######## stereo_line_read_arbiter ########
Fig. 1: stereo_line_read_arbiter, drive-strength map
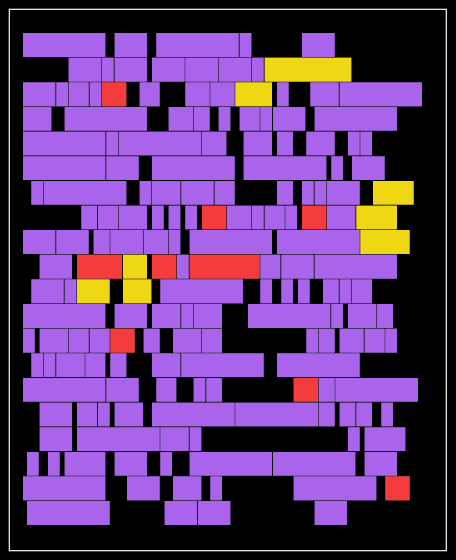

### src/rtl/stereo_arb_pkg.sv
// Shared types and defaults for the stereo line-read arbiter.
package stereo_arb_pkg;

  typedef enum logic [1:0] {
    ST_IDLE  = 2'd0,
    ST_GRANT = 2'd1,
    ST_BURST = 2'd2,
    ST_GAP   = 2'd3
  } arb_state_e;

  localparam logic SIDE_L = 1'b0;
  localparam logic SIDE_R = 1'b1;

  localparam int unsigned DEF_LINE_LEN = 640;
  localparam int unsigned DEF_GAP      = 4;

  // Round-robin choice: lone requester wins; on a tie, serve the side not served last.
  function automatic logic pick_right(input logic l_pend, input logic r_pend, input logic last);
    return r_pend & (~l_pend | (last == SIDE_L));
  endfunction

endpackage

### src/rtl/arb_pending_flag.sv
// One-deep pending flag per camera side with sticky overflow; a new request wins over clears.
module arb_pending_flag (
  input  logic clk_i,
  input  logic rst_ni,
  input  logic req_i,
  input  logic clr_i,
  input  logic clr_ovf_i,
  output logic pend_o,
  output logic ovf_o,
  output logic drop_o
);

  logic pend_q, pend_d;
  logic ovf_q, ovf_d;

  always_comb begin
    drop_o = req_i & pend_q & ~clr_i;
    pend_d = req_i | (pend_q & ~clr_i);
    ovf_d  = drop_o | (ovf_q & ~clr_ovf_i);
  end

  always_ff @(posedge clk_i or negedge rst_ni) begin
    if (!rst_ni) begin
      pend_q <= 1'b0;
      ovf_q  <= 1'b0;
    end else begin
      pend_q <= pend_d;
      ovf_q  <= ovf_d;
    end
  end

  assign pend_o = pend_q;
  assign ovf_o  = ovf_q;

endmodule

### src/rtl/stereo_line_read_arbiter.sv
// Round-robin arbiter sharing one line-buffer read path between left/right cameras.
// Optional per-side line counters and drop counter under STEREO_ARB_STATS_EN.
module stereo_line_read_arbiter
  import stereo_arb_pkg::*;
#(
  parameter int unsigned LINE_LEN = DEF_LINE_LEN,
  parameter int unsigned GAP      = DEF_GAP,
  parameter int unsigned CW       = 13
) (
  input  logic          CCD_PIXCLK,
  input  logic          RESET_SYS_N,
  input  logic          L_REQ,
  input  logic          R_REQ,
  input  logic          CLR_OVF,
  output logic          L_ACK,
  output logic          R_ACK,
  output logic          READ_EN,
  output logic [CW-1:0] READ_Cont,
  output logic          SEL_R,
  output logic          LINE_DONE,
  output logic          L_OVF,
  output logic          R_OVF
`ifdef STEREO_ARB_STATS_EN
  ,
  output logic [15:0]   L_LINES,
  output logic [15:0]   R_LINES,
  output logic [7:0]    DROP_CNT
`endif
);

  localparam logic [CW-1:0] LAST_COL = CW'(LINE_LEN - 1);
  localparam bit            HAS_GAP  = (GAP != 0);
  localparam logic [7:0]    GAP_LOAD = 8'(HAS_GAP ? GAP - 1 : 0);

  arb_state_e    state_q, state_d;
  logic [CW-1:0] col_q, col_d;
  logic [7:0]    gap_q, gap_d;
  logic          sel_q, sel_d;
  logic          last_q, last_d;
  logic          done_q, done_d;

  logic l_pend, r_pend, l_drop, r_drop;
  logic l_clr, r_clr, any_pend, pick_r, burst_end;

  // Flags clear on the edge leaving GRANT, so a request on that edge is a fresh line.
  assign l_clr     = (state_q == ST_GRANT) && (sel_q == SIDE_L);
  assign r_clr     = (state_q == ST_GRANT) && (sel_q == SIDE_R);
  assign any_pend  = l_pend | r_pend;
  assign pick_r    = pick_right(l_pend, r_pend, last_q);
  assign burst_end = (state_q == ST_BURST) && (col_q == LAST_COL);

  arb_pending_flag u_flag_l (
    .clk_i     (CCD_PIXCLK),
    .rst_ni    (RESET_SYS_N),
    .req_i     (L_REQ),
    .clr_i     (l_clr),
    .clr_ovf_i (CLR_OVF),
    .pend_o    (l_pend),
    .ovf_o     (L_OVF),
    .drop_o    (l_drop)
  );

  arb_pending_flag u_flag_r (
    .clk_i     (CCD_PIXCLK),
    .rst_ni    (RESET_SYS_N),
    .req_i     (R_REQ),
    .clr_i     (r_clr),
    .clr_ovf_i (CLR_OVF),
    .pend_o    (r_pend),
    .ovf_o     (R_OVF),
    .drop_o    (r_drop)
  );

  always_comb begin
    state_d = state_q;
    col_d   = '0;
    gap_d   = gap_q;
    sel_d   = sel_q;
    last_d  = last_q;
    done_d  = 1'b0;
    unique case (state_q)
      ST_IDLE:  if (any_pend) state_d = ST_GRANT;
      ST_GRANT: state_d = ST_BURST;
      ST_BURST: begin
        if (burst_end) begin
          done_d = 1'b1;
          if (HAS_GAP) begin
            state_d = ST_GAP;
            gap_d   = GAP_LOAD;
          end else begin
            state_d = any_pend ? ST_GRANT : ST_IDLE;
          end
        end else begin
          col_d = col_q + 1'b1;
        end
      end
      ST_GAP: begin
        if (gap_q == '0) state_d = any_pend ? ST_GRANT : ST_IDLE;
        else             gap_d   = gap_q - 1'b1;
      end
      default: state_d = ST_IDLE;
    endcase
    if (state_d == ST_GRANT) begin
      sel_d  = pick_r;
      last_d = pick_r;
    end
  end

  always_ff @(posedge CCD_PIXCLK or negedge RESET_SYS_N) begin
    if (!RESET_SYS_N) begin
      state_q <= ST_IDLE;
      col_q   <= '0;
      gap_q   <= '0;
      sel_q   <= SIDE_L;
      last_q  <= SIDE_R;
      done_q  <= 1'b0;
    end else begin
      state_q <= state_d;
      col_q   <= col_d;
      gap_q   <= gap_d;
      sel_q   <= sel_d;
      last_q  <= last_d;
      done_q  <= done_d;
    end
  end

  assign L_ACK     = l_clr;
  assign R_ACK     = r_clr;
  assign READ_EN   = (state_q == ST_BURST);
  assign READ_Cont = col_q;
  assign SEL_R     = sel_q;
  assign LINE_DONE = done_q;

`ifdef STEREO_ARB_STATS_EN
  logic [15:0] l_lines_q, r_lines_q;
  logic [7:0]  drop_q;
  logic        done_r_q;
  logic [8:0]  drop_sum;

  assign drop_sum = {1'b0, drop_q} + 9'(l_drop) + 9'(r_drop);

  // With GAP = 0 SEL_R may already point at the next side during LINE_DONE, so latch the finished side.
  always_ff @(posedge CCD_PIXCLK or negedge RESET_SYS_N) begin
    if (!RESET_SYS_N) begin
      l_lines_q <= '0;
      r_lines_q <= '0;
      drop_q    <= '0;
      done_r_q  <= 1'b0;
    end else begin
      if (burst_end) done_r_q <= sel_q;
      if (CLR_OVF) begin
        l_lines_q <= '0;
        r_lines_q <= '0;
        drop_q    <= 8'(l_drop) + 8'(r_drop);
      end else begin
        if (done_q && (done_r_q == SIDE_L)) l_lines_q <= l_lines_q + 1'b1;
        if (done_q && (done_r_q == SIDE_R)) r_lines_q <= r_lines_q + 1'b1;
        drop_q <= drop_sum[8] ? '1 : drop_sum[7:0];
      end
    end
  end

  assign L_LINES  = l_lines_q;
  assign R_LINES  = r_lines_q;
  assign DROP_CNT = drop_q;
`else
  logic unused_drop;
  assign unused_drop = l_drop ^ r_drop;
`endif

endmodule

### config.mk
export PLATFORM = sky130hd
export DESIGN_NAME = stereo_line_read_arbiter
export DESIGN_NICKNAME = d
export VERILOG_FILES = /design/src/rtl/stereo_arb_pkg.sv /design/src/rtl/arb_pending_flag.sv /design/src/rtl/stereo_line_read_arbiter.sv
export SDC_FILE = /design/constraint.sdc
export NUM_CORES = 1
export LEC_CHECK = 0
export CORE_ASPECT_RATIO = 1.25
export CORE_UTILIZATION = 56
export CTS_CLUSTER_DIAMETER = 40
export CTS_CLUSTER_SIZE = 14
export DETAILED_ROUTE_END_ITERATION = 6
export PLACE_DENSITY = 0.84
export SYNTH_ARGS = -nofsm -noshare
export SYNTH_HDL_FRONTEND = slang
export SYNTH_SLANG_ARGS = --single-unit
### constraint.sdc
create_clock -name CCD_PIXCLK -period 3.35 [get_ports CCD_PIXCLK]
set_input_delay 0.335 -clock CCD_PIXCLK [delete_from_list [all_inputs] [get_ports CCD_PIXCLK]]
set_output_delay 0.335 -clock CCD_PIXCLK [all_outputs]
set_load 0.05 [all_outputs]
######## prog_encoder_loader ########
**src/rtl/prog_encoder_loader.sv**
```systemverilog
// prog_encoder_loader: encodes (mnemonic, operand) pairs into 9-bit
// instruction words and writes them to consecutive instruction-memory
// addresses starting at a session base address.
module prog_encoder_loader #(
  parameter int unsigned T     = 10,
  parameter int unsigned DEPTH = 1024
) (
  input  logic         Clk,
  input  logic         Reset,
  input  logic         start,
  input  logic [T-1:0] base_addr,
  input  logic         op_valid,
  output logic         op_ready,
  input  logic [4:0]   op_code,
  input  logic [7:0]   operand,
  input  logic         op_last,
  output logic         im_we,
  output logic [T-1:0] im_addr,
  output logic [8:0]   im_wdata,
  output logic [T-1:0] count,
  output logic         busy,
  output logic         done,
  output logic         err,
  output logic [1:0]   err_code
);

  // Word counter is one bit wider than the address so a full-depth session
  // can still be compared against DEPTH.
  localparam int unsigned CW = T + 1;

  localparam logic [1:0] ST_IDLE = 2'd0;
  localparam logic [1:0] ST_LOAD = 2'd1;
  localparam logic [1:0] ST_DONE = 2'd2;

  localparam logic [1:0] ERR_NONE  = 2'd0;
  localparam logic [1:0] ERR_CODE  = 2'd1;
  localparam logic [1:0] ERR_RANGE = 2'd2;
  localparam logic [1:0] ERR_OVF   = 2'd3;

  logic [1:0]    state_q, state_d;
  logic [T-1:0]  ptr_q, ptr_d;
  logic [CW-1:0] cnt_q, cnt_d;
  logic          we_q, we_d;
  logic [T-1:0]  addr_q, addr_d;
  logic [8:0]    wdata_q, wdata_d;
  logic          done_q, done_d;
  logic          err_q, err_d;
  logic [1:0]    ecode_q, ecode_d;

  logic [8:0]    enc_word;
  logic          bad_code;
  logic          bad_range;
  logic [1:0]    abort_code;
  logic          accept;
  logic          at_depth;

  logic [3:0]    fld_r;
  logic [2:0]    fld_s;
  logic          r_ok;
  logic          s_ok;
  logic          g_ok;

  assign op_ready = (state_q == ST_LOAD);
  assign accept   = op_valid & op_ready;
  assign at_depth = (cnt_q == CW'(DEPTH));

  assign fld_r = operand[3:0];
  assign fld_s = operand[2:0];
  assign r_ok  = (operand[7:4] == 4'd0);
  assign s_ok  = (operand[7:3] == 5'b00001);
  assign g_ok  = (operand[7:3] == 5'd0);

  // Mnemonic encoder: instruction word plus code/operand legality flags.
  always_comb begin
    enc_word  = 9'd0;
    bad_code  = 1'b0;
    bad_range = 1'b0;
    case (op_code)
      5'd0:  enc_word = {1'b1, operand};
      5'd1:  begin enc_word = {1'b0, 4'b0000, fld_r};       bad_range = !r_ok; end
      5'd2:  begin enc_word = {1'b0, 4'b0001, fld_r};       bad_range = !r_ok; end
      5'd3:  begin enc_word = {1'b0, 4'b0010, 1'b0, fld_s}; bad_range = !s_ok; end
      5'd4:  begin enc_word = {1'b0, 4'b0010, 1'b1, fld_s}; bad_range = !s_ok; end
      5'd5:  begin enc_word = {1'b0, 4'b0011, 1'b0, fld_s}; bad_range = !s_ok; end
      5'd6:  begin enc_word = {1'b0, 4'b0011, 1'b1, fld_s}; bad_range = !g_ok; end
      5'd7:  begin enc_word = {1'b0, 4'b0100, fld_r};       bad_range = !r_ok; end
      5'd8:  begin enc_word = {1'b0, 4'b0101, fld_r};       bad_range = !r_ok; end
      5'd9:  begin enc_word = {1'b0, 4'b0110, fld_r};       bad_range = !r_ok; end
      5'd10: begin enc_word = {1'b0, 4'b0111, fld_r};       bad_range = !r_ok; end
      5'd11: begin enc_word = {1'b0, 4'b1000, 1'b0, fld_s}; bad_range = !g_ok; end
      5'd12: begin enc_word = {1'b0, 4'b1000, 1'b1, fld_s}; bad_range = !g_ok; end
      5'd13: begin enc_word = {1'b0, 4'b1001, fld_r};       bad_range = !r_ok; end
      5'd14: begin enc_word = {1'b0, 4'b1010, fld_r};       bad_range = !r_ok; end
      5'd15: enc_word = {1'b0, 4'b1011, 4'b0000};
      5'd16: begin enc_word = {1'b0, 4'b1110, 1'b0, fld_s}; bad_range = !g_ok; end
      5'd17: begin enc_word = {1'b0, 4'b1110, 1'b1, fld_s}; bad_range = !g_ok; end
      5'd18: begin enc_word = {1'b0, 4'b1111, 1'b0, fld_s}; bad_range = !g_ok; end
      5'd19: begin enc_word = {1'b0, 4'b1111, 1'b1, fld_s}; bad_range = !g_ok; end
      default: bad_code = 1'b1;
    endcase
  end

  // Abort reason for the pair on the bus, highest priority first.
  always_comb begin
    abort_code = ERR_NONE;
    if (bad_code) begin
      abort_code = ERR_CODE;
    end else if (bad_range) begin
      abort_code = ERR_RANGE;
    end else if (at_depth) begin
      abort_code = ERR_OVF;
    end
  end

  // Next-state and next-output logic.
  always_comb begin
    state_d = state_q;
    ptr_d   = ptr_q;
    cnt_d   = cnt_q;
    we_d    = 1'b0;
    addr_d  = addr_q;
    wdata_d = wdata_q;
    done_d  = done_q;
    err_d   = err_q;
    ecode_d = ecode_q;
    case (state_q)
      ST_IDLE, ST_DONE: begin
        if (start) begin
          state_d = ST_LOAD;
          ptr_d   = base_addr;
          cnt_d   = '0;
          done_d  = 1'b0;
          err_d   = 1'b0;
          ecode_d = ERR_NONE;
        end
      end
      ST_LOAD: begin
        if (accept) begin
          if (abort_code != ERR_NONE) begin
            state_d = ST_DONE;
            done_d  = 1'b1;
            err_d   = 1'b1;
            ecode_d = abort_code;
          end else begin
            we_d    = 1'b1;
            addr_d  = ptr_q;
            wdata_d = enc_word;
            ptr_d   = ptr_q + T'(1);
            cnt_d   = cnt_q + CW'(1);
            if (op_last) begin
              state_d = ST_DONE;
              done_d  = 1'b1;
            end
          end
        end
      end
      default: state_d = ST_IDLE;
    endcase
  end

  // State and output registers with synchronous reset.
  always_ff @(posedge Clk) begin
    if (Reset) begin
      state_q <= ST_IDLE;
      ptr_q   <= '0;
      cnt_q   <= '0;
      we_q    <= 1'b0;
      addr_q  <= '0;
      wdata_q <= '0;
      done_q  <= 1'b0;
      err_q   <= 1'b0;
      ecode_q <= ERR_NONE;
    end else begin
      state_q <= state_d;
      ptr_q   <= ptr_d;
      cnt_q   <= cnt_d;
      we_q    <= we_d;
      addr_q  <= addr_d;
      wdata_q <= wdata_d;
      done_q  <= done_d;
      err_q   <= err_d;
      ecode_q <= ecode_d;
    end
  end

  assign im_we    = we_q;
  assign im_addr  = addr_q;
  assign im_wdata = wdata_q;
  assign count    = cnt_q[T-1:0];
  assign busy     = (state_q == ST_LOAD);
  assign done     = done_q;
  assign err      = err_q;
  assign err_code = ecode_q;

endmodule
```
**config.mk**
```make
export PLATFORM = sky130hd
export DESIGN_NAME = prog_encoder_loader
export DESIGN_NICKNAME = d
export VERILOG_FILES = /design/src/rtl/prog_encoder_loader.sv
export SDC_FILE = /design/constraint.sdc
export NUM_CORES = 1
export LEC_CHECK = 0
export CAP_MARGIN = 20
export CORE_MARGIN = 2
export CORE_UTILIZATION = 54
export CTS_CLUSTER_SIZE = 20
export DETAILED_ROUTE_END_ITERATION = 10
export PLACE_DENSITY = 0.92
export SETUP_SLACK_MARGIN = 0.2
export SLEW_MARGIN = 25
export SYNTH_ARGS = -nofsm -noshare
export SYNTH_HDL_FRONTEND = slang
export SYNTH_SLANG_ARGS = --single-unit
```
**constraint.sdc**
```tcl
create_clock -name Clk -period 7 [get_ports Clk]
set_input_delay 0.7 -clock Clk [delete_from_list [all_inputs] [get_ports Clk]]
set_output_delay 0.7 -clock Clk [all_outputs]
set_load 0.1 [all_outputs]
```
######## edge_event_arbiter ########
==> src/rtl/edge_pkg.sv <==
// Shared definitions for the dual-edge event controller: edge polarity
// encodings and the channel-index width helper.
package edge_pkg;

    localparam logic EVT_RISE = 1'b1;
    localparam logic EVT_FALL = 1'b0;

    // Width of a channel index for n channels; never narrower than one bit.
    function automatic int chan_w(input int n);
        return (n <= 2) ? 1 : $clog2(n);
    endfunction

endpackage

==> src/rtl/dual_edge_sampler.sv <==
// Per-channel dual-edge sampler. Remembers the previous level and a primed
// flag so that the level present at reset release never looks like an edge.
module dual_edge_sampler
    import edge_pkg::*;
(
    input  logic clk,
    input  logic reset,
    input  logic sig,
    input  logic en,
    output logic edge_pulse,
    output logic level
);

    logic prev;
    logic primed;

    // Track the input every cycle; the first clock after reset only primes.
    always_ff @(posedge clk or negedge reset) begin
        if (!reset) begin
            prev   <= 1'b0;
            primed <= 1'b0;
        end else begin
            prev   <= sig;
            primed <= 1'b1;
        end
    end

    // An edge is any level change once primed; disabling masks the report
    // but prev keeps tracking, so re-enabling never invents an edge.
    assign edge_pulse = primed & en & (sig != prev);
    assign level      = sig ? EVT_RISE : EVT_FALL;

endmodule

==> src/rtl/edge_event_arbiter.sv <==
// Multi-channel dual-edge event controller. Each channel keeps one pending
// event (newest polarity wins, overrun flagged) and a round-robin arbiter
// shares one registered event output between channels.
//
// Handshake: evt_valid/evt_chan/evt_rise are registered. An event transfers
// at a posedge where evt_valid & evt_ready. While evt_valid & !evt_ready the
// payload is held stable and no new grant is made. The output slot is free
// (may load a new event or drop valid) whenever !evt_valid | evt_ready.
module edge_event_arbiter
    import edge_pkg::*;
#(
    parameter  int N  = 4,
    localparam int CW = chan_w(N)
) (
    input  logic          clk,
    input  logic          reset,
    input  logic [N-1:0]  sig,
    input  logic [N-1:0]  en,
    input  logic [N-1:0]  ovr_clr,
    output logic          evt_valid,
    input  logic          evt_ready,
    output logic [CW-1:0] evt_chan,
    output logic          evt_rise,
    output logic [N-1:0]  pending,
    output logic [N-1:0]  overrun
);

    logic [N-1:0]  edge_vec;
    logic [N-1:0]  level_vec;
    logic [N-1:0]  pend;
    logic [N-1:0]  pol;
    logic [N-1:0]  gnt_vec;
    logic [CW-1:0] rr_last;
    logic [CW-1:0] gnt_idx;
    logic          gnt_any;
    logic          slot_free;

    for (genvar i = 0; i < N; i++) begin : g_ch
        dual_edge_sampler u_sampler (
            .clk        (clk),
            .reset      (reset),
            .sig        (sig[i]),
            .en         (en[i]),
            .edge_pulse (edge_vec[i]),
            .level      (level_vec[i])
        );
    end

    // Round-robin search starting just after the last granted channel.
    always_comb begin
        slot_free = !evt_valid || evt_ready;
        gnt_any   = 1'b0;
        gnt_idx   = '0;
        for (int k = 1; k <= N; k++) begin
            if (slot_free && !gnt_any && pend[(int'(rr_last) + k) % N]) begin
                gnt_any = 1'b1;
                gnt_idx = CW'((int'(rr_last) + k) % N);
            end
        end
    end

    // One-hot view of the grant, used to clear the winning pending bit.
    always_comb begin
        gnt_vec = '0;
        if (gnt_any) begin
            gnt_vec[gnt_idx] = 1'b1;
        end
    end

    // Pending/polarity/overrun bookkeeping; a new edge always beats a grant
    // clear, and an overrun set beats an ovr_clr on the same cycle.
    always_ff @(posedge clk or negedge reset) begin
        if (!reset) begin
            pend    <= '0;
            pol     <= '0;
            overrun <= '0;
        end else begin
            pend    <= (pend & ~gnt_vec) | edge_vec;
            pol     <= (pol & ~edge_vec) | (level_vec & edge_vec);
            overrun <= (overrun & ~ovr_clr) | (edge_vec & pend & ~gnt_vec);
        end
    end

    // Output register: load the granted event or go idle when the slot frees.
    always_ff @(posedge clk or negedge reset) begin
        if (!reset) begin
            evt_valid <= 1'b0;
            evt_chan  <= '0;
            evt_rise  <= EVT_FALL;
            rr_last   <= CW'(N - 1);
        end else if (slot_free) begin
            evt_valid <= gnt_any;
            if (gnt_any) begin
                evt_chan <= gnt_idx;
                evt_rise <= pol[gnt_idx];
                rr_last  <= gnt_idx;
            end
        end
    end

    assign pending = pend;

endmodule

==> config.mk <==
export PLATFORM = sky130hd
export DESIGN_NAME = edge_event_arbiter
export DESIGN_NICKNAME = d
export VERILOG_FILES = /design/src/rtl/edge_pkg.sv /design/src/rtl/dual_edge_sampler.sv /design/src/rtl/edge_event_arbiter.sv
export SDC_FILE = /design/constraint.sdc
export NUM_CORES = 1
export LEC_CHECK = 0
export CAP_MARGIN = 0
export CORE_MARGIN = 2
export CORE_UTILIZATION = 50
export DETAILED_ROUTE_END_ITERATION = 7
export PLACE_DENSITY = 0.84
export SLEW_MARGIN = 25
export SYNTH_ARGS = -nofsm -noshare
export SYNTH_HDL_FRONTEND = slang
export SYNTH_SLANG_ARGS = --single-unit
==> constraint.sdc <==
create_clock -name clk -period 2.2 [get_ports clk]
set_input_delay 0.33 -clock clk [delete_from_list [all_inputs] [get_ports clk]]
set_output_delay 0.33 -clock clk [all_outputs]
set_load 0.005 [all_outputs]
######## oam_dma_ctrl ########
===== config.mk =====
export PLATFORM = sky130hd
export DESIGN_NAME = oam_dma_ctrl
export DESIGN_NICKNAME = d
export VERILOG_FILES = /design/src/rtl/nes_dma_pkg.sv /design/src/rtl/oam_dma_ctrl.sv
export SDC_FILE = /design/constraint.sdc
export NUM_CORES = 1
export LEC_CHECK = 0
export ABC_AREA = 1
export CORE_MARGIN = 4
export CORE_UTILIZATION = 50
export DETAILED_ROUTE_END_ITERATION = 6
export PLACE_DENSITY_LB_ADDON = 0.08
export SLEW_MARGIN = 40
export SYNTH_ARGS = -nofsm -noshare
export SYNTH_HDL_FRONTEND = slang
export SYNTH_SLANG_ARGS = --single-unit
export TNS_END_PERCENT = 30

===== constraint.sdc =====
create_clock -name clk -period 3.5 [get_ports clk]
set_clock_uncertainty 0.1 [all_clocks]
set_input_delay 0.525 -clock clk [delete_from_list [all_inputs] [get_ports clk]]
set_output_delay 0.525 -clock clk [all_outputs]
set_load 0.02 [all_outputs]

===== src/rtl/nes_dma_pkg.sv =====
`default_nettype none
// ============================================================================
// Package     : nes_dma_pkg
// Description : Shared types and constants for the $4014 OAM DMA engine.
//               dma_state_t - engine state encoding
//               OAMDMA_ADDR - CPU register address that starts a transfer
//               OAM_BYTES   - bytes copied per transfer
// Revision    : 1.0 - initial release
// ============================================================================
package nes_dma_pkg;

  typedef enum logic [2:0] {
    IDLE  = 3'd0,
    HALT  = 3'd1,
    ALIGN = 3'd2,
    READ  = 3'd3,
    WRITE = 3'd4
  } dma_state_t;

  localparam logic [15:0] OAMDMA_ADDR = 16'h4014;
  localparam int          OAM_BYTES   = 256;

endpackage : nes_dma_pkg
`default_nettype wire


===== src/rtl/oam_dma_ctrl.sv =====
`default_nettype none
// ============================================================================
// Module      : oam_dma_ctrl
// Description : 2A03-style OAM DMA engine. A CPU write to DMA_REG_ADDR halts
//               the CPU, takes over the mapper bus and copies XFER_LEN bytes
//               from page {data,00} into PPU sprite OAM, starting at the
//               current OAMADDR. One READ (get cycle) and one WRITE (put
//               cycle) per byte; an ALIGN cycle is inserted when the halt
//               cycle lands so that the first READ would be a put cycle.
//
// Ports       : clk            - system clock
//               reset          - asynchronous active-high reset
//               cpu_ce         - one-clk pulse per CPU cycle; state advances
//                                only when high
//               cpu_addr       - CPU address bus
//               cpu_data_out   - CPU write data
//               cpu_WE         - CPU write strobe
//               mem_data_in    - mapper read data for dma_addr
//               oam_addr_start - PPU OAMADDR, first OAM destination
//               cpu_halt       - CPU RDY low while high
//               oam_dma        - engine owns the mapper bus
//               dma_addr       - source address {page, idx}
//               dma_rd         - mapper read strobe (READ cycles)
//               oam_addr       - OAM write address
//               oam_data       - OAM write data
//               oam_WE         - OAM write strobe (one clk, WRITE cycles)
//
// Revision    : 1.0 - initial release
// ============================================================================
module oam_dma_ctrl
  import nes_dma_pkg::*;
#(
  parameter logic [15:0] DMA_REG_ADDR = OAMDMA_ADDR,
  parameter int          XFER_LEN     = OAM_BYTES
) (
  input  logic        clk,
  input  logic        reset,
  input  logic        cpu_ce,
  input  logic [15:0] cpu_addr,
  input  logic [7:0]  cpu_data_out,
  input  logic        cpu_WE,
  input  logic [7:0]  mem_data_in,
  input  logic [7:0]  oam_addr_start,
  output logic        cpu_halt,
  output logic        oam_dma,
  output logic [15:0] dma_addr,
  output logic        dma_rd,
  output logic [7:0]  oam_addr,
  output logic [7:0]  oam_data,
  output logic        oam_WE
);

  // Count value held while the final byte of a transfer is being written.
  localparam logic [8:0] LAST_CNT = 9'(XFER_LEN - 1);

  // --------------------------------------------------------------------------
  // State and datapath registers
  // --------------------------------------------------------------------------
  dma_state_t  state_q,   state_d;
  logic        cyc_odd_q, cyc_odd_d;   // CPU get(0)/put(1) parity
  logic [7:0]  page_q,    page_d;
  logic [7:0]  idx_q,     idx_d;
  logic [7:0]  dst_q,     dst_d;
  logic [7:0]  latch_q,   latch_d;
  logic [8:0]  cnt_q,     cnt_d;       // bytes already written this transfer

  // Registered outputs (oam_WE is qualified by cpu_ce below)
  logic        cpu_halt_q,  cpu_halt_d;
  logic        oam_dma_q,   oam_dma_d;
  logic [15:0] dma_addr_q,  dma_addr_d;
  logic        dma_rd_q,    dma_rd_d;
  logic [7:0]  oam_addr_q,  oam_addr_d;
  logic [7:0]  oam_data_q,  oam_data_d;
  logic        oam_wr_q,    oam_wr_d;

  logic        trigger;

  assign trigger = cpu_WE && (cpu_addr == DMA_REG_ADDR);

  // --------------------------------------------------------------------------
  // Next-state logic
  // --------------------------------------------------------------------------
  always_comb begin
    state_d   = state_q;
    cyc_odd_d = cyc_odd_q;
    page_d    = page_q;
    idx_d     = idx_q;
    dst_d     = dst_q;
    latch_d   = latch_q;
    cnt_d     = cnt_q;

    if (cpu_ce) begin
      cyc_odd_d = ~cyc_odd_q;

      case (state_q)
        IDLE: begin
          if (trigger) begin
            page_d  = cpu_data_out;
            dst_d   = oam_addr_start;
            idx_d   = 8'h00;
            cnt_d   = 9'd0;
            state_d = HALT;
          end
        end

        // The cycle after HALT has the opposite parity of HALT itself, so a
        // HALT on a put cycle is followed directly by a get (READ) cycle.
        HALT: begin
          state_d = cyc_odd_q ? READ : ALIGN;
        end

        ALIGN: begin
          state_d = READ;
        end

        READ: begin
          latch_d = mem_data_in;
          state_d = WRITE;
        end

        WRITE: begin
          idx_d   = idx_q + 8'd1;
          dst_d   = dst_q + 8'd1;
          cnt_d   = cnt_q + 9'd1;
          state_d = (cnt_q == LAST_CNT) ? IDLE : READ;
        end

        default: begin
          state_d = IDLE;
        end
      endcase
    end

    // Outputs are decoded from the next state so they line up with the
    // state register after the edge.
    cpu_halt_d = (state_d != IDLE);
    oam_dma_d  = (state_d == ALIGN) || (state_d == READ) || (state_d == WRITE);
    dma_addr_d = oam_dma_d ? {page_d, idx_d} : 16'h0000;
    dma_rd_d   = (state_d == READ);
    oam_wr_d   = (state_d == WRITE);
    oam_addr_d = oam_wr_d ? dst_d   : 8'h00;
    oam_data_d = oam_wr_d ? latch_d : 8'h00;
  end

  // --------------------------------------------------------------------------
  // Registers
  // --------------------------------------------------------------------------
  always_ff @(posedge clk or posedge reset) begin
    if (reset) begin
      state_q    <= IDLE;
      cyc_odd_q  <= 1'b0;
      page_q     <= 8'h00;
      idx_q      <= 8'h00;
      dst_q      <= 8'h00;
      latch_q    <= 8'h00;
      cnt_q      <= 9'd0;
      cpu_halt_q <= 1'b0;
      oam_dma_q  <= 1'b0;
      dma_addr_q <= 16'h0000;
      dma_rd_q   <= 1'b0;
      oam_addr_q <= 8'h00;
      oam_data_q <= 8'h00;
      oam_wr_q   <= 1'b0;
    end else begin
      state_q    <= state_d;
      cyc_odd_q  <= cyc_odd_d;
      page_q     <= page_d;
      idx_q      <= idx_d;
      dst_q      <= dst_d;
      latch_q    <= latch_d;
      cnt_q      <= cnt_d;
      cpu_halt_q <= cpu_halt_d;
      oam_dma_q  <= oam_dma_d;
      dma_addr_q <= dma_addr_d;
      dma_rd_q   <= dma_rd_d;
      oam_addr_q <= oam_addr_d;
      oam_data_q <= oam_data_d;
      oam_wr_q   <= oam_wr_d;
    end
  end

  assign cpu_halt = cpu_halt_q;
  assign oam_dma  = oam_dma_q;
  assign dma_addr = dma_addr_q;
  assign dma_rd   = dma_rd_q;
  assign oam_addr = oam_addr_q;
  assign oam_data = oam_data_q;
  // Strobe is the single clk of cpu_ce that ends the WRITE cycle, so a
  // stalled cpu_ce never produces an extra OAM write.
  assign oam_WE   = oam_wr_q & cpu_ce;

endmodule : oam_dma_ctrl
`default_nettype wire



==> gallery <==
Routing congestion.
panel A
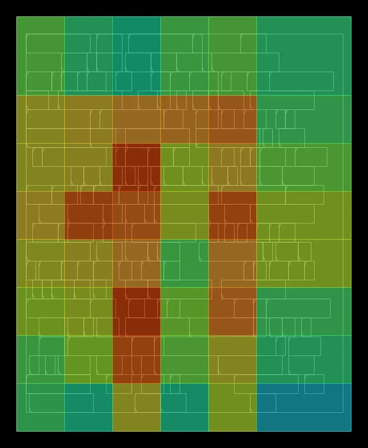
panel B
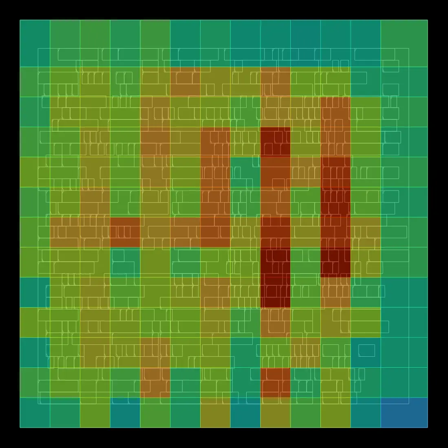
panel C
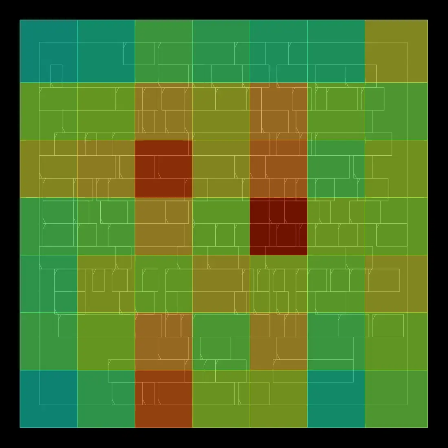
panel D
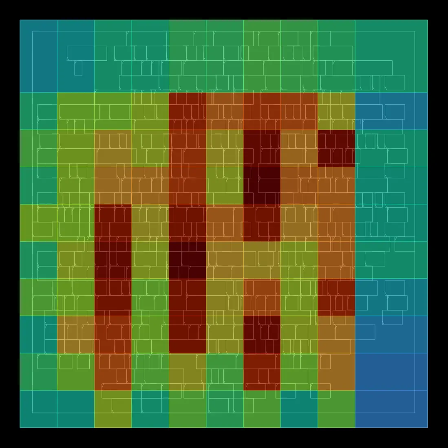
panel A -> stereo_line_read_arbiter
panel B -> oam_dma_ctrl
panel D -> prog_encoder_loader
panel C -> edge_event_arbiter

Fig. 2: oam_dma_ctrl, drive-strength map
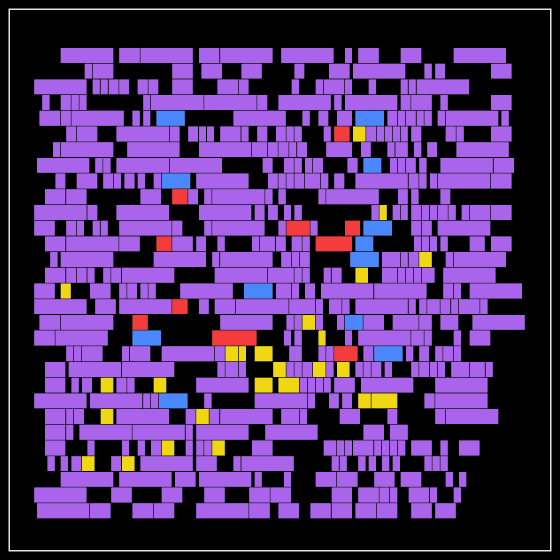
color	size	cells	share
yellow	_2 cells	25	5.0%
purple	_0 and _1 cells	456	91%
red	_3 and _4 cells	10	2.0%
blue	_6 and larger	12	2.4%
Non-clock buffers: 82
PnR worst setup slack: 0.722 ns
Design Area, Final: 4700 sq um
Layout area overhead: 28.5%

Fig. 3: oam_dma_ctrl, M2 wires
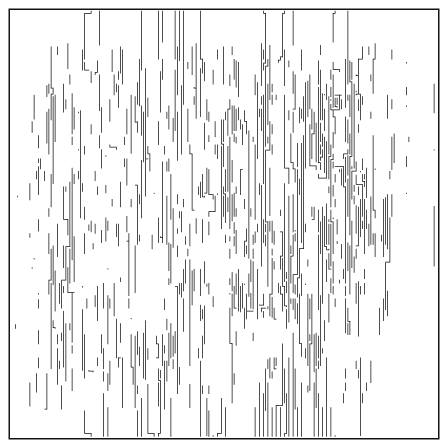
nets with wire on the layer	453
wire length on this layer	3810 um
met2 usage: 30.8%
Vias: 2936
total detailed-routing wirelength: 7820 um

==> Changelog: implementation, oam_dma_ctrl <==
### Metrics

* Status: complete, no violations
* Gr usage total at 18.5%
* Non-clock buffers, area share at 17.3%
* Cells after Synth at 415
* Global route total overflow at 0
* Initial antenna violation count at 0
* Worst-Margin Slew at 0.594 ns
* Leak Pwr at 2.30 nW
* Final Critical Period at 2.78 ns
* Clk pwr share at 20.3%
* # Cells Yosys at 415
* Reg-to-Reg Start: cnt_q[0]
* Most numerous cell in the Yosys netlist: dfrtp_1
* Top comb family, area: simple AND/OR/NAND/NOR gates
* Flop2flop setup slack at 0.72 ns
* DP HPWL at 5570 um
* Setup TNS at 0 ns
* Clock network area share at 3.75%
* Comb area at 1260 sq um
-- oam_dma_ctrl: per-stage QoR --
step / hold slack (ns) / total power (W) / cell area [sq um] / utilization [%]
floorplan: 0.338 / 0.00208 / 3660 / -
global placement: 0.354 / 0.00245 / 4530 / 65.2
detailed placement: 0.358 / 0.00247 / 4530 / 65.2
CTS: 0.369 / 0.00310 / 4700 / 67.7
global route: 0.399 / 0.00329 / 4700 / 67.7
finish: 0.363 / 0.00307 / 4700 / 67.7
-- oam_dma_ctrl: registers in the layout, indices dropped and copies added, names as in the netlist --
register and count:
cnt_q 9, cpu_halt 1, cyc_odd_q 1, dma_addr 16
dma_rd 1, dst_q 8, idx_q 8, latch_q 8
oam_addr 8, oam_data 8, oam_dma 1, oam_wr_q 1
page_q 8, state_q 3
-- oam_dma_ctrl: power by group through the flow --
stage               logic [W]  registers (W)  clock network (W)
global placement      0.00111        0.00134                  0
CTS                   0.00113        0.00133           0.000640
detailed placement    0.00112        0.00135                  0
finish                0.00112        0.00133           0.000624
floorplan            0.000637        0.00144                  0
global route          0.00125        0.00136           0.000677
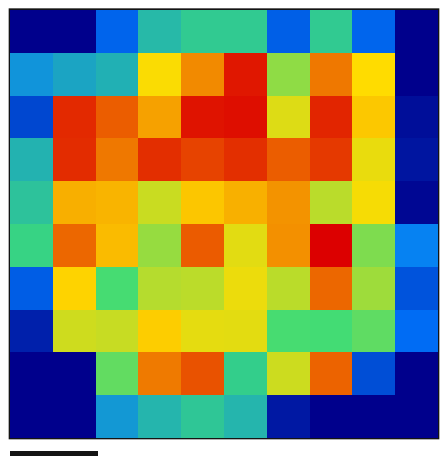
Fig. 4. Cell density map (edge_event_arbiter).
The bar under the picture is 10 um long. The die is cut into 10 by 10 equal tiles; dark blue is low, red is high, 0 to 100% covered.
tiles over 75% full	34%
nearly empty tiles	13%
densest ninth of the die	middle
fullest tile	100%
mean over tiles	54%
core area: 1920 sq um
Post-Route Utilization: 69.1%

==> Changelog: implementation, edge_event_arbiter <==
### Metrics

* Ys Warns at 0
* Status: complete, no violations
* Clock skew at 0.00539 ns
* Iter 0 DRT Violations at 9
* Chip width at 48.9 um
* Synth async-reset ratio at 100%
* DRT met1 WL at 827 um
* Avg Inst Size Synth at 11.0 sq um
* Postcts setup bufs at 0
* Dpl ws at 0.335 ns
* Clk pwr share at 12.4%
* Cell type with the largest total area: dfrtp_1
* Die height at 48.9 um
* Final nets at 137
* Non-clock buffers at 27
* Reg-to-Reg Start: pending[3]
* Hold bufs inserted after CTS at 0
* Met3 usage at 3.07%
* Pint at 0.000987 W
* Gp weighted congestion at 0.898
* Clock net sink count at 23
* Hold_ws at 0.369 ns
* Total detailed-routing wirelength at 1930 um
* DP HPWL at 1460 um
* Met2 usage at 29.5%
* DR vias/cell at 5.43
* Top area cell types: dfrtp_1 52%, dfstp_2 5.2%, nand2_1 5.2%
* Row cnt at 16
* Top Ports at 27
* Crit-path max cell delay at 0.47 ns
* CLK BUF at 4
* Combinational power share at 43.1%
* Adders+Majority by Area at 0%
* DR top layer: met4
* Cells after Synth at 92
* Global route total overflow at 0
* Syn Nets at 107
* Maximum VDD drop at 609 uV
* Capture point of the worst reg-to-reg path: overrun[3]
edge_event_arbiter: metrics by stage:
stage | util (%) | power [W]
final | 69.1 | 0.00152
after global routing | 69.1 | 0.00163
after CTS | 69.1 | 0.00154
after detailed placement | 67.8 | 0.00135
after global placement | 67.8 | 0.00132
after floorplan | - | 0.00105
edge_event_arbiter: worst min-delay path by stage:
stage | from | end | slack (ns) | cells past startpoint
4_1_cts | reset | evt_chan[1] | 0.37 | 2
2_1_floorplan | reset | async pin | 0.03 | 0
3_5_place_dp | rr_last[0] | rr_last[0] | 0.46 | 2
3_3_place_gp | g_ch[2].u_sampler.prev | flop | 0.46 | 1
6_report | reset | g_ch[2].u_sampler.prev | 0.37 | 2
5_1_grt | reset | g_ch[2].u_sampler.prev | 0.39 | 2
edge_event_arbiter: power groups by stage:
stage,registers (W),clock network (W),logic (W)
final,0.000680,0.000188,0.000656
after global routing,0.000703,0.000212,0.000719
after CTS,0.000680,0.000193,0.000663
after detailed placement,0.000689,0,0.000659
after global placement,0.000684,0,0.000638
after floorplan,0.000667,0,0.000386
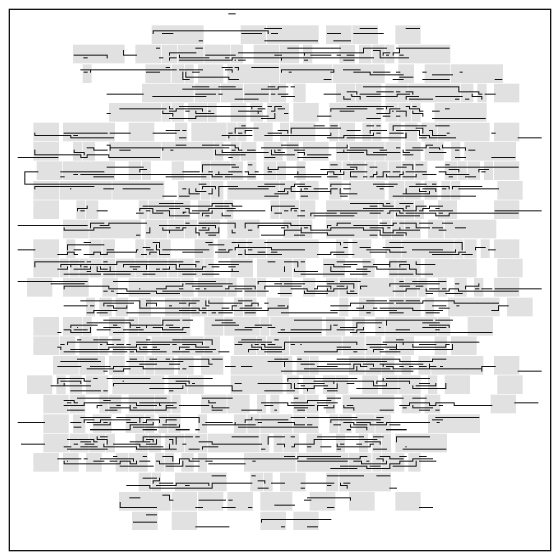
Fig. 5. M1 wires (prog_encoder_loader).
Cells faint in the background.
nets with wire on the layer	393
longest straight run	19.8 um
share of all routed wire	42%
main direction	horizontal
wire length on this layer	3110 um
M1 GR Usage: 31.9%
total detailed-routing wirelength: 7440 um

==> Changelog: implementation, prog_encoder_loader <==
### Metrics

* Pint at 0.000405 W
* Met2 WL post-DR at 3730 um
* Setup TNS at 0 ns
* WP buf/inv at 1
* Initial Util at 55.1%
* Area figure in the yosys stat output at 2760 sq um
* IO Port Bufs at 63
* Commonest Layout Cell: clkdlybuf4s50_1
* Crit end category: flop
* Maximum VDD drop at 101 uV
* NetSw at 0.000200 W
* Die area at 5700 sq um
* H-tree level count at 2
* Status: complete, no violations
* Flop pwr share at 47.9%
* Worst Path Required at 7.22 ns
* Tool warning count at 27
* CTS tree: done
* Met3 routed WL at 472 um
* # Cells Yosys at 374
* Synth cell types at 53
* Met3 usage at 4.76%
* Seq pwr at 0.000289 W
* Clk pwr share at 29.6%
* Hold path depth at 2
* Hold Crit Class: reg2reg
* Post-Layout Cell Count at 481
* Top comb family, area: simple AND/OR/NAND/NOR gates
-- prog_encoder_loader: worst max path at each step --
| stage | startpoint | end | slack [ns] | depth (start not counted) |
|---|---|---|---|---|
| 4_1_cts | op_code[3] | done | 3.46 | 7 |
| 3_3_place_gp | op_code[3] | cnt_q[9] | 3.43 | 7 |
| 2_1_floorplan | state_q[1] | op_ready | 4.25 | 4 |
| 6_report | op_code[3] | done | 3.30 | 7 |
| 3_5_place_dp | op_code[3] | done | 3.13 | 7 |
| 5_1_grt | op_code[3] | done | 3.05 | 7 |
-- prog_encoder_loader: metrics by stage --
stage | worst slack, ns | util (%) | instance area, sq um | total power [W] | hold slack, ns
finish | 3.30 | 67.8 | 3390 | 0.000604 | 0.455
global route | 3.05 | 67.8 | 3390 | 0.000623 | 0.479
CTS | 3.46 | 67.8 | 3390 | 0.000602 | 0.459
detailed placement | 3.13 | 65.8 | 3300 | 0.000428 | 0.447
global placement | 3.43 | 65.8 | 3300 | 0.000424 | 0.440
floorplan | 4.25 | - | 2760 | 0.000388 | 0.453
-- prog_encoder_loader: sequential cells by signal (all words and copies together), names as in the netlist --
register  flops
cnt_q        11
done          1
err           1
err_code      2
im_addr      10
im_wdata      9
im_we         1
ptr_q        10
state_q       2
Fig. 6: stereo_line_read_arbiter, M2 wires
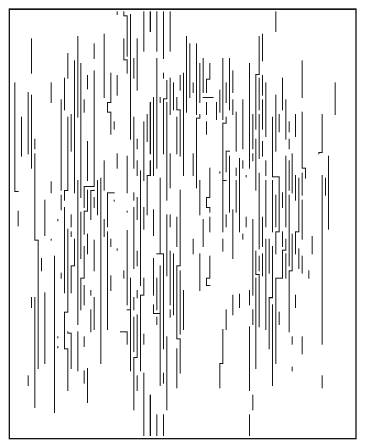
share of all routed wire	51%
main direction	vertical
wire length on this layer	1580 um
Vias: 1194
met2 usage: 41.7%
total detailed-routing wirelength: 3090 um

Fig. 7: stereo_line_read_arbiter, cell density map
The bar under the picture is 10 um long. The die is cut into 10 by 12 equal tiles; dark blue is low, red is high, 0 to 100% covered.
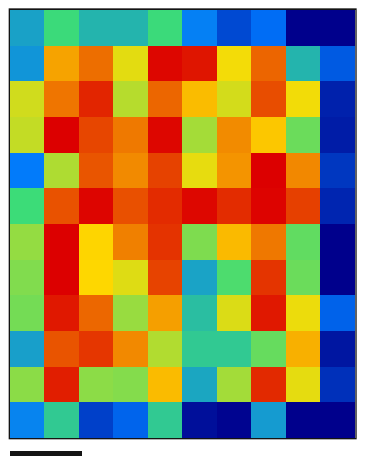
mean over tiles	62%
fullest tile	100%
nearly empty tiles	5.8%
tiles over 75% full	43%
core area: 2480 sq um
Initial Util: 60.1%
Post-Route Utilization: 73.0%

Notes on Fig. 1 above:
color	size	cells	share
red	_3 and _4 cells	9	5.1%
yellow	_2 cells	8	4.6%
purple	_0 and _1 cells	158	90%
Layout area overhead: 21.6%
Design Area, Final: 1810 sq um
Non-clock buffers: 26

==> Changelog: implementation, stereo_line_read_arbiter <==
### Metrics

* Ys Warns at 0
* Placed cell areas at 1760 sq um
* Top class by area: sequential cells
* Post-synth mux share at 2.78%
* Post-CTS sizing at 0
* Synth cell types at 42
* Initial antenna violation count at 0
* Simple Share, Synth at 25.1%
* Capture point of the worst reg-to-reg path: gap_q[0]
* Pint at 0.000459 W
* Vias in the first global route at 1175
* Hold Crit Class: in2async
* Status: complete, no violations
* Fin crit share at 67.8%
* Clk root buf: clkbuf_4
* Switching share of power at 23.2%
* Yosys xor share at 7.65%
* Flop pwr share at 62.0%
-- stereo_line_read_arbiter: power by group through the flow --
stage	Sequential (W)	Clock [W]	Combinational, W
after floorplan	0.000386	0	0.00000695
after global placement	0.000377	0	0.0000353
after detailed placement	0.000377	0	0.0000363
after CTS	0.000370	0.000197	0.0000368
after global routing	0.000371	0.000212	0.0000402
final	0.000370	0.000191	0.0000361
-- stereo_line_read_arbiter: flip-flops by register name, indices dropped and copies added (netlist names) --
register and cells:
last_q 1, u_flag_l.pend_o 1, u_flag_r.ovf_o 1, LINE_DONE 1
u_flag_r.pend_o 1, READ_Cont 13, u_flag_l.ovf_o 1, gap_q 8
SEL_R 1, state_q 2
-- stereo_line_read_arbiter: metal layers --
metal / track usage (%) / wire [um] / share of wire [%]
met5: 0 / 0 / 0
met4: 12.3 / 57 / 1.8
met3: 6.40 / 128 / 4.1
met2: 41.7 / 1580 / 51
met1: 31.3 / 1330 / 43
-- stereo_line_read_arbiter: critical path: stages, from the launching register on --
cell and delay (ns):
dfrtp_1 0.47, nand2b_1 0.24, inv_1 0.10, clkdlybuf4s50_1 0.81

######## impulse_mac ########
Fig. 8: impulse_mac, M1 wires
Cells faint in the background.
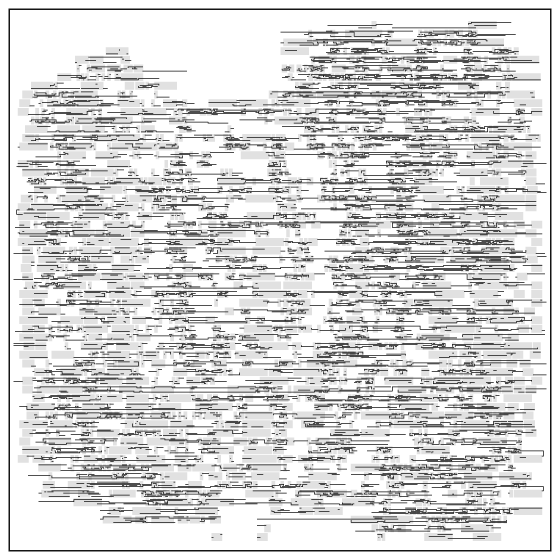

`config.mk`:
```
export PLATFORM = sky130hd
export DESIGN_NAME = impulse_mac
export DESIGN_NICKNAME = d
export VERILOG_FILES = /design/src/rtl/pedal_mac_pkg.sv /design/src/rtl/mac_datapath.sv /design/src/rtl/impulse_mac.sv
export SDC_FILE = /design/constraint.sdc
export NUM_CORES = 1
export LEC_CHECK = 0
export ABC_AREA = 1
export ABC_CLOCK_PERIOD_IN_PS = 13900
export CAP_MARGIN = 20
export CELL_PAD_IN_SITES_DETAIL_PLACEMENT = 0
export CELL_PAD_IN_SITES_GLOBAL_PLACEMENT = 1
export CORE_MARGIN = 2
export CORE_UTILIZATION = 49
export CTS_CLUSTER_SIZE = 30
export DETAILED_ROUTE_END_ITERATION = 8
export PLACE_DENSITY = 0.92
export SYNTH_ARGS = -nofsm -noshare
export SYNTH_HDL_FRONTEND = slang
export SYNTH_SLANG_ARGS = --single-unit
```
`constraint.sdc`:
```
create_clock -name clk -period 13.9 [get_ports clk]
set_input_delay 2.085 -clock clk [delete_from_list [all_inputs] [get_ports clk]]
set_output_delay 2.085 -clock clk [all_outputs]
set_load 0.02 [all_outputs]
```
`src/rtl/pedal_mac_pkg.sv`:
```
// Shared types and constants for the impulse accumulation stage.
package pedal_mac_pkg;

   typedef enum logic [2:0] {
      S_IDLE     = 3'd0,
      S_WAIT_IMP = 3'd1,
      S_WAIT_SMP = 3'd2,
      S_ACC      = 3'd3,
      S_DONE     = 3'd4
   } state_t;

   localparam int MAX_IMPULSES = 500;
   localparam int TAP_W        = 11;
   localparam int ACC_W        = 36;
   localparam int PROD_W       = 25;
   localparam int SAMPLE_W     = 16;
   localparam int OFFSET_W     = 7;
   localparam int DRY_SHIFT    = 8;

   // Descriptor word layout
   localparam int DESC_TOP_MSB  = 15;
   localparam int DESC_TOP_LSB  = 13;
   localparam int DESC_BOT_MSB  = 12;
   localparam int DESC_BOT_LSB  = 9;
   localparam int DESC_NEG_BIT  = 8;
   localparam int DESC_MULT_MSB = 7;
   localparam int MULT_W        = 8;

   localparam logic signed [ACC_W-1:0] SAT_MAX = 36'sd32767;
   localparam logic signed [ACC_W-1:0] SAT_MIN = -36'sd32768;

   // Clamp a scaled accumulator value into the signed 16-bit output range.
   function automatic logic [SAMPLE_W-1:0] sat16(input logic signed [ACC_W-1:0] v);
      if (v > SAT_MAX)
         return 16'h7FFF;
      else if (v < SAT_MIN)
         return 16'h8000;
      else
         return v[SAMPLE_W-1:0];
   endfunction

endpackage

```
`src/rtl/mac_datapath.sv`:
```
// Product register, signed accumulator and saturating output stage.
module mac_datapath
   import pedal_mac_pkg::*;
(
   input  logic                clk,
   input  logic                rst,
   input  logic                load,
   input  logic [SAMPLE_W-1:0] dry,
   input  logic                smp_load,
   input  logic [SAMPLE_W-1:0] sample,
   input  logic [MULT_W-1:0]   mult,
   input  logic                negate,
   input  logic                acc_en,
   input  logic                out_en,
   output logic [SAMPLE_W-1:0] out_sample,
   output logic                out_valid
);

   logic signed [PROD_W-1:0] prod;
   logic signed [PROD_W-1:0] smp_ext;
   logic signed [PROD_W-1:0] mult_ext;
   logic signed [ACC_W-1:0]  acc;
   logic signed [ACC_W-1:0]  prod_ext;
   logic signed [ACC_W-1:0]  acc_scaled;
   logic signed [ACC_W-1:0]  dry_ext;

   // Operands widened to the product width so the 25-bit multiply is exact.
   assign smp_ext    = {{(PROD_W-SAMPLE_W){sample[SAMPLE_W-1]}}, sample};
   assign mult_ext   = {{(PROD_W-MULT_W){1'b0}}, mult};
   assign prod_ext   = {{(ACC_W-PROD_W){prod[PROD_W-1]}}, prod};
   assign dry_ext    = {{(ACC_W-SAMPLE_W-DRY_SHIFT){dry[SAMPLE_W-1]}}, dry, {DRY_SHIFT{1'b0}}};
   assign acc_scaled = acc >>> DRY_SHIFT;

   // Register the tap product when its sample word is accepted.
   always_ff @(posedge clk or posedge rst) begin
      if (rst)
         prod <= '0;
      else if (smp_load)
         prod <= smp_ext * mult_ext;
   end

   // Seed with the dry sample at frame start, then add or subtract each tap.
   always_ff @(posedge clk or posedge rst) begin
      if (rst)
         acc <= '0;
      else if (load)
         acc <= dry_ext;
      else if (acc_en)
         acc <= negate ? (acc - prod_ext) : (acc + prod_ext);
   end

   // Saturated frame result with a single-cycle valid strobe.
   always_ff @(posedge clk or posedge rst) begin
      if (rst) begin
         out_sample <= '0;
         out_valid  <= 1'b0;
      end else begin
         out_valid <= out_en;
         if (out_en)
            out_sample <= sat16(acc_scaled);
      end
   end

endmodule

```
`src/rtl/impulse_mac.sv`:
```
// Convolution tap accumulator: sequences descriptor/sample word pairs into the MAC.
//
// state    | meaning
// ---------+-----------------------------------------------
// IDLE     | no frame in progress
// WAIT_IMP | waiting for the next tap descriptor word
// WAIT_SMP | waiting for the delayed sample word of the tap
// ACC      | folding the registered product into acc
// DONE     | emitting the saturated frame result
module impulse_mac
   import pedal_mac_pkg::*;
(
   input  logic                clk,
   input  logic                rst,
   input  logic                frame_start,
   input  logic [TAP_W-1:0]    impulses,
   input  logic [SAMPLE_W-1:0] dry_in,
   input  logic                mem_valid,
   input  logic                mem_is_impulse,
   input  logic [SAMPLE_W-1:0] mem_data,
   output logic                mem_ready,
   output logic [OFFSET_W-1:0] offset,
   output logic                offset_valid,
   output logic [SAMPLE_W-1:0] out_sample,
   output logic                out_valid,
   output logic                busy,
   output logic                proto_err,
   output logic                overrun
);

   state_t             state, state_n;
   logic [TAP_W-1:0]   tap_cnt;
   logic [TAP_W-1:0]   n_taps;
   logic [MULT_W-1:0]  mult;
   logic               negate;
   logic               xfer, desc_ok, smp_ok, tag_err, last_tap;
   logic               acc_en, out_en;

   // A frame_start wins over any word presented in the same cycle.
   assign xfer     = mem_valid & mem_ready & ~frame_start;
   assign desc_ok  = xfer && (state == S_WAIT_IMP) &&  mem_is_impulse;
   assign smp_ok   = xfer && (state == S_WAIT_SMP) && !mem_is_impulse;
   assign tag_err  = xfer && (((state == S_WAIT_IMP) && !mem_is_impulse) ||
                              ((state == S_WAIT_SMP) &&  mem_is_impulse));
   assign last_tap = ((tap_cnt + TAP_W'(1)) == n_taps);

   // State register.
   always_ff @(posedge clk or posedge rst) begin
      if (rst)
         state <= S_IDLE;
      else
         state <= state_n;
   end

   // Next-state logic; a new frame restarts from any state.
   always_comb begin
      state_n = state;
      if (frame_start) begin
         state_n = (impulses != '0) ? S_WAIT_IMP : S_DONE;
      end else begin
         case (state)
            S_IDLE:     state_n = S_IDLE;
            S_WAIT_IMP: if (desc_ok) state_n = S_WAIT_SMP;
            S_WAIT_SMP: if (smp_ok)  state_n = S_ACC;
            S_ACC:      state_n = last_tap ? S_DONE : S_WAIT_IMP;
            S_DONE:     state_n = S_IDLE;
            default:    state_n = S_IDLE;
         endcase
      end
   end

   // Handshake and datapath strobes decoded from the current state.
   always_comb begin
      mem_ready = (state == S_WAIT_IMP) || (state == S_WAIT_SMP);
      busy      = (state != S_IDLE);
      acc_en    = (state == S_ACC)  && !frame_start;
      out_en    = (state == S_DONE) && !frame_start;
   end

   // Tap counter, descriptor latch and sticky error flags.
   always_ff @(posedge clk or posedge rst) begin
      if (rst) begin
         tap_cnt      <= '0;
         n_taps       <= '0;
         mult         <= '0;
         negate       <= 1'b0;
         offset       <= '0;
         offset_valid <= 1'b0;
         proto_err    <= 1'b0;
         overrun      <= 1'b0;
      end else begin
         offset_valid <= 1'b0;
         if (frame_start) begin
            tap_cnt <= '0;
            n_taps  <= impulses;
            if (state != S_IDLE)
               overrun <= 1'b1;
         end else if (acc_en) begin
            tap_cnt <= tap_cnt + TAP_W'(1);
         end
         if (desc_ok) begin
            negate       <= mem_data[DESC_NEG_BIT];
            mult         <= mem_data[DESC_MULT_MSB:0];
            offset       <= {mem_data[DESC_TOP_MSB:DESC_TOP_LSB],
                             mem_data[DESC_BOT_MSB:DESC_BOT_LSB]};
            offset_valid <= 1'b1;
         end
         if (tag_err)
            proto_err <= 1'b1;
      end
   end

   mac_datapath u_dp (
      .clk        (clk),
      .rst        (rst),
      .load       (frame_start),
      .dry        (dry_in),
      .smp_load   (smp_ok),
      .sample     (mem_data),
      .mult       (mult),
      .negate     (negate),
      .acc_en     (acc_en),
      .out_en     (out_en),
      .out_sample (out_sample),
      .out_valid  (out_valid)
   );

endmodule
```
######## fsm_registrador_palpite ########
### src/rtl/fsm_registrador_palpite.sv
// Collects an N_POS-digit Mastermind guess, one digit per confirm press, with undo,
// colour-range validation and a one-cycle "guess complete" pulse.
module fsm_registrador_palpite #(
  parameter int unsigned N_POS   = 4,
  parameter int unsigned W_DIG   = 3,
  parameter int unsigned N_CORES = 6
) (
  input  logic                          CLK,
  input  logic                          RST_N,
  input  logic                          botao,
  input  logic                          voltar,
  input  logic                          limpar,
  input  logic [W_DIG-1:0]              valor,
  output logic [$clog2(N_POS+1)-1:0]    estado,
  output logic [N_POS*W_DIG-1:0]        palpite,
  output logic                          pronto,
  output logic                          erro
);

  localparam int unsigned SW = $clog2(N_POS + 1);
  localparam int unsigned PW = N_POS * W_DIG;
  localparam logic [SW-1:0] CHEIO  = SW'(N_POS);
  localparam logic [SW-1:0] ULTIMA = SW'(N_POS - 1);

  logic          botao_q, voltar_q;
  logic          press_b, press_v, cheio, valido;
  logic [SW-1:0] estado_nxt;
  logic [PW-1:0] palpite_nxt;
  logic          pronto_nxt, erro_nxt;

  assign press_b = botao  & ~botao_q;
  assign press_v = voltar & ~voltar_q;
  assign cheio   = (estado == CHEIO);
  assign valido  = (32'(valor) < N_CORES);

  // State and output registers; edge-detect history loads 1 so a held button is not a press
  always_ff @(posedge CLK) begin
    if (!RST_N) begin
      estado   <= '0;
      palpite  <= '0;
      pronto   <= 1'b0;
      erro     <= 1'b0;
      botao_q  <= 1'b1;
      voltar_q <= 1'b1;
    end else begin
      estado   <= estado_nxt;
      palpite  <= palpite_nxt;
      pronto   <= pronto_nxt;
      erro     <= erro_nxt;
      botao_q  <= botao;
      voltar_q <= voltar;
    end
  end

  // Next position
  always_comb begin
    estado_nxt = estado;
    if (limpar) begin
      estado_nxt = '0;
    end else if (press_b && press_v) begin
      estado_nxt = estado;
    end else if (press_b) begin
      if (cheio) begin
        estado_nxt = '0;
      end else if (valido) begin
        estado_nxt = estado + SW'(1);
      end
    end else if (press_v && (estado != '0)) begin
      estado_nxt = estado - SW'(1);
    end
  end

  // Stored digits and pulses
  always_comb begin
    palpite_nxt = palpite;
    pronto_nxt  = 1'b0;
    erro_nxt    = 1'b0;
    if (limpar) begin
      palpite_nxt = '0;
    end else if (press_b && press_v) begin
      palpite_nxt = palpite;
    end else if (press_b) begin
      if (cheio) begin
        palpite_nxt = '0;
      end else if (valido) begin
        for (int i = 0; i < int'(N_POS); i++) begin
          if (SW'(i) == estado) palpite_nxt[i*W_DIG +: W_DIG] = valor;
        end
        pronto_nxt = (estado == ULTIMA);
      end else begin
        erro_nxt = 1'b1;
      end
    end else if (press_v && (estado != '0)) begin
      for (int i = 0; i < int'(N_POS); i++) begin
        if (SW'(i) == (estado - SW'(1))) palpite_nxt[i*W_DIG +: W_DIG] = '0;
      end
    end
  end

endmodule

### config.mk
export PLATFORM = sky130hd
export DESIGN_NAME = fsm_registrador_palpite
export DESIGN_NICKNAME = d
export VERILOG_FILES = /design/src/rtl/fsm_registrador_palpite.sv
export SDC_FILE = /design/constraint.sdc
export NUM_CORES = 1
export LEC_CHECK = 0
export ABC_CLOCK_PERIOD_IN_PS = 1800
export CORE_ASPECT_RATIO = 1.75
export CORE_MARGIN = 2
export CORE_UTILIZATION = 45
export CTS_CLUSTER_SIZE = 40
export DETAILED_ROUTE_END_ITERATION = 10
export PLACE_DENSITY = 0.73
export SYNTH_ARGS = -nofsm -noshare
export SYNTH_HDL_FRONTEND = slang
export SYNTH_SLANG_ARGS = --single-unit
### constraint.sdc
create_clock -name CLK -period 1.8 [get_ports CLK]
set_clock_uncertainty 0.05 [all_clocks]
set_input_delay 0.36 -clock CLK [delete_from_list [all_inputs] [get_ports CLK]]
set_output_delay 0.36 -clock CLK [all_outputs]
set_load 0.01 [all_outputs]
######## instr_fetch ########
`config.mk`:
```
export PLATFORM = sky130hd
export DESIGN_NAME = instr_fetch
export DESIGN_NICKNAME = d
export VERILOG_FILES = /design/src/rtl/instr_fetch.sv
export SDC_FILE = /design/constraint.sdc
export NUM_CORES = 1
export LEC_CHECK = 0
export ABC_AREA = 0
export CAP_MARGIN = 20
export CORE_ASPECT_RATIO = 0.6
export CORE_MARGIN = 4
export CORE_UTILIZATION = 40
export CTS_CLUSTER_SIZE = 14
export DETAILED_ROUTE_END_ITERATION = 6
export PLACE_DENSITY = 0.65
export SLEW_MARGIN = 10
export SYNTH_ARGS = -nofsm -noshare
export SYNTH_HDL_FRONTEND = slang
export SYNTH_SLANG_ARGS = --single-unit
```
`constraint.sdc`:
```
create_clock -name clk -period 5.5 [get_ports clk]
set_clock_uncertainty 0.05 [all_clocks]
set_input_delay 1.1 -clock clk [delete_from_list [all_inputs] [get_ports clk]]
set_output_delay 1.1 -clock clk [all_outputs]
set_load 0.05 [all_outputs]
```
`src/rtl/instr_fetch.sv`:
```
// Instruction fetch unit: PC sequencing, one-deep request tracking and a small
// {pc, instr} buffer toward decode. Optional trap on misaligned redirect: FETCH_MISALIGN_TRAP_EN.
module instr_fetch #(
  parameter logic [31:0] RESET_PC = 32'h0000_0000,
  parameter int unsigned DEPTH    = 2
) (
  input  logic        clk,
  input  logic        rst,
  output logic [31:0] instr_addr,
  input  logic [31:0] instr,
  input  logic        redirect_valid,
  input  logic [31:0] redirect_pc,
  output logic        out_valid,
  input  logic        out_ready,
  output logic [31:0] out_instr,
  output logic [31:0] out_pc,
  output logic        fetch_misalign
);

  localparam int unsigned PTR_W = $clog2(DEPTH);
  localparam int unsigned CNT_W = $clog2(DEPTH) + 1;
  localparam int unsigned OCC_W = CNT_W + 1;

  typedef struct packed {
    logic [31:0] pc;
    logic [31:0] instr;
  } fetch_entry_t;

  fetch_entry_t     r_fifo [DEPTH];
  logic [PTR_W-1:0] r_rd_ptr;
  logic [PTR_W-1:0] r_wr_ptr;
  logic [CNT_W-1:0] r_count;
  logic [31:0]      r_pc;
  logic [31:0]      r_pend_pc;
  logic             r_pend;

  logic             w_halted;
  logic             w_pop;
  logic             w_push;
  logic             w_issue;
  logic [OCC_W-1:0] w_occ;

`ifdef FETCH_MISALIGN_TRAP_EN
  logic r_halted;
  assign w_halted       = r_halted;
  assign fetch_misalign = r_halted;
`else
  assign w_halted       = 1'b0;
  assign fetch_misalign = 1'b0;
`endif

  // Credit check: buffered words plus the one in flight must leave room after this edge's pop.
  assign w_pop   = (r_count != '0) && out_ready;
  assign w_push  = r_pend && !redirect_valid;
  assign w_occ   = OCC_W'(r_count) + OCC_W'(r_pend) - OCC_W'(w_pop);
  assign w_issue = !redirect_valid && !w_halted && (w_occ < OCC_W'(DEPTH));

  assign instr_addr = r_pc;
  assign out_valid  = (r_count != '0);
  assign out_instr  = r_fifo[r_rd_ptr].instr;
  assign out_pc     = r_fifo[r_rd_ptr].pc;

  always_ff @(posedge clk) begin
    if (rst) begin
      r_pc      <= RESET_PC;
      r_pend    <= 1'b0;
      r_pend_pc <= RESET_PC;
      r_count   <= '0;
      r_rd_ptr  <= '0;
      r_wr_ptr  <= '0;
`ifdef FETCH_MISALIGN_TRAP_EN
      r_halted  <= 1'b0;
`endif
    end else if (redirect_valid) begin
      // Redirect flushes the buffer and drops the in-flight word.
      r_pend   <= 1'b0;
      r_count  <= '0;
      r_rd_ptr <= '0;
      r_wr_ptr <= '0;
`ifdef FETCH_MISALIGN_TRAP_EN
      if (redirect_pc[1:0] != 2'b00) begin
        r_halted <= 1'b1;
      end else begin
        r_halted <= 1'b0;
        r_pc     <= redirect_pc;
      end
`else
      r_pc <= redirect_pc & ~32'h0000_0003;
`endif
    end else begin
      if (w_push) begin
        r_wr_ptr <= r_wr_ptr + PTR_W'(1);
      end
      if (w_pop) begin
        r_rd_ptr <= r_rd_ptr + PTR_W'(1);
      end
      r_count <= r_count + CNT_W'(w_push) - CNT_W'(w_pop);
      r_pend  <= w_issue;
      if (w_issue) begin
        r_pend_pc <= r_pc;
        r_pc      <= r_pc + 32'd4;
      end
    end
  end

  // Buffer storage needs no reset; validity is tracked by r_count.
  always_ff @(posedge clk) begin
    if (!rst && w_push) begin
      r_fifo[r_wr_ptr] <= '{pc: r_pend_pc, instr: instr};
    end
  end

endmodule
```
######## bm_result_fifo ########
[src/rtl/bm_result_fifo_pkg.sv]
// Shared widths and helpers for the result-capture FIFO. The upstream
// operand/result stage imports the same package so both agree on BITS.
package bm_result_fifo_pkg;

  localparam int BITS      = 32;
  localparam int DEPTH     = 8;
  localparam int ADDR_BITS = 3;
  localparam int DROP_BITS = 16;

  // Occupancy value that means "every entry is used".
  localparam logic [ADDR_BITS:0] FULL_LEVEL = (ADDR_BITS + 1)'(DEPTH);

  // One stored result: flag in the MSB, data word below it.
  typedef struct packed {
    logic            flag;
    logic [BITS-1:0] data;
  } entry_t;

  // Counter increment that sticks at all-ones instead of wrapping.
  function automatic logic [DROP_BITS-1:0] sat_inc(input logic [DROP_BITS-1:0] v);
    if (v == {DROP_BITS{1'b1}}) begin
      return v;
    end else begin
      return v + DROP_BITS'(1);
    end
  endfunction

endpackage

[src/rtl/bm_fifo_regfile.sv]
// Register array for the result FIFO: one synchronous write port and one
// asynchronous read port. Contents are intentionally not reset.
module bm_fifo_regfile #(
  parameter int W  = 33,
  parameter int AW = 3
) (
  input  logic          clock,
  input  logic          we,
  input  logic [AW-1:0] waddr,
  input  logic [W-1:0]  wdata,
  input  logic [AW-1:0] raddr,
  output logic [W-1:0]  rdata
);

  logic [W-1:0] mem_q [2**AW];

  // Capture the write data into the addressed entry.
  always_ff @(posedge clock) begin
    if (we) begin
      mem_q[waddr] <= wdata;
    end
  end

  assign rdata = mem_q[raddr];

endmodule

[src/rtl/bm_result_fifo.sv]
// Capture FIFO for the microbenchmark result stream. Buffers {flag, data}
// pairs, drains them show-ahead over valid/ready, and counts inputs lost
// while full. A full FIFO still accepts a push when the head is popped in
// the same cycle, so a continuous stream flows with no bubble.
module bm_result_fifo
  import bm_result_fifo_pkg::*;
(
  input  logic                 clock,
  input  logic                 reset_n,
  input  logic                 in_valid,
  input  logic [BITS-1:0]      in_data,
  input  logic                 in_flag,
  output logic                 in_ready,
  input  logic                 flush,
  output logic                 out_valid,
  output logic [BITS-1:0]      out_data,
  output logic                 out_flag,
  input  logic                 out_ready,
  output logic [ADDR_BITS:0]   level,
  output logic [DROP_BITS-1:0] drop_count
);

  logic [ADDR_BITS-1:0] wr_ptr_q, wr_ptr_d;
  logic [ADDR_BITS-1:0] rd_ptr_q, rd_ptr_d;
  logic [ADDR_BITS:0]   level_q, level_d;
  logic [DROP_BITS-1:0] drop_q, drop_d;

  logic   in_ready_s;
  logic   out_valid_s;
  logic   push_s;
  logic   pop_s;
  logic   drop_s;
  logic   we_s;
  entry_t wentry_s;
  entry_t rentry_s;

  // Handshake qualifiers derived from the occupancy counter.
  always_comb begin
    out_valid_s = (level_q != '0);
    in_ready_s  = (level_q != FULL_LEVEL) | out_ready;
    push_s      = in_valid & in_ready_s;
    pop_s       = out_valid_s & out_ready;
    drop_s      = in_valid & ~in_ready_s;
    // Flush discards the push of its own cycle, so nothing is written.
    we_s        = push_s & ~flush;
  end

  // Next pointers, occupancy and drop count; flush overrides everything.
  always_comb begin
    wr_ptr_d = wr_ptr_q;
    rd_ptr_d = rd_ptr_q;
    level_d  = level_q;
    drop_d   = drop_q;
    if (flush) begin
      wr_ptr_d = '0;
      rd_ptr_d = '0;
      level_d  = '0;
      drop_d   = '0;
    end else begin
      if (push_s) begin
        wr_ptr_d = wr_ptr_q + ADDR_BITS'(1);
      end else begin
        wr_ptr_d = wr_ptr_q;
      end
      if (pop_s) begin
        rd_ptr_d = rd_ptr_q + ADDR_BITS'(1);
      end else begin
        rd_ptr_d = rd_ptr_q;
      end
      case ({push_s, pop_s})
        2'b10:   level_d = level_q + (ADDR_BITS + 1)'(1);
        2'b01:   level_d = level_q - (ADDR_BITS + 1)'(1);
        default: level_d = level_q;
      endcase
      if (drop_s) begin
        drop_d = sat_inc(drop_q);
      end else begin
        drop_d = drop_q;
      end
    end
  end

  // State registers; reset clears everything without waiting for a clock.
  always_ff @(posedge clock or negedge reset_n) begin
    if (!reset_n) begin
      wr_ptr_q <= '0;
      rd_ptr_q <= '0;
      level_q  <= '0;
      drop_q   <= '0;
    end else begin
      wr_ptr_q <= wr_ptr_d;
      rd_ptr_q <= rd_ptr_d;
      level_q  <= level_d;
      drop_q   <= drop_d;
    end
  end

  // Pack the incoming result into one storage word.
  always_comb begin
    wentry_s.flag = in_flag;
    wentry_s.data = in_data;
  end

  bm_fifo_regfile #(
    .W  (BITS + 1),
    .AW (ADDR_BITS)
  ) u_regfile (
    .clock (clock),
    .we    (we_s),
    .waddr (wr_ptr_q),
    .wdata (wentry_s),
    .raddr (rd_ptr_q),
    .rdata (rentry_s)
  );

  // Show-ahead head word, forced to zero when empty so it is never X.
  always_comb begin
    if (out_valid_s) begin
      out_data = rentry_s.data;
      out_flag = rentry_s.flag;
    end else begin
      out_data = '0;
      out_flag = 1'b0;
    end
  end

  assign in_ready   = in_ready_s;
  assign out_valid  = out_valid_s;
  assign level      = level_q;
  assign drop_count = drop_q;

endmodule

[config.mk]
export PLATFORM = sky130hd
export DESIGN_NAME = bm_result_fifo
export DESIGN_NICKNAME = d
export VERILOG_FILES = /design/src/rtl/bm_result_fifo_pkg.sv /design/src/rtl/bm_fifo_regfile.sv /design/src/rtl/bm_result_fifo.sv
export SDC_FILE = /design/constraint.sdc
export NUM_CORES = 1
export LEC_CHECK = 0
export CAP_MARGIN = 10
export CORE_ASPECT_RATIO = 1.1
export CORE_MARGIN = 2
export CORE_UTILIZATION = 65
export CTS_BUF_LIST = sky130_fd_sc_hd__clkbuf_2
export DETAILED_ROUTE_END_ITERATION = 16
export DONT_BUFFER_PORTS = 1
export HOLD_SLACK_MARGIN = 0.03
export PLACE_DENSITY = 0.91
export SLEW_MARGIN = 20
export SYNTH_ARGS = -nofsm -noshare
export SYNTH_HDL_FRONTEND = slang
export SYNTH_SLANG_ARGS = --single-unit
[constraint.sdc]
create_clock -name clock -period 5.6 [get_ports clock]
set_input_delay 0.84 -clock clock [delete_from_list [all_inputs] [get_ports clock]]
set_output_delay 0.84 -clock clock [all_outputs]
set_load 0.01 [all_outputs]
Fig. 9: instr_fetch, metal 4
Cells faint in the background.
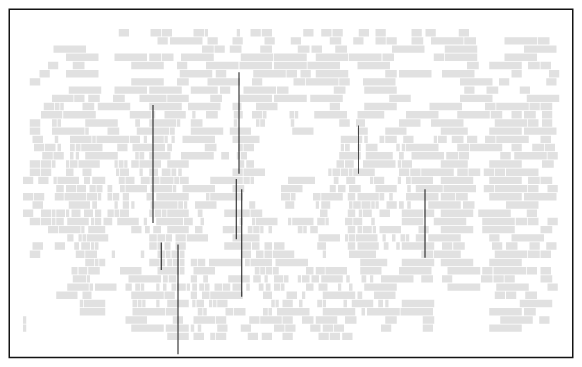
nets with wire on the layer	5
main direction	vertical
wire length on this layer	210 um
share of all routed wire	1.1%
total detailed-routing wirelength: 18700 um
Vias: 5324

Fig. 10: instr_fetch, cell density map
The bar under the picture is 50 um long. The die is cut into 19 by 11 equal tiles; dark blue is low, red is high, 0 to 100% covered.
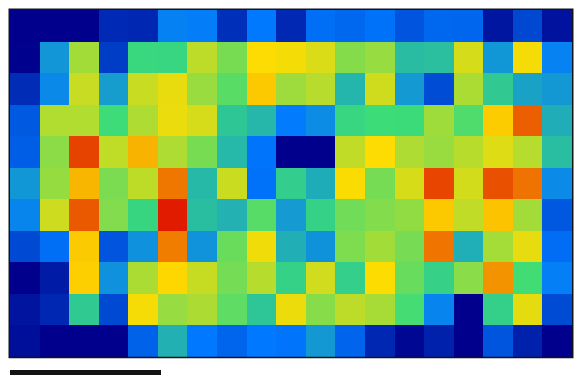
nearly empty tiles	6.7%
tiles over 75% full	9.6%
fullest tile	97%
mean over tiles	46%
Post-Route Utilization: 54.5%
core area: 18400 sq um

==> Changelog: implementation, instr_fetch <==
### Metrics

* DP HPWL at 12300 um
* Worst EP arrival at 4.25 ns
* Mapped Area at 7630 sq um
* Number of enable flip-flop cells at 124
* Register share after synthesis at 66.2%
* Initial Util at 41.4%
* CP Cell Sequence: clkdlybuf4s50_1, o21ai_0, nor2_1, fa_1, xnor2_2, nand4_1, or4_1, a311oi_1
* Slowest cell on crit path: or4_1
* Worst-Margin Slew at 1.02 ns
* Met3 routed WL at 1490 um
* Max-Cap Viols at 0
* Clock network area share at 6.15%
* Final nets at 812
* Final setup violation count at 0
* Crit end category: flop
* Cell type with the largest total area: edfxtp_1
* Slew margin rel. at 31.2%
* Die height at 115 um
* # Cells Yosys at 594
* Simple Share, Synth at 11.9%
* Setup TNS at 0 ns
* Initial antenna violation count at 0
* # Taps at 240
* Fillers at 1556
* Post-Layout Cell Count at 994
* Synth top cells by count: 124 x edfxtp_1, 77 x nand2_1, 66 x dfxtp_1, 62 x mux2_2, 35 x a21oi_1
* Hold Crit Class: reg2reg
* Layout area overhead at 31.6%
* Comb area at 2400 sq um
* Status: complete, no violations
* Combinational Gates at 359
## instr_fetch: cells in the final DEF, fill, tap and decap left out, types with 5 or more instances in the layout
master,netlist,final
clkinv_4,0,5
a311oi_1,13,13
nand3_1,20,20
xor2_1,8,8
or4_1,14,14
a211oi_1,7,7
inv_1,8,8
buf_4,5,5
or3_1,5,5
nor2_1,32,31
edfxtp_1,124,124
clkbuf_16,0,17
clkdlybuf4s50_1,0,157
mux2_2,62,62
conb_1,1,5
a21oi_1,35,35
xnor2_1,5,5
nand4_1,9,9
o31ai_1,10,10
nor4_1,8,8
dfxtp_1,66,65
nand2_1,77,77
o21ai_0,10,10
## instr_fetch: worst paths after layout
kind                       from             end  slack (ns)  cells past startpoint
setup / recovery      out_ready  instr_addr[17]        1.54                      8
hold / removal    r_pend_pc[15]   r_fifo[0][47]        0.40                      0
hold reg to reg   r_pend_pc[15]   r_fifo[0][47]        0.40                      0
setup reg to reg     r_count[1]  instr_addr[17]        2.00                      7
Fig. 11: bm_result_fifo, cell density map
The bar under the picture is 50 um long. The die is cut into 13 by 14 equal tiles; dark blue is low, red is high, 0 to 100% covered.
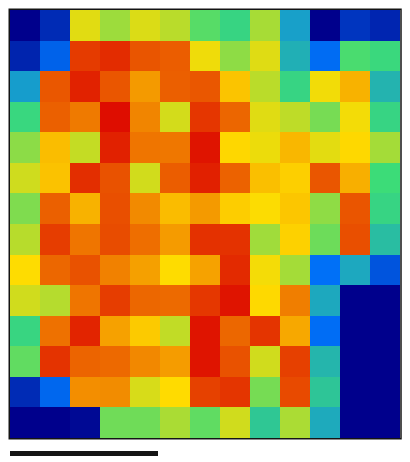
mean over tiles	66%
fullest tile	99%
nearly empty tiles	8.2%
Initial Util: 65.9%
Post-Route Utilization: 72.3%
core area: 17600 sq um

Fig. 12: bm_result_fifo, M1 wires
Cells faint in the background.
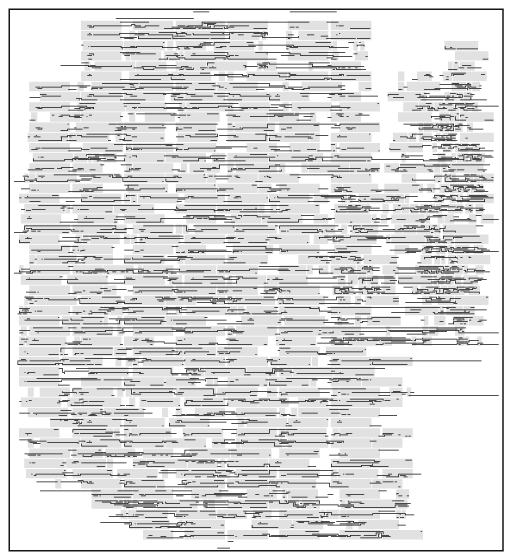
longest straight run	55.2 um
nets with wire on the layer	679
total detailed-routing wirelength: 22600 um
Vias: 5953
M1 GR Usage: 30.3%

==> Changelog: implementation, bm_result_fifo <==
### Metrics

* Status: complete, no violations
* Dpl cells at 822
* DRC viols at 0
* #FFs+latches synth at 290
* Crit. Startpoint: rd_ptr_q[1]
* Critical hold path startpoint: in_data[5]
* Hold_ws at 0.148 ns
* CTS Buf Count at 68
* Max-Cap Viols at 0
* # Cells Yosys at 605
* Fin crit share at 69.8%
* Setup TNS at 0 ns
* Main flop type: edfxtp_1
* Critical Path Sink: out_data[15]
* CTS tree: done
[bm_result_fifo: critical path, stage by stage (launching register included)]
cell     delay [ns]
dfrtp_2        1.10
buf_4          0.48
mux4_2         0.39
mux2i_1        0.20
nor2_1         0.12
[bm_result_fifo: per-layer routing]
layer  wire length [um]  global-route usage, %  up-vias
met1               8630                   30.3     3020
met2              11800                   40.3      301
met5                  0                      0        -
met3               1930                   7.26       25
li1                   -                      -     2607
met4                246                   8.47        0
[bm_result_fifo: registers in the layout, summed over array words and instances, names as in the netlist]
| signal | flops |
|---|---|
| drop_count | 16 |
| level | 4 |
| rd_ptr_q | 3 |
| u_regfile.mem_q | 264 |
| wr_ptr_q | 3 |
[bm_result_fifo: timing repair]
item / 4_1_cts / 5_1_grt
endpoints found under the hold margin: 30 / 0
hold buffers: 3 / 0
endpoints found under the setup margin: 0 / 0
buffers inserted: 0 / 0
[bm_result_fifo: final cells by class]
class,instances,area (sq um),area share [%]
Sequential cell,290,8580,67.4
Multi-Input combinational cell,278,2950,23.2
Clock buffer,95,475,3.74
Tap cell,238,298,2.34
Timing Repair Buffer,17,218,1.71
Clock inverter,19,178,1.40
Inverter,6,22.5,0.177
Antenna cell,1,2.50,0.0197
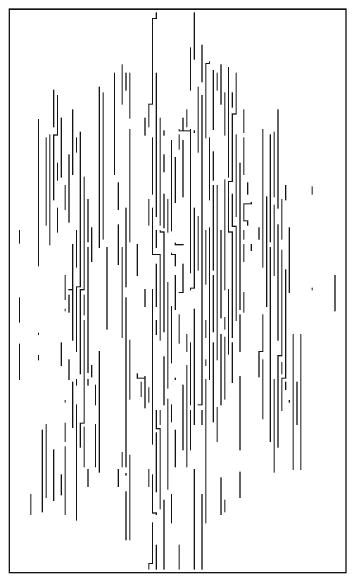
Fig. 13. M2 wires (fsm_registrador_palpite).
wire length on this layer	1480 um
nets with wire on the layer	141
longest straight run	37.4 um
main direction	vertical
share of all routed wire	57%
Vias: 939
total detailed-routing wirelength: 2600 um

==> Changelog: implementation, fsm_registrador_palpite <==
### Metrics

* Most numerous cell in the Yosys netlist: nand2_1
* Inverters at 3
* Critical Path Sink: estado[2]
* Status: complete, no violations
* Top-area cell share at 36.1%
* Initial Util at 46.9%
* Gp weighted congestion at 0.817
* Slowest cell on crit path: clkdlybuf4s50_1
* Slew Viols, Final at 0
* Synth top cells by count: 20 x nand2_1, 19 x dfxtp_1, 12 x mux2i_1, 7 x ha_1
* Number of enable flip-flop cells at 0
* Global route total overflow at 0
* Post-CTS sizing at 3
* Clock net sink count at 19
* Startpoint Class: flop
* Fillers at 186
* Crit. Startpoint: estado[2]
* Clock network area share at 3.04%
* H-tree level count at 1
* Dpl ws at -0.262 ns
* Die area at 2760 sq um
* Worst EP arrival at 1.28 ns
* Worst Path Required at 1.39 ns
* Layout area overhead at 44.4%
* Critical hold path startpoint: voltar
* DRC viols at 0
## fsm_registrador_palpite: kinds of logic (layout without fill, tap and decap cells)
group | count (synthesis) | after routing | share of synthesized area, %
simple gates | 43 | 43 | 21.4
compound gates | 21 | 21 | 17.9
flops | 19 | 19 | 36.1
mux | 12 | 12 | 11.4
fa+ha+maj | 7 | 7 | 8.31
buf+inv | 7 | 44 | 4.04
xor+xnor | 1 | 1 | 0.832
## fsm_registrador_palpite: metal layers
layer	track usage (%)	wire, um
met5	0	0
met4	7.08	38
met3	4.22	102
met2	38.1	1480
met1	24.6	977
## fsm_registrador_palpite: metrics by stage
| step | TNS, ns | util (%) | std cells | cell area [sq um] |
|---|---|---|---|---|
| 6_report | 0 | 67.8 | 172 | 1520 |
| 5_1_grt | -0.00558 | 67.8 | 172 | 1520 |
| 4_1_cts | 0 | 64.5 | 172 | 1450 |
| 3_5_place_dp | -3.35 | 62.0 | 168 | 1390 |
| 3_3_place_gp | -2.70 | 62.0 | 168 | 1390 |
| 2_1_floorplan | 0 | - | 110 | 1050 |
## fsm_registrador_palpite: sequential cells by signal, summed over array words and instances, names as in the netlist
name	cells
voltar_q	1
erro	1
botao_q	1
estado	3
pronto	1
palpite	12
Fig. 14: impulse_mac, cell density map
The bar under the picture is 50 um long. The die is cut into 17 by 17 equal tiles; dark blue is low, red is high, 0 to 100% covered.
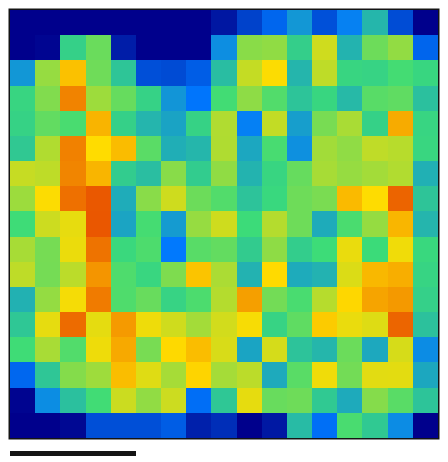
nearly empty tiles	6.9%
fullest tile	90%
emptiest ninth of the die	top middle
Initial Util: 49.8%
core area: 26900 sq um
Post-Route Utilization: 55.6%

Fig. 15: impulse_mac, routing congestion
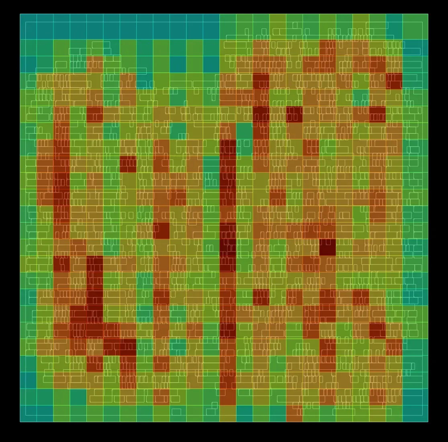
gr busiest metal: met2
met3 usage: 3.89%

About Fig. 8:
wire length on this layer	15500 um
share of all routed wire	45%
longest straight run	44.6 um
main direction	horizontal
Vias: 11909
M1 GR Usage: 32.2%
total detailed-routing wirelength: 34300 um

==> Changelog: implementation, impulse_mac <==
### Metrics

* Status: complete, no violations
* DR vias/cell at 5.12
* Slew Viols, Final at 0
* Max-Cap Viols at 0
* Area figure in the yosys stat output at 13400 sq um
* Worst path depth at 19
* Worst R2R Path Depth at 18
* WS Path Type: in2reg
* Layout cells sized above 1 at 4.03%
* DRT Pass-1 Iters at 6
* Fin crit share at 48.0%
* Post-CTS sizing at 0
* WP buf/inv at 6
* Critical Path Sink: u_dp.prod[21]
* Clk root buf: clkbuf_16
* Clock skew at 0.0169 ns
* Most numerous cell in the Yosys netlist: nand2_1
* Gp weighted congestion at 0.935
* Startpoint Class: input pin
* DR WL/cell at 14.8 um
* Cell mode on critical path: inv_1
* Crit-path max cell delay at 0.58 ns
* Synth cell types at 44
* Fillers at 2657
* DR top layer: met4
* Number of enable flip-flop cells at 0
* Synth async-reset ratio at 100%
* Avg Inst Size Synth at 6.94 sq um
* Dpl cells at 2297
* Worst skew pair latency at 0.44 ns
* Register share after synthesis at 22.8%
* Top Ports at 77
-- impulse_mac: cell type report --
cell class	instances	area, sq um	share of cell area, %
Multi-Input combinational cell	1339	8550	57.2
Timing Repair Buffer	82	806	5.39
Sequential cell	122	3050	20.4
Clock inverter	13	121	0.812
Tap cell	341	427	2.85
Clock buffer	18	439	2.94
Inverter	413	1550	10.4
-- impulse_mac: cell families after synthesis --
group	synth area share, %
muxes	1.26
AOI/OAI and AO/OA	9.24
DFF	22.8
and+or+nand+nor	26.5
xor gates and xnor gates	3.27
adders and majority gates	23.5
buffers and inverters	13.3
-- impulse_mac: metrics by stage --
step	worst slack, ns
after floorplan	7.73
after global placement	6.83
after detailed placement	6.79
after CTS	7.23
after global routing	6.89
final	7.23
-- impulse_mac: worst min path at each step --
| stage | slack, ns | to | cells past startpoint |
|---|---|---|---|
| final | 0.46 | overrun | 1 |
| after floorplan | 0.46 | u_dp.acc[5] | 2 |
| after global placement | 0.44 | overrun | 1 |
| after detailed placement | 0.45 | overrun | 1 |
| after global routing | 0.48 | overrun | 1 |
| after CTS | 0.47 | overrun | 1 |

######## sw_scan_sched ########
Fig. 16: sw_scan_sched, M1 wires
Cells faint in the background.
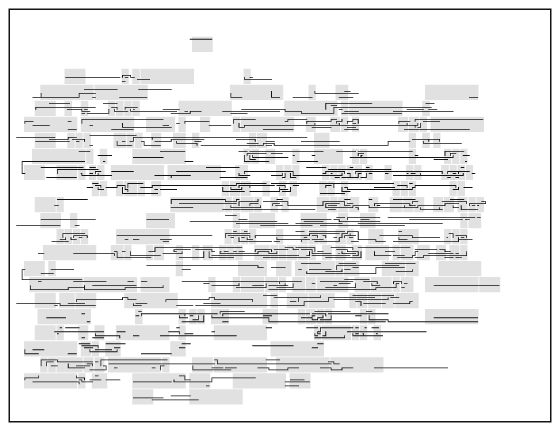

===== src/rtl/sw_scan_sched.sv =====
// Debounces N switches with one shared engine that sweeps channels 0..N-1 per scan tick.
// Press/LED update one clk after the channel's visit; free-running, no backpressure.
module sw_scan_sched #(
    parameter int N          = 4,
    parameter int DIV_RATIO  = 16,
    parameter int STABLE_CNT = 3
) (
    input  logic         clk,
    input  logic         rst,
    input  logic         en,
    input  logic         led_clr,
    input  logic [N-1:0] sw,
    output logic [N-1:0] led,
    output logic [N-1:0] press,
    output logic         scan_done,
    output logic         overrun
);

    localparam int DW = (DIV_RATIO > 1) ? $clog2(DIV_RATIO) : 1;
    localparam int CW = (N > 1) ? $clog2(N) : 1;
    localparam int KW = $clog2(STABLE_CNT + 1);
    localparam logic [DW-1:0] DIV_LAST = DW'(DIV_RATIO - 1);
    localparam logic [CW-1:0] CH_LAST  = CW'(N - 1);
    localparam logic [KW-1:0] CNT_LAST = KW'(STABLE_CNT - 1);

    typedef enum logic {IDLE, SCAN} state_t;

    state_t         state_q, state_d;
    logic [N-1:0]   sw_meta_q, sw_s_q;
    logic [DW-1:0]  div_q, div_d;
    logic           tick_q, tick_d;
    logic [CW-1:0]  ch_q, ch_d;
    logic [N-1:0]   stable_q, stable_d;
    logic [KW-1:0]  cnt_q [N];
    logic [KW-1:0]  cnt_d [N];
    logic [N-1:0]   led_q, led_d;
    logic [N-1:0]   press_q, press_d;
    logic [N-1:0]   toggle;
    logic           scan_done_q, scan_done_d;
    logic           overrun_q, overrun_d;
    logic           samp;

    // state register
    always_ff @(posedge clk or posedge rst) begin
        if (rst) state_q <= IDLE;
        else     state_q <= state_d;
    end

    // next-state logic
    always_comb begin
        state_d = state_q;
        case (state_q)
            IDLE:    if (tick_q) state_d = SCAN;
            SCAN:    if (ch_q == CH_LAST) state_d = IDLE;
            default: state_d = IDLE;
        endcase
    end

    // tick divider: held at zero while disabled
    always_comb begin
        tick_d = en && (div_q == DIV_LAST);
        if (!en || div_q == DIV_LAST) div_d = '0;
        else                          div_d = div_q + 1'b1;
    end

    // shared debounce engine works on the single channel selected by ch_q
    always_comb begin
        ch_d        = ch_q;
        stable_d    = stable_q;
        cnt_d       = cnt_q;
        press_d     = '0;
        toggle      = '0;
        scan_done_d = 1'b0;
        overrun_d   = overrun_q;
        samp        = sw_s_q[ch_q];
        if (state_q == SCAN) begin
            if (samp == stable_q[ch_q]) begin
                cnt_d[ch_q] = '0;
            end else if (cnt_q[ch_q] != CNT_LAST) begin
                cnt_d[ch_q] = cnt_q[ch_q] + 1'b1;
            end else begin
                stable_d[ch_q] = samp;
                cnt_d[ch_q]    = '0;
                if (samp) begin
                    press_d[ch_q] = 1'b1;
                    toggle[ch_q]  = 1'b1;
                end
            end
            if (tick_q) overrun_d = 1'b1;
            if (ch_q == CH_LAST) begin
                ch_d        = '0;
                scan_done_d = 1'b1;
            end else begin
                ch_d = ch_q + 1'b1;
            end
        end else if (tick_q) begin
            ch_d = '0;
        end
        led_d = led_clr ? '0 : (led_q ^ toggle);
    end

    always_ff @(posedge clk or posedge rst) begin
        if (rst) begin
            sw_meta_q   <= '0;
            sw_s_q      <= '0;
            div_q       <= '0;
            tick_q      <= 1'b0;
            ch_q        <= '0;
            stable_q    <= '0;
            for (int i = 0; i < N; i++) cnt_q[i] <= '0;
            led_q       <= '0;
            press_q     <= '0;
            scan_done_q <= 1'b0;
            overrun_q   <= 1'b0;
        end else begin
            sw_meta_q   <= sw;
            sw_s_q      <= sw_meta_q;
            div_q       <= div_d;
            tick_q      <= tick_d;
            ch_q        <= ch_d;
            stable_q    <= stable_d;
            cnt_q       <= cnt_d;
            led_q       <= led_d;
            press_q     <= press_d;
            scan_done_q <= scan_done_d;
            overrun_q   <= overrun_d;
        end
    end

    assign led       = led_q;
    assign press     = press_q;
    assign scan_done = scan_done_q;
    assign overrun   = overrun_q;

endmodule

===== config.mk =====
export PLATFORM = sky130hd
export DESIGN_NAME = sw_scan_sched
export DESIGN_NICKNAME = d
export VERILOG_FILES = /design/src/rtl/sw_scan_sched.sv
export SDC_FILE = /design/constraint.sdc
export NUM_CORES = 1
export LEC_CHECK = 0
export ABC_AREA = 1
export CAP_MARGIN = 20
export CORE_ASPECT_RATIO = 0.75
export CORE_MARGIN = 2
export CORE_UTILIZATION = 35
export CTS_CLUSTER_SIZE = 28
export DETAILED_ROUTE_END_ITERATION = 6
export PLACE_DENSITY = 0.59
export SLEW_MARGIN = 20
export SYNTH_ARGS = -nofsm -noshare
export SYNTH_HDL_FRONTEND = slang
export SYNTH_SLANG_ARGS = --single-unit

===== constraint.sdc =====
create_clock -name clk -period 2.15 [get_ports clk]
set_clock_uncertainty 0.1 [all_clocks]
set_input_delay 0.3225 -clock clk [delete_from_list [all_inputs] [get_ports clk]]
set_output_delay 0.3225 -clock clk [all_outputs]
set_load 0.03 [all_outputs]

######## sar_search_4bits ########
### config.mk
export PLATFORM = sky130hd
export DESIGN_NAME = sar_search_4bits
export DESIGN_NICKNAME = d
export VERILOG_FILES = /design/src/rtl/sar_pkg.sv /design/src/rtl/sar_search_4bits.sv
export SDC_FILE = /design/constraint.sdc
export NUM_CORES = 1
export LEC_CHECK = 0
export ABC_CLOCK_PERIOD_IN_PS = 2110
export CORE_MARGIN = 2
export CORE_UTILIZATION = 48
export CTS_CLUSTER_DIAMETER = 80
export DETAILED_ROUTE_END_ITERATION = 8
export PLACE_DENSITY = 0.81
export SLEW_MARGIN = 20
export SYNTH_ARGS = -nofsm -noshare
export SYNTH_HDL_FRONTEND = slang
export SYNTH_SLANG_ARGS = --single-unit
export TNS_END_PERCENT = 5
### constraint.sdc
create_clock -name clk -period 2.11 [get_ports clk]
set_clock_uncertainty 0.2 [all_clocks]
set_input_delay 0.5275 -clock clk [delete_from_list [all_inputs] [get_ports clk]]
set_output_delay 0.5275 -clock clk [all_outputs]
set_load 0.005 [all_outputs]
### src/rtl/sar_pkg.sv
// Shared definitions for the successive-approximation search controller.
package sar_pkg;

  localparam int SAR_WIDTH = 4;

  typedef enum logic [1:0] {
    IDLE    = 2'd0,
    COMPARE = 2'd1,
    DONE    = 2'd2
  } sar_state_e;

endpackage

### src/rtl/sar_search_4bits.sv
// Binary-search controller: drives trial into an external comparator and
// recovers the unknown operand MSB first, one comparison per clock.
module sar_search_4bits
  import sar_pkg::*;
#(
  parameter int WIDTH = SAR_WIDTH
) (
  input  logic                       clk,
  input  logic                       rst_n,
  input  logic                       start,
  input  logic                       cmp_eq,
  input  logic                       cmp_gt,
  input  logic                       cmp_lt,
  output logic [WIDTH-1:0]           trial,
  output logic                       busy,
  output logic                       done,
  output logic [WIDTH-1:0]           result,
  output logic                       err,
  output logic [$clog2(WIDTH+1)-1:0] steps
);

  localparam int IW = (WIDTH > 1) ? $clog2(WIDTH) : 1;
  localparam int SW = $clog2(WIDTH + 1);

  sar_state_e       state_q, state_d;
  logic [WIDTH-1:0] trial_q, trial_d;
  logic [WIDTH-1:0] result_q, result_d;
  logic [IW-1:0]    idx_q, idx_d;
  logic [SW-1:0]    steps_q, steps_d;
  logic             err_q, err_d;

  logic [WIDTH-1:0] bit_cur;
  logic [WIDTH-1:0] bit_next;
  logic             flags_onehot;

  always_comb begin
    bit_cur      = WIDTH'(1) << idx_q;
    bit_next     = bit_cur >> 1;
    flags_onehot = ({cmp_eq, cmp_gt, cmp_lt} == 3'b100) ||
                   ({cmp_eq, cmp_gt, cmp_lt} == 3'b010) ||
                   ({cmp_eq, cmp_gt, cmp_lt} == 3'b001);
  end

  always_comb begin
    state_d  = state_q;
    trial_d  = trial_q;
    result_d = result_q;
    idx_d    = idx_q;
    steps_d  = steps_q;
    err_d    = err_q;
    unique case (state_q)
      IDLE: begin
        trial_d = '0;
        if (start) begin
          trial_d = WIDTH'(1) << (WIDTH - 1);
          idx_d   = IW'(WIDTH - 1);
          err_d   = 1'b0;
          steps_d = '0;
          state_d = COMPARE;
        end
      end
      COMPARE: begin
        steps_d = steps_q + SW'(1);
        if (!flags_onehot) begin
          err_d    = 1'b1;
          result_d = '0;
          state_d  = DONE;
        end else if (cmp_eq) begin
          result_d = trial_q;
          state_d  = DONE;
        end else if (cmp_gt) begin
          if (idx_q == '0) begin
            result_d = trial_q;
            state_d  = DONE;
          end else begin
            trial_d = trial_q | bit_next;
            idx_d   = idx_q - IW'(1);
          end
        end else begin
          // Operand is below trial: drop the current bit, try the next one down.
          if (idx_q == '0) begin
            result_d = trial_q & ~bit_cur;
            state_d  = DONE;
          end else begin
            trial_d = (trial_q & ~bit_cur) | bit_next;
            idx_d   = idx_q - IW'(1);
          end
        end
      end
      DONE: begin
        trial_d = '0;
        state_d = IDLE;
      end
      default: begin
        trial_d = '0;
        state_d = IDLE;
      end
    endcase
  end

  always_ff @(posedge clk or negedge rst_n) begin
    if (!rst_n) begin
      state_q  <= IDLE;
      trial_q  <= '0;
      result_q <= '0;
      idx_q    <= '0;
      steps_q  <= '0;
      err_q    <= 1'b0;
    end else begin
      state_q  <= state_d;
      trial_q  <= trial_d;
      result_q <= result_d;
      idx_q    <= idx_d;
      steps_q  <= steps_d;
      err_q    <= err_d;
    end
  end

  assign trial  = trial_q;
  assign busy   = (state_q == COMPARE);
  assign done   = (state_q == DONE);
  assign result = result_q;
  assign err    = err_q;
  assign steps  = steps_q;

endmodule

Fig. 17: sar_search_4bits, M2 wires
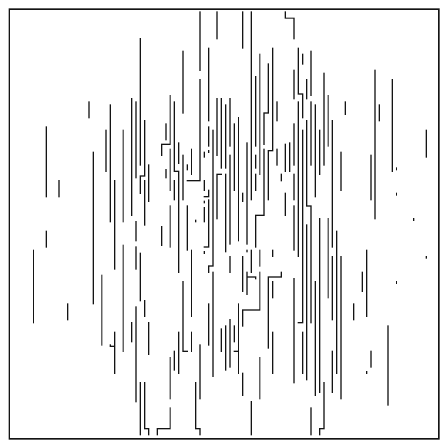
longest straight run	20.7 um
main direction	vertical
nets with wire on the layer	109
share of all routed wire	51%
total detailed-routing wirelength: 1870 um
Vias: 756
met2 usage: 35.3%

Fig. 18: sar_search_4bits, routing congestion
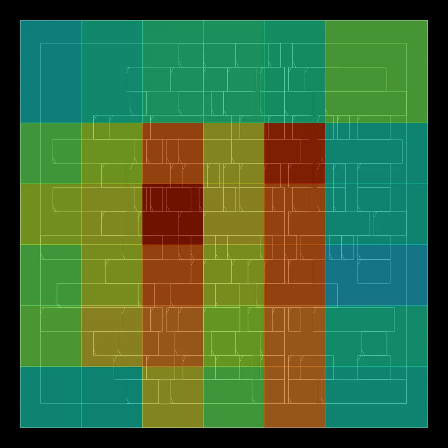
M1 GR Usage: 26.1%
DR WL/cell: 13.5 um
gr busiest metal: met2

==> Changelog: implementation, sar_search_4bits <==
### Metrics

* Worst skew pair latency at 0.30 ns
* DRT Pass-1 Iters at 4
* Worst-Margin Slew at 0.480 ns
* Status: complete, no violations
* Slowest cell on crit path: clkdlybuf4s50_1
* Register share after synthesis at 47.1%
* Vias in the first global route at 736
* Post-Layout Cell Count at 138
* DP HPWL at 1380 um
* Die height at 46.1 um
* PnR worst setup slack at 0.173 ns
* DR vias/cell at 5.48
* DRT met1 WL at 819 um
* Maximum VDD drop at 911 uV
* Non-clock buffers at 33
* Setup TNS at 0 ns
## sar_search_4bits: cell usage after synthesis (all sizes together)
cell type	count	area, sq um
o32a	1	10.0
nand2	15	56.3
nand2b	2	20.0
and2b	1	7.51
nor2	5	18.8
a22o	3	26.3
buf	1	7.51
xor2	1	8.76
nor4b	1	8.76
inv	5	18.8
o21a	2	15.0
a22oi	2	15.0
dfrtp	16	400
o21ai	6	30.0
o31ai	3	36.3
nand3b	1	7.51
a21oi	4	23.8
nand3	6	30.0
o21bai	1	7.51
mux2	1	11.3
nor3	1	16.3
clkinv	1	3.75
ha	5	62.6
xnor2	1	8.76
## sar_search_4bits: registers in the layout, summed over array words and instances (netlist names)
name     count
err          1
idx_q        2
result       4
state_q      2
steps        3
trial        4
## sar_search_4bits: cells by family (layout without fill, tap and decap cells)
kind of cell | Yosys count | count (layout) | synth area share, %
compound gates | 22 | 22 | 19.3
xor+xnor | 2 | 2 | 2.06
fa+ha+maj | 5 | 5 | 7.35
buf+inv | 7 | 43 | 3.53
flops | 16 | 16 | 47.1
mux | 1 | 1 | 1.32
simple gates | 32 | 32 | 19.4
Fig. 19: sw_scan_sched, drive-strength map
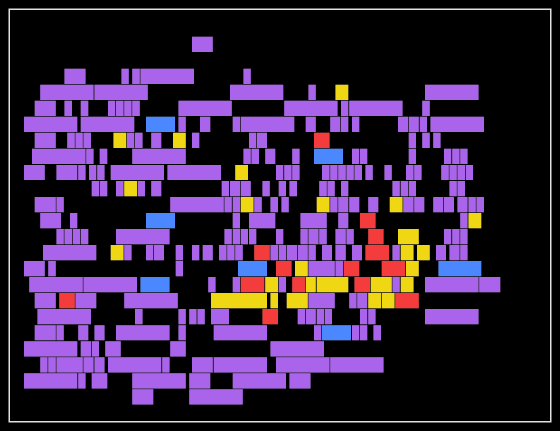
color	size	cells	share
purple	_0 and _1 cells	241	84%
blue	_6 and larger	7	2.4%
red	_3 and _4 cells	14	4.9%
yellow	_2 cells	25	8.7%
Non-clock buffers: 25
Design Area, Final: 2410 sq um
Layout area overhead: 19.7%
PnR worst setup slack: 0.163 ns

Notes on Fig. 16 above:
nets with wire on the layer	272
wire length on this layer	2270 um
main direction	horizontal
share of all routed wire	52%
longest straight run	29.4 um
M1 GR Usage: 23.4%
total detailed-routing wirelength: 4340 um
Vias: 1622

==> Changelog: implementation, sw_scan_sched <==
### Metrics

* Fin. Hold Viols at 0
* Critical Path Sink: cnt_q[5]
* Dpl ws at 0.0408 ns
* Pin count of the biggest net entering global routing at 39
* Area figure in the yosys stat output at 2020 sq um
* Flop2flop setup slack at 0.16 ns
* Syn Nets at 273
* Worst-Margin Slew at 0.475 ns
* DR WL/cell at 12.0 um
* Top-area cell share at 47.1%
* Simple Share, Synth at 35.4%
* Tool warning count at 29
* Synth top cells by count: 93 x nand2_1, 38 x dfrtp_1, 32 x inv_1, 22 x nand3_1, 16 x nor2_1
* Status: complete, no violations
* Met2 WL post-DR at 1720 um
* Mapped Area at 2020 sq um
[sw_scan_sched: cell type report]
cell class              count  area [sq um]
fillers                   526          3030
flip-flops and latches     38           952
multi-input cells         182           896
repair buffers             25           243
inverters                  34           134
well taps                  75          93.8
clock buffers               6          82.6
clock inverters             2          12.5
[sw_scan_sched: registers in the layout, summed over array words and instances (netlist names)]
name       flops
cnt_q          8
div_q          4
led            4
press          4
stable_q       4
sw_meta_q      4
sw_s_q         4
ch_q           2
overrun        1
scan_done      1
state_q        1
tick_q         1
[sw_scan_sched: timing repair]
| action | 4_1_cts | 5_1_grt |
|---|---|---|
| setup buffers | 0 | 2 |
| resized | 0 | 3 |
| endpoints found under the hold margin | 0 | 0 |
| hold buffers | 0 | 0 |
| setup endpoints to repair | 0 | 12 |
[sw_scan_sched: routing by layer]
layer / vias up / global-route usage [%]
li1: 845 / -
met5: - / 0
met1: 732 / 23.4
met3: 2 / 3.26
met4: 0 / 6.90
met2: 43 / 20.9
[sw_scan_sched: logic make-up after synthesis]
group	Yosys count
buffers and inverters	39
and+or+nand+nor	157
AOI/OAI and AO/OA	19
DFF	38
adders and majority gates	6

######## fsm_mode_controller ########
Fig. 20: fsm_mode_controller, drive-strength map
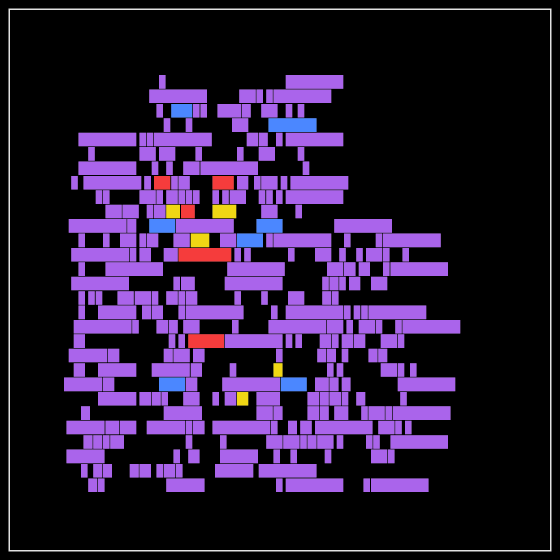

===== src/rtl/fsm_mode_controller.sv =====
// Clock edit-mode sequencer: debounced MODE/UP buttons drive the 3-bit mode.
// Optional idle return to NORMAL is built when MODE_TIMEOUT_EN is defined.
module fsm_mode_controller #(
   parameter int DEBOUNCE_CYCLES = 500000,
   parameter int TIMEOUT_S       = 10
) (
   input  logic       clk,
   input  logic       rst,
   input  logic       btn_mode,
   input  logic       btn_up,
   input  logic       pulse_1s,
   output logic [2:0] state,
   output logic       mode_changed,
   output logic       inc_pulse
);

   typedef enum logic [2:0] {
      NORMAL = 3'b000,
      SS     = 3'b001,
      MI     = 3'b010,
      HH     = 3'b011,
      DD     = 3'b100,
      MO     = 3'b101,
      YY     = 3'b110,
      ILL    = 3'b111
   } mode_e;

   localparam int            CW      = $clog2(DEBOUNCE_CYCLES + 1);
   localparam logic [CW-1:0] DB_LAST = CW'(DEBOUNCE_CYCLES - 1);

   // bit 0 = MODE, bit 1 = UP
   logic [1:0]    sync1_q;
   logic [1:0]    sync2_q;
   logic [1:0]    lvl_q;
   logic [1:0]    lvl_prev_q;
   logic [CW-1:0] cnt_q [2];

   logic  mode_edge;
   logic  up_edge;
   logic  expire;
   mode_e state_q;
   mode_e adv_d;
   logic  mode_changed_q;
   logic  inc_q;

   always_ff @(posedge clk) begin
      if (rst) begin
         sync1_q    <= '0;
         sync2_q    <= '0;
         lvl_q      <= '0;
         lvl_prev_q <= '0;
         for (int i = 0; i < 2; i++) cnt_q[i] <= '0;
      end else begin
         sync1_q    <= {btn_up, btn_mode};
         sync2_q    <= sync1_q;
         lvl_prev_q <= lvl_q;
         // Accept the new level on the last of the required stable samples.
         for (int i = 0; i < 2; i++) begin
            if (sync2_q[i] == lvl_q[i]) begin
               cnt_q[i] <= '0;
            end else if (cnt_q[i] >= DB_LAST) begin
               lvl_q[i] <= sync2_q[i];
               cnt_q[i] <= '0;
            end else begin
               cnt_q[i] <= cnt_q[i] + 1'b1;
            end
         end
      end
   end

   assign mode_edge = lvl_q[0] & ~lvl_prev_q[0];
   assign up_edge   = lvl_q[1] & ~lvl_prev_q[1];

   always_comb begin
      adv_d = NORMAL;
      unique case (state_q)
         NORMAL:  adv_d = SS;
         SS:      adv_d = MI;
         MI:      adv_d = HH;
         HH:      adv_d = DD;
         DD:      adv_d = MO;
         MO:      adv_d = YY;
         default: adv_d = NORMAL;
      endcase
   end

`ifdef MODE_TIMEOUT_EN
   localparam int            TW      = $clog2(TIMEOUT_S + 1);
   localparam logic [TW-1:0] TO_LAST = TW'(TIMEOUT_S - 1);

   logic [TW-1:0] idle_q;

   assign expire = pulse_1s && (idle_q == TO_LAST) && (state_q != NORMAL);

   always_ff @(posedge clk) begin
      if (rst) begin
         idle_q <= '0;
      end else if (state_q == NORMAL || state_q == ILL ||
                   mode_edge || up_edge || expire) begin
         idle_q <= '0;
      end else if (pulse_1s) begin
         idle_q <= idle_q + 1'b1;
      end
   end
`else
   localparam int unused_timeout = TIMEOUT_S;
   logic          unused_pulse;

   assign expire       = 1'b0;
   assign unused_pulse = pulse_1s;
`endif

   always_ff @(posedge clk) begin
      if (rst) begin
         state_q        <= NORMAL;
         mode_changed_q <= 1'b0;
         inc_q          <= 1'b0;
      end else begin
         mode_changed_q <= 1'b0;
         inc_q          <= 1'b0;
         if (state_q == ILL) begin
            state_q        <= NORMAL;
            mode_changed_q <= 1'b1;
         end else if (mode_edge) begin
            state_q        <= adv_d;
            mode_changed_q <= 1'b1;
         end else if (up_edge && state_q != NORMAL) begin
            inc_q <= 1'b1;
         end else if (expire) begin
            state_q        <= NORMAL;
            mode_changed_q <= 1'b1;
         end
      end
   end

   assign state        = state_q;
   assign mode_changed = mode_changed_q;
   assign inc_pulse    = inc_q;

endmodule


===== config.mk =====
export PLATFORM = sky130hd
export DESIGN_NAME = fsm_mode_controller
export DESIGN_NICKNAME = d
export VERILOG_FILES = /design/src/rtl/fsm_mode_controller.sv
export SDC_FILE = /design/constraint.sdc
export NUM_CORES = 1
export LEC_CHECK = 0
export CORE_MARGIN = 10
export CORE_UTILIZATION = 38
export DETAILED_ROUTE_END_ITERATION = 16
export DONT_BUFFER_PORTS = 1
export GPL_TIMING_DRIVEN = 0
export SYNTH_ARGS = -nofsm -noshare
export SYNTH_HDL_FRONTEND = slang
export SYNTH_SLANG_ARGS = --single-unit

===== constraint.sdc =====
create_clock -name clk -period 2.55 [get_ports clk]
set_input_delay 0.255 -clock clk [delete_from_list [all_inputs] [get_ports clk]]
set_output_delay 0.255 -clock clk [all_outputs]
set_load 0.005 [all_outputs]

######## pt2272_frame_controller ########
[src/rtl/pt2272_frame_controller.sv]
// ---------------------------------------------------------------------------
// pt2272_frame_controller : PT2272 frame aligner, address check, N-frame confirm.
// Optional macro PT2272_MOMENTARY_EN clears D on timeout/sym_err.  Rev 1.0
// ---------------------------------------------------------------------------
`default_nettype none

module pt2272_frame_controller #(
  parameter int CONFIRM_FRAMES = 2,
  parameter int TIMEOUT_CYCLES = 24000
) (
  input  logic        clk,
  input  logic        reset,
  input  logic [15:0] addr_i,
  input  logic        sym_valid,
  input  logic [1:0]  sym,
  input  logic        sym_err,
  output logic [3:0]  D,
  output logic        dv,
  output logic        frame_ok,
  output logic        frame_err
);

  localparam logic [1:0]  SYM_SYNC = 2'b01;
  localparam logic [2:0]  CONF_MAX = 3'(CONFIRM_FRAMES);
  localparam logic [15:0] TMO_LAST = 16'(TIMEOUT_CYCLES - 1);

  typedef enum logic [1:0] {HUNT, COLLECT, WAIT_SYNC, EVAL} state_t;

  state_t      state_q, state_d;
  logic [3:0]  idx_q, idx_d;
  logic [23:0] frame_q, frame_d;
  logic [2:0]  conf_q, conf_d;
  logic [15:0] tmo_q, tmo_d;
  logic [3:0]  prev_q, prev_d;
  logic [3:0]  d_q, d_d;
  logic        dv_q, dv_d;
  logic        ok_q, ok_d;
  logic        err_q, err_d;

  logic        sym_ok;
  logic        is_sync;
  logic        timeout;
  logic        drop;
  logic        addr_match;
  logic        data_legal;
  logic [3:0]  frame_data;

  assign sym_ok  = sym_valid & ~sym_err;
  assign is_sync = (sym == SYM_SYNC);
  assign timeout = ((state_q == COLLECT) || (state_q == WAIT_SYNC)) &&
                   !sym_valid && !sym_err && (tmo_q >= TMO_LAST);
  assign addr_match = (frame_q[15:0] == addr_i);

  // Data trits are legal only as 00 or 11, so either bit of the code gives the data bit.
  always_comb begin
    data_legal = 1'b1;
    frame_data = 4'd0;
    for (int i = 0; i < 4; i++) begin
      data_legal     = data_legal & (frame_q[16 + 2*i] == frame_q[17 + 2*i]);
      frame_data[3-i] = frame_q[16 + 2*i];
    end
  end

  always_comb begin
    state_d = state_q;
    idx_d   = idx_q;
    frame_d = frame_q;
    conf_d  = conf_q;
    prev_d  = prev_q;
    d_d     = d_q;
    dv_d    = 1'b0;
    ok_d    = 1'b0;
    err_d   = 1'b0;
    drop    = 1'b0;
    tmo_d   = (sym_valid || sym_err || (state_q == HUNT)) ? 16'd0 : tmo_q + 16'd1;

    case (state_q)
      HUNT: begin
        if (sym_ok && is_sync) begin
          state_d = COLLECT;
          idx_d   = 4'd0;
        end
      end
      COLLECT: begin
        if (sym_err) begin
          err_d = 1'b1;
          drop  = 1'b1;
        end else if (timeout) begin
          drop = 1'b1;
        end else if (sym_valid) begin
          if (is_sync) begin
            err_d = 1'b1;
            idx_d = 4'd0;
          end else begin
            frame_d[{idx_q, 1'b0} +: 2] = sym;
            if (idx_q == 4'd11) begin
              state_d = WAIT_SYNC;
              idx_d   = 4'd0;
            end else begin
              idx_d = idx_q + 4'd1;
            end
          end
        end
      end
      WAIT_SYNC: begin
        if (sym_err) begin
          err_d = 1'b1;
          drop  = 1'b1;
        end else if (timeout) begin
          drop = 1'b1;
        end else if (sym_valid) begin
          if (is_sync) begin
            state_d = EVAL;
          end else begin
            err_d   = 1'b1;
            state_d = HUNT;
            conf_d  = 3'd0;
          end
        end
      end
      EVAL: begin
        state_d = COLLECT;
        idx_d   = 4'd0;
        if (addr_match && data_legal) begin
          ok_d   = 1'b1;
          prev_d = frame_data;
          if (frame_data == prev_q)
            conf_d = (conf_q >= CONF_MAX) ? CONF_MAX : conf_q + 3'd1;
          else
            conf_d = 3'd1;
          // A distinct value reaching the threshold must publish even when CONFIRM_FRAMES is 1.
          if ((conf_d == CONF_MAX) && ((conf_q < CONF_MAX) || (frame_data != prev_q))) begin
            dv_d = 1'b1;
            d_d  = frame_data;
          end
        end else begin
          err_d  = 1'b1;
          conf_d = 3'd0;
        end
      end
      default: state_d = HUNT;
    endcase

    if (drop) begin
      state_d = HUNT;
      idx_d   = 4'd0;
      conf_d  = 3'd0;
`ifdef PT2272_MOMENTARY_EN
      d_d     = 4'd0;
`endif
    end
  end

  always_ff @(posedge clk) begin
    if (reset) begin
      state_q <= HUNT;
      idx_q   <= 4'd0;
      frame_q <= 24'd0;
      conf_q  <= 3'd0;
      tmo_q   <= 16'd0;
      prev_q  <= 4'd0;
      d_q     <= 4'd0;
      dv_q    <= 1'b0;
      ok_q    <= 1'b0;
      err_q   <= 1'b0;
    end else begin
      state_q <= state_d;
      idx_q   <= idx_d;
      frame_q <= frame_d;
      conf_q  <= conf_d;
      tmo_q   <= tmo_d;
      prev_q  <= prev_d;
      d_q     <= d_d;
      dv_q    <= dv_d;
      ok_q    <= ok_d;
      err_q   <= err_d;
    end
  end

  assign D         = d_q;
  assign dv        = dv_q;
  assign frame_ok  = ok_q;
  assign frame_err = err_q;

endmodule

`default_nettype wire

[config.mk]
export PLATFORM = sky130hd
export DESIGN_NAME = pt2272_frame_controller
export DESIGN_NICKNAME = d
export VERILOG_FILES = /design/src/rtl/pt2272_frame_controller.sv
export SDC_FILE = /design/constraint.sdc
export NUM_CORES = 1
export LEC_CHECK = 0
export CAP_MARGIN = 20
export CORE_MARGIN = 3
export CORE_UTILIZATION = 50
export CTS_BUF_LIST = sky130_fd_sc_hd__clkbuf_8
export DETAILED_ROUTE_END_ITERATION = 7
export GPL_TIMING_DRIVEN = 0
export PLACE_DENSITY_LB_ADDON = 0.3
export SLEW_MARGIN = 20
export SYNTH_ARGS = -nofsm -noshare
export SYNTH_HDL_FRONTEND = slang
export SYNTH_SLANG_ARGS = --single-unit
[constraint.sdc]
create_clock -name clk -period 4.7 [get_ports clk]
set_clock_uncertainty 0.05 [all_clocks]
set_input_delay 1.175 -clock clk [delete_from_list [all_inputs] [get_ports clk]]
set_output_delay 1.175 -clock clk [all_outputs]
set_load 0.1 [all_outputs]
######## song_reader_flat ########
**config.mk**
```make
export PLATFORM = sky130hd
export DESIGN_NAME = song_reader_flat
export DESIGN_NICKNAME = d
export VERILOG_FILES = /design/src/rtl/song_reader_pkg.sv /design/src/rtl/song_reader_if.sv /design/src/rtl/dffr.sv /design/src/rtl/song_index_ctr.sv /design/src/rtl/song_reader.sv /design/src/flat_wrapper.sv
export SDC_FILE = /design/constraint.sdc
export NUM_CORES = 1
export LEC_CHECK = 0
export ABC_AREA = 1
export CAP_MARGIN = 20
export CELL_PAD_IN_SITES_DETAIL_PLACEMENT = 0
export CELL_PAD_IN_SITES_GLOBAL_PLACEMENT = 2
export CORE_ASPECT_RATIO = 2
export CORE_MARGIN = 2
export CORE_UTILIZATION = 27
export DETAILED_ROUTE_END_ITERATION = 10
export PLACE_DENSITY = 0.86
export SLEW_MARGIN = 15
export SYNTH_ARGS = -nofsm -noshare
export SYNTH_HDL_FRONTEND = slang
export SYNTH_SLANG_ARGS = --single-unit
export TNS_END_PERCENT = 20
```
**constraint.sdc**
```tcl
create_clock -name clk -period 3.45 [get_ports clk]
set_input_delay 0.345 -clock clk [delete_from_list [all_inputs] [get_ports clk]]
set_output_delay 0.345 -clock clk [all_outputs]
set_load 0.05 [all_outputs]
```
**src/rtl/song_reader_pkg.sv**
```systemverilog
// Shared widths, state encoding and rom_data field layout for the song reader.
// Pure declarations: no logic, no latency.
package song_reader_pkg;
    localparam int IDX_W  = 5;
    localparam int NOTE_W = 6;
    localparam int DUR_W  = 6;
    localparam int SKIP   = 4;
    localparam int SONG_W = 2;

    localparam int DUR_LSB  = 0;
    localparam int DUR_MSB  = DUR_W - 1;
    localparam int NOTE_LSB = DUR_W;
    localparam int NOTE_MSB = DUR_W + NOTE_W - 1;

    localparam logic [DUR_W-1:0] END_MARK = '0;
    localparam logic [IDX_W-1:0] IDX_MAX  = '1;

    typedef enum logic [1:0] {
        IDLE  = 2'd0,
        FETCH = 2'd1,
        LATCH = 2'd2,
        WAIT  = 2'd3
    } state_t;
endpackage

```
**src/rtl/song_reader_if.sv**
```systemverilog
// Control-unit, ROM and note-player signals of the song reader.
// slave = song_reader side, master = environment driving it.
interface song_reader_if;
    import song_reader_pkg::*;

    logic                      play;
    logic                      rewind;
    logic                      ff;
    logic                      reset_player;
    logic [SONG_W-1:0]         song;
    logic                      note_done;
    logic [SONG_W+IDX_W-1:0]   rom_addr;
    logic [NOTE_W+DUR_W-1:0]   rom_data;
    logic [NOTE_W-1:0]         note;
    logic [DUR_W-1:0]          duration;
    logic                      new_note;
    logic                      song_done;

    modport slave (
        input  play, rewind, ff, reset_player, song, note_done, rom_data,
        output rom_addr, note, duration, new_note, song_done
    );

    modport master (
        output play, rewind, ff, reset_player, song, note_done, rom_data,
        input  rom_addr, note, duration, new_note, song_done
    );
endinterface

```
**src/rtl/dffr.sv**
```systemverilog
// Resettable flops: dffr always loads, dffre loads only when en_i is set.
// One cycle d->q, asynchronous active-high reset to zero.
module dffr #(
    parameter int W = 1
) (
    input  logic         clk_i,
    input  logic         rst_i,
    input  logic [W-1:0] d_i,
    output logic [W-1:0] q_o
);
    always_ff @(posedge clk_i or posedge rst_i) begin
        if (rst_i) q_o <= '0;
        else       q_o <= d_i;
    end
endmodule

module dffre #(
    parameter int W = 1
) (
    input  logic         clk_i,
    input  logic         rst_i,
    input  logic         en_i,
    input  logic [W-1:0] d_i,
    output logic [W-1:0] q_o
);
    always_ff @(posedge clk_i or posedge rst_i) begin
        if (rst_i)     q_o <= '0;
        else if (en_i) q_o <= d_i;
    end
endmodule

```
**src/rtl/song_index_ctr.sv**
```systemverilog
// Note index: clear > saturating rewind > forward skip (wraps to 0 on overflow) > increment.
// Updates one cycle after the request; ovf_o is combinational on the current index.
module song_index_ctr
    import song_reader_pkg::*;
(
    input  logic             clk_i,
    input  logic             rst_i,
    input  logic             clr_i,
    input  logic             inc_i,
    input  logic             sub_i,
    input  logic             add_i,
    output logic [IDX_W-1:0] idx_o,
    output logic             ovf_o
);
    localparam logic [IDX_W-1:0] SKIP_V = IDX_W'(SKIP);

    logic [IDX_W-1:0] idx_q, idx_d;
    logic [IDX_W:0]   sum;
    logic             en;

    // One extra bit so idx+SKIP past the last note is visible as a carry.
    assign sum   = {1'b0, idx_q} + {1'b0, SKIP_V};
    assign ovf_o = sum[IDX_W];
    assign en    = clr_i | inc_i | sub_i | add_i;
    assign idx_o = idx_q;

    always_comb begin
        idx_d = idx_q;
        if (clr_i)      idx_d = '0;
        else if (sub_i) idx_d = (idx_q >= SKIP_V) ? idx_q - SKIP_V : '0;
        else if (add_i) idx_d = ovf_o ? '0 : sum[IDX_W-1:0];
        else if (inc_i) idx_d = idx_q + IDX_W'(1);
    end

    dffre #(.W(IDX_W)) u_idx (
        .clk_i (clk_i),
        .rst_i (rst_i),
        .en_i  (en),
        .d_i   (idx_d),
        .q_o   (idx_q)
    );
endmodule

```
**src/rtl/song_reader.sv**
```systemverilog
// Walks a song's note list in an external synchronous ROM and presents note/duration with new_note.
// new_note three cycles after play in IDLE; no backpressure, note_done advances the index.
module song_reader
    import song_reader_pkg::*;
(
    input  logic         clk,
    input  logic         reset,
    song_reader_if.slave bus
);
    logic [1:0]        state_bits;
    state_t            state_q, state_d;
    logic [NOTE_W-1:0] note_q, note_d;
    logic [DUR_W-1:0]  dur_q, dur_d;
    logic              new_note_q, new_note_d;
    logic              song_done_q, song_done_d;

    logic             idx_clr, idx_inc, idx_sub, idx_add, idx_ovf;
    logic [IDX_W-1:0] idx;
    logic [DUR_W-1:0]  rom_dur;
    logic [NOTE_W-1:0] rom_note;

    assign state_q  = state_t'(state_bits);
    assign rom_dur  = bus.rom_data[DUR_MSB:DUR_LSB];
    assign rom_note = bus.rom_data[NOTE_MSB:NOTE_LSB];

    assign bus.rom_addr  = {bus.song, idx};
    assign bus.note      = note_q;
    assign bus.duration  = dur_q;
    assign bus.new_note  = new_note_q;
    assign bus.song_done = song_done_q;

    always_comb begin
        state_d     = state_q;
        note_d      = note_q;
        dur_d       = dur_q;
        new_note_d  = 1'b0;
        song_done_d = 1'b0;
        idx_clr     = 1'b0;
        idx_inc     = 1'b0;
        idx_sub     = 1'b0;
        idx_add     = 1'b0;

        // Transport controls abort whatever is in flight and park in IDLE.
        if (bus.reset_player) begin
            idx_clr = 1'b1;
            note_d  = '0;
            dur_d   = '0;
            state_d = IDLE;
        end else if (bus.rewind) begin
            idx_sub = 1'b1;
            state_d = IDLE;
        end else if (bus.ff) begin
            idx_add     = 1'b1;
            song_done_d = idx_ovf;
            state_d     = IDLE;
        end else begin
            case (state_q)
                IDLE:  if (bus.play) state_d = FETCH;
                FETCH: state_d = LATCH;
                LATCH: begin
                    if (rom_dur == END_MARK) begin
                        song_done_d = 1'b1;
                        idx_clr     = 1'b1;
                        state_d     = IDLE;
                    end else begin
                        note_d     = rom_note;
                        dur_d      = rom_dur;
                        new_note_d = 1'b1;
                        state_d    = WAIT;
                    end
                end
                WAIT: begin
                    if (bus.note_done) begin
                        if (idx == IDX_MAX) begin
                            song_done_d = 1'b1;
                            idx_clr     = 1'b1;
                        end else begin
                            idx_inc = 1'b1;
                        end
                        state_d = IDLE;
                    end
                end
                default: state_d = IDLE;
            endcase
        end
    end

    song_index_ctr u_idx (
        .clk_i (clk),
        .rst_i (reset),
        .clr_i (idx_clr),
        .inc_i (idx_inc),
        .sub_i (idx_sub),
        .add_i (idx_add),
        .idx_o (idx),
        .ovf_o (idx_ovf)
    );

    dffr #(.W(2))      u_state (.clk_i(clk), .rst_i(reset), .d_i(state_d),     .q_o(state_bits));
    dffr #(.W(NOTE_W)) u_note  (.clk_i(clk), .rst_i(reset), .d_i(note_d),      .q_o(note_q));
    dffr #(.W(DUR_W))  u_dur   (.clk_i(clk), .rst_i(reset), .d_i(dur_d),       .q_o(dur_q));
    dffr #(.W(1))      u_nn    (.clk_i(clk), .rst_i(reset), .d_i(new_note_d),  .q_o(new_note_q));
    dffr #(.W(1))      u_sd    (.clk_i(clk), .rst_i(reset), .d_i(song_done_d), .q_o(song_done_q));
endmodule
```
**src/flat_wrapper.sv**
```systemverilog
// flat-port wrapper written by rule: the top's interface ports become plain ports
module song_reader_flat import song_reader_pkg::*;
  (clk, reset, bus_play, bus_rewind, bus_ff, bus_reset_player, bus_song, bus_note_done, bus_rom_data, bus_rom_addr, bus_note, bus_duration, bus_new_note, bus_song_done);
  song_reader_if bus_i ();
  input  logic clk;
  input  logic reset;
  input wire logic [$bits(bus_i.play)-1:0] bus_play;
  input wire logic [$bits(bus_i.rewind)-1:0] bus_rewind;
  input wire logic [$bits(bus_i.ff)-1:0] bus_ff;
  input wire logic [$bits(bus_i.reset_player)-1:0] bus_reset_player;
  input wire logic [$bits(bus_i.song)-1:0] bus_song;
  input wire logic [$bits(bus_i.note_done)-1:0] bus_note_done;
  input wire logic [$bits(bus_i.rom_data)-1:0] bus_rom_data;
  output wire logic [$bits(bus_i.rom_addr)-1:0] bus_rom_addr;
  output wire logic [$bits(bus_i.note)-1:0] bus_note;
  output wire logic [$bits(bus_i.duration)-1:0] bus_duration;
  output wire logic [$bits(bus_i.new_note)-1:0] bus_new_note;
  output wire logic [$bits(bus_i.song_done)-1:0] bus_song_done;
  assign bus_i.play = bus_play;
  assign bus_i.rewind = bus_rewind;
  assign bus_i.ff = bus_ff;
  assign bus_i.reset_player = bus_reset_player;
  assign bus_i.song = bus_song;
  assign bus_i.note_done = bus_note_done;
  assign bus_i.rom_data = bus_rom_data;
  assign bus_rom_addr = bus_i.rom_addr;
  assign bus_note = bus_i.note;
  assign bus_duration = bus_i.duration;
  assign bus_new_note = bus_i.new_note;
  assign bus_song_done = bus_i.song_done;
  song_reader u_core (.clk(clk), .reset(reset), .bus(bus_i));
endmodule
```
######## seg7_scan_display ########
===== src/rtl/seg7_scan_display.sv =====
// Four-digit multiplexed seven-segment driver that snapshots the time word once per refresh frame.
// Build option SEG7_LEADING_ZERO_BLANK_EN: digits 3..1 go dark while they and every digit above are zero.

module seg7_scan_display #(
    parameter int SCAN_DIV = 50000
) (
    input  logic        clk,
    input  logic        reset,
    input  logic [15:0] disp_num,
    input  logic [3:0]  point,
    input  logic        blank,
    output logic [3:0]  AN,
    output logic [7:0]  SEGMENT
);

    localparam int PCNT_W = (SCAN_DIV > 2) ? $clog2(SCAN_DIV) : 1;
    localparam logic [PCNT_W-1:0] PCNT_LAST = PCNT_W'(SCAN_DIV - 1);

    logic [PCNT_W-1:0] r_pcnt;
    logic [1:0]        r_idx;
    logic [15:0]       r_shadow_num;
    logic [3:0]        r_shadow_pt;
    logic [3:0]        r_an;
    logic [7:0]        r_seg;

    logic              w_tick;
    logic              w_frame_end;
    logic [3:0]        w_nibble;
    logic [6:0]        w_seg_lit;
    logic              w_dp_n;
    logic              w_lead_zero;
    logic [3:0]        w_an_sel;

    // Segment pattern for one hex digit, bit order g,f,e,d,c,b,a, active low.
    function automatic logic [6:0] f_decode(input logic [3:0] nib);
        logic [6:0] seg;
        case (nib)
            4'h0:    seg = 7'h40;
            4'h1:    seg = 7'h79;
            4'h2:    seg = 7'h24;
            4'h3:    seg = 7'h30;
            4'h4:    seg = 7'h19;
            4'h5:    seg = 7'h12;
            4'h6:    seg = 7'h02;
            4'h7:    seg = 7'h78;
            4'h8:    seg = 7'h00;
            4'h9:    seg = 7'h10;
            4'hA:    seg = 7'h08;
            4'hB:    seg = 7'h03;
            4'hC:    seg = 7'h46;
            4'hD:    seg = 7'h21;
            4'hE:    seg = 7'h06;
            4'hF:    seg = 7'h0E;
            default: seg = 7'h7F;
        endcase
        return seg;
    endfunction

    assign w_tick      = (r_pcnt == PCNT_LAST);
    assign w_frame_end = w_tick && (r_idx == 2'd3);

    // Shadow registers only load at the frame boundary so a carry mid-frame cannot tear the display.
    always_ff @(posedge clk) begin
        if (reset) begin
            r_pcnt       <= '0;
            r_idx        <= 2'd0;
            r_shadow_num <= 16'h0000;
            r_shadow_pt  <= 4'b0000;
        end else begin
            if (w_tick) begin
                r_pcnt <= '0;
                r_idx  <= r_idx + 2'd1;
            end else begin
                r_pcnt <= r_pcnt + PCNT_W'(1);
            end
            if (w_frame_end) begin
                r_shadow_num <= disp_num;
                r_shadow_pt  <= point;
            end
        end
    end

    always_comb begin
        w_nibble = r_shadow_num[3:0];
        case (r_idx)
            2'd0:    w_nibble = r_shadow_num[3:0];
            2'd1:    w_nibble = r_shadow_num[7:4];
            2'd2:    w_nibble = r_shadow_num[11:8];
            2'd3:    w_nibble = r_shadow_num[15:12];
            default: w_nibble = r_shadow_num[3:0];
        endcase
    end

`ifdef SEG7_LEADING_ZERO_BLANK_EN
    always_comb begin
        w_lead_zero = 1'b0;
        case (r_idx)
            2'd3:    w_lead_zero = (r_shadow_num[15:12] == 4'h0);
            2'd2:    w_lead_zero = (r_shadow_num[15:8] == 8'h00);
            2'd1:    w_lead_zero = (r_shadow_num[15:4] == 12'h000);
            default: w_lead_zero = 1'b0;
        endcase
    end
`else
    assign w_lead_zero = 1'b0;
`endif

    assign w_seg_lit = w_lead_zero ? 7'h7F : f_decode(w_nibble);
    assign w_dp_n    = ~r_shadow_pt[r_idx];
    assign w_an_sel  = ~(4'b0001 << r_idx);

    // Pin-facing registers; blank only gates the outputs, scanning keeps running underneath.
    always_ff @(posedge clk) begin
        if (reset) begin
            r_an  <= 4'b1111;
            r_seg <= 8'hFF;
        end else if (blank) begin
            r_an  <= 4'b1111;
            r_seg <= 8'hFF;
        end else begin
            r_an  <= w_an_sel;
            r_seg <= {w_dp_n, w_seg_lit};
        end
    end

    assign AN      = r_an;
    assign SEGMENT = r_seg;

endmodule


===== config.mk =====
export PLATFORM = sky130hd
export DESIGN_NAME = seg7_scan_display
export DESIGN_NICKNAME = d
export VERILOG_FILES = /design/src/rtl/seg7_scan_display.sv
export SDC_FILE = /design/constraint.sdc
export NUM_CORES = 1
export LEC_CHECK = 0
export CORE_ASPECT_RATIO = 1.2
export CORE_UTILIZATION = 53
export CTS_CLUSTER_DIAMETER = 40
export DETAILED_ROUTE_END_ITERATION = 16
export HOLD_SLACK_MARGIN = 0.12
export PLACE_DENSITY = 0.79
export SLEW_MARGIN = 10
export SYNTH_ARGS = -nofsm -noshare
export SYNTH_HDL_FRONTEND = slang
export SYNTH_SLANG_ARGS = --single-unit

===== constraint.sdc =====
create_clock -name clk -period 2.3 [get_ports clk]
set_input_delay 0.345 -clock clk [delete_from_list [all_inputs] [get_ports clk]]
set_output_delay 0.345 -clock clk [all_outputs]
set_load 0.05 [all_outputs]

Fig. 21: fsm_mode_controller, M1 wires
Cells faint in the background.
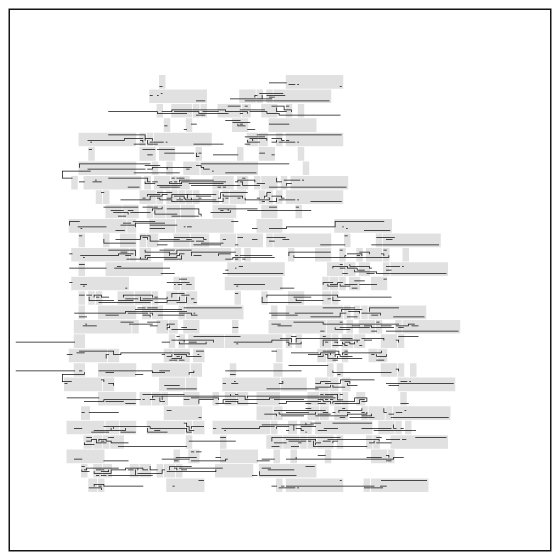
wire length on this layer	2150 um
longest straight run	20.2 um
nets with wire on the layer	287
Vias: 1725
total detailed-routing wirelength: 4150 um
M1 GR Usage: 11.1%

Fig. 22: fsm_mode_controller, routing congestion
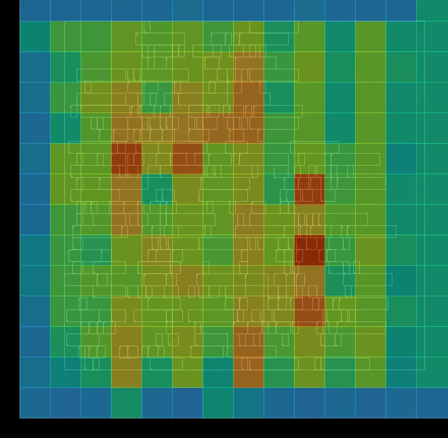
gr busiest metal: met2
gr usage total: 8.63%
Post-Route Utilization: 45.4%
met2 usage: 13.7%

Notes on Fig. 20 above:
color	size	cells	share
purple	_0 and _1 cells	276	94%
red	_3 and _4 cells	5	1.7%
blue	_6 and larger	7	2.4%
yellow	_2 cells	5	1.7%
Design Area, Final: 2910 sq um
Non-clock buffers: 5
Layout area overhead: 14.1%

==> Changelog: implementation, fsm_mode_controller <==
### Metrics

* Status: complete, no violations
* Die area at 10400 sq um
* Clock skew at 0.00845 ns
* Flop2flop setup slack at 0.15 ns
* Clk pwr share at 33.6%
* Synth async-reset ratio at 0%
* Most numerous cell in the Yosys netlist: nor2_1
* Post-CTS sizing at 0
* Commonest Layout Cell: nor2_1
* Worst EP arrival at 2.46 ns
* Top area cell types: edfxtp_1 45%, dfxtp_1 10%, nor2_1 7.8%
* Flop pwr share at 61.9%
* Biggest register: cnt_q
* Synth cell types at 37
* Fillers at 622
* Global route total overflow at 0
[fsm_mode_controller: metrics by stage]
| stage | std cells | cell area (sq um) | hold WS (ns) |
|---|---|---|---|
| final | 370 | 2910 | 0.0329 |
| after global placement | 361 | 2790 | 0.344 |
| after global routing | 370 | 2910 | 0.0181 |
| after detailed placement | 361 | 2790 | 0.347 |
| after floorplan | 284 | 2690 | 0.338 |
| after CTS | 369 | 2900 | 0.0135 |
[fsm_mode_controller: worst reg2reg max path: stages (launching register included)]
cell	delay (ns)
edfxtp_1	0.48
or4_4	0.58
nor4_2	0.38
a2111oi_4	0.08
buf_4	0.17
o21bai_4	0.24
buf_6	0.19
nor2_1	0.06
[fsm_mode_controller: cells by family (layout without fill, tap and decap cells)]
family | after synthesis | in the layout | share of synthesized area [%]
fa+ha+maj | 2 | 2 | 0.980
buf+inv | 11 | 20 | 1.91
compound gates | 21 | 21 | 6.57
xor+xnor | 34 | 34 | 11.7
simple gates | 127 | 127 | 23.9
flops | 51 | 51 | 54.9
other cells | 1 | 38 | 0.147
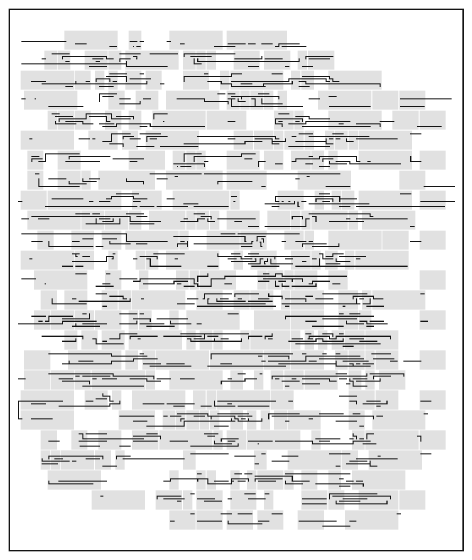
Fig. 23. M1 wires (seg7_scan_display).
Cells faint in the background.
wire length on this layer	1920 um
longest straight run	18.4 um
share of all routed wire	41%
nets with wire on the layer	291
main direction	horizontal
Vias: 1826
total detailed-routing wirelength: 4650 um
M1 GR Usage: 26.0%

==> Changelog: implementation, seg7_scan_display <==
### Metrics

* ANT nets after route at 0
* Worst skew pair latency at 0.31 ns
* Met2 WL post-DR at 2510 um
* Switching share of power at 23.4%
* Die height at 73.5 um
* Core area at 4000 sq um
* Row cnt at 25
* # Cells Yosys at 249
* Hold bufs inserted after CTS at 0
* Tool warning count at 35
* Post-Route Utilization at 69.3%
* Global route total overflow at 0
* Initial Util at 56.3%
* Clk slew on worst S/H paths at 0.09 ns
* Die area at 4520 sq um
* Maximum VDD drop at 445 uV
* NetSw at 0.000350 W
* Combinational power share at 7.4%
* Crit end category: flop
* Status: complete, no violations
* Startpoint Class: flop
* Worst Path Required at 2.48 ns
* Synth top cells by count: 57 x nand2_1, 50 x dfxtp_1, 30 x a21oi_1, 12 x ha_1, 10 x nor2_2
* Mapped Area at 2260 sq um
* Clk root buf: clkbuf_8
* Final Critical Period at 2.13 ns
* Critical Path Sink: SEGMENT[3]
* Met3 usage at 4.40%
* Register share after synthesis at 44.4%
* Hold_ws at 0.453 ns
## seg7_scan_display: worst max-delay path, cell delays in order (launching register included)
cell and delay, ns:
dfxtp_2 0.38, inv_1 0.09, ha_2 0.21, a222oi_1 0.45, a21oi_2 0.17, inv_2 0.12
ha_1 0.16, nor2_1 0.07, a2111oi_2 0.28, a31oi_1 0.06
## seg7_scan_display: area by class of cell
cell class | instances | area, sq um | share of cell area, %
tap | 54 | 67.6 | 2.43
multi-input combinational | 181 | 1170 | 42.2
clock buffer | 5 | 68.8 | 2.48
clock inverter | 3 | 21.3 | 0.766
timing repair buffer | 43 | 408 | 14.7
inverter | 9 | 33.8 | 1.22
sequential | 50 | 1000 | 36.2
## seg7_scan_display: state kept, by name (all words and copies together), names as in the netlist
register      count
AN                4
r_shadow_num     16
r_idx             2
SEGMENT           8
r_pcnt           16
r_shadow_pt       4
## seg7_scan_display: through the flow
step | TNS, ns | worst slack (ns) | cells | instance area (sq um)
finish | 0 | 0.167 | 345 | 2780
global route | -0.0172 | -0.0172 | 345 | 2780
CTS | 0 | 0.0543 | 344 | 2750
detailed placement | -0.0420 | -0.0420 | 336 | 2650
global placement | 0 | 0.123 | 336 | 2650
floorplan | 0 | 0.198 | 249 | 2260
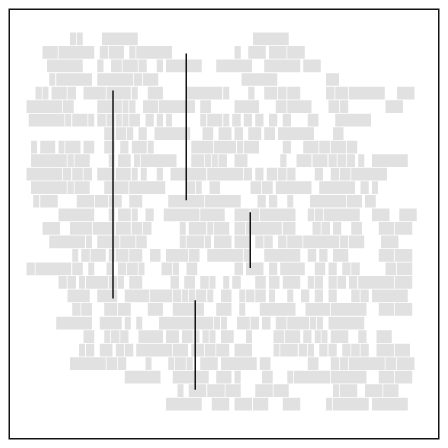
Fig. 24. Metal 4 (pt2272_frame_controller).
Cells faint in the background.
longest straight run	41.5 um
main direction	vertical
nets with wire on the layer	3
Vias: 2849
total detailed-routing wirelength: 7260 um

==> Changelog: implementation, pt2272_frame_controller <==
### Metrics

* Status: complete, no violations
* RSZ-0062 raised after global routing: false
* Comb area at 1890 sq um
* Layout area overhead at 16.8%
* Worst skew pair latency at 0.34 ns
* Reg-to-Reg Start: idx_q[0]
* Pin count of the biggest net entering global routing at 11
* Post-CTS sizing at 0
* Setup TNS at 0 ns
* CP top delay family: simple AND/OR/NAND/NOR gates
* Avg Inst Size Synth at 8.20 sq um
* CLK BUF at 10
* Initial Util at 52.9%
* Biggest regs: frame_q x24, tmo_q x16
* Slew Viols, Final at 0
* DRC viols at 0
* Commonest Layout Cell: dfxtp_1
* First-pass GRT wire length at 12700 um
* Worst EP arrival at 3.26 ns
* Cell type with the largest total area: dfxtp_1
* Most numerous cell in the Yosys netlist: dfxtp_1
* Simple Share, Synth at 25.4%
* Fmax at 329 MHz
* Seq area share at 32.1%
* Final setup violation count at 0
* Clock network area share at 5.21%
* Largest register FFs at 24
* H-tree level count at 3
* Final Critical Period at 3.04 ns
* Top Ports at 29
* Startpoint Class: input pin
* DP HPWL at 5470 um
* Register share after synthesis at 37.5%
* Top area cell types: dfxtp_1 37%, xnor2_1 6.0%, a21oi_1 5.5%
* Most frequent cells in the layout: 60 x dfxtp_1, 44 x nor2_1, 35 x a21oi_1
* CTS Buf Count at 9
* DR vias/cell at 5.62
* Worst Path Required at 4.92 ns
==> pt2272_frame_controller: path summary, 6_finish.rpt <==
check / endpoint / cells after the start
min reg2reg: D[0] / 2
max: conf_q[0] / 6
min: D[0] / 2
max reg2reg: frame_q[6] / 8
==> pt2272_frame_controller: power breakdown <==
group	internal (W)	switching, W	total, W
clock network	0.000254	0.000202	0.000457
registers	0.000512	0.00000346	0.000515
logic	0.0000398	0.0000558	0.0000955
==> pt2272_frame_controller: metrics by stage <==
step                      worst slack [ns]  std cells  power (W)
after floorplan                       1.96        391   0.000586
final                                 1.66        507    0.00107
after CTS                             1.60        507    0.00108
after detailed placement              1.26        491   0.000622
after global routing                  1.49        507    0.00111
after global placement                1.31        491   0.000619
==> pt2272_frame_controller: metal layers <==
layer	vias up	GRT usage, %	part of all wire (%)
met4	0	7.63	1.4
met1	1318	29.1	47
li1	1457	-	-
met5	-	0	0
met2	62	33.5	46
met3	12	5.00	5.5
==> pt2272_frame_controller: worst register-to-register path, delay by kind of cell (launching register included) <==
kind	cells	cell delay, ns
mux	1	0.28
fa+ha+maj	1	0.30
flops	1	0.44
buf+inv	2	0.47
simple gates	4	1.12
Fig. 25: song_reader_flat, cell density map
The bar under the picture is 20 um long. The die is cut into 5 by 10 equal tiles; dark blue is low, red is high, 0 to 100% covered.
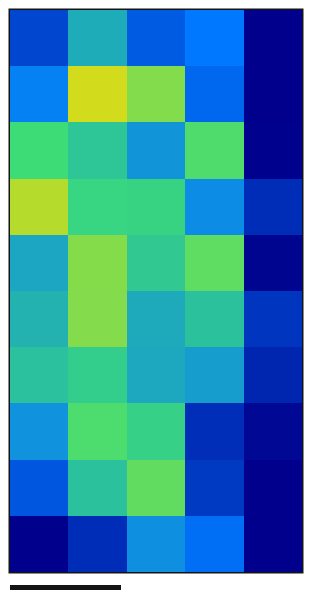
densest ninth of the die	left middle
nearly empty tiles	16%
fullest tile	69%
Post-Route Utilization: 37.4%
core area: 4600 sq um

Fig. 26: song_reader_flat, drive-strength map
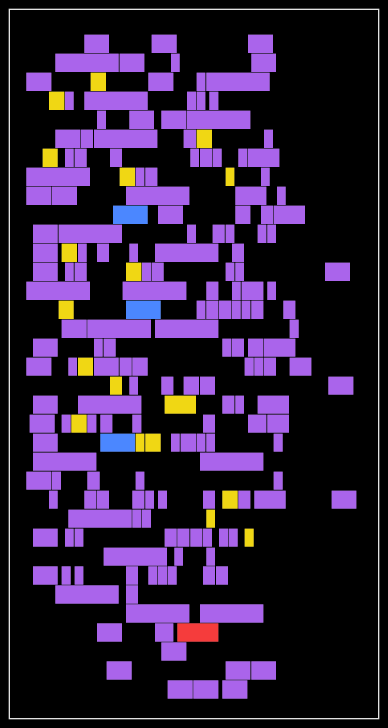
color	size	cells	share
yellow	_2 cells	18	9.0%
red	_3 and _4 cells	1	0.50%
purple	_0 and _1 cells	178	89%
blue	_6 and larger	3	1.5%
Design Area, Final: 1720 sq um
PnR worst setup slack: 1.43 ns

==> Changelog: implementation, song_reader_flat <==
### Metrics

* Startpoint Class: flop
* Die height at 101 um
* Chip width at 52.7 um
* Power per cell area at 314 nW/um^2
* Cells after Synth at 165
* Status: complete, no violations
* Final setup violation count at 0
* Seq pwr at 0.000262 W
* Global route total overflow at 0
* Ys Warns at 0
* Gr usage total at 13.9%
* Slowest cell on crit path: clkdlybuf4s50_1
* Biggest regs: u_core.u_dur.q_o x6, u_core.u_note.q_o x6, u_core.u_idx.u_idx.q_o x5
* First-pass GRT wire length at 5510 um
* Comb power at 0.000110 W
* Critical hold path startpoint: u_core.u_dur.q_o[0]
* Slew Viols, Final at 0
* Complex Gates by Area at 4.30%
* Combinational power share at 20.4%
* Cell type with the largest total area: dfrtp_1
* Max-Cap Viols at 0
* Gp weighted congestion at 0.754
* Post-CTS sizing at 0
==> song_reader_flat: area by class of cell <==
type	instances	share of cell area (%)
clock buffer	3	2.40
clock inverter	1	0.291
inverter	16	3.50
multi-input combinational	122	37.7
sequential	21	30.6
tap	55	4.01
timing repair buffer	37	21.6
==> song_reader_flat: path summary, 6_finish.rpt <==
| path | to | slack, ns | depth (start not counted) |
|---|---|---|---|
| worst max-delay path | bus_rom_addr[2] | 1.43 | 1 |
| worst min-delay path | u_core.u_dur.q_o[0] | 0.51 | 2 |
| worst max register to register | u_core.u_idx.u_idx.q_o[3] | 1.55 | 9 |
| worst min register to register | u_core.u_dur.q_o[0] | 0.51 | 2 |
| max in group asynchronous | u_core.u_idx.u_idx.q_o[4] | 2.38 | 2 |
| min in group asynchronous | u_core.u_idx.u_idx.q_o[1] | 0.54 | 2 |
==> song_reader_flat: cell usage after synthesis, drive strengths merged <==
cell type,number
nand2,52
nand3,28
dfrtp,21
inv,16
nor2,13
ha,6
nand4,6
buf,5
a21oi,4
o21ai,4
nor3,3
xnor2,2
clkbuf,1
o211ai,1
o31ai,1
or2,1
xor2,1

######## tmr_recovery_ctrl ########
Fig. 27: tmr_recovery_ctrl, routing congestion
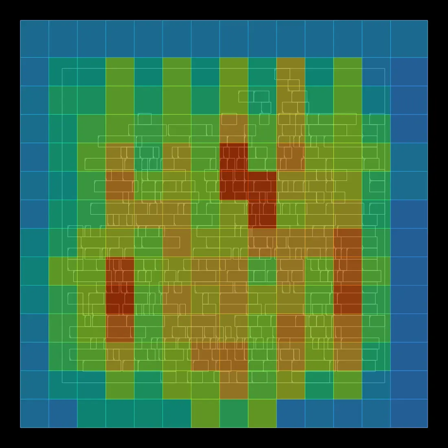

--- src/rtl/tmr_recovery_ctrl.sv ---
// Recovery sequencer for the TMR bus voter: halts all harts, resyncs a single
// faulty hart, resumes, and latches a fatal condition on uncorrectable errors.
module tmr_recovery_ctrl #(
  parameter int NHARTS         = 3,
  parameter int TIMEOUT_CYCLES = 1024,
  parameter int CNT_W          = 8
) (
  input  logic                    clk_i,
  input  logic                    rst_i,
  input  logic                    tmr_en_i,
  input  logic                    voter_error_i,
  input  logic [NHARTS-1:0]       voter_error_id_i,
  output logic                    voter_enable_o,
  output logic [NHARTS-1:0]       debug_req_o,
  input  logic [NHARTS-1:0]       core_halted_i,
  output logic                    resync_req_o,
  output logic [NHARTS-1:0]       resync_id_o,
  input  logic                    resync_done_i,
  output logic                    busy_o,
  output logic                    fatal_o,
  output logic                    irq_o,
  input  logic                    clear_i,
  output logic [NHARTS*CNT_W-1:0] err_cnt_o
);

  typedef enum logic [2:0] {
    IDLE,
    ACTIVE,
    HALT,
    SYNC,
    RESUME,
    FATAL
  } state_t;

  localparam int TW = $clog2(TIMEOUT_CYCLES + 1);
  localparam logic [TW-1:0] TMO_LAST = TW'(TIMEOUT_CYCLES - 1);

  state_t          state;
  state_t          state_n;
  logic [TW-1:0]   tmo_cnt;
  logic            tmo_hit;
  logic            single_err;
  logic            all_halted;
  logic            none_halted;
  logic            inc_cnt;
  logic            waiting;

  assign tmo_hit     = (tmo_cnt == TMO_LAST);
  assign single_err  = ($countones(voter_error_id_i) == 1);
  assign all_halted  = &core_halted_i;
  assign none_halted = ~|core_halted_i;
  assign waiting     = (state == HALT) || (state == SYNC) || (state == RESUME);

  // Exit conditions are tested before the timeout so a same-cycle exit wins.
  always_comb begin
    state_n = state;
    inc_cnt = 1'b0;
    case (state)
      IDLE: begin
        if (tmr_en_i) state_n = ACTIVE;
      end
      ACTIVE: begin
        if (voter_error_i) begin
          if (single_err) begin
            state_n = HALT;
            inc_cnt = 1'b1;
          end else begin
            state_n = FATAL;
          end
        end else if (!tmr_en_i) begin
          state_n = IDLE;
        end
      end
      HALT: begin
        if (all_halted)   state_n = SYNC;
        else if (tmo_hit) state_n = FATAL;
      end
      SYNC: begin
        if (resync_done_i) state_n = RESUME;
        else if (tmo_hit)  state_n = FATAL;
      end
      RESUME: begin
        if (none_halted)  state_n = tmr_en_i ? ACTIVE : IDLE;
        else if (tmo_hit) state_n = FATAL;
      end
      FATAL: begin
        if (clear_i) state_n = IDLE;
      end
      default: state_n = IDLE;
    endcase
  end

  // Outputs are registered from the next state so they line up with the state.
  always_ff @(posedge clk_i or posedge rst_i) begin
    if (rst_i) begin
      state          <= IDLE;
      tmo_cnt        <= '0;
      voter_enable_o <= 1'b0;
      debug_req_o    <= '0;
      resync_req_o   <= 1'b0;
      resync_id_o    <= '0;
      busy_o         <= 1'b0;
      fatal_o        <= 1'b0;
      irq_o          <= 1'b0;
      err_cnt_o      <= '0;
    end else begin
      state          <= state_n;
      tmo_cnt        <= (waiting && (state_n == state)) ? tmo_cnt + 1'b1 : '0;
      voter_enable_o <= (state_n == ACTIVE);
      debug_req_o    <= (state_n inside {HALT, SYNC, FATAL}) ? '1 : '0;
      resync_req_o   <= (state_n == SYNC);
      busy_o         <= (state_n inside {HALT, SYNC, RESUME});
      fatal_o        <= (state_n == FATAL);
      irq_o          <= ((state_n == FATAL) && (state != FATAL)) ||
                        ((state == RESUME) && (state_n inside {ACTIVE, IDLE}));

      if (inc_cnt)
        resync_id_o <= voter_error_id_i;
      else if (state_n inside {IDLE, ACTIVE})
        resync_id_o <= '0;

      for (int i = 0; i < NHARTS; i++) begin
        if (clear_i)
          err_cnt_o[i*CNT_W +: CNT_W] <= '0;
        else if (inc_cnt && voter_error_id_i[i] && !(&err_cnt_o[i*CNT_W +: CNT_W]))
          err_cnt_o[i*CNT_W +: CNT_W] <= err_cnt_o[i*CNT_W +: CNT_W] + 1'b1;
      end
    end
  end

endmodule

--- config.mk ---
export PLATFORM = sky130hd
export DESIGN_NAME = tmr_recovery_ctrl
export DESIGN_NICKNAME = d
export VERILOG_FILES = /design/src/rtl/tmr_recovery_ctrl.sv
export SDC_FILE = /design/constraint.sdc
export NUM_CORES = 1
export LEC_CHECK = 0
export ABC_CLOCK_PERIOD_IN_PS = 2200
export CORE_MARGIN = 10
export CORE_UTILIZATION = 40
export CTS_BUF_LIST = sky130_fd_sc_hd__clkbuf_16
export CTS_CLUSTER_SIZE = 20
export DETAILED_ROUTE_END_ITERATION = 12
export PLACE_DENSITY = 0.69
export SLEW_MARGIN = 20
export SYNTH_ARGS = -nofsm -noshare
export SYNTH_HDL_FRONTEND = slang
export SYNTH_SLANG_ARGS = --single-unit
--- constraint.sdc ---
create_clock -name clk_i -period 2.2 [get_ports clk_i]
set_input_delay 0.22 -clock clk_i [delete_from_list [all_inputs] [get_ports clk_i]]
set_output_delay 0.22 -clock clk_i [all_outputs]
set_load 0.03 [all_outputs]
######## order_book_arbiter ########
`config.mk`:
```
export PLATFORM = sky130hd
export DESIGN_NAME = order_book_arbiter
export DESIGN_NICKNAME = d
export VERILOG_FILES = /design/src/rtl/order_book_arbiter.sv
export SDC_FILE = /design/constraint.sdc
export NUM_CORES = 1
export LEC_CHECK = 0
export CELL_PAD_IN_SITES_DETAIL_PLACEMENT = 1
export CELL_PAD_IN_SITES_GLOBAL_PLACEMENT = 2
export CORE_AREA = 2 2 358 360
export DETAILED_ROUTE_END_ITERATION = 8
export DIE_AREA = 0 0 360 362
export GPL_TIMING_DRIVEN = 0
export PLACE_DENSITY = 0.62
export SETUP_SLACK_MARGIN = 0.5
export SYNTH_ARGS = -nofsm -noshare
export SYNTH_HDL_FRONTEND = slang
export SYNTH_SLANG_ARGS = --single-unit
export TNS_END_PERCENT = 10
```
`constraint.sdc`:
```
create_clock -name clk -period 2.52 [get_ports clk]
set_input_delay 0.63 -clock clk [delete_from_list [all_inputs] [get_ports clk]]
set_output_delay 0.63 -clock clk [all_outputs]
set_load 0.1 [all_outputs]
```
`src/rtl/order_book_arbiter.sv`:
```
// rtl/order_book_arbiter.sv - round-robin arbiter sharing one order_book between NUM_REQ requesters
// Optional: define ORDER_BOOK_ARB_PRIO_EN to give requester 0 strict priority.
module order_book_arbiter #(
  parameter int NUM_REQ        = 4,
  parameter int TIMEOUT_CYCLES = 1024
) (
  input  logic                    clk,
  input  logic                    reset,
  input  logic [NUM_REQ-1:0]      req_valid,
  input  logic [NUM_REQ*32-1:0]   req_order_id,
  input  logic [NUM_REQ*32-1:0]   req_quantity,
  input  logic [NUM_REQ*64-1:0]   req_price,
  input  logic [NUM_REQ*3-1:0]    req_type,
  output logic [NUM_REQ-1:0]      req_ack,
  output logic [NUM_REQ-1:0]      done,
  output logic                    error,
  output logic [31:0]             bbo_order_id,
  output logic [31:0]             bbo_quantity,
  output logic [63:0]             bbo_price,
  output logic                    ob_valid,
  output logic [31:0]             ob_order_id,
  output logic [31:0]             ob_quantity,
  output logic [63:0]             ob_price,
  output logic [2:0]              ob_req_type,
  input  logic                    ob_ready,
  input  logic [31:0]             ob_max_order_id,
  input  logic [31:0]             ob_max_quantity,
  input  logic [63:0]             ob_max_price,
  output logic                    busy
);

  localparam int          PW      = (NUM_REQ > 1) ? $clog2(NUM_REQ) : 1;
  localparam bit          TO_EN   = (TIMEOUT_CYCLES != 0);
  localparam logic [15:0] TO_LAST = 16'(TIMEOUT_CYCLES - 1);

  typedef enum logic [1:0] {S_IDLE, S_ISSUE, S_WAIT, S_GAP} state_t;

  state_t               state_q, state_d;
  logic [PW-1:0]        ptr_q, ptr_d, win_q, win_d;
  logic [15:0]          cnt_q, cnt_d;
  logic [NUM_REQ-1:0]   ack_q, ack_d, done_q, done_d;
  logic                 err_q, err_d, obv_q, obv_d, busy_q, busy_d;
  logic [31:0]          ob_id_q, ob_id_d, ob_qty_q, ob_qty_d;
  logic [63:0]          ob_px_q, ob_px_d;
  logic [2:0]           ob_typ_q, ob_typ_d;
  logic [31:0]          bbo_id_q, bbo_id_d, bbo_qty_q, bbo_qty_d;
  logic [63:0]          bbo_px_q, bbo_px_d;

  logic [NUM_REQ-1:0]   elig;
  logic                 found;
  logic [PW-1:0]        pick, idx, ptr_next;
  logic [PW:0]          sum;

  // Rotating search: first eligible requester at or after the pointer, wrapping.
  always_comb begin
    found = 1'b0;
    pick  = '0;
    idx   = '0;
    sum   = '0;
`ifdef ORDER_BOOK_ARB_PRIO_EN
    elig  = req_valid & ~NUM_REQ'(1);
`else
    elig  = req_valid;
`endif
    for (int i = 0; i < NUM_REQ; i++) begin
      sum = {1'b0, ptr_q} + (PW+1)'(i);
      if (sum >= (PW+1)'(NUM_REQ)) sum = sum - (PW+1)'(NUM_REQ);
      idx = sum[PW-1:0];
      if (!found && elig[idx]) begin
        found = 1'b1;
        pick  = idx;
      end
    end
`ifdef ORDER_BOOK_ARB_PRIO_EN
    if (req_valid[0]) begin
      found = 1'b1;
      pick  = '0;
    end
`endif
  end

  assign ptr_next = (win_q == PW'(NUM_REQ - 1)) ? '0 : win_q + 1'b1;

  always_comb begin
    state_d   = state_q;
    ptr_d     = ptr_q;
    win_d     = win_q;
    cnt_d     = cnt_q;
    ack_d     = '0;
    done_d    = '0;
    err_d     = 1'b0;
    obv_d     = obv_q;
    ob_id_d   = ob_id_q;
    ob_qty_d  = ob_qty_q;
    ob_px_d   = ob_px_q;
    ob_typ_d  = ob_typ_q;
    bbo_id_d  = bbo_id_q;
    bbo_qty_d = bbo_qty_q;
    bbo_px_d  = bbo_px_q;
    case (state_q)
      S_IDLE: begin
        // A high ob_ready here means the book is still finishing the previous request.
        if (!ob_ready && found) begin
          win_d       = pick;
          ob_id_d     = req_order_id[pick*32 +: 32];
          ob_qty_d    = req_quantity[pick*32 +: 32];
          ob_px_d     = req_price[pick*64 +: 64];
          ob_typ_d    = req_type[pick*3 +: 3];
          ack_d[pick] = 1'b1;
          state_d     = S_ISSUE;
        end
      end
      S_ISSUE: begin
        obv_d   = 1'b1;
        cnt_d   = '0;
        state_d = S_WAIT;
      end
      S_WAIT: begin
        if (ob_ready) begin
          bbo_id_d      = ob_max_order_id;
          bbo_qty_d     = ob_max_quantity;
          bbo_px_d      = ob_max_price;
          obv_d         = 1'b0;
          done_d[win_q] = 1'b1;
          state_d       = S_GAP;
        end else if (TO_EN && cnt_q == TO_LAST) begin
          obv_d         = 1'b0;
          done_d[win_q] = 1'b1;
          err_d         = 1'b1;
          state_d       = S_GAP;
        end else if (cnt_q != 16'hFFFF) begin
          cnt_d = cnt_q + 16'd1;
        end
      end
      S_GAP: begin
`ifdef ORDER_BOOK_ARB_PRIO_EN
        if (win_q != '0) ptr_d = ptr_next;
`else
        ptr_d = ptr_next;
`endif
        state_d = S_IDLE;
      end
      default: state_d = S_IDLE;
    endcase
    busy_d = (state_d != S_IDLE);
  end

  always_ff @(posedge clk) begin
    if (reset) begin
      state_q   <= S_IDLE;
      ptr_q     <= '0;
      win_q     <= '0;
      cnt_q     <= '0;
      ack_q     <= '0;
      done_q    <= '0;
      err_q     <= 1'b0;
      obv_q     <= 1'b0;
      busy_q    <= 1'b0;
      ob_id_q   <= '0;
      ob_qty_q  <= '0;
      ob_px_q   <= '0;
      ob_typ_q  <= '0;
      bbo_id_q  <= '0;
      bbo_qty_q <= '0;
      bbo_px_q  <= '0;
    end else begin
      state_q   <= state_d;
      ptr_q     <= ptr_d;
      win_q     <= win_d;
      cnt_q     <= cnt_d;
      ack_q     <= ack_d;
      done_q    <= done_d;
      err_q     <= err_d;
      obv_q     <= obv_d;
      busy_q    <= busy_d;
      ob_id_q   <= ob_id_d;
      ob_qty_q  <= ob_qty_d;
      ob_px_q   <= ob_px_d;
      ob_typ_q  <= ob_typ_d;
      bbo_id_q  <= bbo_id_d;
      bbo_qty_q <= bbo_qty_d;
      bbo_px_q  <= bbo_px_d;
    end
  end

  assign req_ack      = ack_q;
  assign done         = done_q;
  assign error        = err_q;
  assign bbo_order_id = bbo_id_q;
  assign bbo_quantity = bbo_qty_q;
  assign bbo_price    = bbo_px_q;
  assign ob_valid     = obv_q;
  assign ob_order_id  = ob_id_q;
  assign ob_quantity  = ob_qty_q;
  assign ob_price     = ob_px_q;
  assign ob_req_type  = ob_typ_q;
  assign busy         = busy_q;

endmodule

```

## Gallery

M2 wires.
(a)
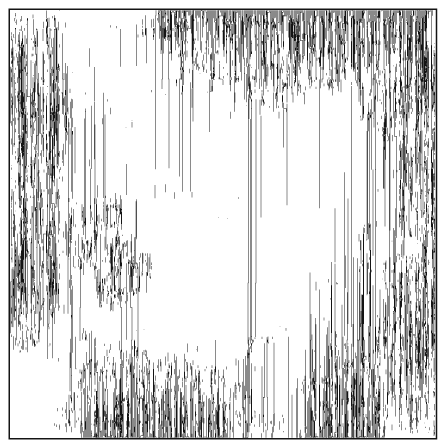
(b)
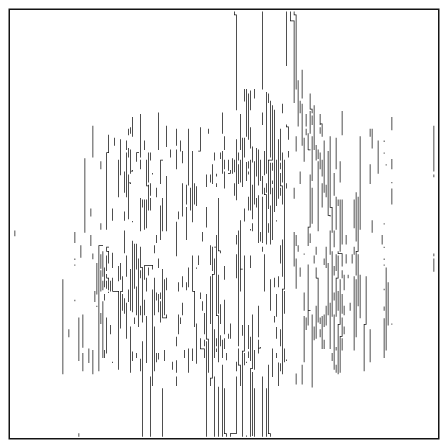
(a): order_book_arbiter
(b): tmr_recovery_ctrl

Fig. 28: tmr_recovery_ctrl, cell density map
The bar under the picture is 20 um long. The die is cut into 10 by 10 equal tiles; dark blue is low, red is high, 0 to 100% covered.
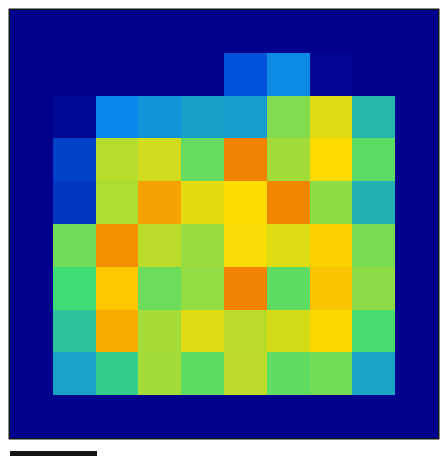
nearly empty tiles	43%
fullest tile	85%
mean over tiles	33%
Initial Util: 41.6%
Post-Route Utilization: 55.9%

About Fig. 27:
M1 GR Usage: 14.5%
met2 usage: 19.6%

==> Changelog: implementation, tmr_recovery_ctrl <==
### Metrics

* Seq area share at 35.3%
* Core area at 5960 sq um
* Status: complete, no violations
* Yosys xor share at 8.48%
* WS Path Type: in2reg
* # Cells Yosys at 251
* Avg Inst Size Synth at 9.87 sq um
* Layout cells sized above 1 at 15.4%
* Fillers at 558
* Design Area, Final at 3330 sq um
* Worst EP arrival at 2.24 ns
* First-pass GRT wire length at 9780 um
* Comb area at 1250 sq um
* Register share after synthesis at 47.5%
* Inverters at 12
* Main flop type: dfrtp_1
* Gr busiest metal: met2
* H-tree level count at 2
* Syn Nets at 268
* FF+latch area at 1180 sq um
* DRT met1 WL at 2510 um
* Largest register FFs at 24
* IO Port Bufs at 46
* Top comb family, area: simple AND/OR/NAND/NOR gates
* Total detailed-routing wirelength at 5800 um
* Post-Layout Cell Count at 394
* Most frequent cells in the layout: 47 x dfrtp_1, 45 x clkdlybuf4s50_1, 38 x nor2_1
* Simple Share, Synth at 25.8%
* Setup TNS at 0 ns
* Gp weighted congestion at 0.826
* CP Cell Sequence: clkdlybuf4s50_1, fa_1, nor2b_1, buf_4, nand3_4, nor4_1, xnor2_1, nor2_1
* Worst skew pair latency at 0.28 ns
* Gr usage total at 11.9%
* Top class by area: logic gates
tmr_recovery_ctrl: path summary, 6_finish.rpt:
kind                            endpoint           startpoint  slack (ns)
setup / recovery           err_cnt_o[21]  voter_error_id_i[1]        0.12
hold / removal              err_cnt_o[3]                rst_i        0.26
setup reg to reg           err_cnt_o[21]             state[2]        0.26
hold reg to reg               tmo_cnt[0]           tmo_cnt[0]        0.49
max in group asynchronous  err_cnt_o[13]                rst_i        1.39
min in group clk_i            tmo_cnt[0]           tmo_cnt[0]        0.49
tmr_recovery_ctrl: logic make-up after synthesis:
logic type / Yosys count
and+or+nand+nor: 119
buffers and inverters: 21
xor gates and xnor gates: 24
DFF: 47
AOI/OAI and AO/OA: 33
adders and majority gates: 5
muxes: 2
tmr_recovery_ctrl: report_power, final:
| part | leakage, nW | switching [W] | total [W] | internal [W] |
|---|---|---|---|---|
| Combinational | 0.643 | 0.000459 | 0.000833 | 0.000373 |
| Sequential | 0.648 | 0.0000748 | 0.00102 | 0.000950 |
| Clock | 0.0733 | 0.000306 | 0.000720 | 0.000414 |
Fig. 29: order_book_arbiter, M1 wires
Cells faint in the background.
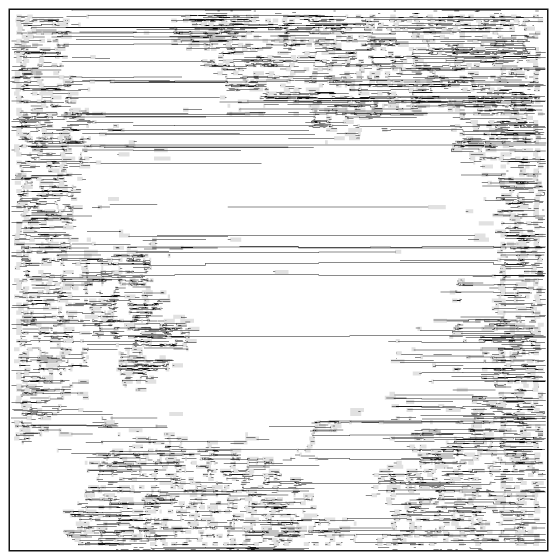
main direction	horizontal
share of all routed wire	38%
longest straight run	249 um
nets with wire on the layer	2858
wire length on this layer	38.3 mm
Vias: 15359
total detailed-routing wirelength: 101000 um

==> Changelog: implementation, order_book_arbiter <==
### Metrics

* Status: complete, no violations
* PnR worst setup slack at 0.340 ns
* Fillers at 14718
* #FFs+latches synth at 292
* Gr usage total at 14.8%
* Hold Crit Class: in2reg
* Layout cells sized above 1 at 23.1%
* CTS tree: done
* Design Area, Final at 26800 sq um
* CP Cell Sequence: clkdlybuf4s15_2
* H-tree level count at 2
* Final nets at 3135
* Top power group: combinational logic
* Clk slew on worst S/H paths at 0.06 ns
* DR top layer: met5
* DR WL/cell at 24.1 um
* Yosys xor share at 0.527%
* Most frequent cells in the layout: 652 x clkdlybuf4s50_1, 397 x nand2_1, 289 x dfxtp_1
* Avg Inst Size Synth at 9.00 sq um
* Critical Path Sink: ob_price[31]
* Met2 usage at 26.5%
* Cells after Synth at 1477
* RSZ-0062 raised after global routing: true
* Clk pwr at 0.00628 W
* Met3 routed WL at 8970 um
* DP HPWL at 82200 um
* Global route total overflow at 0
* Placed cell areas at 24700 sq um
* Syn Nets at 2146
* Worst R2R Path Depth at 8
* Complex Gates by Area at 24.6%
* Number of enable flip-flop cells at 0
* Slowest cell on crit path: clkdlybuf4s15_2
* Simple Share, Synth at 14.8%
* CTS max path bufs at 3
* Worst path depth at 1
* Critical path peak fanout at 2
* WS Path Type: reg2out
* Vias in the first global route at 16472
## order_book_arbiter: layout make-up
cell class | instances | area share (%)
flip-flops and latches | 292 | 21.9
diodes | 12 | 0.112
inverters | 9 | 0.126
repair buffers | 944 | 34.6
clock inverters | 14 | 0.683
multi-input cells | 1055 | 26.1
plain buffers | 121 | 4.06
well taps | 1662 | 7.77
clock buffers | 63 | 4.64
## order_book_arbiter: worst min path at each step
stage	start	to
2_1_floorplan	cnt_q[15]	cnt_q[15]
3_3_place_gp	bbo_price[23]	bbo_price[23]
3_5_place_dp	bbo_quantity[21]	bbo_quantity[21]
4_1_cts	reset	state_q[0]
5_1_grt	reset	state_q[0]
6_report	reset	state_q[0]
## order_book_arbiter: registers in the layout, indices dropped and copies added, names as in the netlist, 2 cells and up
register and count:
ob_price 64, bbo_order_id 32, ob_order_id 32, ptr_q 2, win_q 2, bbo_price 64
ob_req_type 3, state_q 2, bbo_quantity 32, done 4, cnt_q 16, ob_quantity 32
req_ack 4

######## bmem_arbiter ########
Fig. 30: bmem_arbiter, drive-strength map
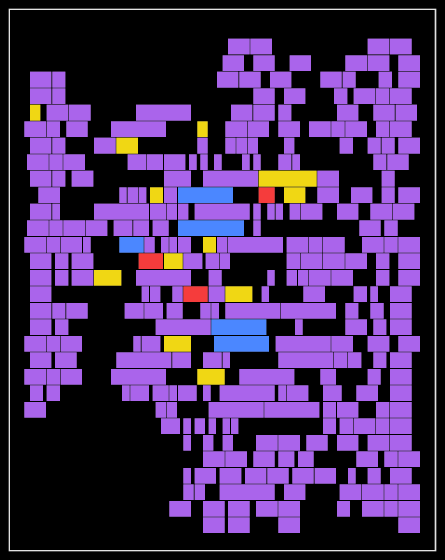

**src/rtl/img_pkg.sv**
```systemverilog
// ---------------------------------------------------------------------------
// img_pkg
// Shared definitions for the image buffer memory arbiter:
//   - default image / memory geometry (NPIX, AW, DW, RD_LAT)
//   - FSM state encoding
//   - read-tag record carried through the memory read-latency pipeline
// ---------------------------------------------------------------------------
package img_pkg;

  localparam int NPIX_DEF   = 784;  // 28x28 pixels
  localparam int AW_DEF     = 11;
  localparam int DW_DEF     = 16;
  localparam int RD_LAT_DEF = 2;

  typedef enum logic [1:0] {
    ST_IDLE    = 2'd0,
    ST_CAPTURE = 2'd1,
    ST_READY   = 2'd2
  } state_e;

  // Requester identity as carried in the tag (matches rr_arb2 gnt bit index).
  localparam logic WHO_A = 1'b0;
  localparam logic WHO_B = 1'b1;

  typedef struct packed {
    logic vld;  // a read was granted in this slot
    logic who;  // WHO_A / WHO_B
    logic oob;  // address was outside the image, return zero
  } rd_tag_t;

endpackage : img_pkg

```
**src/rtl/bmem_arbiter_rr_arb2.sv**
```systemverilog
// ---------------------------------------------------------------------------
// rr_arb2
// Two-requester round-robin arbiter with combinational grant.
// Ports:
//   iCLK, iRST : clock, asynchronous active-low reset
//   req_i[1:0] : request vector (bit 0 = A, bit 1 = B)
//   gnt_o[1:0] : one-hot (or zero) grant, same cycle as the request
// The last-grant pointer resets to B so that A wins the first tie.
// ---------------------------------------------------------------------------
module rr_arb2 (
  input  logic       iCLK,
  input  logic       iRST,
  input  logic [1:0] req_i,
  output logic [1:0] gnt_o
);

  logic last_b_q;  // 1: B was granted most recently

  always_comb begin
    gnt_o = 2'b00;
    case (req_i)
      2'b01:   gnt_o = 2'b01;
      2'b10:   gnt_o = 2'b10;
      2'b11:   gnt_o = last_b_q ? 2'b01 : 2'b10;
      default: gnt_o = 2'b00;
    endcase
  end

  always_ff @(posedge iCLK or negedge iRST) begin
    if (!iRST) begin
      last_b_q <= 1'b1;
    end else if (|gnt_o) begin
      last_b_q <= gnt_o[1];
    end
  end

endmodule : rr_arb2

```
**src/rtl/bmem_arbiter.sv**
```systemverilog
// ---------------------------------------------------------------------------
// bmem_arbiter
// Owns a single-port image buffer memory. A capture stream fills it with one
// NPIX-pixel image; once complete, two readers (A = display, B = NN) share
// read access through a round-robin arbiter.
// Ports:
//   iCLK, iRST                     : clock, asynchronous active-low reset
//   iCAP_START, iCAP_VAL, iCAP_DATA: capture control / pixel stream
//   oDONE                          : buffer holds a complete image
//   iA_REN, iA_ADDR                : reader A request (held until granted)
//   oA_GNT, oA_DATA, oA_DVAL       : reader A grant / read return
//   iB_*, oB_*                     : same for reader B
//   oMEM_WEN, oMEM_REN, oMEM_ADDR  : memory controls
//   oMEM_WDATA, iMEM_RDATA         : memory data
// ---------------------------------------------------------------------------
module bmem_arbiter
  import img_pkg::*;
#(
  parameter int NPIX   = NPIX_DEF,
  parameter int AW     = AW_DEF,
  parameter int DW     = DW_DEF,
  parameter int RD_LAT = RD_LAT_DEF
) (
  input  logic          iCLK,
  input  logic          iRST,
  input  logic          iCAP_START,
  input  logic          iCAP_VAL,
  input  logic [DW-1:0] iCAP_DATA,
  output logic          oDONE,
  input  logic          iA_REN,
  input  logic [AW-1:0] iA_ADDR,
  output logic          oA_GNT,
  output logic [DW-1:0] oA_DATA,
  output logic          oA_DVAL,
  input  logic          iB_REN,
  input  logic [AW-1:0] iB_ADDR,
  output logic          oB_GNT,
  output logic [DW-1:0] oB_DATA,
  output logic          oB_DVAL,
  output logic          oMEM_WEN,
  output logic          oMEM_REN,
  output logic [AW-1:0] oMEM_ADDR,
  output logic [DW-1:0] oMEM_WDATA,
  input  logic [DW-1:0] iMEM_RDATA
);

  localparam logic [AW-1:0] LAST_PIX = AW'(NPIX - 1);
  localparam logic [AW:0]   NPIX_W   = (AW+1)'(NPIX);

  state_e        state_q;
  logic [AW-1:0] wr_cnt_q;
  logic          done_q;
  rd_tag_t       tag_q [RD_LAT];

  logic          wr_en;
  logic [1:0]    arb_req;
  logic [1:0]    arb_gnt;
  logic          gnt_any;
  logic [AW-1:0] gnt_addr;
  logic          gnt_oob;
  rd_tag_t       tag_d;
  rd_tag_t       tag_out;

  // --------------------------------------------------------------------------
  // Capture FSM
  // A start pulse while already capturing takes priority over a pixel in the
  // same cycle: the pixel is dropped and the counter restarts at 0.
  // --------------------------------------------------------------------------
  assign wr_en = (state_q == ST_CAPTURE) && iCAP_VAL && !iCAP_START;

  always_ff @(posedge iCLK or negedge iRST) begin
    if (!iRST) begin
      state_q  <= ST_IDLE;
      wr_cnt_q <= '0;
      done_q   <= 1'b0;
    end else begin
      case (state_q)
        ST_IDLE: begin
          if (iCAP_START) begin
            state_q  <= ST_CAPTURE;
            wr_cnt_q <= '0;
            done_q   <= 1'b0;
          end
        end
        ST_CAPTURE: begin
          if (iCAP_START) begin
            wr_cnt_q <= '0;
          end else if (iCAP_VAL) begin
            if (wr_cnt_q == LAST_PIX) begin
              state_q  <= ST_READY;
              done_q   <= 1'b1;
              wr_cnt_q <= '0;
            end else begin
              wr_cnt_q <= wr_cnt_q + 1'b1;
            end
          end
        end
        ST_READY: begin
          if (iCAP_START) begin
            state_q  <= ST_CAPTURE;
            wr_cnt_q <= '0;
            done_q   <= 1'b0;
          end
        end
        default: begin
          state_q  <= ST_IDLE;
          wr_cnt_q <= '0;
          done_q   <= 1'b0;
        end
      endcase
    end
  end

  assign oDONE = done_q;

  // --------------------------------------------------------------------------
  // Read arbitration: only a complete image may be read, so requests are
  // masked (left pending) outside READY. Writes only happen in CAPTURE, which
  // keeps WEN and REN mutually exclusive by construction.
  // --------------------------------------------------------------------------
  assign arb_req = {iB_REN, iA_REN} & {2{state_q == ST_READY}};

  rr_arb2 u_rr_arb2 (
    .iCLK  (iCLK),
    .iRST  (iRST),
    .req_i (arb_req),
    .gnt_o (arb_gnt)
  );

  assign gnt_any  = |arb_gnt;
  assign gnt_addr = arb_gnt[1] ? iB_ADDR : iA_ADDR;
  assign gnt_oob  = ({1'b0, gnt_addr} >= NPIX_W);

  assign oA_GNT     = arb_gnt[0];
  assign oB_GNT     = arb_gnt[1];
  assign oMEM_WEN   = wr_en;
  assign oMEM_REN   = gnt_any && !gnt_oob;
  assign oMEM_WDATA = wr_en ? iCAP_DATA : '0;

  always_comb begin
    oMEM_ADDR = '0;
    if (wr_en) begin
      oMEM_ADDR = wr_cnt_q;
    end else if (gnt_any) begin
      oMEM_ADDR = gnt_addr;
    end
  end

  // --------------------------------------------------------------------------
  // Read-return tag pipeline, aligned with the memory read latency. It is not
  // flushed on a capture start, so reads already granted still complete.
  // --------------------------------------------------------------------------
  always_comb begin
    tag_d     = '0;
    tag_d.vld = gnt_any;
    tag_d.who = arb_gnt[1] ? WHO_B : WHO_A;
    tag_d.oob = gnt_oob;
  end

  always_ff @(posedge iCLK or negedge iRST) begin
    if (!iRST) begin
      for (int i = 0; i < RD_LAT; i++) begin
        tag_q[i] <= '0;
      end
    end else begin
      tag_q[0] <= tag_d;
      for (int i = 1; i < RD_LAT; i++) begin
        tag_q[i] <= tag_q[i-1];
      end
    end
  end

  assign tag_out = tag_q[RD_LAT-1];

  assign oA_DVAL = tag_out.vld && (tag_out.who == WHO_A);
  assign oB_DVAL = tag_out.vld && (tag_out.who == WHO_B);
  assign oA_DATA = (oA_DVAL && !tag_out.oob) ? iMEM_RDATA : '0;
  assign oB_DATA = (oB_DVAL && !tag_out.oob) ? iMEM_RDATA : '0;

endmodule : bmem_arbiter

```
**config.mk**
```make
export PLATFORM = sky130hd
export DESIGN_NAME = bmem_arbiter
export DESIGN_NICKNAME = d
export VERILOG_FILES = /design/src/rtl/img_pkg.sv /design/src/rtl/bmem_arbiter_rr_arb2.sv /design/src/rtl/bmem_arbiter.sv
export SDC_FILE = /design/constraint.sdc
export NUM_CORES = 1
export LEC_CHECK = 0
export ABC_CLOCK_PERIOD_IN_PS = 4200
export CORE_AREA = 2 2 68 87
export CTS_BUF_LIST = sky130_fd_sc_hd__clkbuf_16
export DETAILED_ROUTE_END_ITERATION = 12
export DIE_AREA = 0 0 70 89
export GPL_TIMING_DRIVEN = 0
export PLACE_DENSITY = 0.73
export SLEW_MARGIN = 20
export SYNTH_ARGS = -nofsm -noshare
export SYNTH_HDL_FRONTEND = slang
export SYNTH_SLANG_ARGS = --single-unit
```
**constraint.sdc**
```tcl
create_clock -name iCLK -period 4.2 [get_ports iCLK]
set_input_delay 0.42 -clock iCLK [delete_from_list [all_inputs] [get_ports iCLK]]
set_output_delay 0.42 -clock iCLK [all_outputs]
set_load 0.01 [all_outputs]
```
######## mux16_arbiter ########
## src/rtl/mux16_arbiter.sv

```systemverilog
// Two-requester round-robin arbiter steering a 16-bit Mux16 onto one valid/ready channel.
// Define MUX16_ARB_BURST_LIMIT_EN to cap each grant at MAX_BURST accepted beats.
module mux16_arbiter #(
  parameter int unsigned WIDTH     = 16,
  parameter int unsigned MAX_BURST = 4
) (
  input  logic             clk,
  input  logic             reset,
  input  logic             req_a,
  input  logic             req_b,
  input  logic [WIDTH-1:0] data_a,
  input  logic [WIDTH-1:0] data_b,
  input  logic             last_a,
  input  logic             last_b,
  output logic             gnt_a,
  output logic             gnt_b,
  output logic             sel,
  output logic             out_valid,
  output logic [WIDTH-1:0] out_data,
  input  logic             out_ready,
  output logic             busy
);

  typedef enum logic [1:0] {StIdle, StGrantA, StGrantB} state_e;

  state_e state_q, state_d;
  logic   prio_q, prio_d;
  logic   sel_q, sel_d;
  logic   fire;
  logic   cur_req, cur_last, other_req;
  logic   grant_end;
  logic   cnt_hit;

`ifdef MUX16_ARB_BURST_LIMIT_EN
  localparam int unsigned     CntW   = $clog2(MAX_BURST + 1);
  localparam logic [CntW-1:0] CntMax = CntW'(MAX_BURST);

  logic [CntW-1:0] cnt_q, cnt_d;

  // The beat being accepted now is the MAX_BURST-th of this grant.
  assign cnt_hit = (cnt_q == CntMax - CntW'(1));

  always_comb begin
    cnt_d = cnt_q;
    if (grant_end) begin
      cnt_d = '0;
    end else if (fire) begin
      cnt_d = cnt_q + CntW'(1);
    end
  end

  always_ff @(posedge clk or posedge reset) begin
    if (reset) begin
      cnt_q <= '0;
    end else begin
      cnt_q <= cnt_d;
    end
  end
`else
  assign cnt_hit = 1'b0;
`endif

  assign gnt_a     = (state_q == StGrantA);
  assign gnt_b     = (state_q == StGrantB);
  assign sel       = sel_q;
  assign busy      = (state_q != StIdle);
  assign out_valid = (gnt_a & req_a) | (gnt_b & req_b);
  assign fire      = out_valid & out_ready;
  assign out_data  = sel_q ? data_b : data_a;

  always_comb begin
    state_d   = state_q;
    prio_d    = prio_q;
    sel_d     = sel_q;
    grant_end = 1'b0;
    cur_req   = (state_q == StGrantB) ? req_b  : req_a;
    cur_last  = (state_q == StGrantB) ? last_b : last_a;
    other_req = (state_q == StGrantB) ? req_a  : req_b;

    unique case (state_q)
      StIdle: begin
        if (req_a && (!req_b || !prio_q)) begin
          state_d = StGrantA;
        end else if (req_b) begin
          state_d = StGrantB;
        end
      end
      StGrantA, StGrantB: begin
        // Withdrawal, a last beat, or the burst cap closes the grant; one event per grant.
        grant_end = !cur_req || (fire && (cur_last || cnt_hit));
      end
      default: state_d = StIdle;
    endcase

    if (grant_end) begin
      prio_d = (state_q == StGrantA);
      if (other_req) begin
        state_d = (state_q == StGrantA) ? StGrantB : StGrantA;
      end else begin
        state_d = StIdle;
      end
    end

    if (state_d == StGrantA) begin
      sel_d = 1'b0;
    end else if (state_d == StGrantB) begin
      sel_d = 1'b1;
    end
  end

  always_ff @(posedge clk or posedge reset) begin
    if (reset) begin
      state_q <= StIdle;
      prio_q  <= 1'b0;
      sel_q   <= 1'b0;
    end else begin
      state_q <= state_d;
      prio_q  <= prio_d;
      sel_q   <= sel_d;
    end
  end

endmodule

```

## config.mk

```make
export PLATFORM = sky130hd
export DESIGN_NAME = mux16_arbiter
export DESIGN_NICKNAME = d
export VERILOG_FILES = /design/src/rtl/mux16_arbiter.sv
export SDC_FILE = /design/constraint.sdc
export NUM_CORES = 1
export LEC_CHECK = 0
export ABC_CLOCK_PERIOD_IN_PS = 2900
export CAP_MARGIN = 10
export CELL_PAD_IN_SITES_DETAIL_PLACEMENT = 2
export CELL_PAD_IN_SITES_GLOBAL_PLACEMENT = 2
export CORE_AREA = 8 8 74 76
export CTS_CLUSTER_DIAMETER = 120
export DETAILED_ROUTE_END_ITERATION = 10
export DIE_AREA = 0 0 82 84
export GPL_TIMING_DRIVEN = 1
export PLACE_DENSITY_LB_ADDON = 0.12
export SYNTH_ARGS = -nofsm -noshare
export SYNTH_HDL_FRONTEND = slang
export SYNTH_SLANG_ARGS = --single-unit
```

## constraint.sdc

```tcl
create_clock -name clk -period 2.9 [get_ports clk]
set_input_delay 0.725 -clock clk [delete_from_list [all_inputs] [get_ports clk]]
set_output_delay 0.725 -clock clk [all_outputs]
set_load 0.01 [all_outputs]
```

######## id_ex_operand_stage_flat ########
`src/rtl/id_ex_operand_stage_if.sv`:
```
// Bundle between decode/hazard/forwarding sources and the ID/EX operand stage.
// master: drives decoded fields, hazard controls and forwarding sources.
// slave:  the operand stage itself.
interface id_ex_operand_stage_if;
    // Decode-stage fields and hazard controls
    logic        in_valid;
    logic        stall;
    logic        flush;
    logic [4:0]  rs_num;
    logic [4:0]  rt_num;
    logic [31:0] rs_data;
    logic [31:0] rt_data;
    logic [15:0] imm;
    logic        alu_src;
    logic [1:0]  alu_op;
    logic [5:0]  funct;
    logic [4:0]  rd_num;
    logic        reg_write;

    // Forwarding / writeback sources
    logic        exmem_reg_write;
    logic [4:0]  exmem_rd;
    logic [31:0] exmem_result;
    logic        memwb_reg_write;
    logic [4:0]  memwb_rd;
    logic [31:0] memwb_data;

    // Stage outputs towards the ALU
    logic        out_valid;
    logic [31:0] op1;
    logic [31:0] op2;
    logic [3:0]  alu_control_code;
    logic [4:0]  out_rd;
    logic        out_reg_write;
    logic        ctrl_err;

    modport master (
        output in_valid, stall, flush, rs_num, rt_num, rs_data, rt_data, imm, alu_src,
               alu_op, funct, rd_num, reg_write,
               exmem_reg_write, exmem_rd, exmem_result,
               memwb_reg_write, memwb_rd, memwb_data,
        input  out_valid, op1, op2, alu_control_code, out_rd, out_reg_write, ctrl_err
    );

    modport slave (
        input  in_valid, stall, flush, rs_num, rt_num, rs_data, rt_data, imm, alu_src,
               alu_op, funct, rd_num, reg_write,
               exmem_reg_write, exmem_rd, exmem_result,
               memwb_reg_write, memwb_rd, memwb_data,
        output out_valid, op1, op2, alu_control_code, out_rd, out_reg_write, ctrl_err
    );
endinterface

```
`src/rtl/id_ex_operand_stage.sv`:
```
// ID/EX pipeline register feeding the ALU: captures decoded fields, registers the
// ALU control code, and resolves operands through EX/MEM and MEM/WB forwarding.
module id_ex_operand_stage #(
    parameter bit FWD_EN = 1'b1
) (
    input logic                  clk,
    input logic                  reset,
    id_ex_operand_stage_if.slave bus
);

    localparam logic [3:0] CodeNop = 4'b1111;

    // Stored stage contents
    logic        valid_q;
    logic [4:0]  rs_num_q;
    logic [4:0]  rt_num_q;
    logic [31:0] rs_data_q;
    logic [31:0] rt_data_q;
    logic [31:0] imm_ext_q;
    logic        alu_src_q;
    logic [3:0]  code_q;
    logic [4:0]  rd_q;
    logic        reg_write_q;
    logic        ctrl_err_q;

    // Decode and capture-side helpers
    logic [3:0]  dec_code;
    logic        dec_err;
    logic [31:0] imm_ext;
    logic        memwb_valid;
    logic        cap_rs_hit;
    logic        cap_rt_hit;
    logic        ref_rs_hit;
    logic        ref_rt_hit;

    // Forwarding helpers
    logic        exmem_valid;
    logic        fwd_ex_rs;
    logic        fwd_ex_rt;
    logic        fwd_wb_rs;
    logic        fwd_wb_rt;
    logic [31:0] op1_fwd;
    logic [31:0] op2_fwd;

    // Decode alu_op/funct into the ALU control code; unknown funct flags an error.
    always_comb begin
        dec_code = CodeNop;
        dec_err  = 1'b0;
        unique case (bus.alu_op)
            2'b00: dec_code = 4'b0010;
            2'b01: dec_code = 4'b0110;
            2'b11: dec_code = 4'b0001;
            2'b10: begin
                case (bus.funct)
                    6'b100100: dec_code = 4'b0000;
                    6'b100101: dec_code = 4'b0001;
                    6'b100000: dec_code = 4'b0010;
                    6'b100010: dec_code = 4'b0110;
                    6'b101010: dec_code = 4'b0111;
                    6'b100111: dec_code = 4'b1001;
                    6'b100110: dec_code = 4'b1101;
                    default:   dec_err  = 1'b1;
                endcase
            end
        endcase
    end

    // ORI zero-extends; everything else sign-extends.
    assign imm_ext = (bus.alu_op == 2'b11) ? {16'h0000, bus.imm}
                                           : {{16{bus.imm[15]}}, bus.imm};

    // MEM/WB match on incoming numbers (capture bypass) and stored numbers (stall refresh).
    assign memwb_valid = bus.memwb_reg_write && (bus.memwb_rd != 5'd0);
    assign cap_rs_hit  = memwb_valid && (bus.memwb_rd == bus.rs_num);
    assign cap_rt_hit  = memwb_valid && (bus.memwb_rd == bus.rt_num);
    assign ref_rs_hit  = memwb_valid && (bus.memwb_rd == rs_num_q);
    assign ref_rt_hit  = memwb_valid && (bus.memwb_rd == rt_num_q);

    // Stage register: reset/flush/bubble clear, stall holds with writeback refresh, else load.
    always_ff @(posedge clk) begin
        if (reset || bus.flush || (!bus.stall && !bus.in_valid)) begin
            valid_q     <= 1'b0;
            rs_num_q    <= 5'd0;
            rt_num_q    <= 5'd0;
            rs_data_q   <= 32'd0;
            rt_data_q   <= 32'd0;
            imm_ext_q   <= 32'd0;
            alu_src_q   <= 1'b0;
            code_q      <= CodeNop;
            rd_q        <= 5'd0;
            reg_write_q <= 1'b0;
            ctrl_err_q  <= 1'b0;
        end else if (bus.stall) begin
            if (ref_rs_hit) begin
                rs_data_q <= bus.memwb_data;
            end
            if (ref_rt_hit) begin
                rt_data_q <= bus.memwb_data;
            end
        end else begin
            valid_q     <= 1'b1;
            rs_num_q    <= bus.rs_num;
            rt_num_q    <= bus.rt_num;
            rs_data_q   <= cap_rs_hit ? bus.memwb_data : bus.rs_data;
            rt_data_q   <= cap_rt_hit ? bus.memwb_data : bus.rt_data;
            imm_ext_q   <= imm_ext;
            alu_src_q   <= bus.alu_src;
            code_q      <= dec_code;
            rd_q        <= bus.rd_num;
            reg_write_q <= bus.reg_write && !dec_err;
            ctrl_err_q  <= dec_err;
        end
    end

    // Forwarding match terms; register 0 never forwards.
    assign exmem_valid = FWD_EN && bus.exmem_reg_write && (bus.exmem_rd != 5'd0);
    assign fwd_ex_rs   = exmem_valid && (bus.exmem_rd == rs_num_q);
    assign fwd_ex_rt   = exmem_valid && (bus.exmem_rd == rt_num_q);
    assign fwd_wb_rs   = FWD_EN && ref_rs_hit;
    assign fwd_wb_rt   = FWD_EN && ref_rt_hit;

    // Operand select: EX/MEM beats MEM/WB beats stored data; immediate is never forwarded.
    always_comb begin
        op1_fwd = rs_data_q;
        if (fwd_ex_rs) begin
            op1_fwd = bus.exmem_result;
        end else if (fwd_wb_rs) begin
            op1_fwd = bus.memwb_data;
        end

        op2_fwd = rt_data_q;
        if (alu_src_q) begin
            op2_fwd = imm_ext_q;
        end else if (fwd_ex_rt) begin
            op2_fwd = bus.exmem_result;
        end else if (fwd_wb_rt) begin
            op2_fwd = bus.memwb_data;
        end
    end

    assign bus.out_valid        = valid_q;
    assign bus.op1              = op1_fwd;
    assign bus.op2              = op2_fwd;
    assign bus.alu_control_code = code_q;
    assign bus.out_rd           = rd_q;
    assign bus.out_reg_write    = reg_write_q;
    assign bus.ctrl_err         = ctrl_err_q;

endmodule
```
`src/flat_wrapper.sv`:
```
// flat-port wrapper written by rule: the top's interface ports become plain ports
module id_ex_operand_stage_flat 
#(
    parameter bit FWD_EN = 1'b1
)
  (clk, reset, bus_in_valid, bus_stall, bus_flush, bus_rs_num, bus_rt_num, bus_rs_data, bus_rt_data, bus_imm, bus_alu_src, bus_alu_op, bus_funct, bus_rd_num, bus_reg_write, bus_exmem_reg_write, bus_exmem_rd, bus_exmem_result, bus_memwb_reg_write, bus_memwb_rd, bus_memwb_data, bus_out_valid, bus_op1, bus_op2, bus_alu_control_code, bus_out_rd, bus_out_reg_write, bus_ctrl_err);
  id_ex_operand_stage_if bus_i ();
  input logic clk;
  input logic reset;
  input wire logic [$bits(bus_i.in_valid)-1:0] bus_in_valid;
  input wire logic [$bits(bus_i.stall)-1:0] bus_stall;
  input wire logic [$bits(bus_i.flush)-1:0] bus_flush;
  input wire logic [$bits(bus_i.rs_num)-1:0] bus_rs_num;
  input wire logic [$bits(bus_i.rt_num)-1:0] bus_rt_num;
  input wire logic [$bits(bus_i.rs_data)-1:0] bus_rs_data;
  input wire logic [$bits(bus_i.rt_data)-1:0] bus_rt_data;
  input wire logic [$bits(bus_i.imm)-1:0] bus_imm;
  input wire logic [$bits(bus_i.alu_src)-1:0] bus_alu_src;
  input wire logic [$bits(bus_i.alu_op)-1:0] bus_alu_op;
  input wire logic [$bits(bus_i.funct)-1:0] bus_funct;
  input wire logic [$bits(bus_i.rd_num)-1:0] bus_rd_num;
  input wire logic [$bits(bus_i.reg_write)-1:0] bus_reg_write;
  input wire logic [$bits(bus_i.exmem_reg_write)-1:0] bus_exmem_reg_write;
  input wire logic [$bits(bus_i.exmem_rd)-1:0] bus_exmem_rd;
  input wire logic [$bits(bus_i.exmem_result)-1:0] bus_exmem_result;
  input wire logic [$bits(bus_i.memwb_reg_write)-1:0] bus_memwb_reg_write;
  input wire logic [$bits(bus_i.memwb_rd)-1:0] bus_memwb_rd;
  input wire logic [$bits(bus_i.memwb_data)-1:0] bus_memwb_data;
  output wire logic [$bits(bus_i.out_valid)-1:0] bus_out_valid;
  output wire logic [$bits(bus_i.op1)-1:0] bus_op1;
  output wire logic [$bits(bus_i.op2)-1:0] bus_op2;
  output wire logic [$bits(bus_i.alu_control_code)-1:0] bus_alu_control_code;
  output wire logic [$bits(bus_i.out_rd)-1:0] bus_out_rd;
  output wire logic [$bits(bus_i.out_reg_write)-1:0] bus_out_reg_write;
  output wire logic [$bits(bus_i.ctrl_err)-1:0] bus_ctrl_err;
  assign bus_i.in_valid = bus_in_valid;
  assign bus_i.stall = bus_stall;
  assign bus_i.flush = bus_flush;
  assign bus_i.rs_num = bus_rs_num;
  assign bus_i.rt_num = bus_rt_num;
  assign bus_i.rs_data = bus_rs_data;
  assign bus_i.rt_data = bus_rt_data;
  assign bus_i.imm = bus_imm;
  assign bus_i.alu_src = bus_alu_src;
  assign bus_i.alu_op = bus_alu_op;
  assign bus_i.funct = bus_funct;
  assign bus_i.rd_num = bus_rd_num;
  assign bus_i.reg_write = bus_reg_write;
  assign bus_i.exmem_reg_write = bus_exmem_reg_write;
  assign bus_i.exmem_rd = bus_exmem_rd;
  assign bus_i.exmem_result = bus_exmem_result;
  assign bus_i.memwb_reg_write = bus_memwb_reg_write;
  assign bus_i.memwb_rd = bus_memwb_rd;
  assign bus_i.memwb_data = bus_memwb_data;
  assign bus_out_valid = bus_i.out_valid;
  assign bus_op1 = bus_i.op1;
  assign bus_op2 = bus_i.op2;
  assign bus_alu_control_code = bus_i.alu_control_code;
  assign bus_out_rd = bus_i.out_rd;
  assign bus_out_reg_write = bus_i.out_reg_write;
  assign bus_ctrl_err = bus_i.ctrl_err;
  id_ex_operand_stage #(.FWD_EN(FWD_EN)) u_core (.clk(clk), .reset(reset), .bus(bus_i));
endmodule
```
`config.mk`:
```
export PLATFORM = sky130hd
export DESIGN_NAME = id_ex_operand_stage_flat
export DESIGN_NICKNAME = d
export VERILOG_FILES = /design/src/rtl/id_ex_operand_stage_if.sv /design/src/rtl/id_ex_operand_stage.sv /design/src/flat_wrapper.sv
export SDC_FILE = /design/constraint.sdc
export NUM_CORES = 1
export LEC_CHECK = 0
export CELL_PAD_IN_SITES_DETAIL_PLACEMENT = 0
export CELL_PAD_IN_SITES_GLOBAL_PLACEMENT = 1
export CORE_MARGIN = 8
export CORE_UTILIZATION = 30
export CTS_BUF_LIST = sky130_fd_sc_hd__clkbuf_2
export CTS_CLUSTER_DIAMETER = 100
export CTS_CLUSTER_SIZE = 8
export DETAILED_ROUTE_END_ITERATION = 7
export DONT_BUFFER_PORTS = 1
export PLACE_DENSITY_LB_ADDON = 0.1
export SLEW_MARGIN = 40
export SYNTH_ARGS = -nofsm -noshare
export SYNTH_HDL_FRONTEND = slang
export SYNTH_SLANG_ARGS = --single-unit
```
`constraint.sdc`:
```
create_clock -name clk -period 2.7 [get_ports clk]
set_input_delay 0.27 -clock clk [delete_from_list [all_inputs] [get_ports clk]]
set_output_delay 0.27 -clock clk [all_outputs]
set_load 0.005 [all_outputs]
```

## Gallery

M1 wires.
Cells faint in the background.
shot_01.png
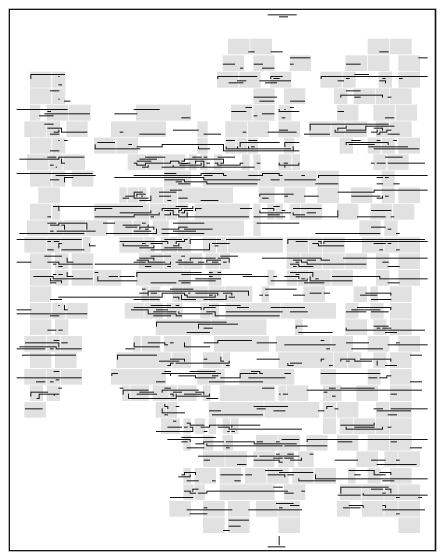
shot_02.png
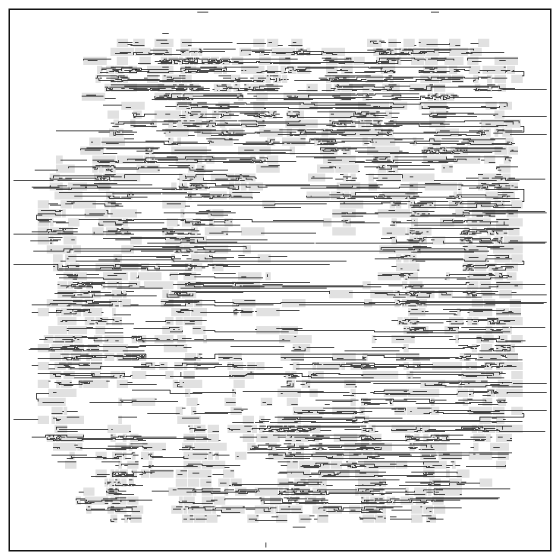
shot_03.png
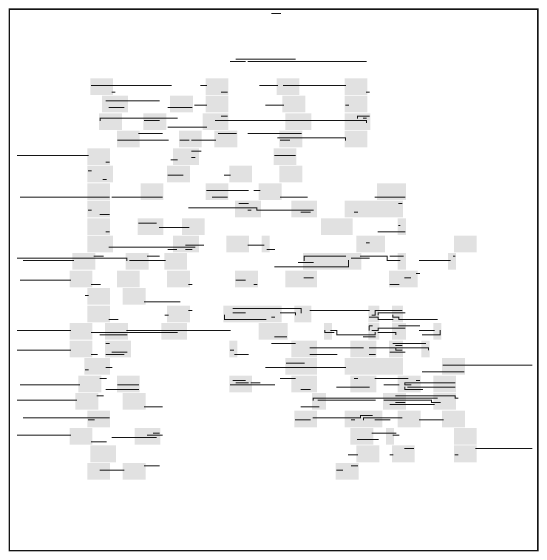
shot_01.png is bmem_arbiter.
shot_03.png is mux16_arbiter.
shot_02.png is id_ex_operand_stage_flat.

Key to shot_03.png:
nets with wire on the layer	132
wire length on this layer	828 um

Fig. 31: mux16_arbiter, routing congestion
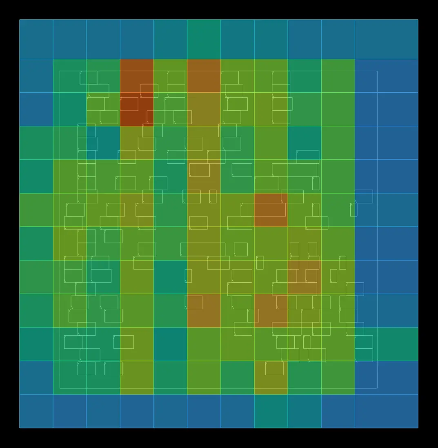
met3 usage: 6.47%
met2 usage: 12.6%
DR WL/cell: 15.5 um

==> Changelog: implementation, mux16_arbiter <==
### Metrics

* Fillers at 476
* Crit. Startpoint: req_a
* Ys Warns at 0
* Commonest Layout Cell: clkdlybuf4s50_1
* Worst R2R Path Depth at 8
* Clk pwr share at 12.7%
* Fin crit share at 93.7%
* Top comb family, area: multiplexers
* ANT nets after route at 0
* Top-area cell share at 41.8%
* DR vias/cell at 4.00
* DRC viols at 0
* # Cells Yosys at 53
* Gp weighted congestion at 0.615
* Pin count of the biggest net entering global routing at 19
* Die height at 84 um
* Cell type with the largest total area: mux2_2
* Avg Inst Size Synth at 10.2 sq um
* Most numerous cell in the Yosys netlist: mux2_2
* Slew margin rel. at 82.8%
* Startpoint Class: input pin
* PnR worst setup slack at 0.183 ns
* Hold bufs inserted after CTS at 0
* DR top layer: met4
* Max-Cap Viols at 0
* Maximum VDD drop at 153 uV
* Status: complete, no violations
* Reg-to-Reg Start: state_q[0]
* Total detailed-routing wirelength at 2580 um
* CTS tree: done
## mux16_arbiter: cells by family (layout without fill, tap and decap cells)
| group | count (synthesis) | in the layout |
|---|---|---|
| flip-flops | 4 | 4 |
| buffers and inverters | 7 | 68 |
| multiplexers | 25 | 25 |
| AND/OR/NAND/NOR | 9 | 9 |
| adder cells (fa/ha/maj) | 4 | 4 |
| AND-OR/OR-AND | 4 | 4 |
## mux16_arbiter: layout make-up
cell class                 instances  area (sq um)  area share [%]
timing repair buffer              60           598            48.5
multi-input combinational         42           410            33.3
sequential                         4           100            8.11
tap                               52          65.1            5.27
clock buffer                       3          41.3            3.35
inverter                           5          18.8            1.52
## mux16_arbiter: sequential cells by signal (all words and copies together) (netlist names)
name and count:
state_q 2, prio_q 1, sel 1
## mux16_arbiter: critical path, cell delays in order
cell,delay (ns)
clkdlybuf4s50_1,0.54
a22o_2,0.19
clkdlybuf4s50_1,0.53
## mux16_arbiter: per-stage QoR
step                      instance area, sq um  cells  hold slack (ns)
after floorplan                            539     53            0.491
after global placement                    1190    163            0.554
after detailed placement                  1190    163            0.525
after CTS                                 1230    166            0.533
after global routing                      1230    166            0.557
final                                     1230    166            0.529
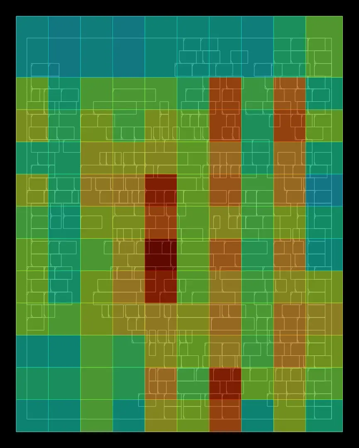
Fig. 32. Routing congestion (bmem_arbiter).
M1 GR Usage: 19.0%
met3 usage: 3.72%
gr busiest metal: met2
Post-Route Utilization: 56.4%

## Picture notes: Fig. 30
color	size	cells	share
blue	_6 and larger	5	1.6%
purple	_0 and _1 cells	296	94%
red	_3 and _4 cells	3	0.95%
yellow	_2 cells	12	3.8%
Non-clock buffers: 133
Layout area overhead: 90.2%
PnR worst setup slack: 1.13 ns
Design Area, Final: 3010 sq um

==> Changelog: implementation, bmem_arbiter <==
### Metrics

* #FFs+latches synth at 20
* Crit. Startpoint: iCAP_START
* Syn Nets at 249
* Status: complete, no violations
* Mapped Area at 1580 sq um
* Global route total overflow at 0
* Vias in the first global route at 1868
* Worst skew pair latency at 0.25 ns
* Antenna Cells at 0
* Ys Warns at 0
* WHS Endpoint: tag_out[1]
* DRT met1 WL at 2060 um
* DR WL/cell at 13.8 um
* Final Critical Period at 3.07 ns
* Complex Gates by Area at 12.7%
* H-tree level count at 1
* Met3 routed WL at 429 um
* Core area at 5330 sq um
* Biggest register: wr_cnt_q
* Postcts setup bufs at 0
* Comb power at 0.000110 W
* Clock network area share at 3.49%
* Top area cell types: dfrtp_1 30%, and2_1 13%, mux2i_1 7.6%
* Inverters at 3
* Non-clock buffers, area share at 42.8%
==> bmem_arbiter: per-stage QoR <==
step	area (sq um)	setup WS, ns	power, W	hold WS (ns)	cells
after CTS	3010	1.12	0.000573	0.350	380
after detailed placement	2900	1.12	0.000313	0.337	376
after floorplan	1580	2.30	0.000231	0.124	188
final	3010	1.13	0.000570	0.348	380
after global placement	2900	1.15	0.000311	0.332	376
after global routing	3010	0.999	0.000593	0.355	380
==> bmem_arbiter: kinds of logic after synthesis <==
logic type                 after synthesis
adders and majority gates                1
muxes                                   12
AOI/OAI and AO/OA                       32
and+or+nand+nor                        105
xor gates and xnor gates                 6
DFF                                     20
buffers and inverters                   12
==> bmem_arbiter: worst register-to-register path: cells and delay by family, from the launching register on <==
family | cells | cell delay (ns)
flops | 1 | 0.46
compound gates | 2 | 0.58
simple gates | 2 | 0.60
==> bmem_arbiter: synth_stat cells, types with 3 or more instances <==
cell      count
xor2_1        3
xnor2_1       3
inv_1         3
o211ai_1      3
and3_1       18
nand2_1      17
nor2_1       10
and2_1       33
o21ai_0      18
clkbuf_1      5
mux2i_1      12
dfrtp_1      19
Fig. 33: id_ex_operand_stage_flat, metal 4
Cells faint in the background.
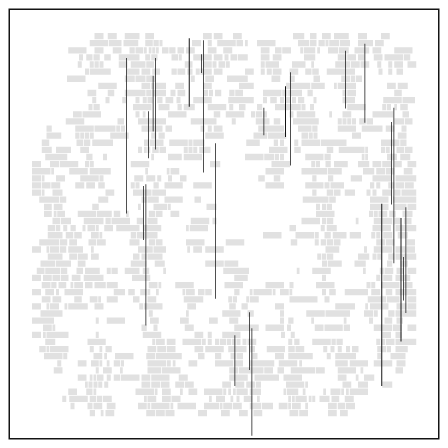
share of all routed wire	2.4%
wire length on this layer	810 um
longest straight run	69.4 um
nets with wire on the layer	19
main direction	vertical
Vias: 7201
total detailed-routing wirelength: 33800 um

Fig. 34: id_ex_operand_stage_flat, M2 wires
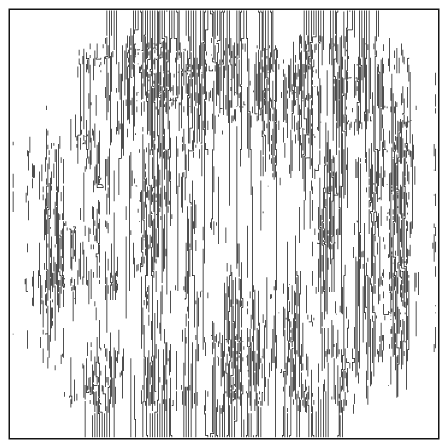
share of all routed wire	48%
main direction	vertical
wire length on this layer	16200 um
nets with wire on the layer	977
longest straight run	75.1 um
met2 usage: 39.0%

==> Changelog: implementation, id_ex_operand_stage_flat <==
### Metrics

* Non-clock buffers at 223
* Top Ports at 262
* Final setup violation count at 41
* Design Area, Final at 10200 sq um
* Critical path peak fanout at 5
* Die area at 26800 sq um
* CTS tree: done
* Worst R2R Path Depth at 8
* Slew Viols, Final at 0
* CLK BUF at 10
* Violated checks: negative setup slack
* Status: finished, violations left
* CTS max path bufs at 2
* Iter 0 DRT Violations at 554
* Chip width at 164 um
* CP Cell Sequence: xor2_2, nor4_4, nor2b_4, buf_12, buf_12, a221oi_2, o31ai_1, buf_4
* CTS Buf Count at 9
* Leak Pwr at 3.63 nW
* ANT nets after route at 0
* Met3 routed WL at 2830 um
* Reg-to-Reg Start: u_core.rs_num_q[3]
* Tool warning count at 28
* Startpoint Class: flop
* Max-Cap Viols at 0
* Top class by area: logic gates
* PnR worst setup slack at -0.0738 ns
* Final Critical Period at 2.77 ns
* Clk root buf: clkbuf_2
* FF+latch area at 2100 sq um
* Ys Warns at 0
* Clk pwr share at 26.9%
* Seq area share at 20.7%
* Hold_ws at 0.0596 ns
* Core area at 21600 sq um
* Clk slew on worst S/H paths at 0.31 ns
* Global route total overflow at 0
* Switching share of power at 30.6%
* Post-Route Utilization at 47.0%
* Worst EP arrival at 2.50 ns
* Worst path depth at 8
* Mapped Area at 6540 sq um
* Hold bufs inserted after CTS at 156
* Synth cell types at 47
-- id_ex_operand_stage_flat: layout by cell type, fill, tap and decap left out, types with 7 or more instances in the layout --
cell type,instances
nor2_1,77
mux2i_1,39
mux2i_2,8
a21oi_2,19
a221oi_2,18
buf_12,15
nor2_4,23
and3_1,33
buf_4,27
o31ai_1,15
mux2i_4,17
dfxtp_1,95
clkbuf_2,10
nand2_1,25
nor2_2,7
o21ai_0,69
a22oi_1,59
xnor2_1,16
o31ai_2,17
dlygate4sd3_1,156
a21oi_4,14
a221oi_4,8
buf_16,11
buf_6,7
a21oi_1,70
-- id_ex_operand_stage_flat: cells in the mapped netlist, drive strengths merged (22+ instances only) --
library cell	number	area share, %
nor2	107	6.2
dfxtp	104	32
a21oi	103	8.1
o21ai	70	5.4
a22oi	65	7.9
mux2i	64	9.8
clkbuf	44	2.9
buf	39	4.5
and3	34	3.3
o31ai	33	4.3
a221oi	32	5.9
nand2	27	1.7
xnor2	22	2.9
-- id_ex_operand_stage_flat: cell families after synthesis --
group,count (synthesis),share of synthesized area (%)
muxes,64,9.80
DFF,104,31.8
xor gates and xnor gates,30,4.02
and+or+nand+nor,188,13.4
buffers and inverters,88,7.73
AOI/OAI and AO/OA,314,33.2

######## wb_arbiter_flat ########
Fig. 35: wb_arbiter_flat, M2 wires
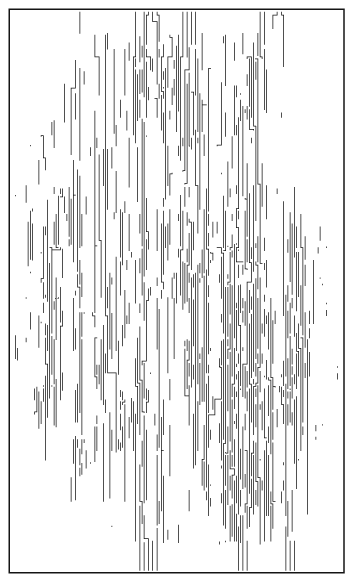

### src/rtl/wb_pkg.sv
// Shared types and default sizes for the writeback arbiter and its load FIFO.
package wb_pkg;

    localparam int WB_W     = 8;
    localparam int WB_D     = 4;
    localparam int WB_DEPTH = 4;

    typedef struct packed {
        logic              valid;
        logic [WB_D-1:0]   waddr;
        logic [WB_W-1:0]   data;
    } wb_entry_t;

    typedef enum logic [1:0] {
        SRC_NONE = 2'd0,
        SRC_ALU  = 2'd1,
        SRC_FIFO = 2'd2
    } wb_src_e;

    // Width of an occupancy counter that must represent 0..depth inclusive.
    function automatic int cnt_w(input int depth);
        return $clog2(depth) + 1;
    endfunction

endpackage

### src/rtl/wb_arbiter_if.sv
// Bus bundle between execute/memory, decode and the register-file write port.
// The byp_* signals exist only when WB_BYPASS_EN is defined.
interface wb_arbiter_if
    import wb_pkg::*;
#(
    parameter int W     = WB_W,
    parameter int D     = WB_D,
    parameter int DEPTH = WB_DEPTH
) ();

    logic                      alu_valid;
    logic [D-1:0]              alu_waddr;
    logic [W-1:0]              alu_data;

    logic                      mem_valid;
    logic                      mem_ready;
    logic [D-1:0]              mem_waddr;
    logic [W-1:0]              mem_data;

    logic                      write_en;
    logic [D-1:0]              waddr;
    logic [W-1:0]              data_in;

    logic [D-1:0]              chk_addrA;
    logic [D-1:0]              chk_addrB;
    logic                      hazardA;
    logic                      hazardB;

    logic [cnt_w(DEPTH)-1:0]   fifo_count;

`ifdef WB_BYPASS_EN
    logic                      byp_validA;
    logic                      byp_validB;
    logic [W-1:0]              byp_dataA;
    logic [W-1:0]              byp_dataB;
`endif

    // Upstream/decode side.
    modport master (
        output alu_valid, alu_waddr, alu_data,
        output mem_valid, mem_waddr, mem_data,
        output chk_addrA, chk_addrB,
        input  mem_ready, write_en, waddr, data_in,
        input  hazardA, hazardB, fifo_count
`ifdef WB_BYPASS_EN
        ,
        input  byp_validA, byp_validB, byp_dataA, byp_dataB
`endif
    );

    // Arbiter side.
    modport slave (
        input  alu_valid, alu_waddr, alu_data,
        input  mem_valid, mem_waddr, mem_data,
        input  chk_addrA, chk_addrB,
        output mem_ready, write_en, waddr, data_in,
        output hazardA, hazardB, fifo_count
`ifdef WB_BYPASS_EN
        ,
        output byp_validA, byp_validB, byp_dataA, byp_dataB
`endif
    );

endinterface

### src/rtl/wb_fifo.sv
// Load-result FIFO with per-entry valid bits, squash-by-address and
// combinational match-by-address lookups for hazard detection.
module wb_fifo
    import wb_pkg::*;
#(
    parameter int W     = WB_W,
    parameter int D     = WB_D,
    parameter int DEPTH = WB_DEPTH
) (
    input  logic                    i_clk,
    input  logic                    i_rst_n,
    input  logic                    i_push,
    input  logic [D-1:0]            i_push_waddr,
    input  logic [W-1:0]            i_push_data,
    input  logic                    i_pop,
    input  logic                    i_squash_en,
    input  logic [D-1:0]            i_squash_addr,
    input  logic [D-1:0]            i_chk_a,
    input  logic [D-1:0]            i_chk_b,
    output logic                    o_match_a,
    output logic                    o_match_b,
    output logic                    o_head_valid,
    output logic [D-1:0]            o_head_waddr,
    output logic [W-1:0]            o_head_data,
    output logic [cnt_w(DEPTH)-1:0] o_count,
    output logic                    o_empty,
    output logic                    o_full
);

    localparam int            AW       = $clog2(DEPTH);
    localparam logic [AW:0]   FULL_CNT = (AW+1)'(DEPTH);

    logic [DEPTH-1:0] r_valid;
    logic [D-1:0]     r_waddr [DEPTH];
    logic [W-1:0]     r_data  [DEPTH];
    logic [AW-1:0]    r_wptr;
    logic [AW-1:0]    r_rptr;
    logic [AW:0]      r_count;
    logic             w_match_a;
    logic             w_match_b;

    // Squash, pop-clear and push-set touch valid bits in that order; the push
    // slot is always free, so a load pushed alongside an ALU squash survives.
    always_ff @(posedge i_clk or negedge i_rst_n) begin
        if (!i_rst_n) begin
            r_valid <= '0;
            r_wptr  <= '0;
            r_rptr  <= '0;
            r_count <= '0;
        end else begin
            for (int i = 0; i < DEPTH; i++) begin
                if (i_squash_en && (r_waddr[i] == i_squash_addr)) begin
                    r_valid[i] <= 1'b0;
                end
            end
            if (i_pop) begin
                r_valid[r_rptr] <= 1'b0;
                r_rptr          <= r_rptr + 1'b1;
            end
            if (i_push) begin
                r_valid[r_wptr] <= 1'b1;
                r_wptr          <= r_wptr + 1'b1;
            end
            case ({i_push, i_pop})
                2'b10:   r_count <= r_count + 1'b1;
                2'b01:   r_count <= r_count - 1'b1;
                default: r_count <= r_count;
            endcase
        end
    end

    // Payload storage carries no reset; the valid bits alone define occupancy.
    always_ff @(posedge i_clk) begin
        if (i_push) begin
            r_waddr[r_wptr] <= i_push_waddr;
            r_data[r_wptr]  <= i_push_data;
        end
    end

    always_comb begin
        w_match_a = 1'b0;
        w_match_b = 1'b0;
        for (int i = 0; i < DEPTH; i++) begin
            if (r_valid[i] && (r_waddr[i] == i_chk_a)) w_match_a = 1'b1;
            if (r_valid[i] && (r_waddr[i] == i_chk_b)) w_match_b = 1'b1;
        end
    end

    assign o_match_a    = w_match_a;
    assign o_match_b    = w_match_b;
    assign o_head_valid = r_valid[r_rptr];
    assign o_head_waddr = r_waddr[r_rptr];
    assign o_head_data  = r_data[r_rptr];
    assign o_count      = r_count;
    assign o_empty      = (r_count == '0);
    assign o_full       = (r_count == FULL_CNT);

endmodule

### src/rtl/wb_arbiter.sv
// Writeback arbiter: ALU results take priority over buffered loads into the
// registered reg-file write port. WB_BYPASS_EN adds decode bypass outputs.
module wb_arbiter
    import wb_pkg::*;
#(
    parameter int W     = WB_W,
    parameter int D     = WB_D,
    parameter int DEPTH = WB_DEPTH
) (
    input  logic         CLK,
    input  logic         RESET_N,
    wb_arbiter_if.slave  bus
);

    wb_src_e                   w_src;
    logic                      w_push;
    logic                      w_pop;
    logic                      w_squash;
    logic                      w_full;
    logic                      w_empty;
    logic                      w_head_valid;
    logic [D-1:0]              w_head_waddr;
    logic [W-1:0]              w_head_data;
    logic                      w_match_a;
    logic                      w_match_b;
    logic                      w_out_hit_a;
    logic                      w_out_hit_b;
    logic                      w_chk_nz_a;
    logic                      w_chk_nz_b;
    logic [cnt_w(DEPTH)-1:0]   w_count;

    logic                      r_we;
    logic [D-1:0]              r_waddr;
    logic [W-1:0]              r_data;

    // Ready looks at the current count only, so a full FIFO refuses a load
    // even in a cycle where it also pops.
    assign bus.mem_ready = !w_full;
    assign w_push        = bus.mem_valid && !w_full && (bus.mem_waddr != '0);
    assign w_squash      = bus.alu_valid && (bus.alu_waddr != '0);
    assign w_pop         = (w_src == SRC_FIFO);

    always_comb begin
        w_src = SRC_NONE;
        if (bus.alu_valid) begin
            w_src = SRC_ALU;
        end else if (!w_empty) begin
            w_src = SRC_FIFO;
        end
    end

    wb_fifo #(
        .W     (W),
        .D     (D),
        .DEPTH (DEPTH)
    ) u_fifo (
        .i_clk         (CLK),
        .i_rst_n       (RESET_N),
        .i_push        (w_push),
        .i_push_waddr  (bus.mem_waddr),
        .i_push_data   (bus.mem_data),
        .i_pop         (w_pop),
        .i_squash_en   (w_squash),
        .i_squash_addr (bus.alu_waddr),
        .i_chk_a       (bus.chk_addrA),
        .i_chk_b       (bus.chk_addrB),
        .o_match_a     (w_match_a),
        .o_match_b     (w_match_b),
        .o_head_valid  (w_head_valid),
        .o_head_waddr  (w_head_waddr),
        .o_head_data   (w_head_data),
        .o_count       (w_count),
        .o_empty       (w_empty),
        .o_full        (w_full)
    );

    // A squashed head still pops, giving a write_en=0 slot in load order.
    always_ff @(posedge CLK or negedge RESET_N) begin
        if (!RESET_N) begin
            r_we    <= 1'b0;
            r_waddr <= '0;
            r_data  <= '0;
        end else begin
            case (w_src)
                SRC_ALU: begin
                    r_we    <= (bus.alu_waddr != '0);
                    r_waddr <= bus.alu_waddr;
                    r_data  <= bus.alu_data;
                end
                SRC_FIFO: begin
                    r_we    <= w_head_valid;
                    r_waddr <= w_head_waddr;
                    r_data  <= w_head_data;
                end
                default: begin
                    r_we    <= 1'b0;
                end
            endcase
        end
    end

    assign bus.write_en   = r_we;
    assign bus.waddr      = r_waddr;
    assign bus.data_in    = r_data;
    assign bus.fifo_count = w_count;

    assign w_chk_nz_a  = (bus.chk_addrA != '0);
    assign w_chk_nz_b  = (bus.chk_addrB != '0);
    assign w_out_hit_a = r_we && (r_waddr == bus.chk_addrA);
    assign w_out_hit_b = r_we && (r_waddr == bus.chk_addrB);

`ifdef WB_BYPASS_EN
    // The output register is forwarded to decode, so only queued loads stall.
    assign bus.hazardA    = w_chk_nz_a && w_match_a;
    assign bus.hazardB    = w_chk_nz_b && w_match_b;
    assign bus.byp_validA = w_chk_nz_a && w_out_hit_a;
    assign bus.byp_validB = w_chk_nz_b && w_out_hit_b;
    assign bus.byp_dataA  = r_data;
    assign bus.byp_dataB  = r_data;
`else
    assign bus.hazardA    = w_chk_nz_a && (w_match_a || w_out_hit_a);
    assign bus.hazardB    = w_chk_nz_b && (w_match_b || w_out_hit_b);
`endif

endmodule

### src/flat_wrapper.sv
// flat-port wrapper written by rule: the top's interface ports become plain ports
module wb_arbiter_flat import wb_pkg::*;
#(
    parameter int W     = WB_W,
    parameter int D     = WB_D,
    parameter int DEPTH = WB_DEPTH
)
  (CLK, RESET_N, bus_alu_valid, bus_alu_waddr, bus_alu_data, bus_mem_valid, bus_mem_waddr, bus_mem_data, bus_chk_addrA, bus_chk_addrB, bus_mem_ready, bus_write_en, bus_waddr, bus_data_in, bus_hazardA, bus_hazardB, bus_fifo_count);
  wb_arbiter_if #(.W(W), .D(D), .DEPTH(DEPTH)) bus_i ();
  input  logic CLK;
  input  logic RESET_N;
  input wire logic [$bits(bus_i.alu_valid)-1:0] bus_alu_valid;
  input wire logic [$bits(bus_i.alu_waddr)-1:0] bus_alu_waddr;
  input wire logic [$bits(bus_i.alu_data)-1:0] bus_alu_data;
  input wire logic [$bits(bus_i.mem_valid)-1:0] bus_mem_valid;
  input wire logic [$bits(bus_i.mem_waddr)-1:0] bus_mem_waddr;
  input wire logic [$bits(bus_i.mem_data)-1:0] bus_mem_data;
  input wire logic [$bits(bus_i.chk_addrA)-1:0] bus_chk_addrA;
  input wire logic [$bits(bus_i.chk_addrB)-1:0] bus_chk_addrB;
  output wire logic [$bits(bus_i.mem_ready)-1:0] bus_mem_ready;
  output wire logic [$bits(bus_i.write_en)-1:0] bus_write_en;
  output wire logic [$bits(bus_i.waddr)-1:0] bus_waddr;
  output wire logic [$bits(bus_i.data_in)-1:0] bus_data_in;
  output wire logic [$bits(bus_i.hazardA)-1:0] bus_hazardA;
  output wire logic [$bits(bus_i.hazardB)-1:0] bus_hazardB;
  output wire logic [$bits(bus_i.fifo_count)-1:0] bus_fifo_count;
  assign bus_i.alu_valid = bus_alu_valid;
  assign bus_i.alu_waddr = bus_alu_waddr;
  assign bus_i.alu_data = bus_alu_data;
  assign bus_i.mem_valid = bus_mem_valid;
  assign bus_i.mem_waddr = bus_mem_waddr;
  assign bus_i.mem_data = bus_mem_data;
  assign bus_i.chk_addrA = bus_chk_addrA;
  assign bus_i.chk_addrB = bus_chk_addrB;
  assign bus_mem_ready = bus_i.mem_ready;
  assign bus_write_en = bus_i.write_en;
  assign bus_waddr = bus_i.waddr;
  assign bus_data_in = bus_i.data_in;
  assign bus_hazardA = bus_i.hazardA;
  assign bus_hazardB = bus_i.hazardB;
  assign bus_fifo_count = bus_i.fifo_count;
  wb_arbiter #(.W(W), .D(D), .DEPTH(DEPTH)) u_core (.CLK(CLK), .RESET_N(RESET_N), .bus(bus_i));
endmodule
### config.mk
export PLATFORM = sky130hd
export DESIGN_NAME = wb_arbiter_flat
export DESIGN_NICKNAME = d
export VERILOG_FILES = /design/src/rtl/wb_pkg.sv /design/src/rtl/wb_arbiter_if.sv /design/src/rtl/wb_fifo.sv /design/src/rtl/wb_arbiter.sv /design/src/flat_wrapper.sv
export SDC_FILE = /design/constraint.sdc
export NUM_CORES = 1
export LEC_CHECK = 0
export CORE_ASPECT_RATIO = 1.75
export CORE_MARGIN = 3
export CORE_UTILIZATION = 49
export CTS_CLUSTER_SIZE = 16
export DETAILED_ROUTE_END_ITERATION = 16
export GPL_TIMING_DRIVEN = 0
export PLACE_DENSITY = 0.75
export SYNTH_ARGS = -nofsm -noshare
export SYNTH_HDL_FRONTEND = slang
export SYNTH_SLANG_ARGS = --single-unit
### constraint.sdc
create_clock -name CLK -period 1.9 [get_ports CLK]
set_input_delay 0.285 -clock CLK [delete_from_list [all_inputs] [get_ports CLK]]
set_output_delay 0.285 -clock CLK [all_outputs]
set_load 0.005 [all_outputs]
######## dmg_bus ########
File: src/rtl/dmg_bus.sv
// DMG system bus: M-cycle clock enable, address decode / read mux, write strobes,
// boot-ROM overlay latch and the FF46 OAM DMA engine.
module dmg_bus #(
   parameter int CE_DIV    = 4,
   parameter int BOOT_SIZE = 256,
   parameter int DMA_LEN   = 160
) (
   input  logic        clk,
   input  logic        rst,
   output logic        cpu_ce,
   input  logic [15:0] cpu_addr,
   input  logic [7:0]  cpu_d_out,
   input  logic        cpu_write,
   output logic [7:0]  cpu_d_in,
   output logic [15:0] mem_addr,
   input  logic [7:0]  rom_d_rd,
   input  logic [7:0]  boot_d_rd,
   input  logic [7:0]  vram_d_rd,
   input  logic [7:0]  wram_d_rd,
   input  logic [7:0]  oam_d_rd,
   input  logic [7:0]  io_d_rd,
   input  logic [7:0]  hram_d_rd,
   output logic        vram_we,
   output logic        wram_we,
   output logic        io_we,
   output logic        hram_we,
   output logic [7:0]  oam_addr,
   output logic [7:0]  oam_d_wr,
   output logic        oam_we,
   output logic        dma_active,
   output logic        boot_hidden
);
   localparam int          DIV_W    = $clog2(CE_DIV);
   localparam logic [16:0] BOOT_LIM = 17'(BOOT_SIZE);
   localparam logic [7:0]  LAST_IDX = 8'(DMA_LEN - 1);

   typedef enum logic [1:0] {S_IDLE, S_START, S_XFER} dma_state_t;
   typedef enum logic [3:0] {
      R_NONE, R_ROM, R_BOOT, R_VRAM, R_WRAM, R_OAM, R_IO, R_HRAM, R_REG46, R_REG50
   } region_t;

   function automatic region_t decode(input logic [15:0] a, input logic hidden);
      region_t r;
      r = R_NONE;
      if (!a[15])                                r = (!hidden && ({1'b0, a} < BOOT_LIM)) ? R_BOOT : R_ROM;
      else if (a[15:13] == 3'b100)               r = R_VRAM;
      else if (a[15:14] == 2'b11 && a < 16'hFE00) r = R_WRAM;
      else if (a >= 16'hFE00 && a <= 16'hFE9F)   r = R_OAM;
      else if (a == 16'hFF46)                    r = R_REG46;
      else if (a == 16'hFF50)                    r = R_REG50;
      else if (a >= 16'hFF00 && a <= 16'hFF7F)   r = R_IO;
      else if (a == 16'hFFFF)                    r = R_IO;
      else if (a >= 16'hFF80)                    r = R_HRAM;
      return r;
   endfunction

   logic [DIV_W-1:0] div_reg;
   logic             ce_reg;
   logic             boot_hidden_reg;
   logic [7:0]       ff46_reg;
   logic [7:0]       src_reg, src_next;
   logic             pending_reg, pending_next;
   dma_state_t       state_reg, state_next;
   logic [7:0]       idx_reg, idx_next;

   logic        wr_ff46, wr_ff50;
   logic [15:0] dma_addr, cpu_eff;
   region_t     cpu_region, dma_region;
   logic [7:0]  dma_data;

   assign cpu_ce      = ce_reg;
   assign boot_hidden = boot_hidden_reg;
   assign dma_active  = (state_reg != S_IDLE);

   assign wr_ff46 = ce_reg & cpu_write & (cpu_addr == 16'hFF46);
   assign wr_ff50 = ce_reg & cpu_write & (cpu_addr == 16'hFF50) & (cpu_d_out != 8'h00) & ~dma_active;

   always_ff @(posedge clk) begin
      if (!rst) begin
         div_reg         <= '0;
         ce_reg          <= 1'b0;
         boot_hidden_reg <= 1'b0;
         ff46_reg        <= 8'h00;
         src_reg         <= 8'h00;
         pending_reg     <= 1'b0;
         state_reg       <= S_IDLE;
         idx_reg         <= 8'h00;
      end else begin
         div_reg     <= div_reg + DIV_W'(1);
         ce_reg      <= (div_reg == DIV_W'(CE_DIV - 1));
         src_reg     <= src_next;
         pending_reg <= pending_next;
         state_reg   <= state_next;
         idx_reg     <= idx_next;
         if (wr_ff50) boot_hidden_reg <= 1'b1;
         if (wr_ff46) ff46_reg <= cpu_d_out;
      end
   end

   // A pending FF46 write always wins, so a restart mid-transfer re-enters START.
   always_comb begin
      state_next   = state_reg;
      idx_next     = idx_reg;
      src_next     = src_reg;
      pending_next = pending_reg;
      if (ce_reg) begin
         if (pending_reg) begin
            state_next   = S_START;
            src_next     = (ff46_reg >= 8'hE0) ? ff46_reg - 8'h20 : ff46_reg;
            pending_next = 1'b0;
         end else begin
            case (state_reg)
               S_START: begin
                  state_next = S_XFER;
                  idx_next   = 8'h00;
               end
               S_XFER: begin
                  idx_next = idx_reg + 8'd1;
                  if (idx_reg == LAST_IDX) state_next = S_IDLE;
               end
               default: ;
            endcase
         end
      end
      if (wr_ff46) pending_next = 1'b1;
   end

   // Echo RAM E000-FDFF folds onto C000-DDFF.
   assign cpu_eff    = (cpu_addr >= 16'hE000 && cpu_addr < 16'hFE00) ?
                       {cpu_addr[15:14], 1'b0, cpu_addr[12:0]} : cpu_addr;
   assign dma_addr   = {src_reg, idx_reg};
   assign mem_addr   = dma_active ? dma_addr : cpu_eff;
   assign cpu_region = decode(cpu_addr, boot_hidden_reg);
   assign dma_region = decode(dma_addr, boot_hidden_reg);

   always_comb begin
      dma_data = 8'hFF;
      case (dma_region)
         R_ROM:   dma_data = rom_d_rd;
         R_BOOT:  dma_data = boot_d_rd;
         R_VRAM:  dma_data = vram_d_rd;
         R_WRAM:  dma_data = wram_d_rd;
         default: dma_data = 8'hFF;
      endcase
   end

   always_comb begin
      cpu_d_in = 8'hFF;
      if (!dma_active || cpu_region == R_HRAM) begin
         case (cpu_region)
            R_ROM:   cpu_d_in = rom_d_rd;
            R_BOOT:  cpu_d_in = boot_d_rd;
            R_VRAM:  cpu_d_in = vram_d_rd;
            R_WRAM:  cpu_d_in = wram_d_rd;
            R_OAM:   cpu_d_in = oam_d_rd;
            R_IO:    cpu_d_in = io_d_rd;
            R_HRAM:  cpu_d_in = hram_d_rd;
            R_REG46: cpu_d_in = ff46_reg;
            default: cpu_d_in = 8'hFF;
         endcase
      end
   end

   assign vram_we = cpu_write & ~dma_active & (cpu_region == R_VRAM);
   assign wram_we = cpu_write & ~dma_active & (cpu_region == R_WRAM);
   assign io_we   = cpu_write & ~dma_active & (cpu_region == R_IO);
   assign hram_we = cpu_write & (cpu_region == R_HRAM);

   assign oam_addr = dma_active ? idx_reg  : cpu_addr[7:0];
   assign oam_d_wr = dma_active ? dma_data : cpu_d_out;
   assign oam_we   = dma_active ? (state_reg == S_XFER) : (cpu_write & (cpu_region == R_OAM));
endmodule

File: config.mk
export PLATFORM = sky130hd
export DESIGN_NAME = dmg_bus
export DESIGN_NICKNAME = d
export VERILOG_FILES = /design/src/rtl/dmg_bus.sv
export SDC_FILE = /design/constraint.sdc
export NUM_CORES = 1
export LEC_CHECK = 0
export ABC_AREA = 1
export CORE_UTILIZATION = 38
export DETAILED_ROUTE_END_ITERATION = 7
export PLACE_DENSITY = 0.8
export SYNTH_ARGS = -nofsm -noshare
export SYNTH_HDL_FRONTEND = slang
export SYNTH_SLANG_ARGS = --single-unit
File: constraint.sdc
create_clock -name clk -period 5.8 [get_ports clk]
set_input_delay 1.45 -clock clk [delete_from_list [all_inputs] [get_ports clk]]
set_output_delay 1.45 -clock clk [all_outputs]
set_load 0.02 [all_outputs]
######## uxn_fetch_unit ########
**src/rtl/uxn_fetch_unit.sv**
```systemverilog
// uxn_fetch_unit: prefetching instruction fetch stage in front of the uxn decode/execute core.
// Keeps up to MAX_OUTST in-order reads in flight and buffers returned bytes with their addresses.
module uxn_fetch_unit #(
  parameter int                ADDR_W     = 16,
  parameter int                DATA_W     = 8,
  parameter int                FIFO_DEPTH = 4,
  parameter logic [ADDR_W-1:0] RESET_PC   = 16'h0100,
  parameter int                MAX_OUTST  = 2
) (
  input  logic              clk,
  input  logic              rst,
  output logic              mem_req,
  output logic [ADDR_W-1:0] mem_addr,
  input  logic              mem_gnt,
  input  logic              mem_rvalid,
  input  logic [DATA_W-1:0] mem_rdata,
  output logic              instr_valid,
  input  logic              instr_ready,
  output logic [DATA_W-1:0] instr_byte,
  output logic [ADDR_W-1:0] instr_pc,
  input  logic              redirect_valid,
  input  logic [ADDR_W-1:0] redirect_pc,
  output logic              fetch_busy
);

  // state | meaning
  // IDLE  | first cycle out of reset, nothing issued
  // RUN   | issuing reads and delivering bytes
  // FLUSH | discarding responses that predate a redirect

  localparam int PTR_W = (FIFO_DEPTH > 1) ? $clog2(FIFO_DEPTH) : 1;
  localparam int CNT_W = $clog2(FIFO_DEPTH + 1);
  localparam int OUT_W = $clog2(MAX_OUTST + 1);
  localparam int SUM_W = $clog2(FIFO_DEPTH + MAX_OUTST + 1);
  localparam int TAG_W = (MAX_OUTST > 1) ? $clog2(MAX_OUTST) : 1;

  localparam logic [CNT_W-1:0] DEPTH_C  = CNT_W'(FIFO_DEPTH);
  localparam logic [SUM_W-1:0] DEPTH_S  = SUM_W'(FIFO_DEPTH);
  localparam logic [OUT_W-1:0] MAXO_C   = OUT_W'(MAX_OUTST);
  localparam logic [TAG_W-1:0] TAG_LAST = TAG_W'(MAX_OUTST - 1);

  typedef enum logic [1:0] {
    S_IDLE,
    S_RUN,
    S_FLUSH
  } state_t;

  state_t state_q, state_d;

  logic [ADDR_W-1:0] fetch_pc_q, fetch_pc_d;
  logic [OUT_W-1:0]  outst_q, outst_d;
  logic [OUT_W-1:0]  drop_q, drop_d;
  logic [CNT_W-1:0]  cnt_q, cnt_d;
  logic [PTR_W-1:0]  wr_ptr_q, rd_ptr_q;
  logic [DATA_W-1:0] fifo_byte [FIFO_DEPTH];
  logic [ADDR_W-1:0] fifo_pc   [FIFO_DEPTH];
  logic [ADDR_W-1:0] tag_q     [MAX_OUTST];
  logic [TAG_W-1:0]  tag_wr_q, tag_rd_q;

  logic              fifo_empty;
  logic [SUM_W-1:0]  inflight_sum;
  logic              grant;
  logic              resp;
  logic              push;
  logic              pop;

  function automatic logic [TAG_W-1:0] tag_next(input logic [TAG_W-1:0] p);
    return (p == TAG_LAST) ? '0 : p + TAG_W'(1);
  endfunction

  // Counting FIFO entries plus in-flight reads reserves a slot for every response.
  always_comb begin
    fifo_empty   = (cnt_q == '0);
    inflight_sum = SUM_W'(cnt_q) + SUM_W'(outst_q);
    mem_req      = (state_q != S_IDLE) && (inflight_sum < DEPTH_S) && (outst_q < MAXO_C);
    mem_addr     = fetch_pc_q;
    grant        = mem_req && mem_gnt;
    resp         = mem_rvalid && (outst_q != '0);
    push         = resp && (drop_q == '0) && !redirect_valid;
    instr_valid  = !fifo_empty && !redirect_valid && (state_q != S_FLUSH);
    pop          = instr_valid && instr_ready;
    instr_byte   = fifo_empty ? '0 : fifo_byte[rd_ptr_q];
    instr_pc     = fifo_empty ? '0 : fifo_pc[rd_ptr_q];
    fetch_busy   = (outst_q != '0);
  end

  always_comb begin
    state_d    = state_q;
    fetch_pc_d = fetch_pc_q;
    outst_d    = outst_q + OUT_W'(grant) - OUT_W'(resp);
    drop_d     = drop_q;
    cnt_d      = cnt_q + CNT_W'(push) - CNT_W'(pop);

    if (grant) fetch_pc_d = fetch_pc_q + ADDR_W'(1);
    if (resp && (drop_q != '0)) drop_d = drop_q - OUT_W'(1);

    case (state_q)
      S_IDLE:  state_d = S_RUN;
      S_RUN:   state_d = S_RUN;
      S_FLUSH: if (drop_d == '0) state_d = S_RUN;
      default: state_d = S_IDLE;
    endcase

    // Every read still in flight after this cycle belongs to the abandoned stream.
    if (redirect_valid) begin
      fetch_pc_d = redirect_pc;
      drop_d     = outst_d;
      cnt_d      = '0;
      state_d    = ((state_q == S_IDLE) || (outst_d == '0)) ? S_RUN : S_FLUSH;
    end
  end

  always_ff @(posedge clk) begin
    if (rst) state_q <= S_IDLE;
    else     state_q <= state_d;
  end

  always_ff @(posedge clk) begin
    if (rst) begin
      fetch_pc_q <= RESET_PC;
      outst_q    <= '0;
      drop_q     <= '0;
      cnt_q      <= '0;
      wr_ptr_q   <= '0;
      rd_ptr_q   <= '0;
      tag_wr_q   <= '0;
      tag_rd_q   <= '0;
      for (int i = 0; i < FIFO_DEPTH; i++) begin
        fifo_byte[i] <= '0;
        fifo_pc[i]   <= '0;
      end
      for (int i = 0; i < MAX_OUTST; i++) tag_q[i] <= '0;
    end else begin
      fetch_pc_q <= fetch_pc_d;
      outst_q    <= outst_d;
      drop_q     <= drop_d;
      cnt_q      <= cnt_d;

      if (redirect_valid) begin
        wr_ptr_q <= '0;
        rd_ptr_q <= '0;
      end else begin
        if (push) begin
          fifo_byte[wr_ptr_q] <= mem_rdata;
          fifo_pc[wr_ptr_q]   <= tag_q[tag_rd_q];
          wr_ptr_q            <= wr_ptr_q + PTR_W'(1);
        end
        if (pop) rd_ptr_q <= rd_ptr_q + PTR_W'(1);
      end

      // Tags track every granted read, dropped or not, so they stay aligned with responses.
      if (grant) begin
        tag_q[tag_wr_q] <= fetch_pc_q;
        tag_wr_q        <= tag_next(tag_wr_q);
      end
      if (resp) tag_rd_q <= tag_next(tag_rd_q);
    end
  end

  a_no_overflow: assert property (@(posedge clk) disable iff (rst)
    !(push && (cnt_q == DEPTH_C)));

  a_req_stable: assert property (@(posedge clk) disable iff (rst)
    (mem_req && !mem_gnt && !redirect_valid) |=> (mem_req && $stable(mem_addr)));

  a_outst_bound: assert property (@(posedge clk) disable iff (rst)
    (outst_q <= MAXO_C) && (drop_q <= outst_q) && (inflight_sum <= DEPTH_S));

endmodule

```
**config.mk**
```make
export PLATFORM = sky130hd
export DESIGN_NAME = uxn_fetch_unit
export DESIGN_NICKNAME = d
export VERILOG_FILES = /design/src/rtl/uxn_fetch_unit.sv
export SDC_FILE = /design/constraint.sdc
export NUM_CORES = 1
export LEC_CHECK = 0
export ABC_AREA = 1
export CAP_MARGIN = 30
export CORE_ASPECT_RATIO = 1.75
export CORE_MARGIN = 2
export CORE_UTILIZATION = 53
export CTS_CLUSTER_DIAMETER = 150
export DETAILED_ROUTE_END_ITERATION = 16
export GPL_ROUTABILITY_DRIVEN = 1
export PLACE_DENSITY = 0.75
export SETUP_SLACK_MARGIN = 0.15
export SLEW_MARGIN = 10
export SYNTH_ARGS = -nofsm -noshare
export SYNTH_HDL_FRONTEND = slang
export SYNTH_SLANG_ARGS = --single-unit
export TNS_END_PERCENT = 10
```
**constraint.sdc**
```tcl
create_clock -name clk -period 3.7 [get_ports clk]
set_input_delay 0.925 -clock clk [delete_from_list [all_inputs] [get_ports clk]]
set_output_delay 0.925 -clock clk [all_outputs]
set_load 0.02 [all_outputs]
```
Fig. 36: dmg_bus, cell density map
The bar under the picture is 20 um long. The die is cut into 9 by 9 equal tiles; dark blue is low, red is high, 0 to 100% covered.
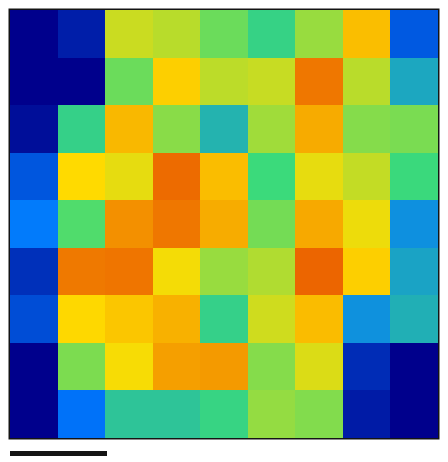
nearly empty tiles	8.6%
fullest tile	89%
emptiest ninth of the die	top left
tiles over 75% full	27%
mean over tiles	53%
densest ninth of the die	middle
Initial Util: 39.3%
core area: 7250 sq um
Post-Route Utilization: 59.3%

==> Changelog: implementation, dmg_bus <==
### Metrics

* Status: complete, no violations
* ANT nets after route at 0
* Mapped Area at 2850 sq um
* DRT Pass-1 Iters at 5
* Synth top cells by count: 95 x nand2_1, 70 x nor2_1, 64 x inv_1, 39 x o21ai_0, 32 x a21oi_1
* Complex Gates by Area at 20.7%
* Antenna Cells at 0
* Row cnt at 31
* Final Critical Period at 5.43 ns
* Flop2flop setup slack at 3.98 ns
* Simple Share, Synth at 40.3%
* First-pass GRT wire length at 15800 um
* IO Port Bufs at 130
* Hold Crit Class: reg2reg
* Die height at 88.6 um
* Top-area cell share at 21.8%
* Maximum VDD drop at 118 uV
* Flop pwr share at 35.9%
* Reg-to-Reg Start: state_reg[0]
* Vias at 3670
* Worst path depth at 11
* Post-CTS sizing at 0
* Comb area at 1850 sq um
* Main flop type: dfxtp_1
* Layout cells sized above 1 at 7.48%
* Capture point of the worst reg-to-reg path: idx_reg[3]
* Hold bufs inserted after CTS at 0
* Most numerous cell in the Yosys netlist: nand2_1
* Critical path peak fanout at 6
* Comb power at 0.000200 W
* Final nets at 691
* Max-Cap Viols at 0
* Pin count of the biggest net entering global routing at 33
* Clock skew at 0.00744 ns
* Crit end category: primary output
* Post-synth mux share at 0%
* Top power group: registers
* Synth cell types at 37
* Slowest cell on crit path: clkdlybuf4s50_1
* Switching share of power at 29.1%
==> dmg_bus: layer usage <==
metal | up-vias | wire length, um | track usage, %
met5 | - | 0 | 0
met4 | 0 | 218 | 8.94
met3 | 21 | 787 | 3.54
met2 | 171 | 4960 | 42.4
met1 | 1659 | 4510 | 35.4
li1 | 1819 | - | -
==> dmg_bus: metrics by stage <==
step | hold slack, ns | cells | power (W) | cell area (sq um) | setup slack (ns)
floorplan | 0.399 | 478 | 0.000303 | 2850 | 1.74
global placement | 0.406 | 693 | 0.000416 | 4200 | 0.470
detailed placement | 0.417 | 693 | 0.000417 | 4200 | 0.423
CTS | 0.425 | 701 | 0.000602 | 4300 | 0.417
global route | 0.441 | 701 | 0.000626 | 4300 | 0.251
finish | 0.424 | 701 | 0.000601 | 4300 | 0.368
==> dmg_bus: cell type report <==
cell class	instances	share of cell area, %
multi-input combinational	353	42.9
timing repair buffer	132	30.6
sequential	31	14.4
inverter	78	6.86
tap	99	2.88
clock buffer	8	2.33
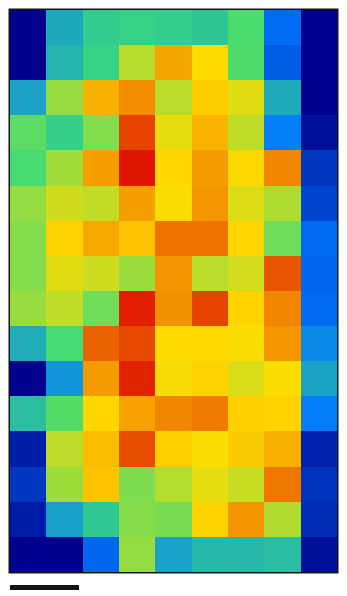
Fig. 37. Cell density map (uxn_fetch_unit).
The bar under the picture is 20 um long. The die is cut into 9 by 16 equal tiles; dark blue is low, red is high, 0 to 100% covered.
tiles over 75% full	34%
nearly empty tiles	5.6%
mean over tiles	57%
core area: 14200 sq um
Post-Route Utilization: 63.8%
Initial Util: 53.7%

==> Changelog: implementation, uxn_fetch_unit <==
### Metrics

* Status: complete, no violations
* Met2 WL post-DR at 8820 um
* Global route total overflow at 0
* Capture point of the worst reg-to-reg path: tag_q[1][11]
* First-pass GRT wire length at 26200 um
* Synth cell types at 34
* Final Critical Period at 3.33 ns
* DP HPWL at 10600 um
* Hold path depth at 1
* Die area at 15400 sq um
* Total chip power at 0.00454 W
* Worst Path Required at 2.77 ns
* Commonest Layout Cell: nor2_1
* CTS max path bufs at 2
* Post-Layout Cell Count at 1090
==> uxn_fetch_unit: cell families after synthesis <==
group           after synthesis  share of synthesized area (%)
compound gates              103                           6.78
mux                          16                           2.36
flops                       162                           59.2
xor+xnor                     12                           1.37
fa+ha+maj                     8                           1.41
simple gates                407                           22.3
buf+inv                     119                           6.63
==> uxn_fetch_unit: layout make-up <==
| cell class | count | area (sq um) |
|---|---|---|
| Sequential cell | 162 | 4520 |
| Tap cell | 180 | 225 |
| Inverter | 80 | 305 |
| Timing Repair Buffer | 90 | 856 |
| Fill cell | 1177 | 5150 |
| Multi-Input combinational cell | 546 | 2630 |
| Clock buffer | 17 | 425 |
| Clock inverter | 15 | 111 |
==> uxn_fetch_unit: sequential cells by signal, indices dropped and copies added (netlist names), named ones only <==
register,flops
wr_ptr_q,2
cnt_q,3
fifo_pc,64
fifo_byte,32
rd_ptr_q,2
mem_addr,16
drop_q,2
outst_q,2
state_q,2
tag_q,32
tag_wr_q,1
tag_rd_q,1
==> uxn_fetch_unit: power breakdown <==
group	switching (W)	total [W]	internal, W
clock network	0.000710	0.00157	0.000860
registers	0.0000892	0.00220	0.00211
logic	0.000467	0.000768	0.000301
Fig. 38: wb_arbiter_flat, metal 4
Cells faint in the background.
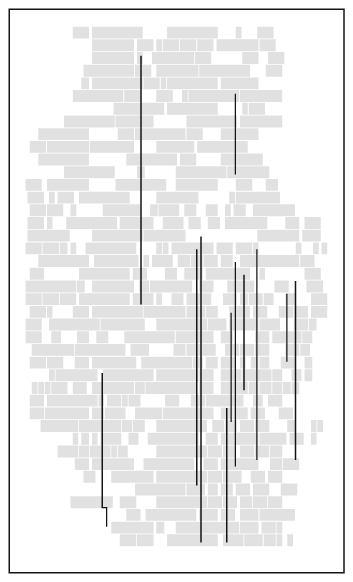
wire length on this layer	436 um
nets with wire on the layer	11
longest straight run	65.3 um
total detailed-routing wirelength: 8850 um
Vias: 2513

Fig. 39: wb_arbiter_flat, cell density map
The bar under the picture is 20 um long. The die is cut into 7 by 12 equal tiles; dark blue is low, red is high, 0 to 100% covered.
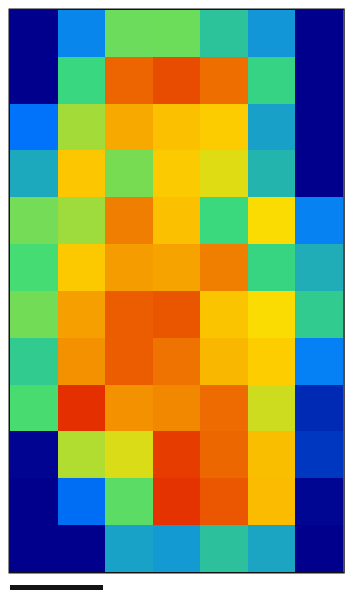
fullest tile	95%
nearly empty tiles	14%
densest ninth of the die	middle
mean over tiles	55%
emptiest ninth of the die	top right
core area: 7230 sq um
Post-Route Utilization: 66.3%
Initial Util: 50.7%

Notes on Fig. 35 above:
share of all routed wire	54%
nets with wire on the layer	354
wire length on this layer	4790 um
met2 usage: 37.4%

==> Changelog: implementation, wb_arbiter_flat <==
### Metrics

* Startpoint Class: flop
* DR top layer: met4
* NetSw at 0.00204 W
* Final setup violation count at 2
* Met3 routed WL at 438 um
* CTS Buf Count at 9
* Clk pwr at 0.00158 W
* CTS tree: done
* M1 GR Usage at 22.9%
* Crit end category: primary output
* Area figure in the yosys stat output at 3670 sq um
* Leak Pwr at 1.91 nW
* Clock net sink count at 72
* Clk root buf: clkbuf_16
* Global route total overflow at 0
* Final Critical Period at 2.02 ns
* DP HPWL at 5990 um
* RSZ-0062 raised after global routing: true
* Setup TNS at -0.194 ns
* Status: finished, violations left
* Clk slew on worst S/H paths at 0.05 ns
* Worst R2R Path Depth at 6
* Complex Gates by Area at 7.10%
* Crit-path max cell delay at 0.41 ns
* Die area at 8600 sq um
* Capture point of the worst reg-to-reg path: u_core.u_fifo.r_valid[1]
* Combinational Gates at 151
* PnR worst setup slack at -0.117 ns
* IO Port Bufs at 42
* Chip width at 71.4 um
* DRT met1 WL at 3180 um
* Mapped Area at 3670 sq um
* Violated checks: negative setup slack
* CP Cell Sequence: buf_6, xor2_2, nor4_4, a31oi_1, a31oi_1, buf_2
* Slew margin rel. at 13.5%
* Tool warning count at 34
* Hold Crit Class: in2reg
* Adders+Majority by Area at 3.62%
* Worst skew pair latency at 0.33 ns
wb_arbiter_flat: synth_stat cells (2+ instances only):
| cell | n |
|---|---|
| o21ai_0 | 2 |
| nor4_1 | 11 |
| a31oi_1 | 6 |
| mux4_1 | 4 |
| nand3_1 | 2 |
| dfrtp_1 | 24 |
| nand2_1 | 7 |
| buf_2 | 3 |
| edfxtp_1 | 48 |
| xnor2_1 | 13 |
| xor2_1 | 48 |
| nor3_1 | 7 |
| buf_6 | 5 |
| nor2_1 | 3 |
| ha_1 | 9 |
| a222oi_1 | 12 |
| a22oi_1 | 4 |
| inv_1 | 20 |
| and2_1 | 4 |
| clkbuf_1 | 10 |
| mux4_2 | 9 |
| a21o_1 | 5 |
wb_arbiter_flat: flip-flops by register name, summed over array words and instances (netlist names):
name and count:
u_core.u_fifo.r_waddr 16, u_core.u_fifo.r_wptr 2, u_core.u_fifo.r_data 32, u_core.bus.data_in 8, u_core.u_fifo.r_valid 4, u_core.bus.waddr 4
u_core.bus.write_en 1, u_core.u_fifo.r_rptr 2, u_core.u_fifo.o_count 3

######## uart_tx_arbiter_flat ########
==> src/rtl/uart_tx_arbiter_if.sv <==
// uart_tx_arbiter_if: requester/transmitter bundle shared by the arbiter and its clients
interface uart_tx_arbiter_if #(
  parameter int WORD_SIZE = 8,
  parameter int NUM_REQ   = 4
);
  logic [NUM_REQ-1:0]           req;
  logic [NUM_REQ*WORD_SIZE-1:0] req_data;
  logic [NUM_REQ-1:0]           grant;
  logic [NUM_REQ-1:0]           done;
  logic                         busy;
  logic                         timeout;
  logic [WORD_SIZE-1:0]         tx_data;
  logic                         tx_send;
  logic                         tx_sent_i;
  modport master (
    output req, req_data, tx_sent_i,
    input  grant, done, busy, timeout, tx_data, tx_send
  );
  modport slave (
    input  req, req_data, tx_sent_i,
    output grant, done, busy, timeout, tx_data, tx_send
  );
endinterface

==> src/rtl/uart_tx_arbiter.sv <==
// uart_tx_arbiter: round-robin sharing of one UART transmitter; watchdog built when UART_ARB_TIMEOUT_EN is defined
module uart_tx_arbiter #(
  parameter int WORD_SIZE      = 8,
  parameter int NUM_REQ        = 4,
  parameter int TIMEOUT_CYCLES = 65535
) (
  input logic clk,
  input logic rst,
  uart_tx_arbiter_if.slave bus
);
  localparam int PW = NUM_REQ > 1 ? $clog2(NUM_REQ) : 1;
  typedef enum logic [1:0] {IDLE, ISSUE, WAIT} state_t;
  state_t state, state_n;
  logic [PW-1:0] ptr, ptr_n, cur, cur_n, win;
  logic hit, to, fin;
  logic [NUM_REQ-1:0] grant_n, done_n;
  logic busy_n, timeout_n, tx_send_n;
  logic [WORD_SIZE-1:0] tx_data_n;
  function automatic logic [PW-1:0] wrap(input int v);
    return PW'(v % NUM_REQ);
  endfunction
  // winner: first set req scanning upward from ptr; reverse loop so the nearest index is assigned last
  always_comb begin
    hit = 1'b0;
    win = '0;
    for (int i = NUM_REQ - 1; i >= 0; i--)
      if (bus.req[wrap(int'(ptr) + i)]) begin
        hit = 1'b1;
        win = wrap(int'(ptr) + i);
      end
  end
`ifdef UART_ARB_TIMEOUT_EN
  localparam int CW = $clog2(TIMEOUT_CYCLES + 1);
  logic [CW-1:0] cnt;
  assign to = cnt == CW'(TIMEOUT_CYCLES - 1);
  // watchdog: held at zero outside WAIT, counts WAIT cycles; the limit is reached on the edge it would hit TIMEOUT_CYCLES
  always_ff @(posedge clk or posedge rst)
    if (rst) cnt <= '0;
    else cnt <= state == WAIT ? cnt + 1'b1 : '0;
`else
  assign to = TIMEOUT_CYCLES < 0;
`endif
  assign fin = state == WAIT && (bus.tx_sent_i || to);
  // state and registered outputs
  always_ff @(posedge clk or posedge rst)
    if (rst) begin
      state       <= IDLE;
      ptr         <= '0;
      cur         <= '0;
      bus.grant   <= '0;
      bus.done    <= '0;
      bus.busy    <= 1'b0;
      bus.timeout <= 1'b0;
      bus.tx_send <= 1'b0;
      bus.tx_data <= '0;
    end else begin
      state       <= state_n;
      ptr         <= ptr_n;
      cur         <= cur_n;
      bus.grant   <= grant_n;
      bus.done    <= done_n;
      bus.busy    <= busy_n;
      bus.timeout <= timeout_n;
      bus.tx_send <= tx_send_n;
      bus.tx_data <= tx_data_n;
    end
  // next state: one word outstanding, requests only looked at in IDLE
  always_comb
    state_n = state == IDLE  ? (hit ? ISSUE : IDLE) :
              state == ISSUE ? WAIT :
              fin ? IDLE : WAIT;
  // next registered outputs; completion beats the watchdog on the same edge
  always_comb begin
    grant_n   = state == IDLE && hit ? NUM_REQ'(1) << win : '0;
    done_n    = state == WAIT && bus.tx_sent_i ? NUM_REQ'(1) << cur : '0;
    timeout_n = state == WAIT && !bus.tx_sent_i && to;
    tx_send_n = state == ISSUE;
    busy_n    = state == IDLE ? hit : state == ISSUE ? 1'b1 : !fin;
    tx_data_n = state == IDLE && hit ? bus.req_data[win*WORD_SIZE +: WORD_SIZE] : bus.tx_data;
    cur_n     = state == IDLE && hit ? win : cur;
    ptr_n     = fin ? wrap(int'(cur) + 1) : ptr;
  end
endmodule
==> src/flat_wrapper.sv <==
// flat-port wrapper written by rule: the top's interface ports become plain ports
module uart_tx_arbiter_flat 
#(
  parameter int WORD_SIZE      = 8,
  parameter int NUM_REQ        = 4,
  parameter int TIMEOUT_CYCLES = 65535
)
  (clk, rst, bus_req, bus_req_data, bus_tx_sent_i, bus_grant, bus_done, bus_busy, bus_timeout, bus_tx_data, bus_tx_send);
  uart_tx_arbiter_if #(.WORD_SIZE(WORD_SIZE), .NUM_REQ(NUM_REQ)) bus_i ();
  input logic clk;
  input logic rst;
  input wire logic [$bits(bus_i.req)-1:0] bus_req;
  input wire logic [$bits(bus_i.req_data)-1:0] bus_req_data;
  input wire logic [$bits(bus_i.tx_sent_i)-1:0] bus_tx_sent_i;
  output wire logic [$bits(bus_i.grant)-1:0] bus_grant;
  output wire logic [$bits(bus_i.done)-1:0] bus_done;
  output wire logic [$bits(bus_i.busy)-1:0] bus_busy;
  output wire logic [$bits(bus_i.timeout)-1:0] bus_timeout;
  output wire logic [$bits(bus_i.tx_data)-1:0] bus_tx_data;
  output wire logic [$bits(bus_i.tx_send)-1:0] bus_tx_send;
  assign bus_i.req = bus_req;
  assign bus_i.req_data = bus_req_data;
  assign bus_i.tx_sent_i = bus_tx_sent_i;
  assign bus_grant = bus_i.grant;
  assign bus_done = bus_i.done;
  assign bus_busy = bus_i.busy;
  assign bus_timeout = bus_i.timeout;
  assign bus_tx_data = bus_i.tx_data;
  assign bus_tx_send = bus_i.tx_send;
  uart_tx_arbiter #(.WORD_SIZE(WORD_SIZE), .NUM_REQ(NUM_REQ), .TIMEOUT_CYCLES(TIMEOUT_CYCLES)) u_core (.clk(clk), .rst(rst), .bus(bus_i));
endmodule
==> config.mk <==
export PLATFORM = sky130hd
export DESIGN_NAME = uart_tx_arbiter_flat
export DESIGN_NICKNAME = d
export VERILOG_FILES = /design/src/rtl/uart_tx_arbiter_if.sv /design/src/rtl/uart_tx_arbiter.sv /design/src/flat_wrapper.sv
export SDC_FILE = /design/constraint.sdc
export NUM_CORES = 1
export LEC_CHECK = 0
export CORE_MARGIN = 3
export CORE_UTILIZATION = 30
export DETAILED_ROUTE_END_ITERATION = 8
export GPL_ROUTABILITY_DRIVEN = 0
export MAX_ROUTING_LAYER = met4
export PLACE_DENSITY = 0.62
export SLEW_MARGIN = 10
export SYNTH_ARGS = -nofsm -noshare
export SYNTH_HDL_FRONTEND = slang
export SYNTH_SLANG_ARGS = --single-unit
==> constraint.sdc <==
create_clock -name clk -period 1.6 [get_ports clk]
set_input_delay 0.16 -clock clk [delete_from_list [all_inputs] [get_ports clk]]
set_output_delay 0.16 -clock clk [all_outputs]
set_load 0.01 [all_outputs]
Fig. 40: uart_tx_arbiter_flat, routing congestion
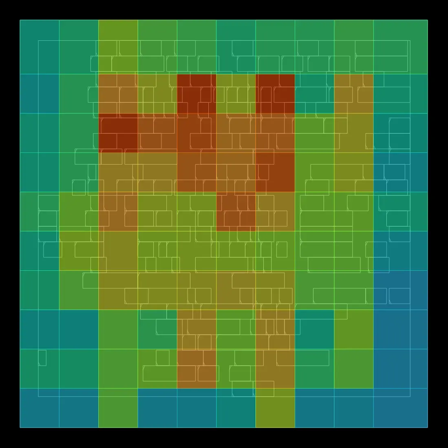
gr usage total: 15.2%
Post-Route Utilization: 51.9%
DR WL/cell: 15.2 um
M1 GR Usage: 19.5%
gr busiest metal: met2

==> Changelog: implementation <==
### Metrics

* H-tree level count at 1
* Tool warning count at 32
* Placed cell areas at 1990 sq um
* First-pass GRT wire length at 5820 um
* Total chip power at 0.00326 W
* PnR worst setup slack at -0.0413 ns
* Pint at 0.00217 W
* Power per cell area at 1540 nW/um^2
* Cells after Synth at 119
* Yosys xor share at 0%
* Slowest cell on crit path: dfrtp_2
* Avg Inst Size Synth at 10.9 sq um
* Top Ports at 58
* Cell mode on critical path: mux2_4
* IO Port Bufs at 56
* Crit-path max cell delay at 0.46 ns
* Dpl cells at 235
* Hold bufs inserted after CTS at 0
* Final Critical Period at 1.64 ns
* Final setup violation count at 8
* Maximum VDD drop at 583 uV
* WP buf/inv at 0
* Status: finished, violations left
* ANT nets after route at 0
* Top-area cell share at 46.5%
* Seq pwr at 0.00101 W
* Setup TNS at -0.259 ns
* Most numerous cell in the Yosys netlist: dfrtp_1
* Synth async-reset ratio at 100%
* Comb power at 0.00172 W
* Worst R2R Path Depth at 5
* CTS Buf Count at 3
* Violated checks: negative setup slack
* Switching share of power at 33.5%
* Fmax at 609 MHz
* Pin count of the biggest net entering global routing at 25
how the worst max path moves through the flow:
stage	slack [ns]	cells after the start	start	to
finish	-0.04	5	u_core.ptr[1]	u_core.bus.tx_data[7]
global placement	-0.29	6	bus_req[0]	u_core.bus.tx_data[2]
CTS	-0.03	5	u_core.ptr[1]	u_core.bus.tx_data[6]
global route	-0.12	5	u_core.ptr[1]	u_core.bus.tx_data[7]
floorplan	-0.10	7	u_core.ptr[1]	u_core.bus.tx_data[0]
detailed placement	-0.42	6	bus_req[2]	u_core.bus.tx_data[6]
timing repair:
action	in CTS	in global routing
buffers inserted	1	0
gates resized	12	3
setup endpoints to repair	11	8
gates cloned	1	0
pin swaps	3	1
kinds of logic after synthesis:
kind of cell | after synthesis
other | 1
buffers and inverters | 13
muxes | 10
and+or+nand+nor | 40
DFF | 24
adders and majority gates | 4
AOI/OAI and AO/OA | 27
area by class of cell:
type	count	area, sq um	share of cell area (%)
timing repair buffer	73	684	32.3
multi-input combinational	83	676	31.8
sequential	24	602	28.4
tap	50	62.6	2.95
clock buffer	3	41.3	1.95
clock inverter	1	30.0	1.42
inverter	7	26.3	1.24


==> gallery <==
M1 wires.
Cells faint in the background.
picture 1
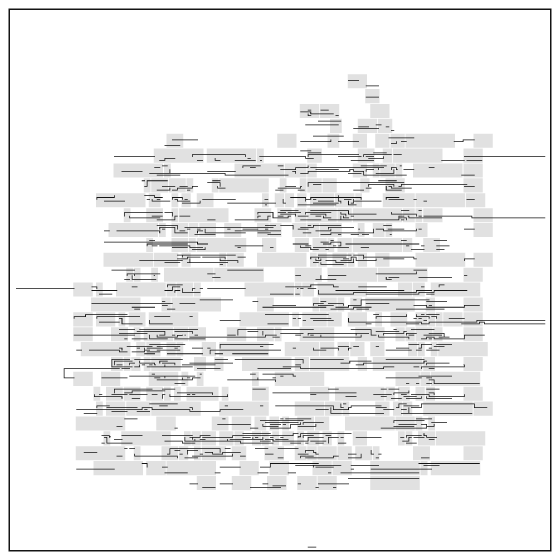
picture 2
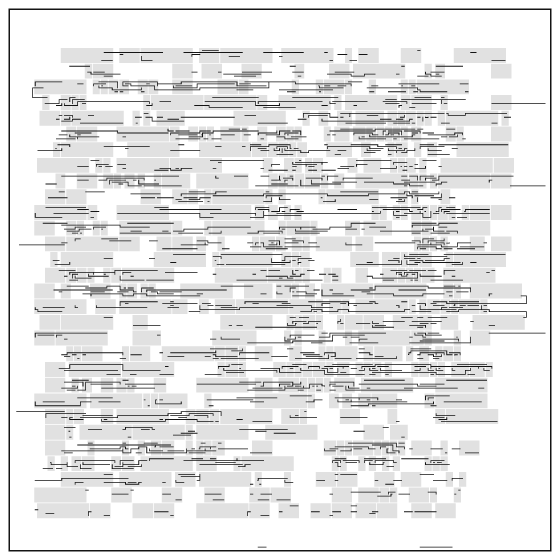
picture 3
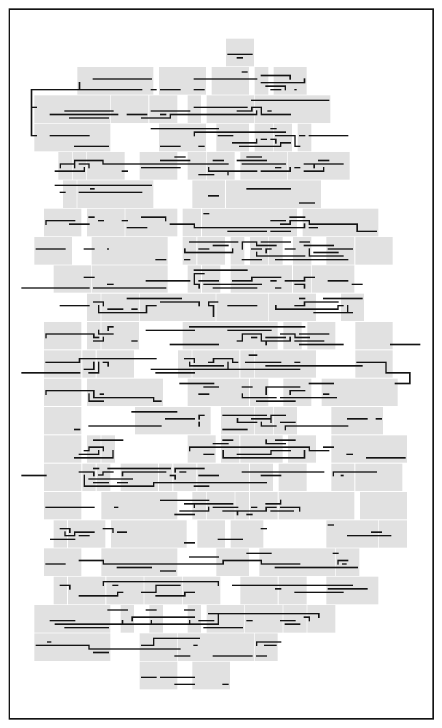
picture 4
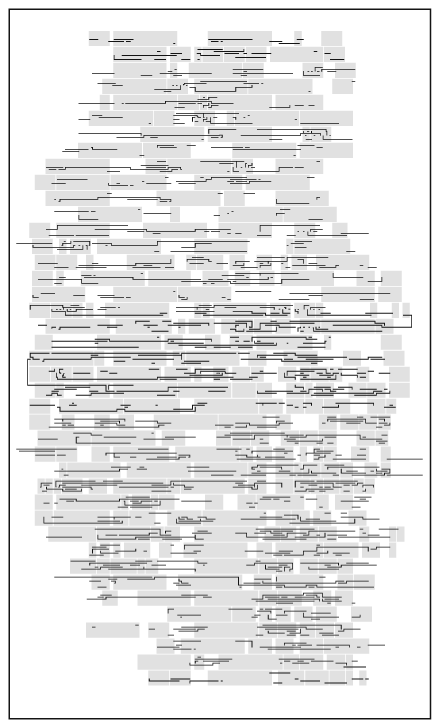
picture 5
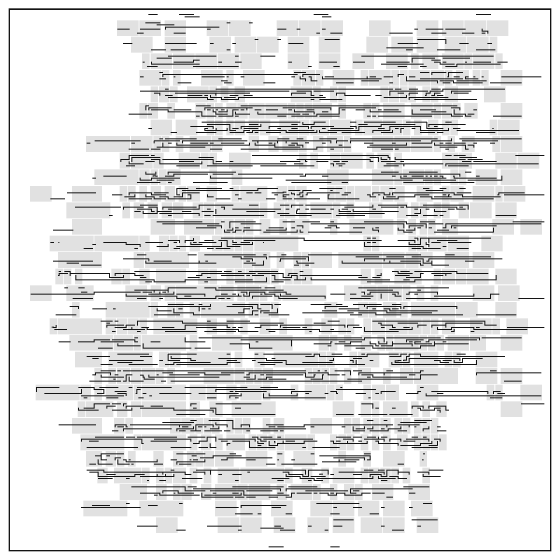
picture 6
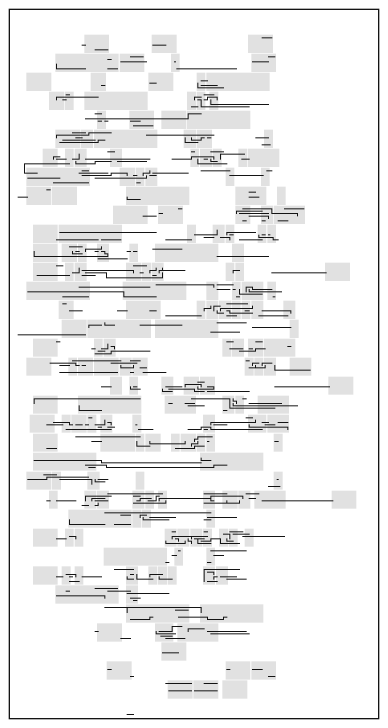
- picture 3 = fsm_registrador_palpite
- picture 6 = song_reader_flat
- picture 4 = wb_arbiter_flat
- picture 2 = oam_dma_ctrl
- picture 5 = dmg_bus
- picture 1 = tmr_recovery_ctrl


## Gallery

Metal 4.
Cells faint in the background.
image #1
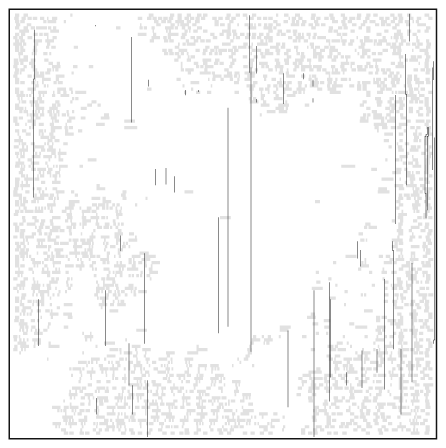
image #2
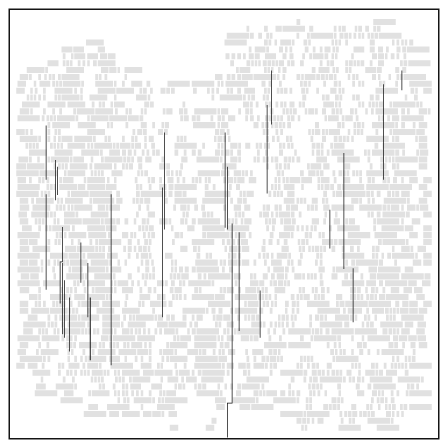
image #3
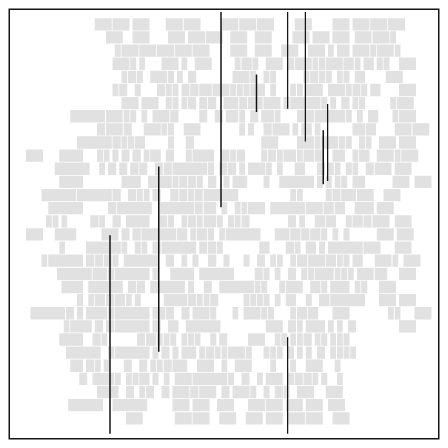
image #4
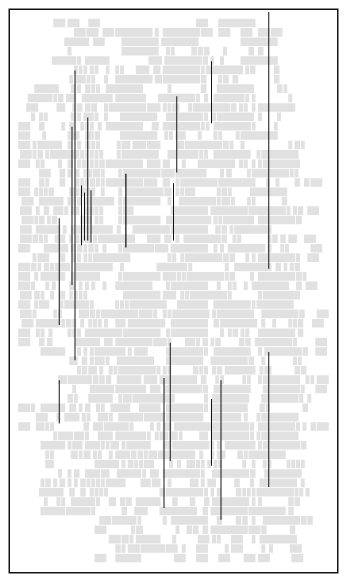
image #5
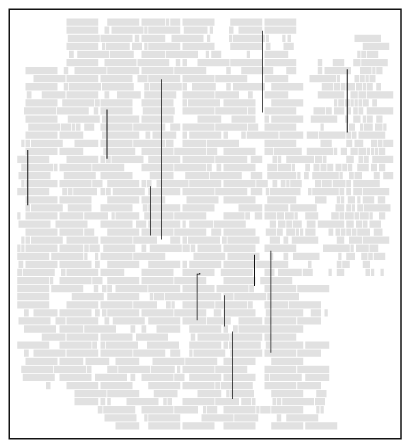
image #6
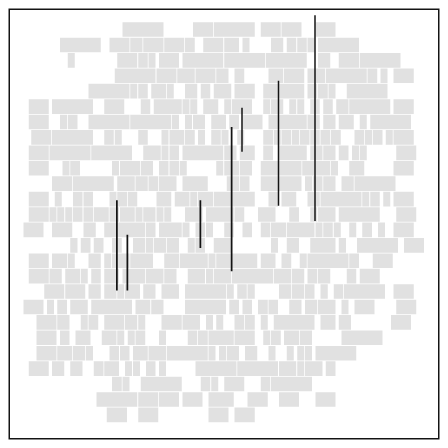
| picture | from |
|---|---|
| image #3 | dmg_bus |
| image #6 | prog_encoder_loader |
| image #5 | bm_result_fifo |
| image #2 | impulse_mac |
| image #1 | order_book_arbiter |
| image #4 | uxn_fetch_unit |

Power figures rest on the tool's default switching activity, not on a simulated workload.
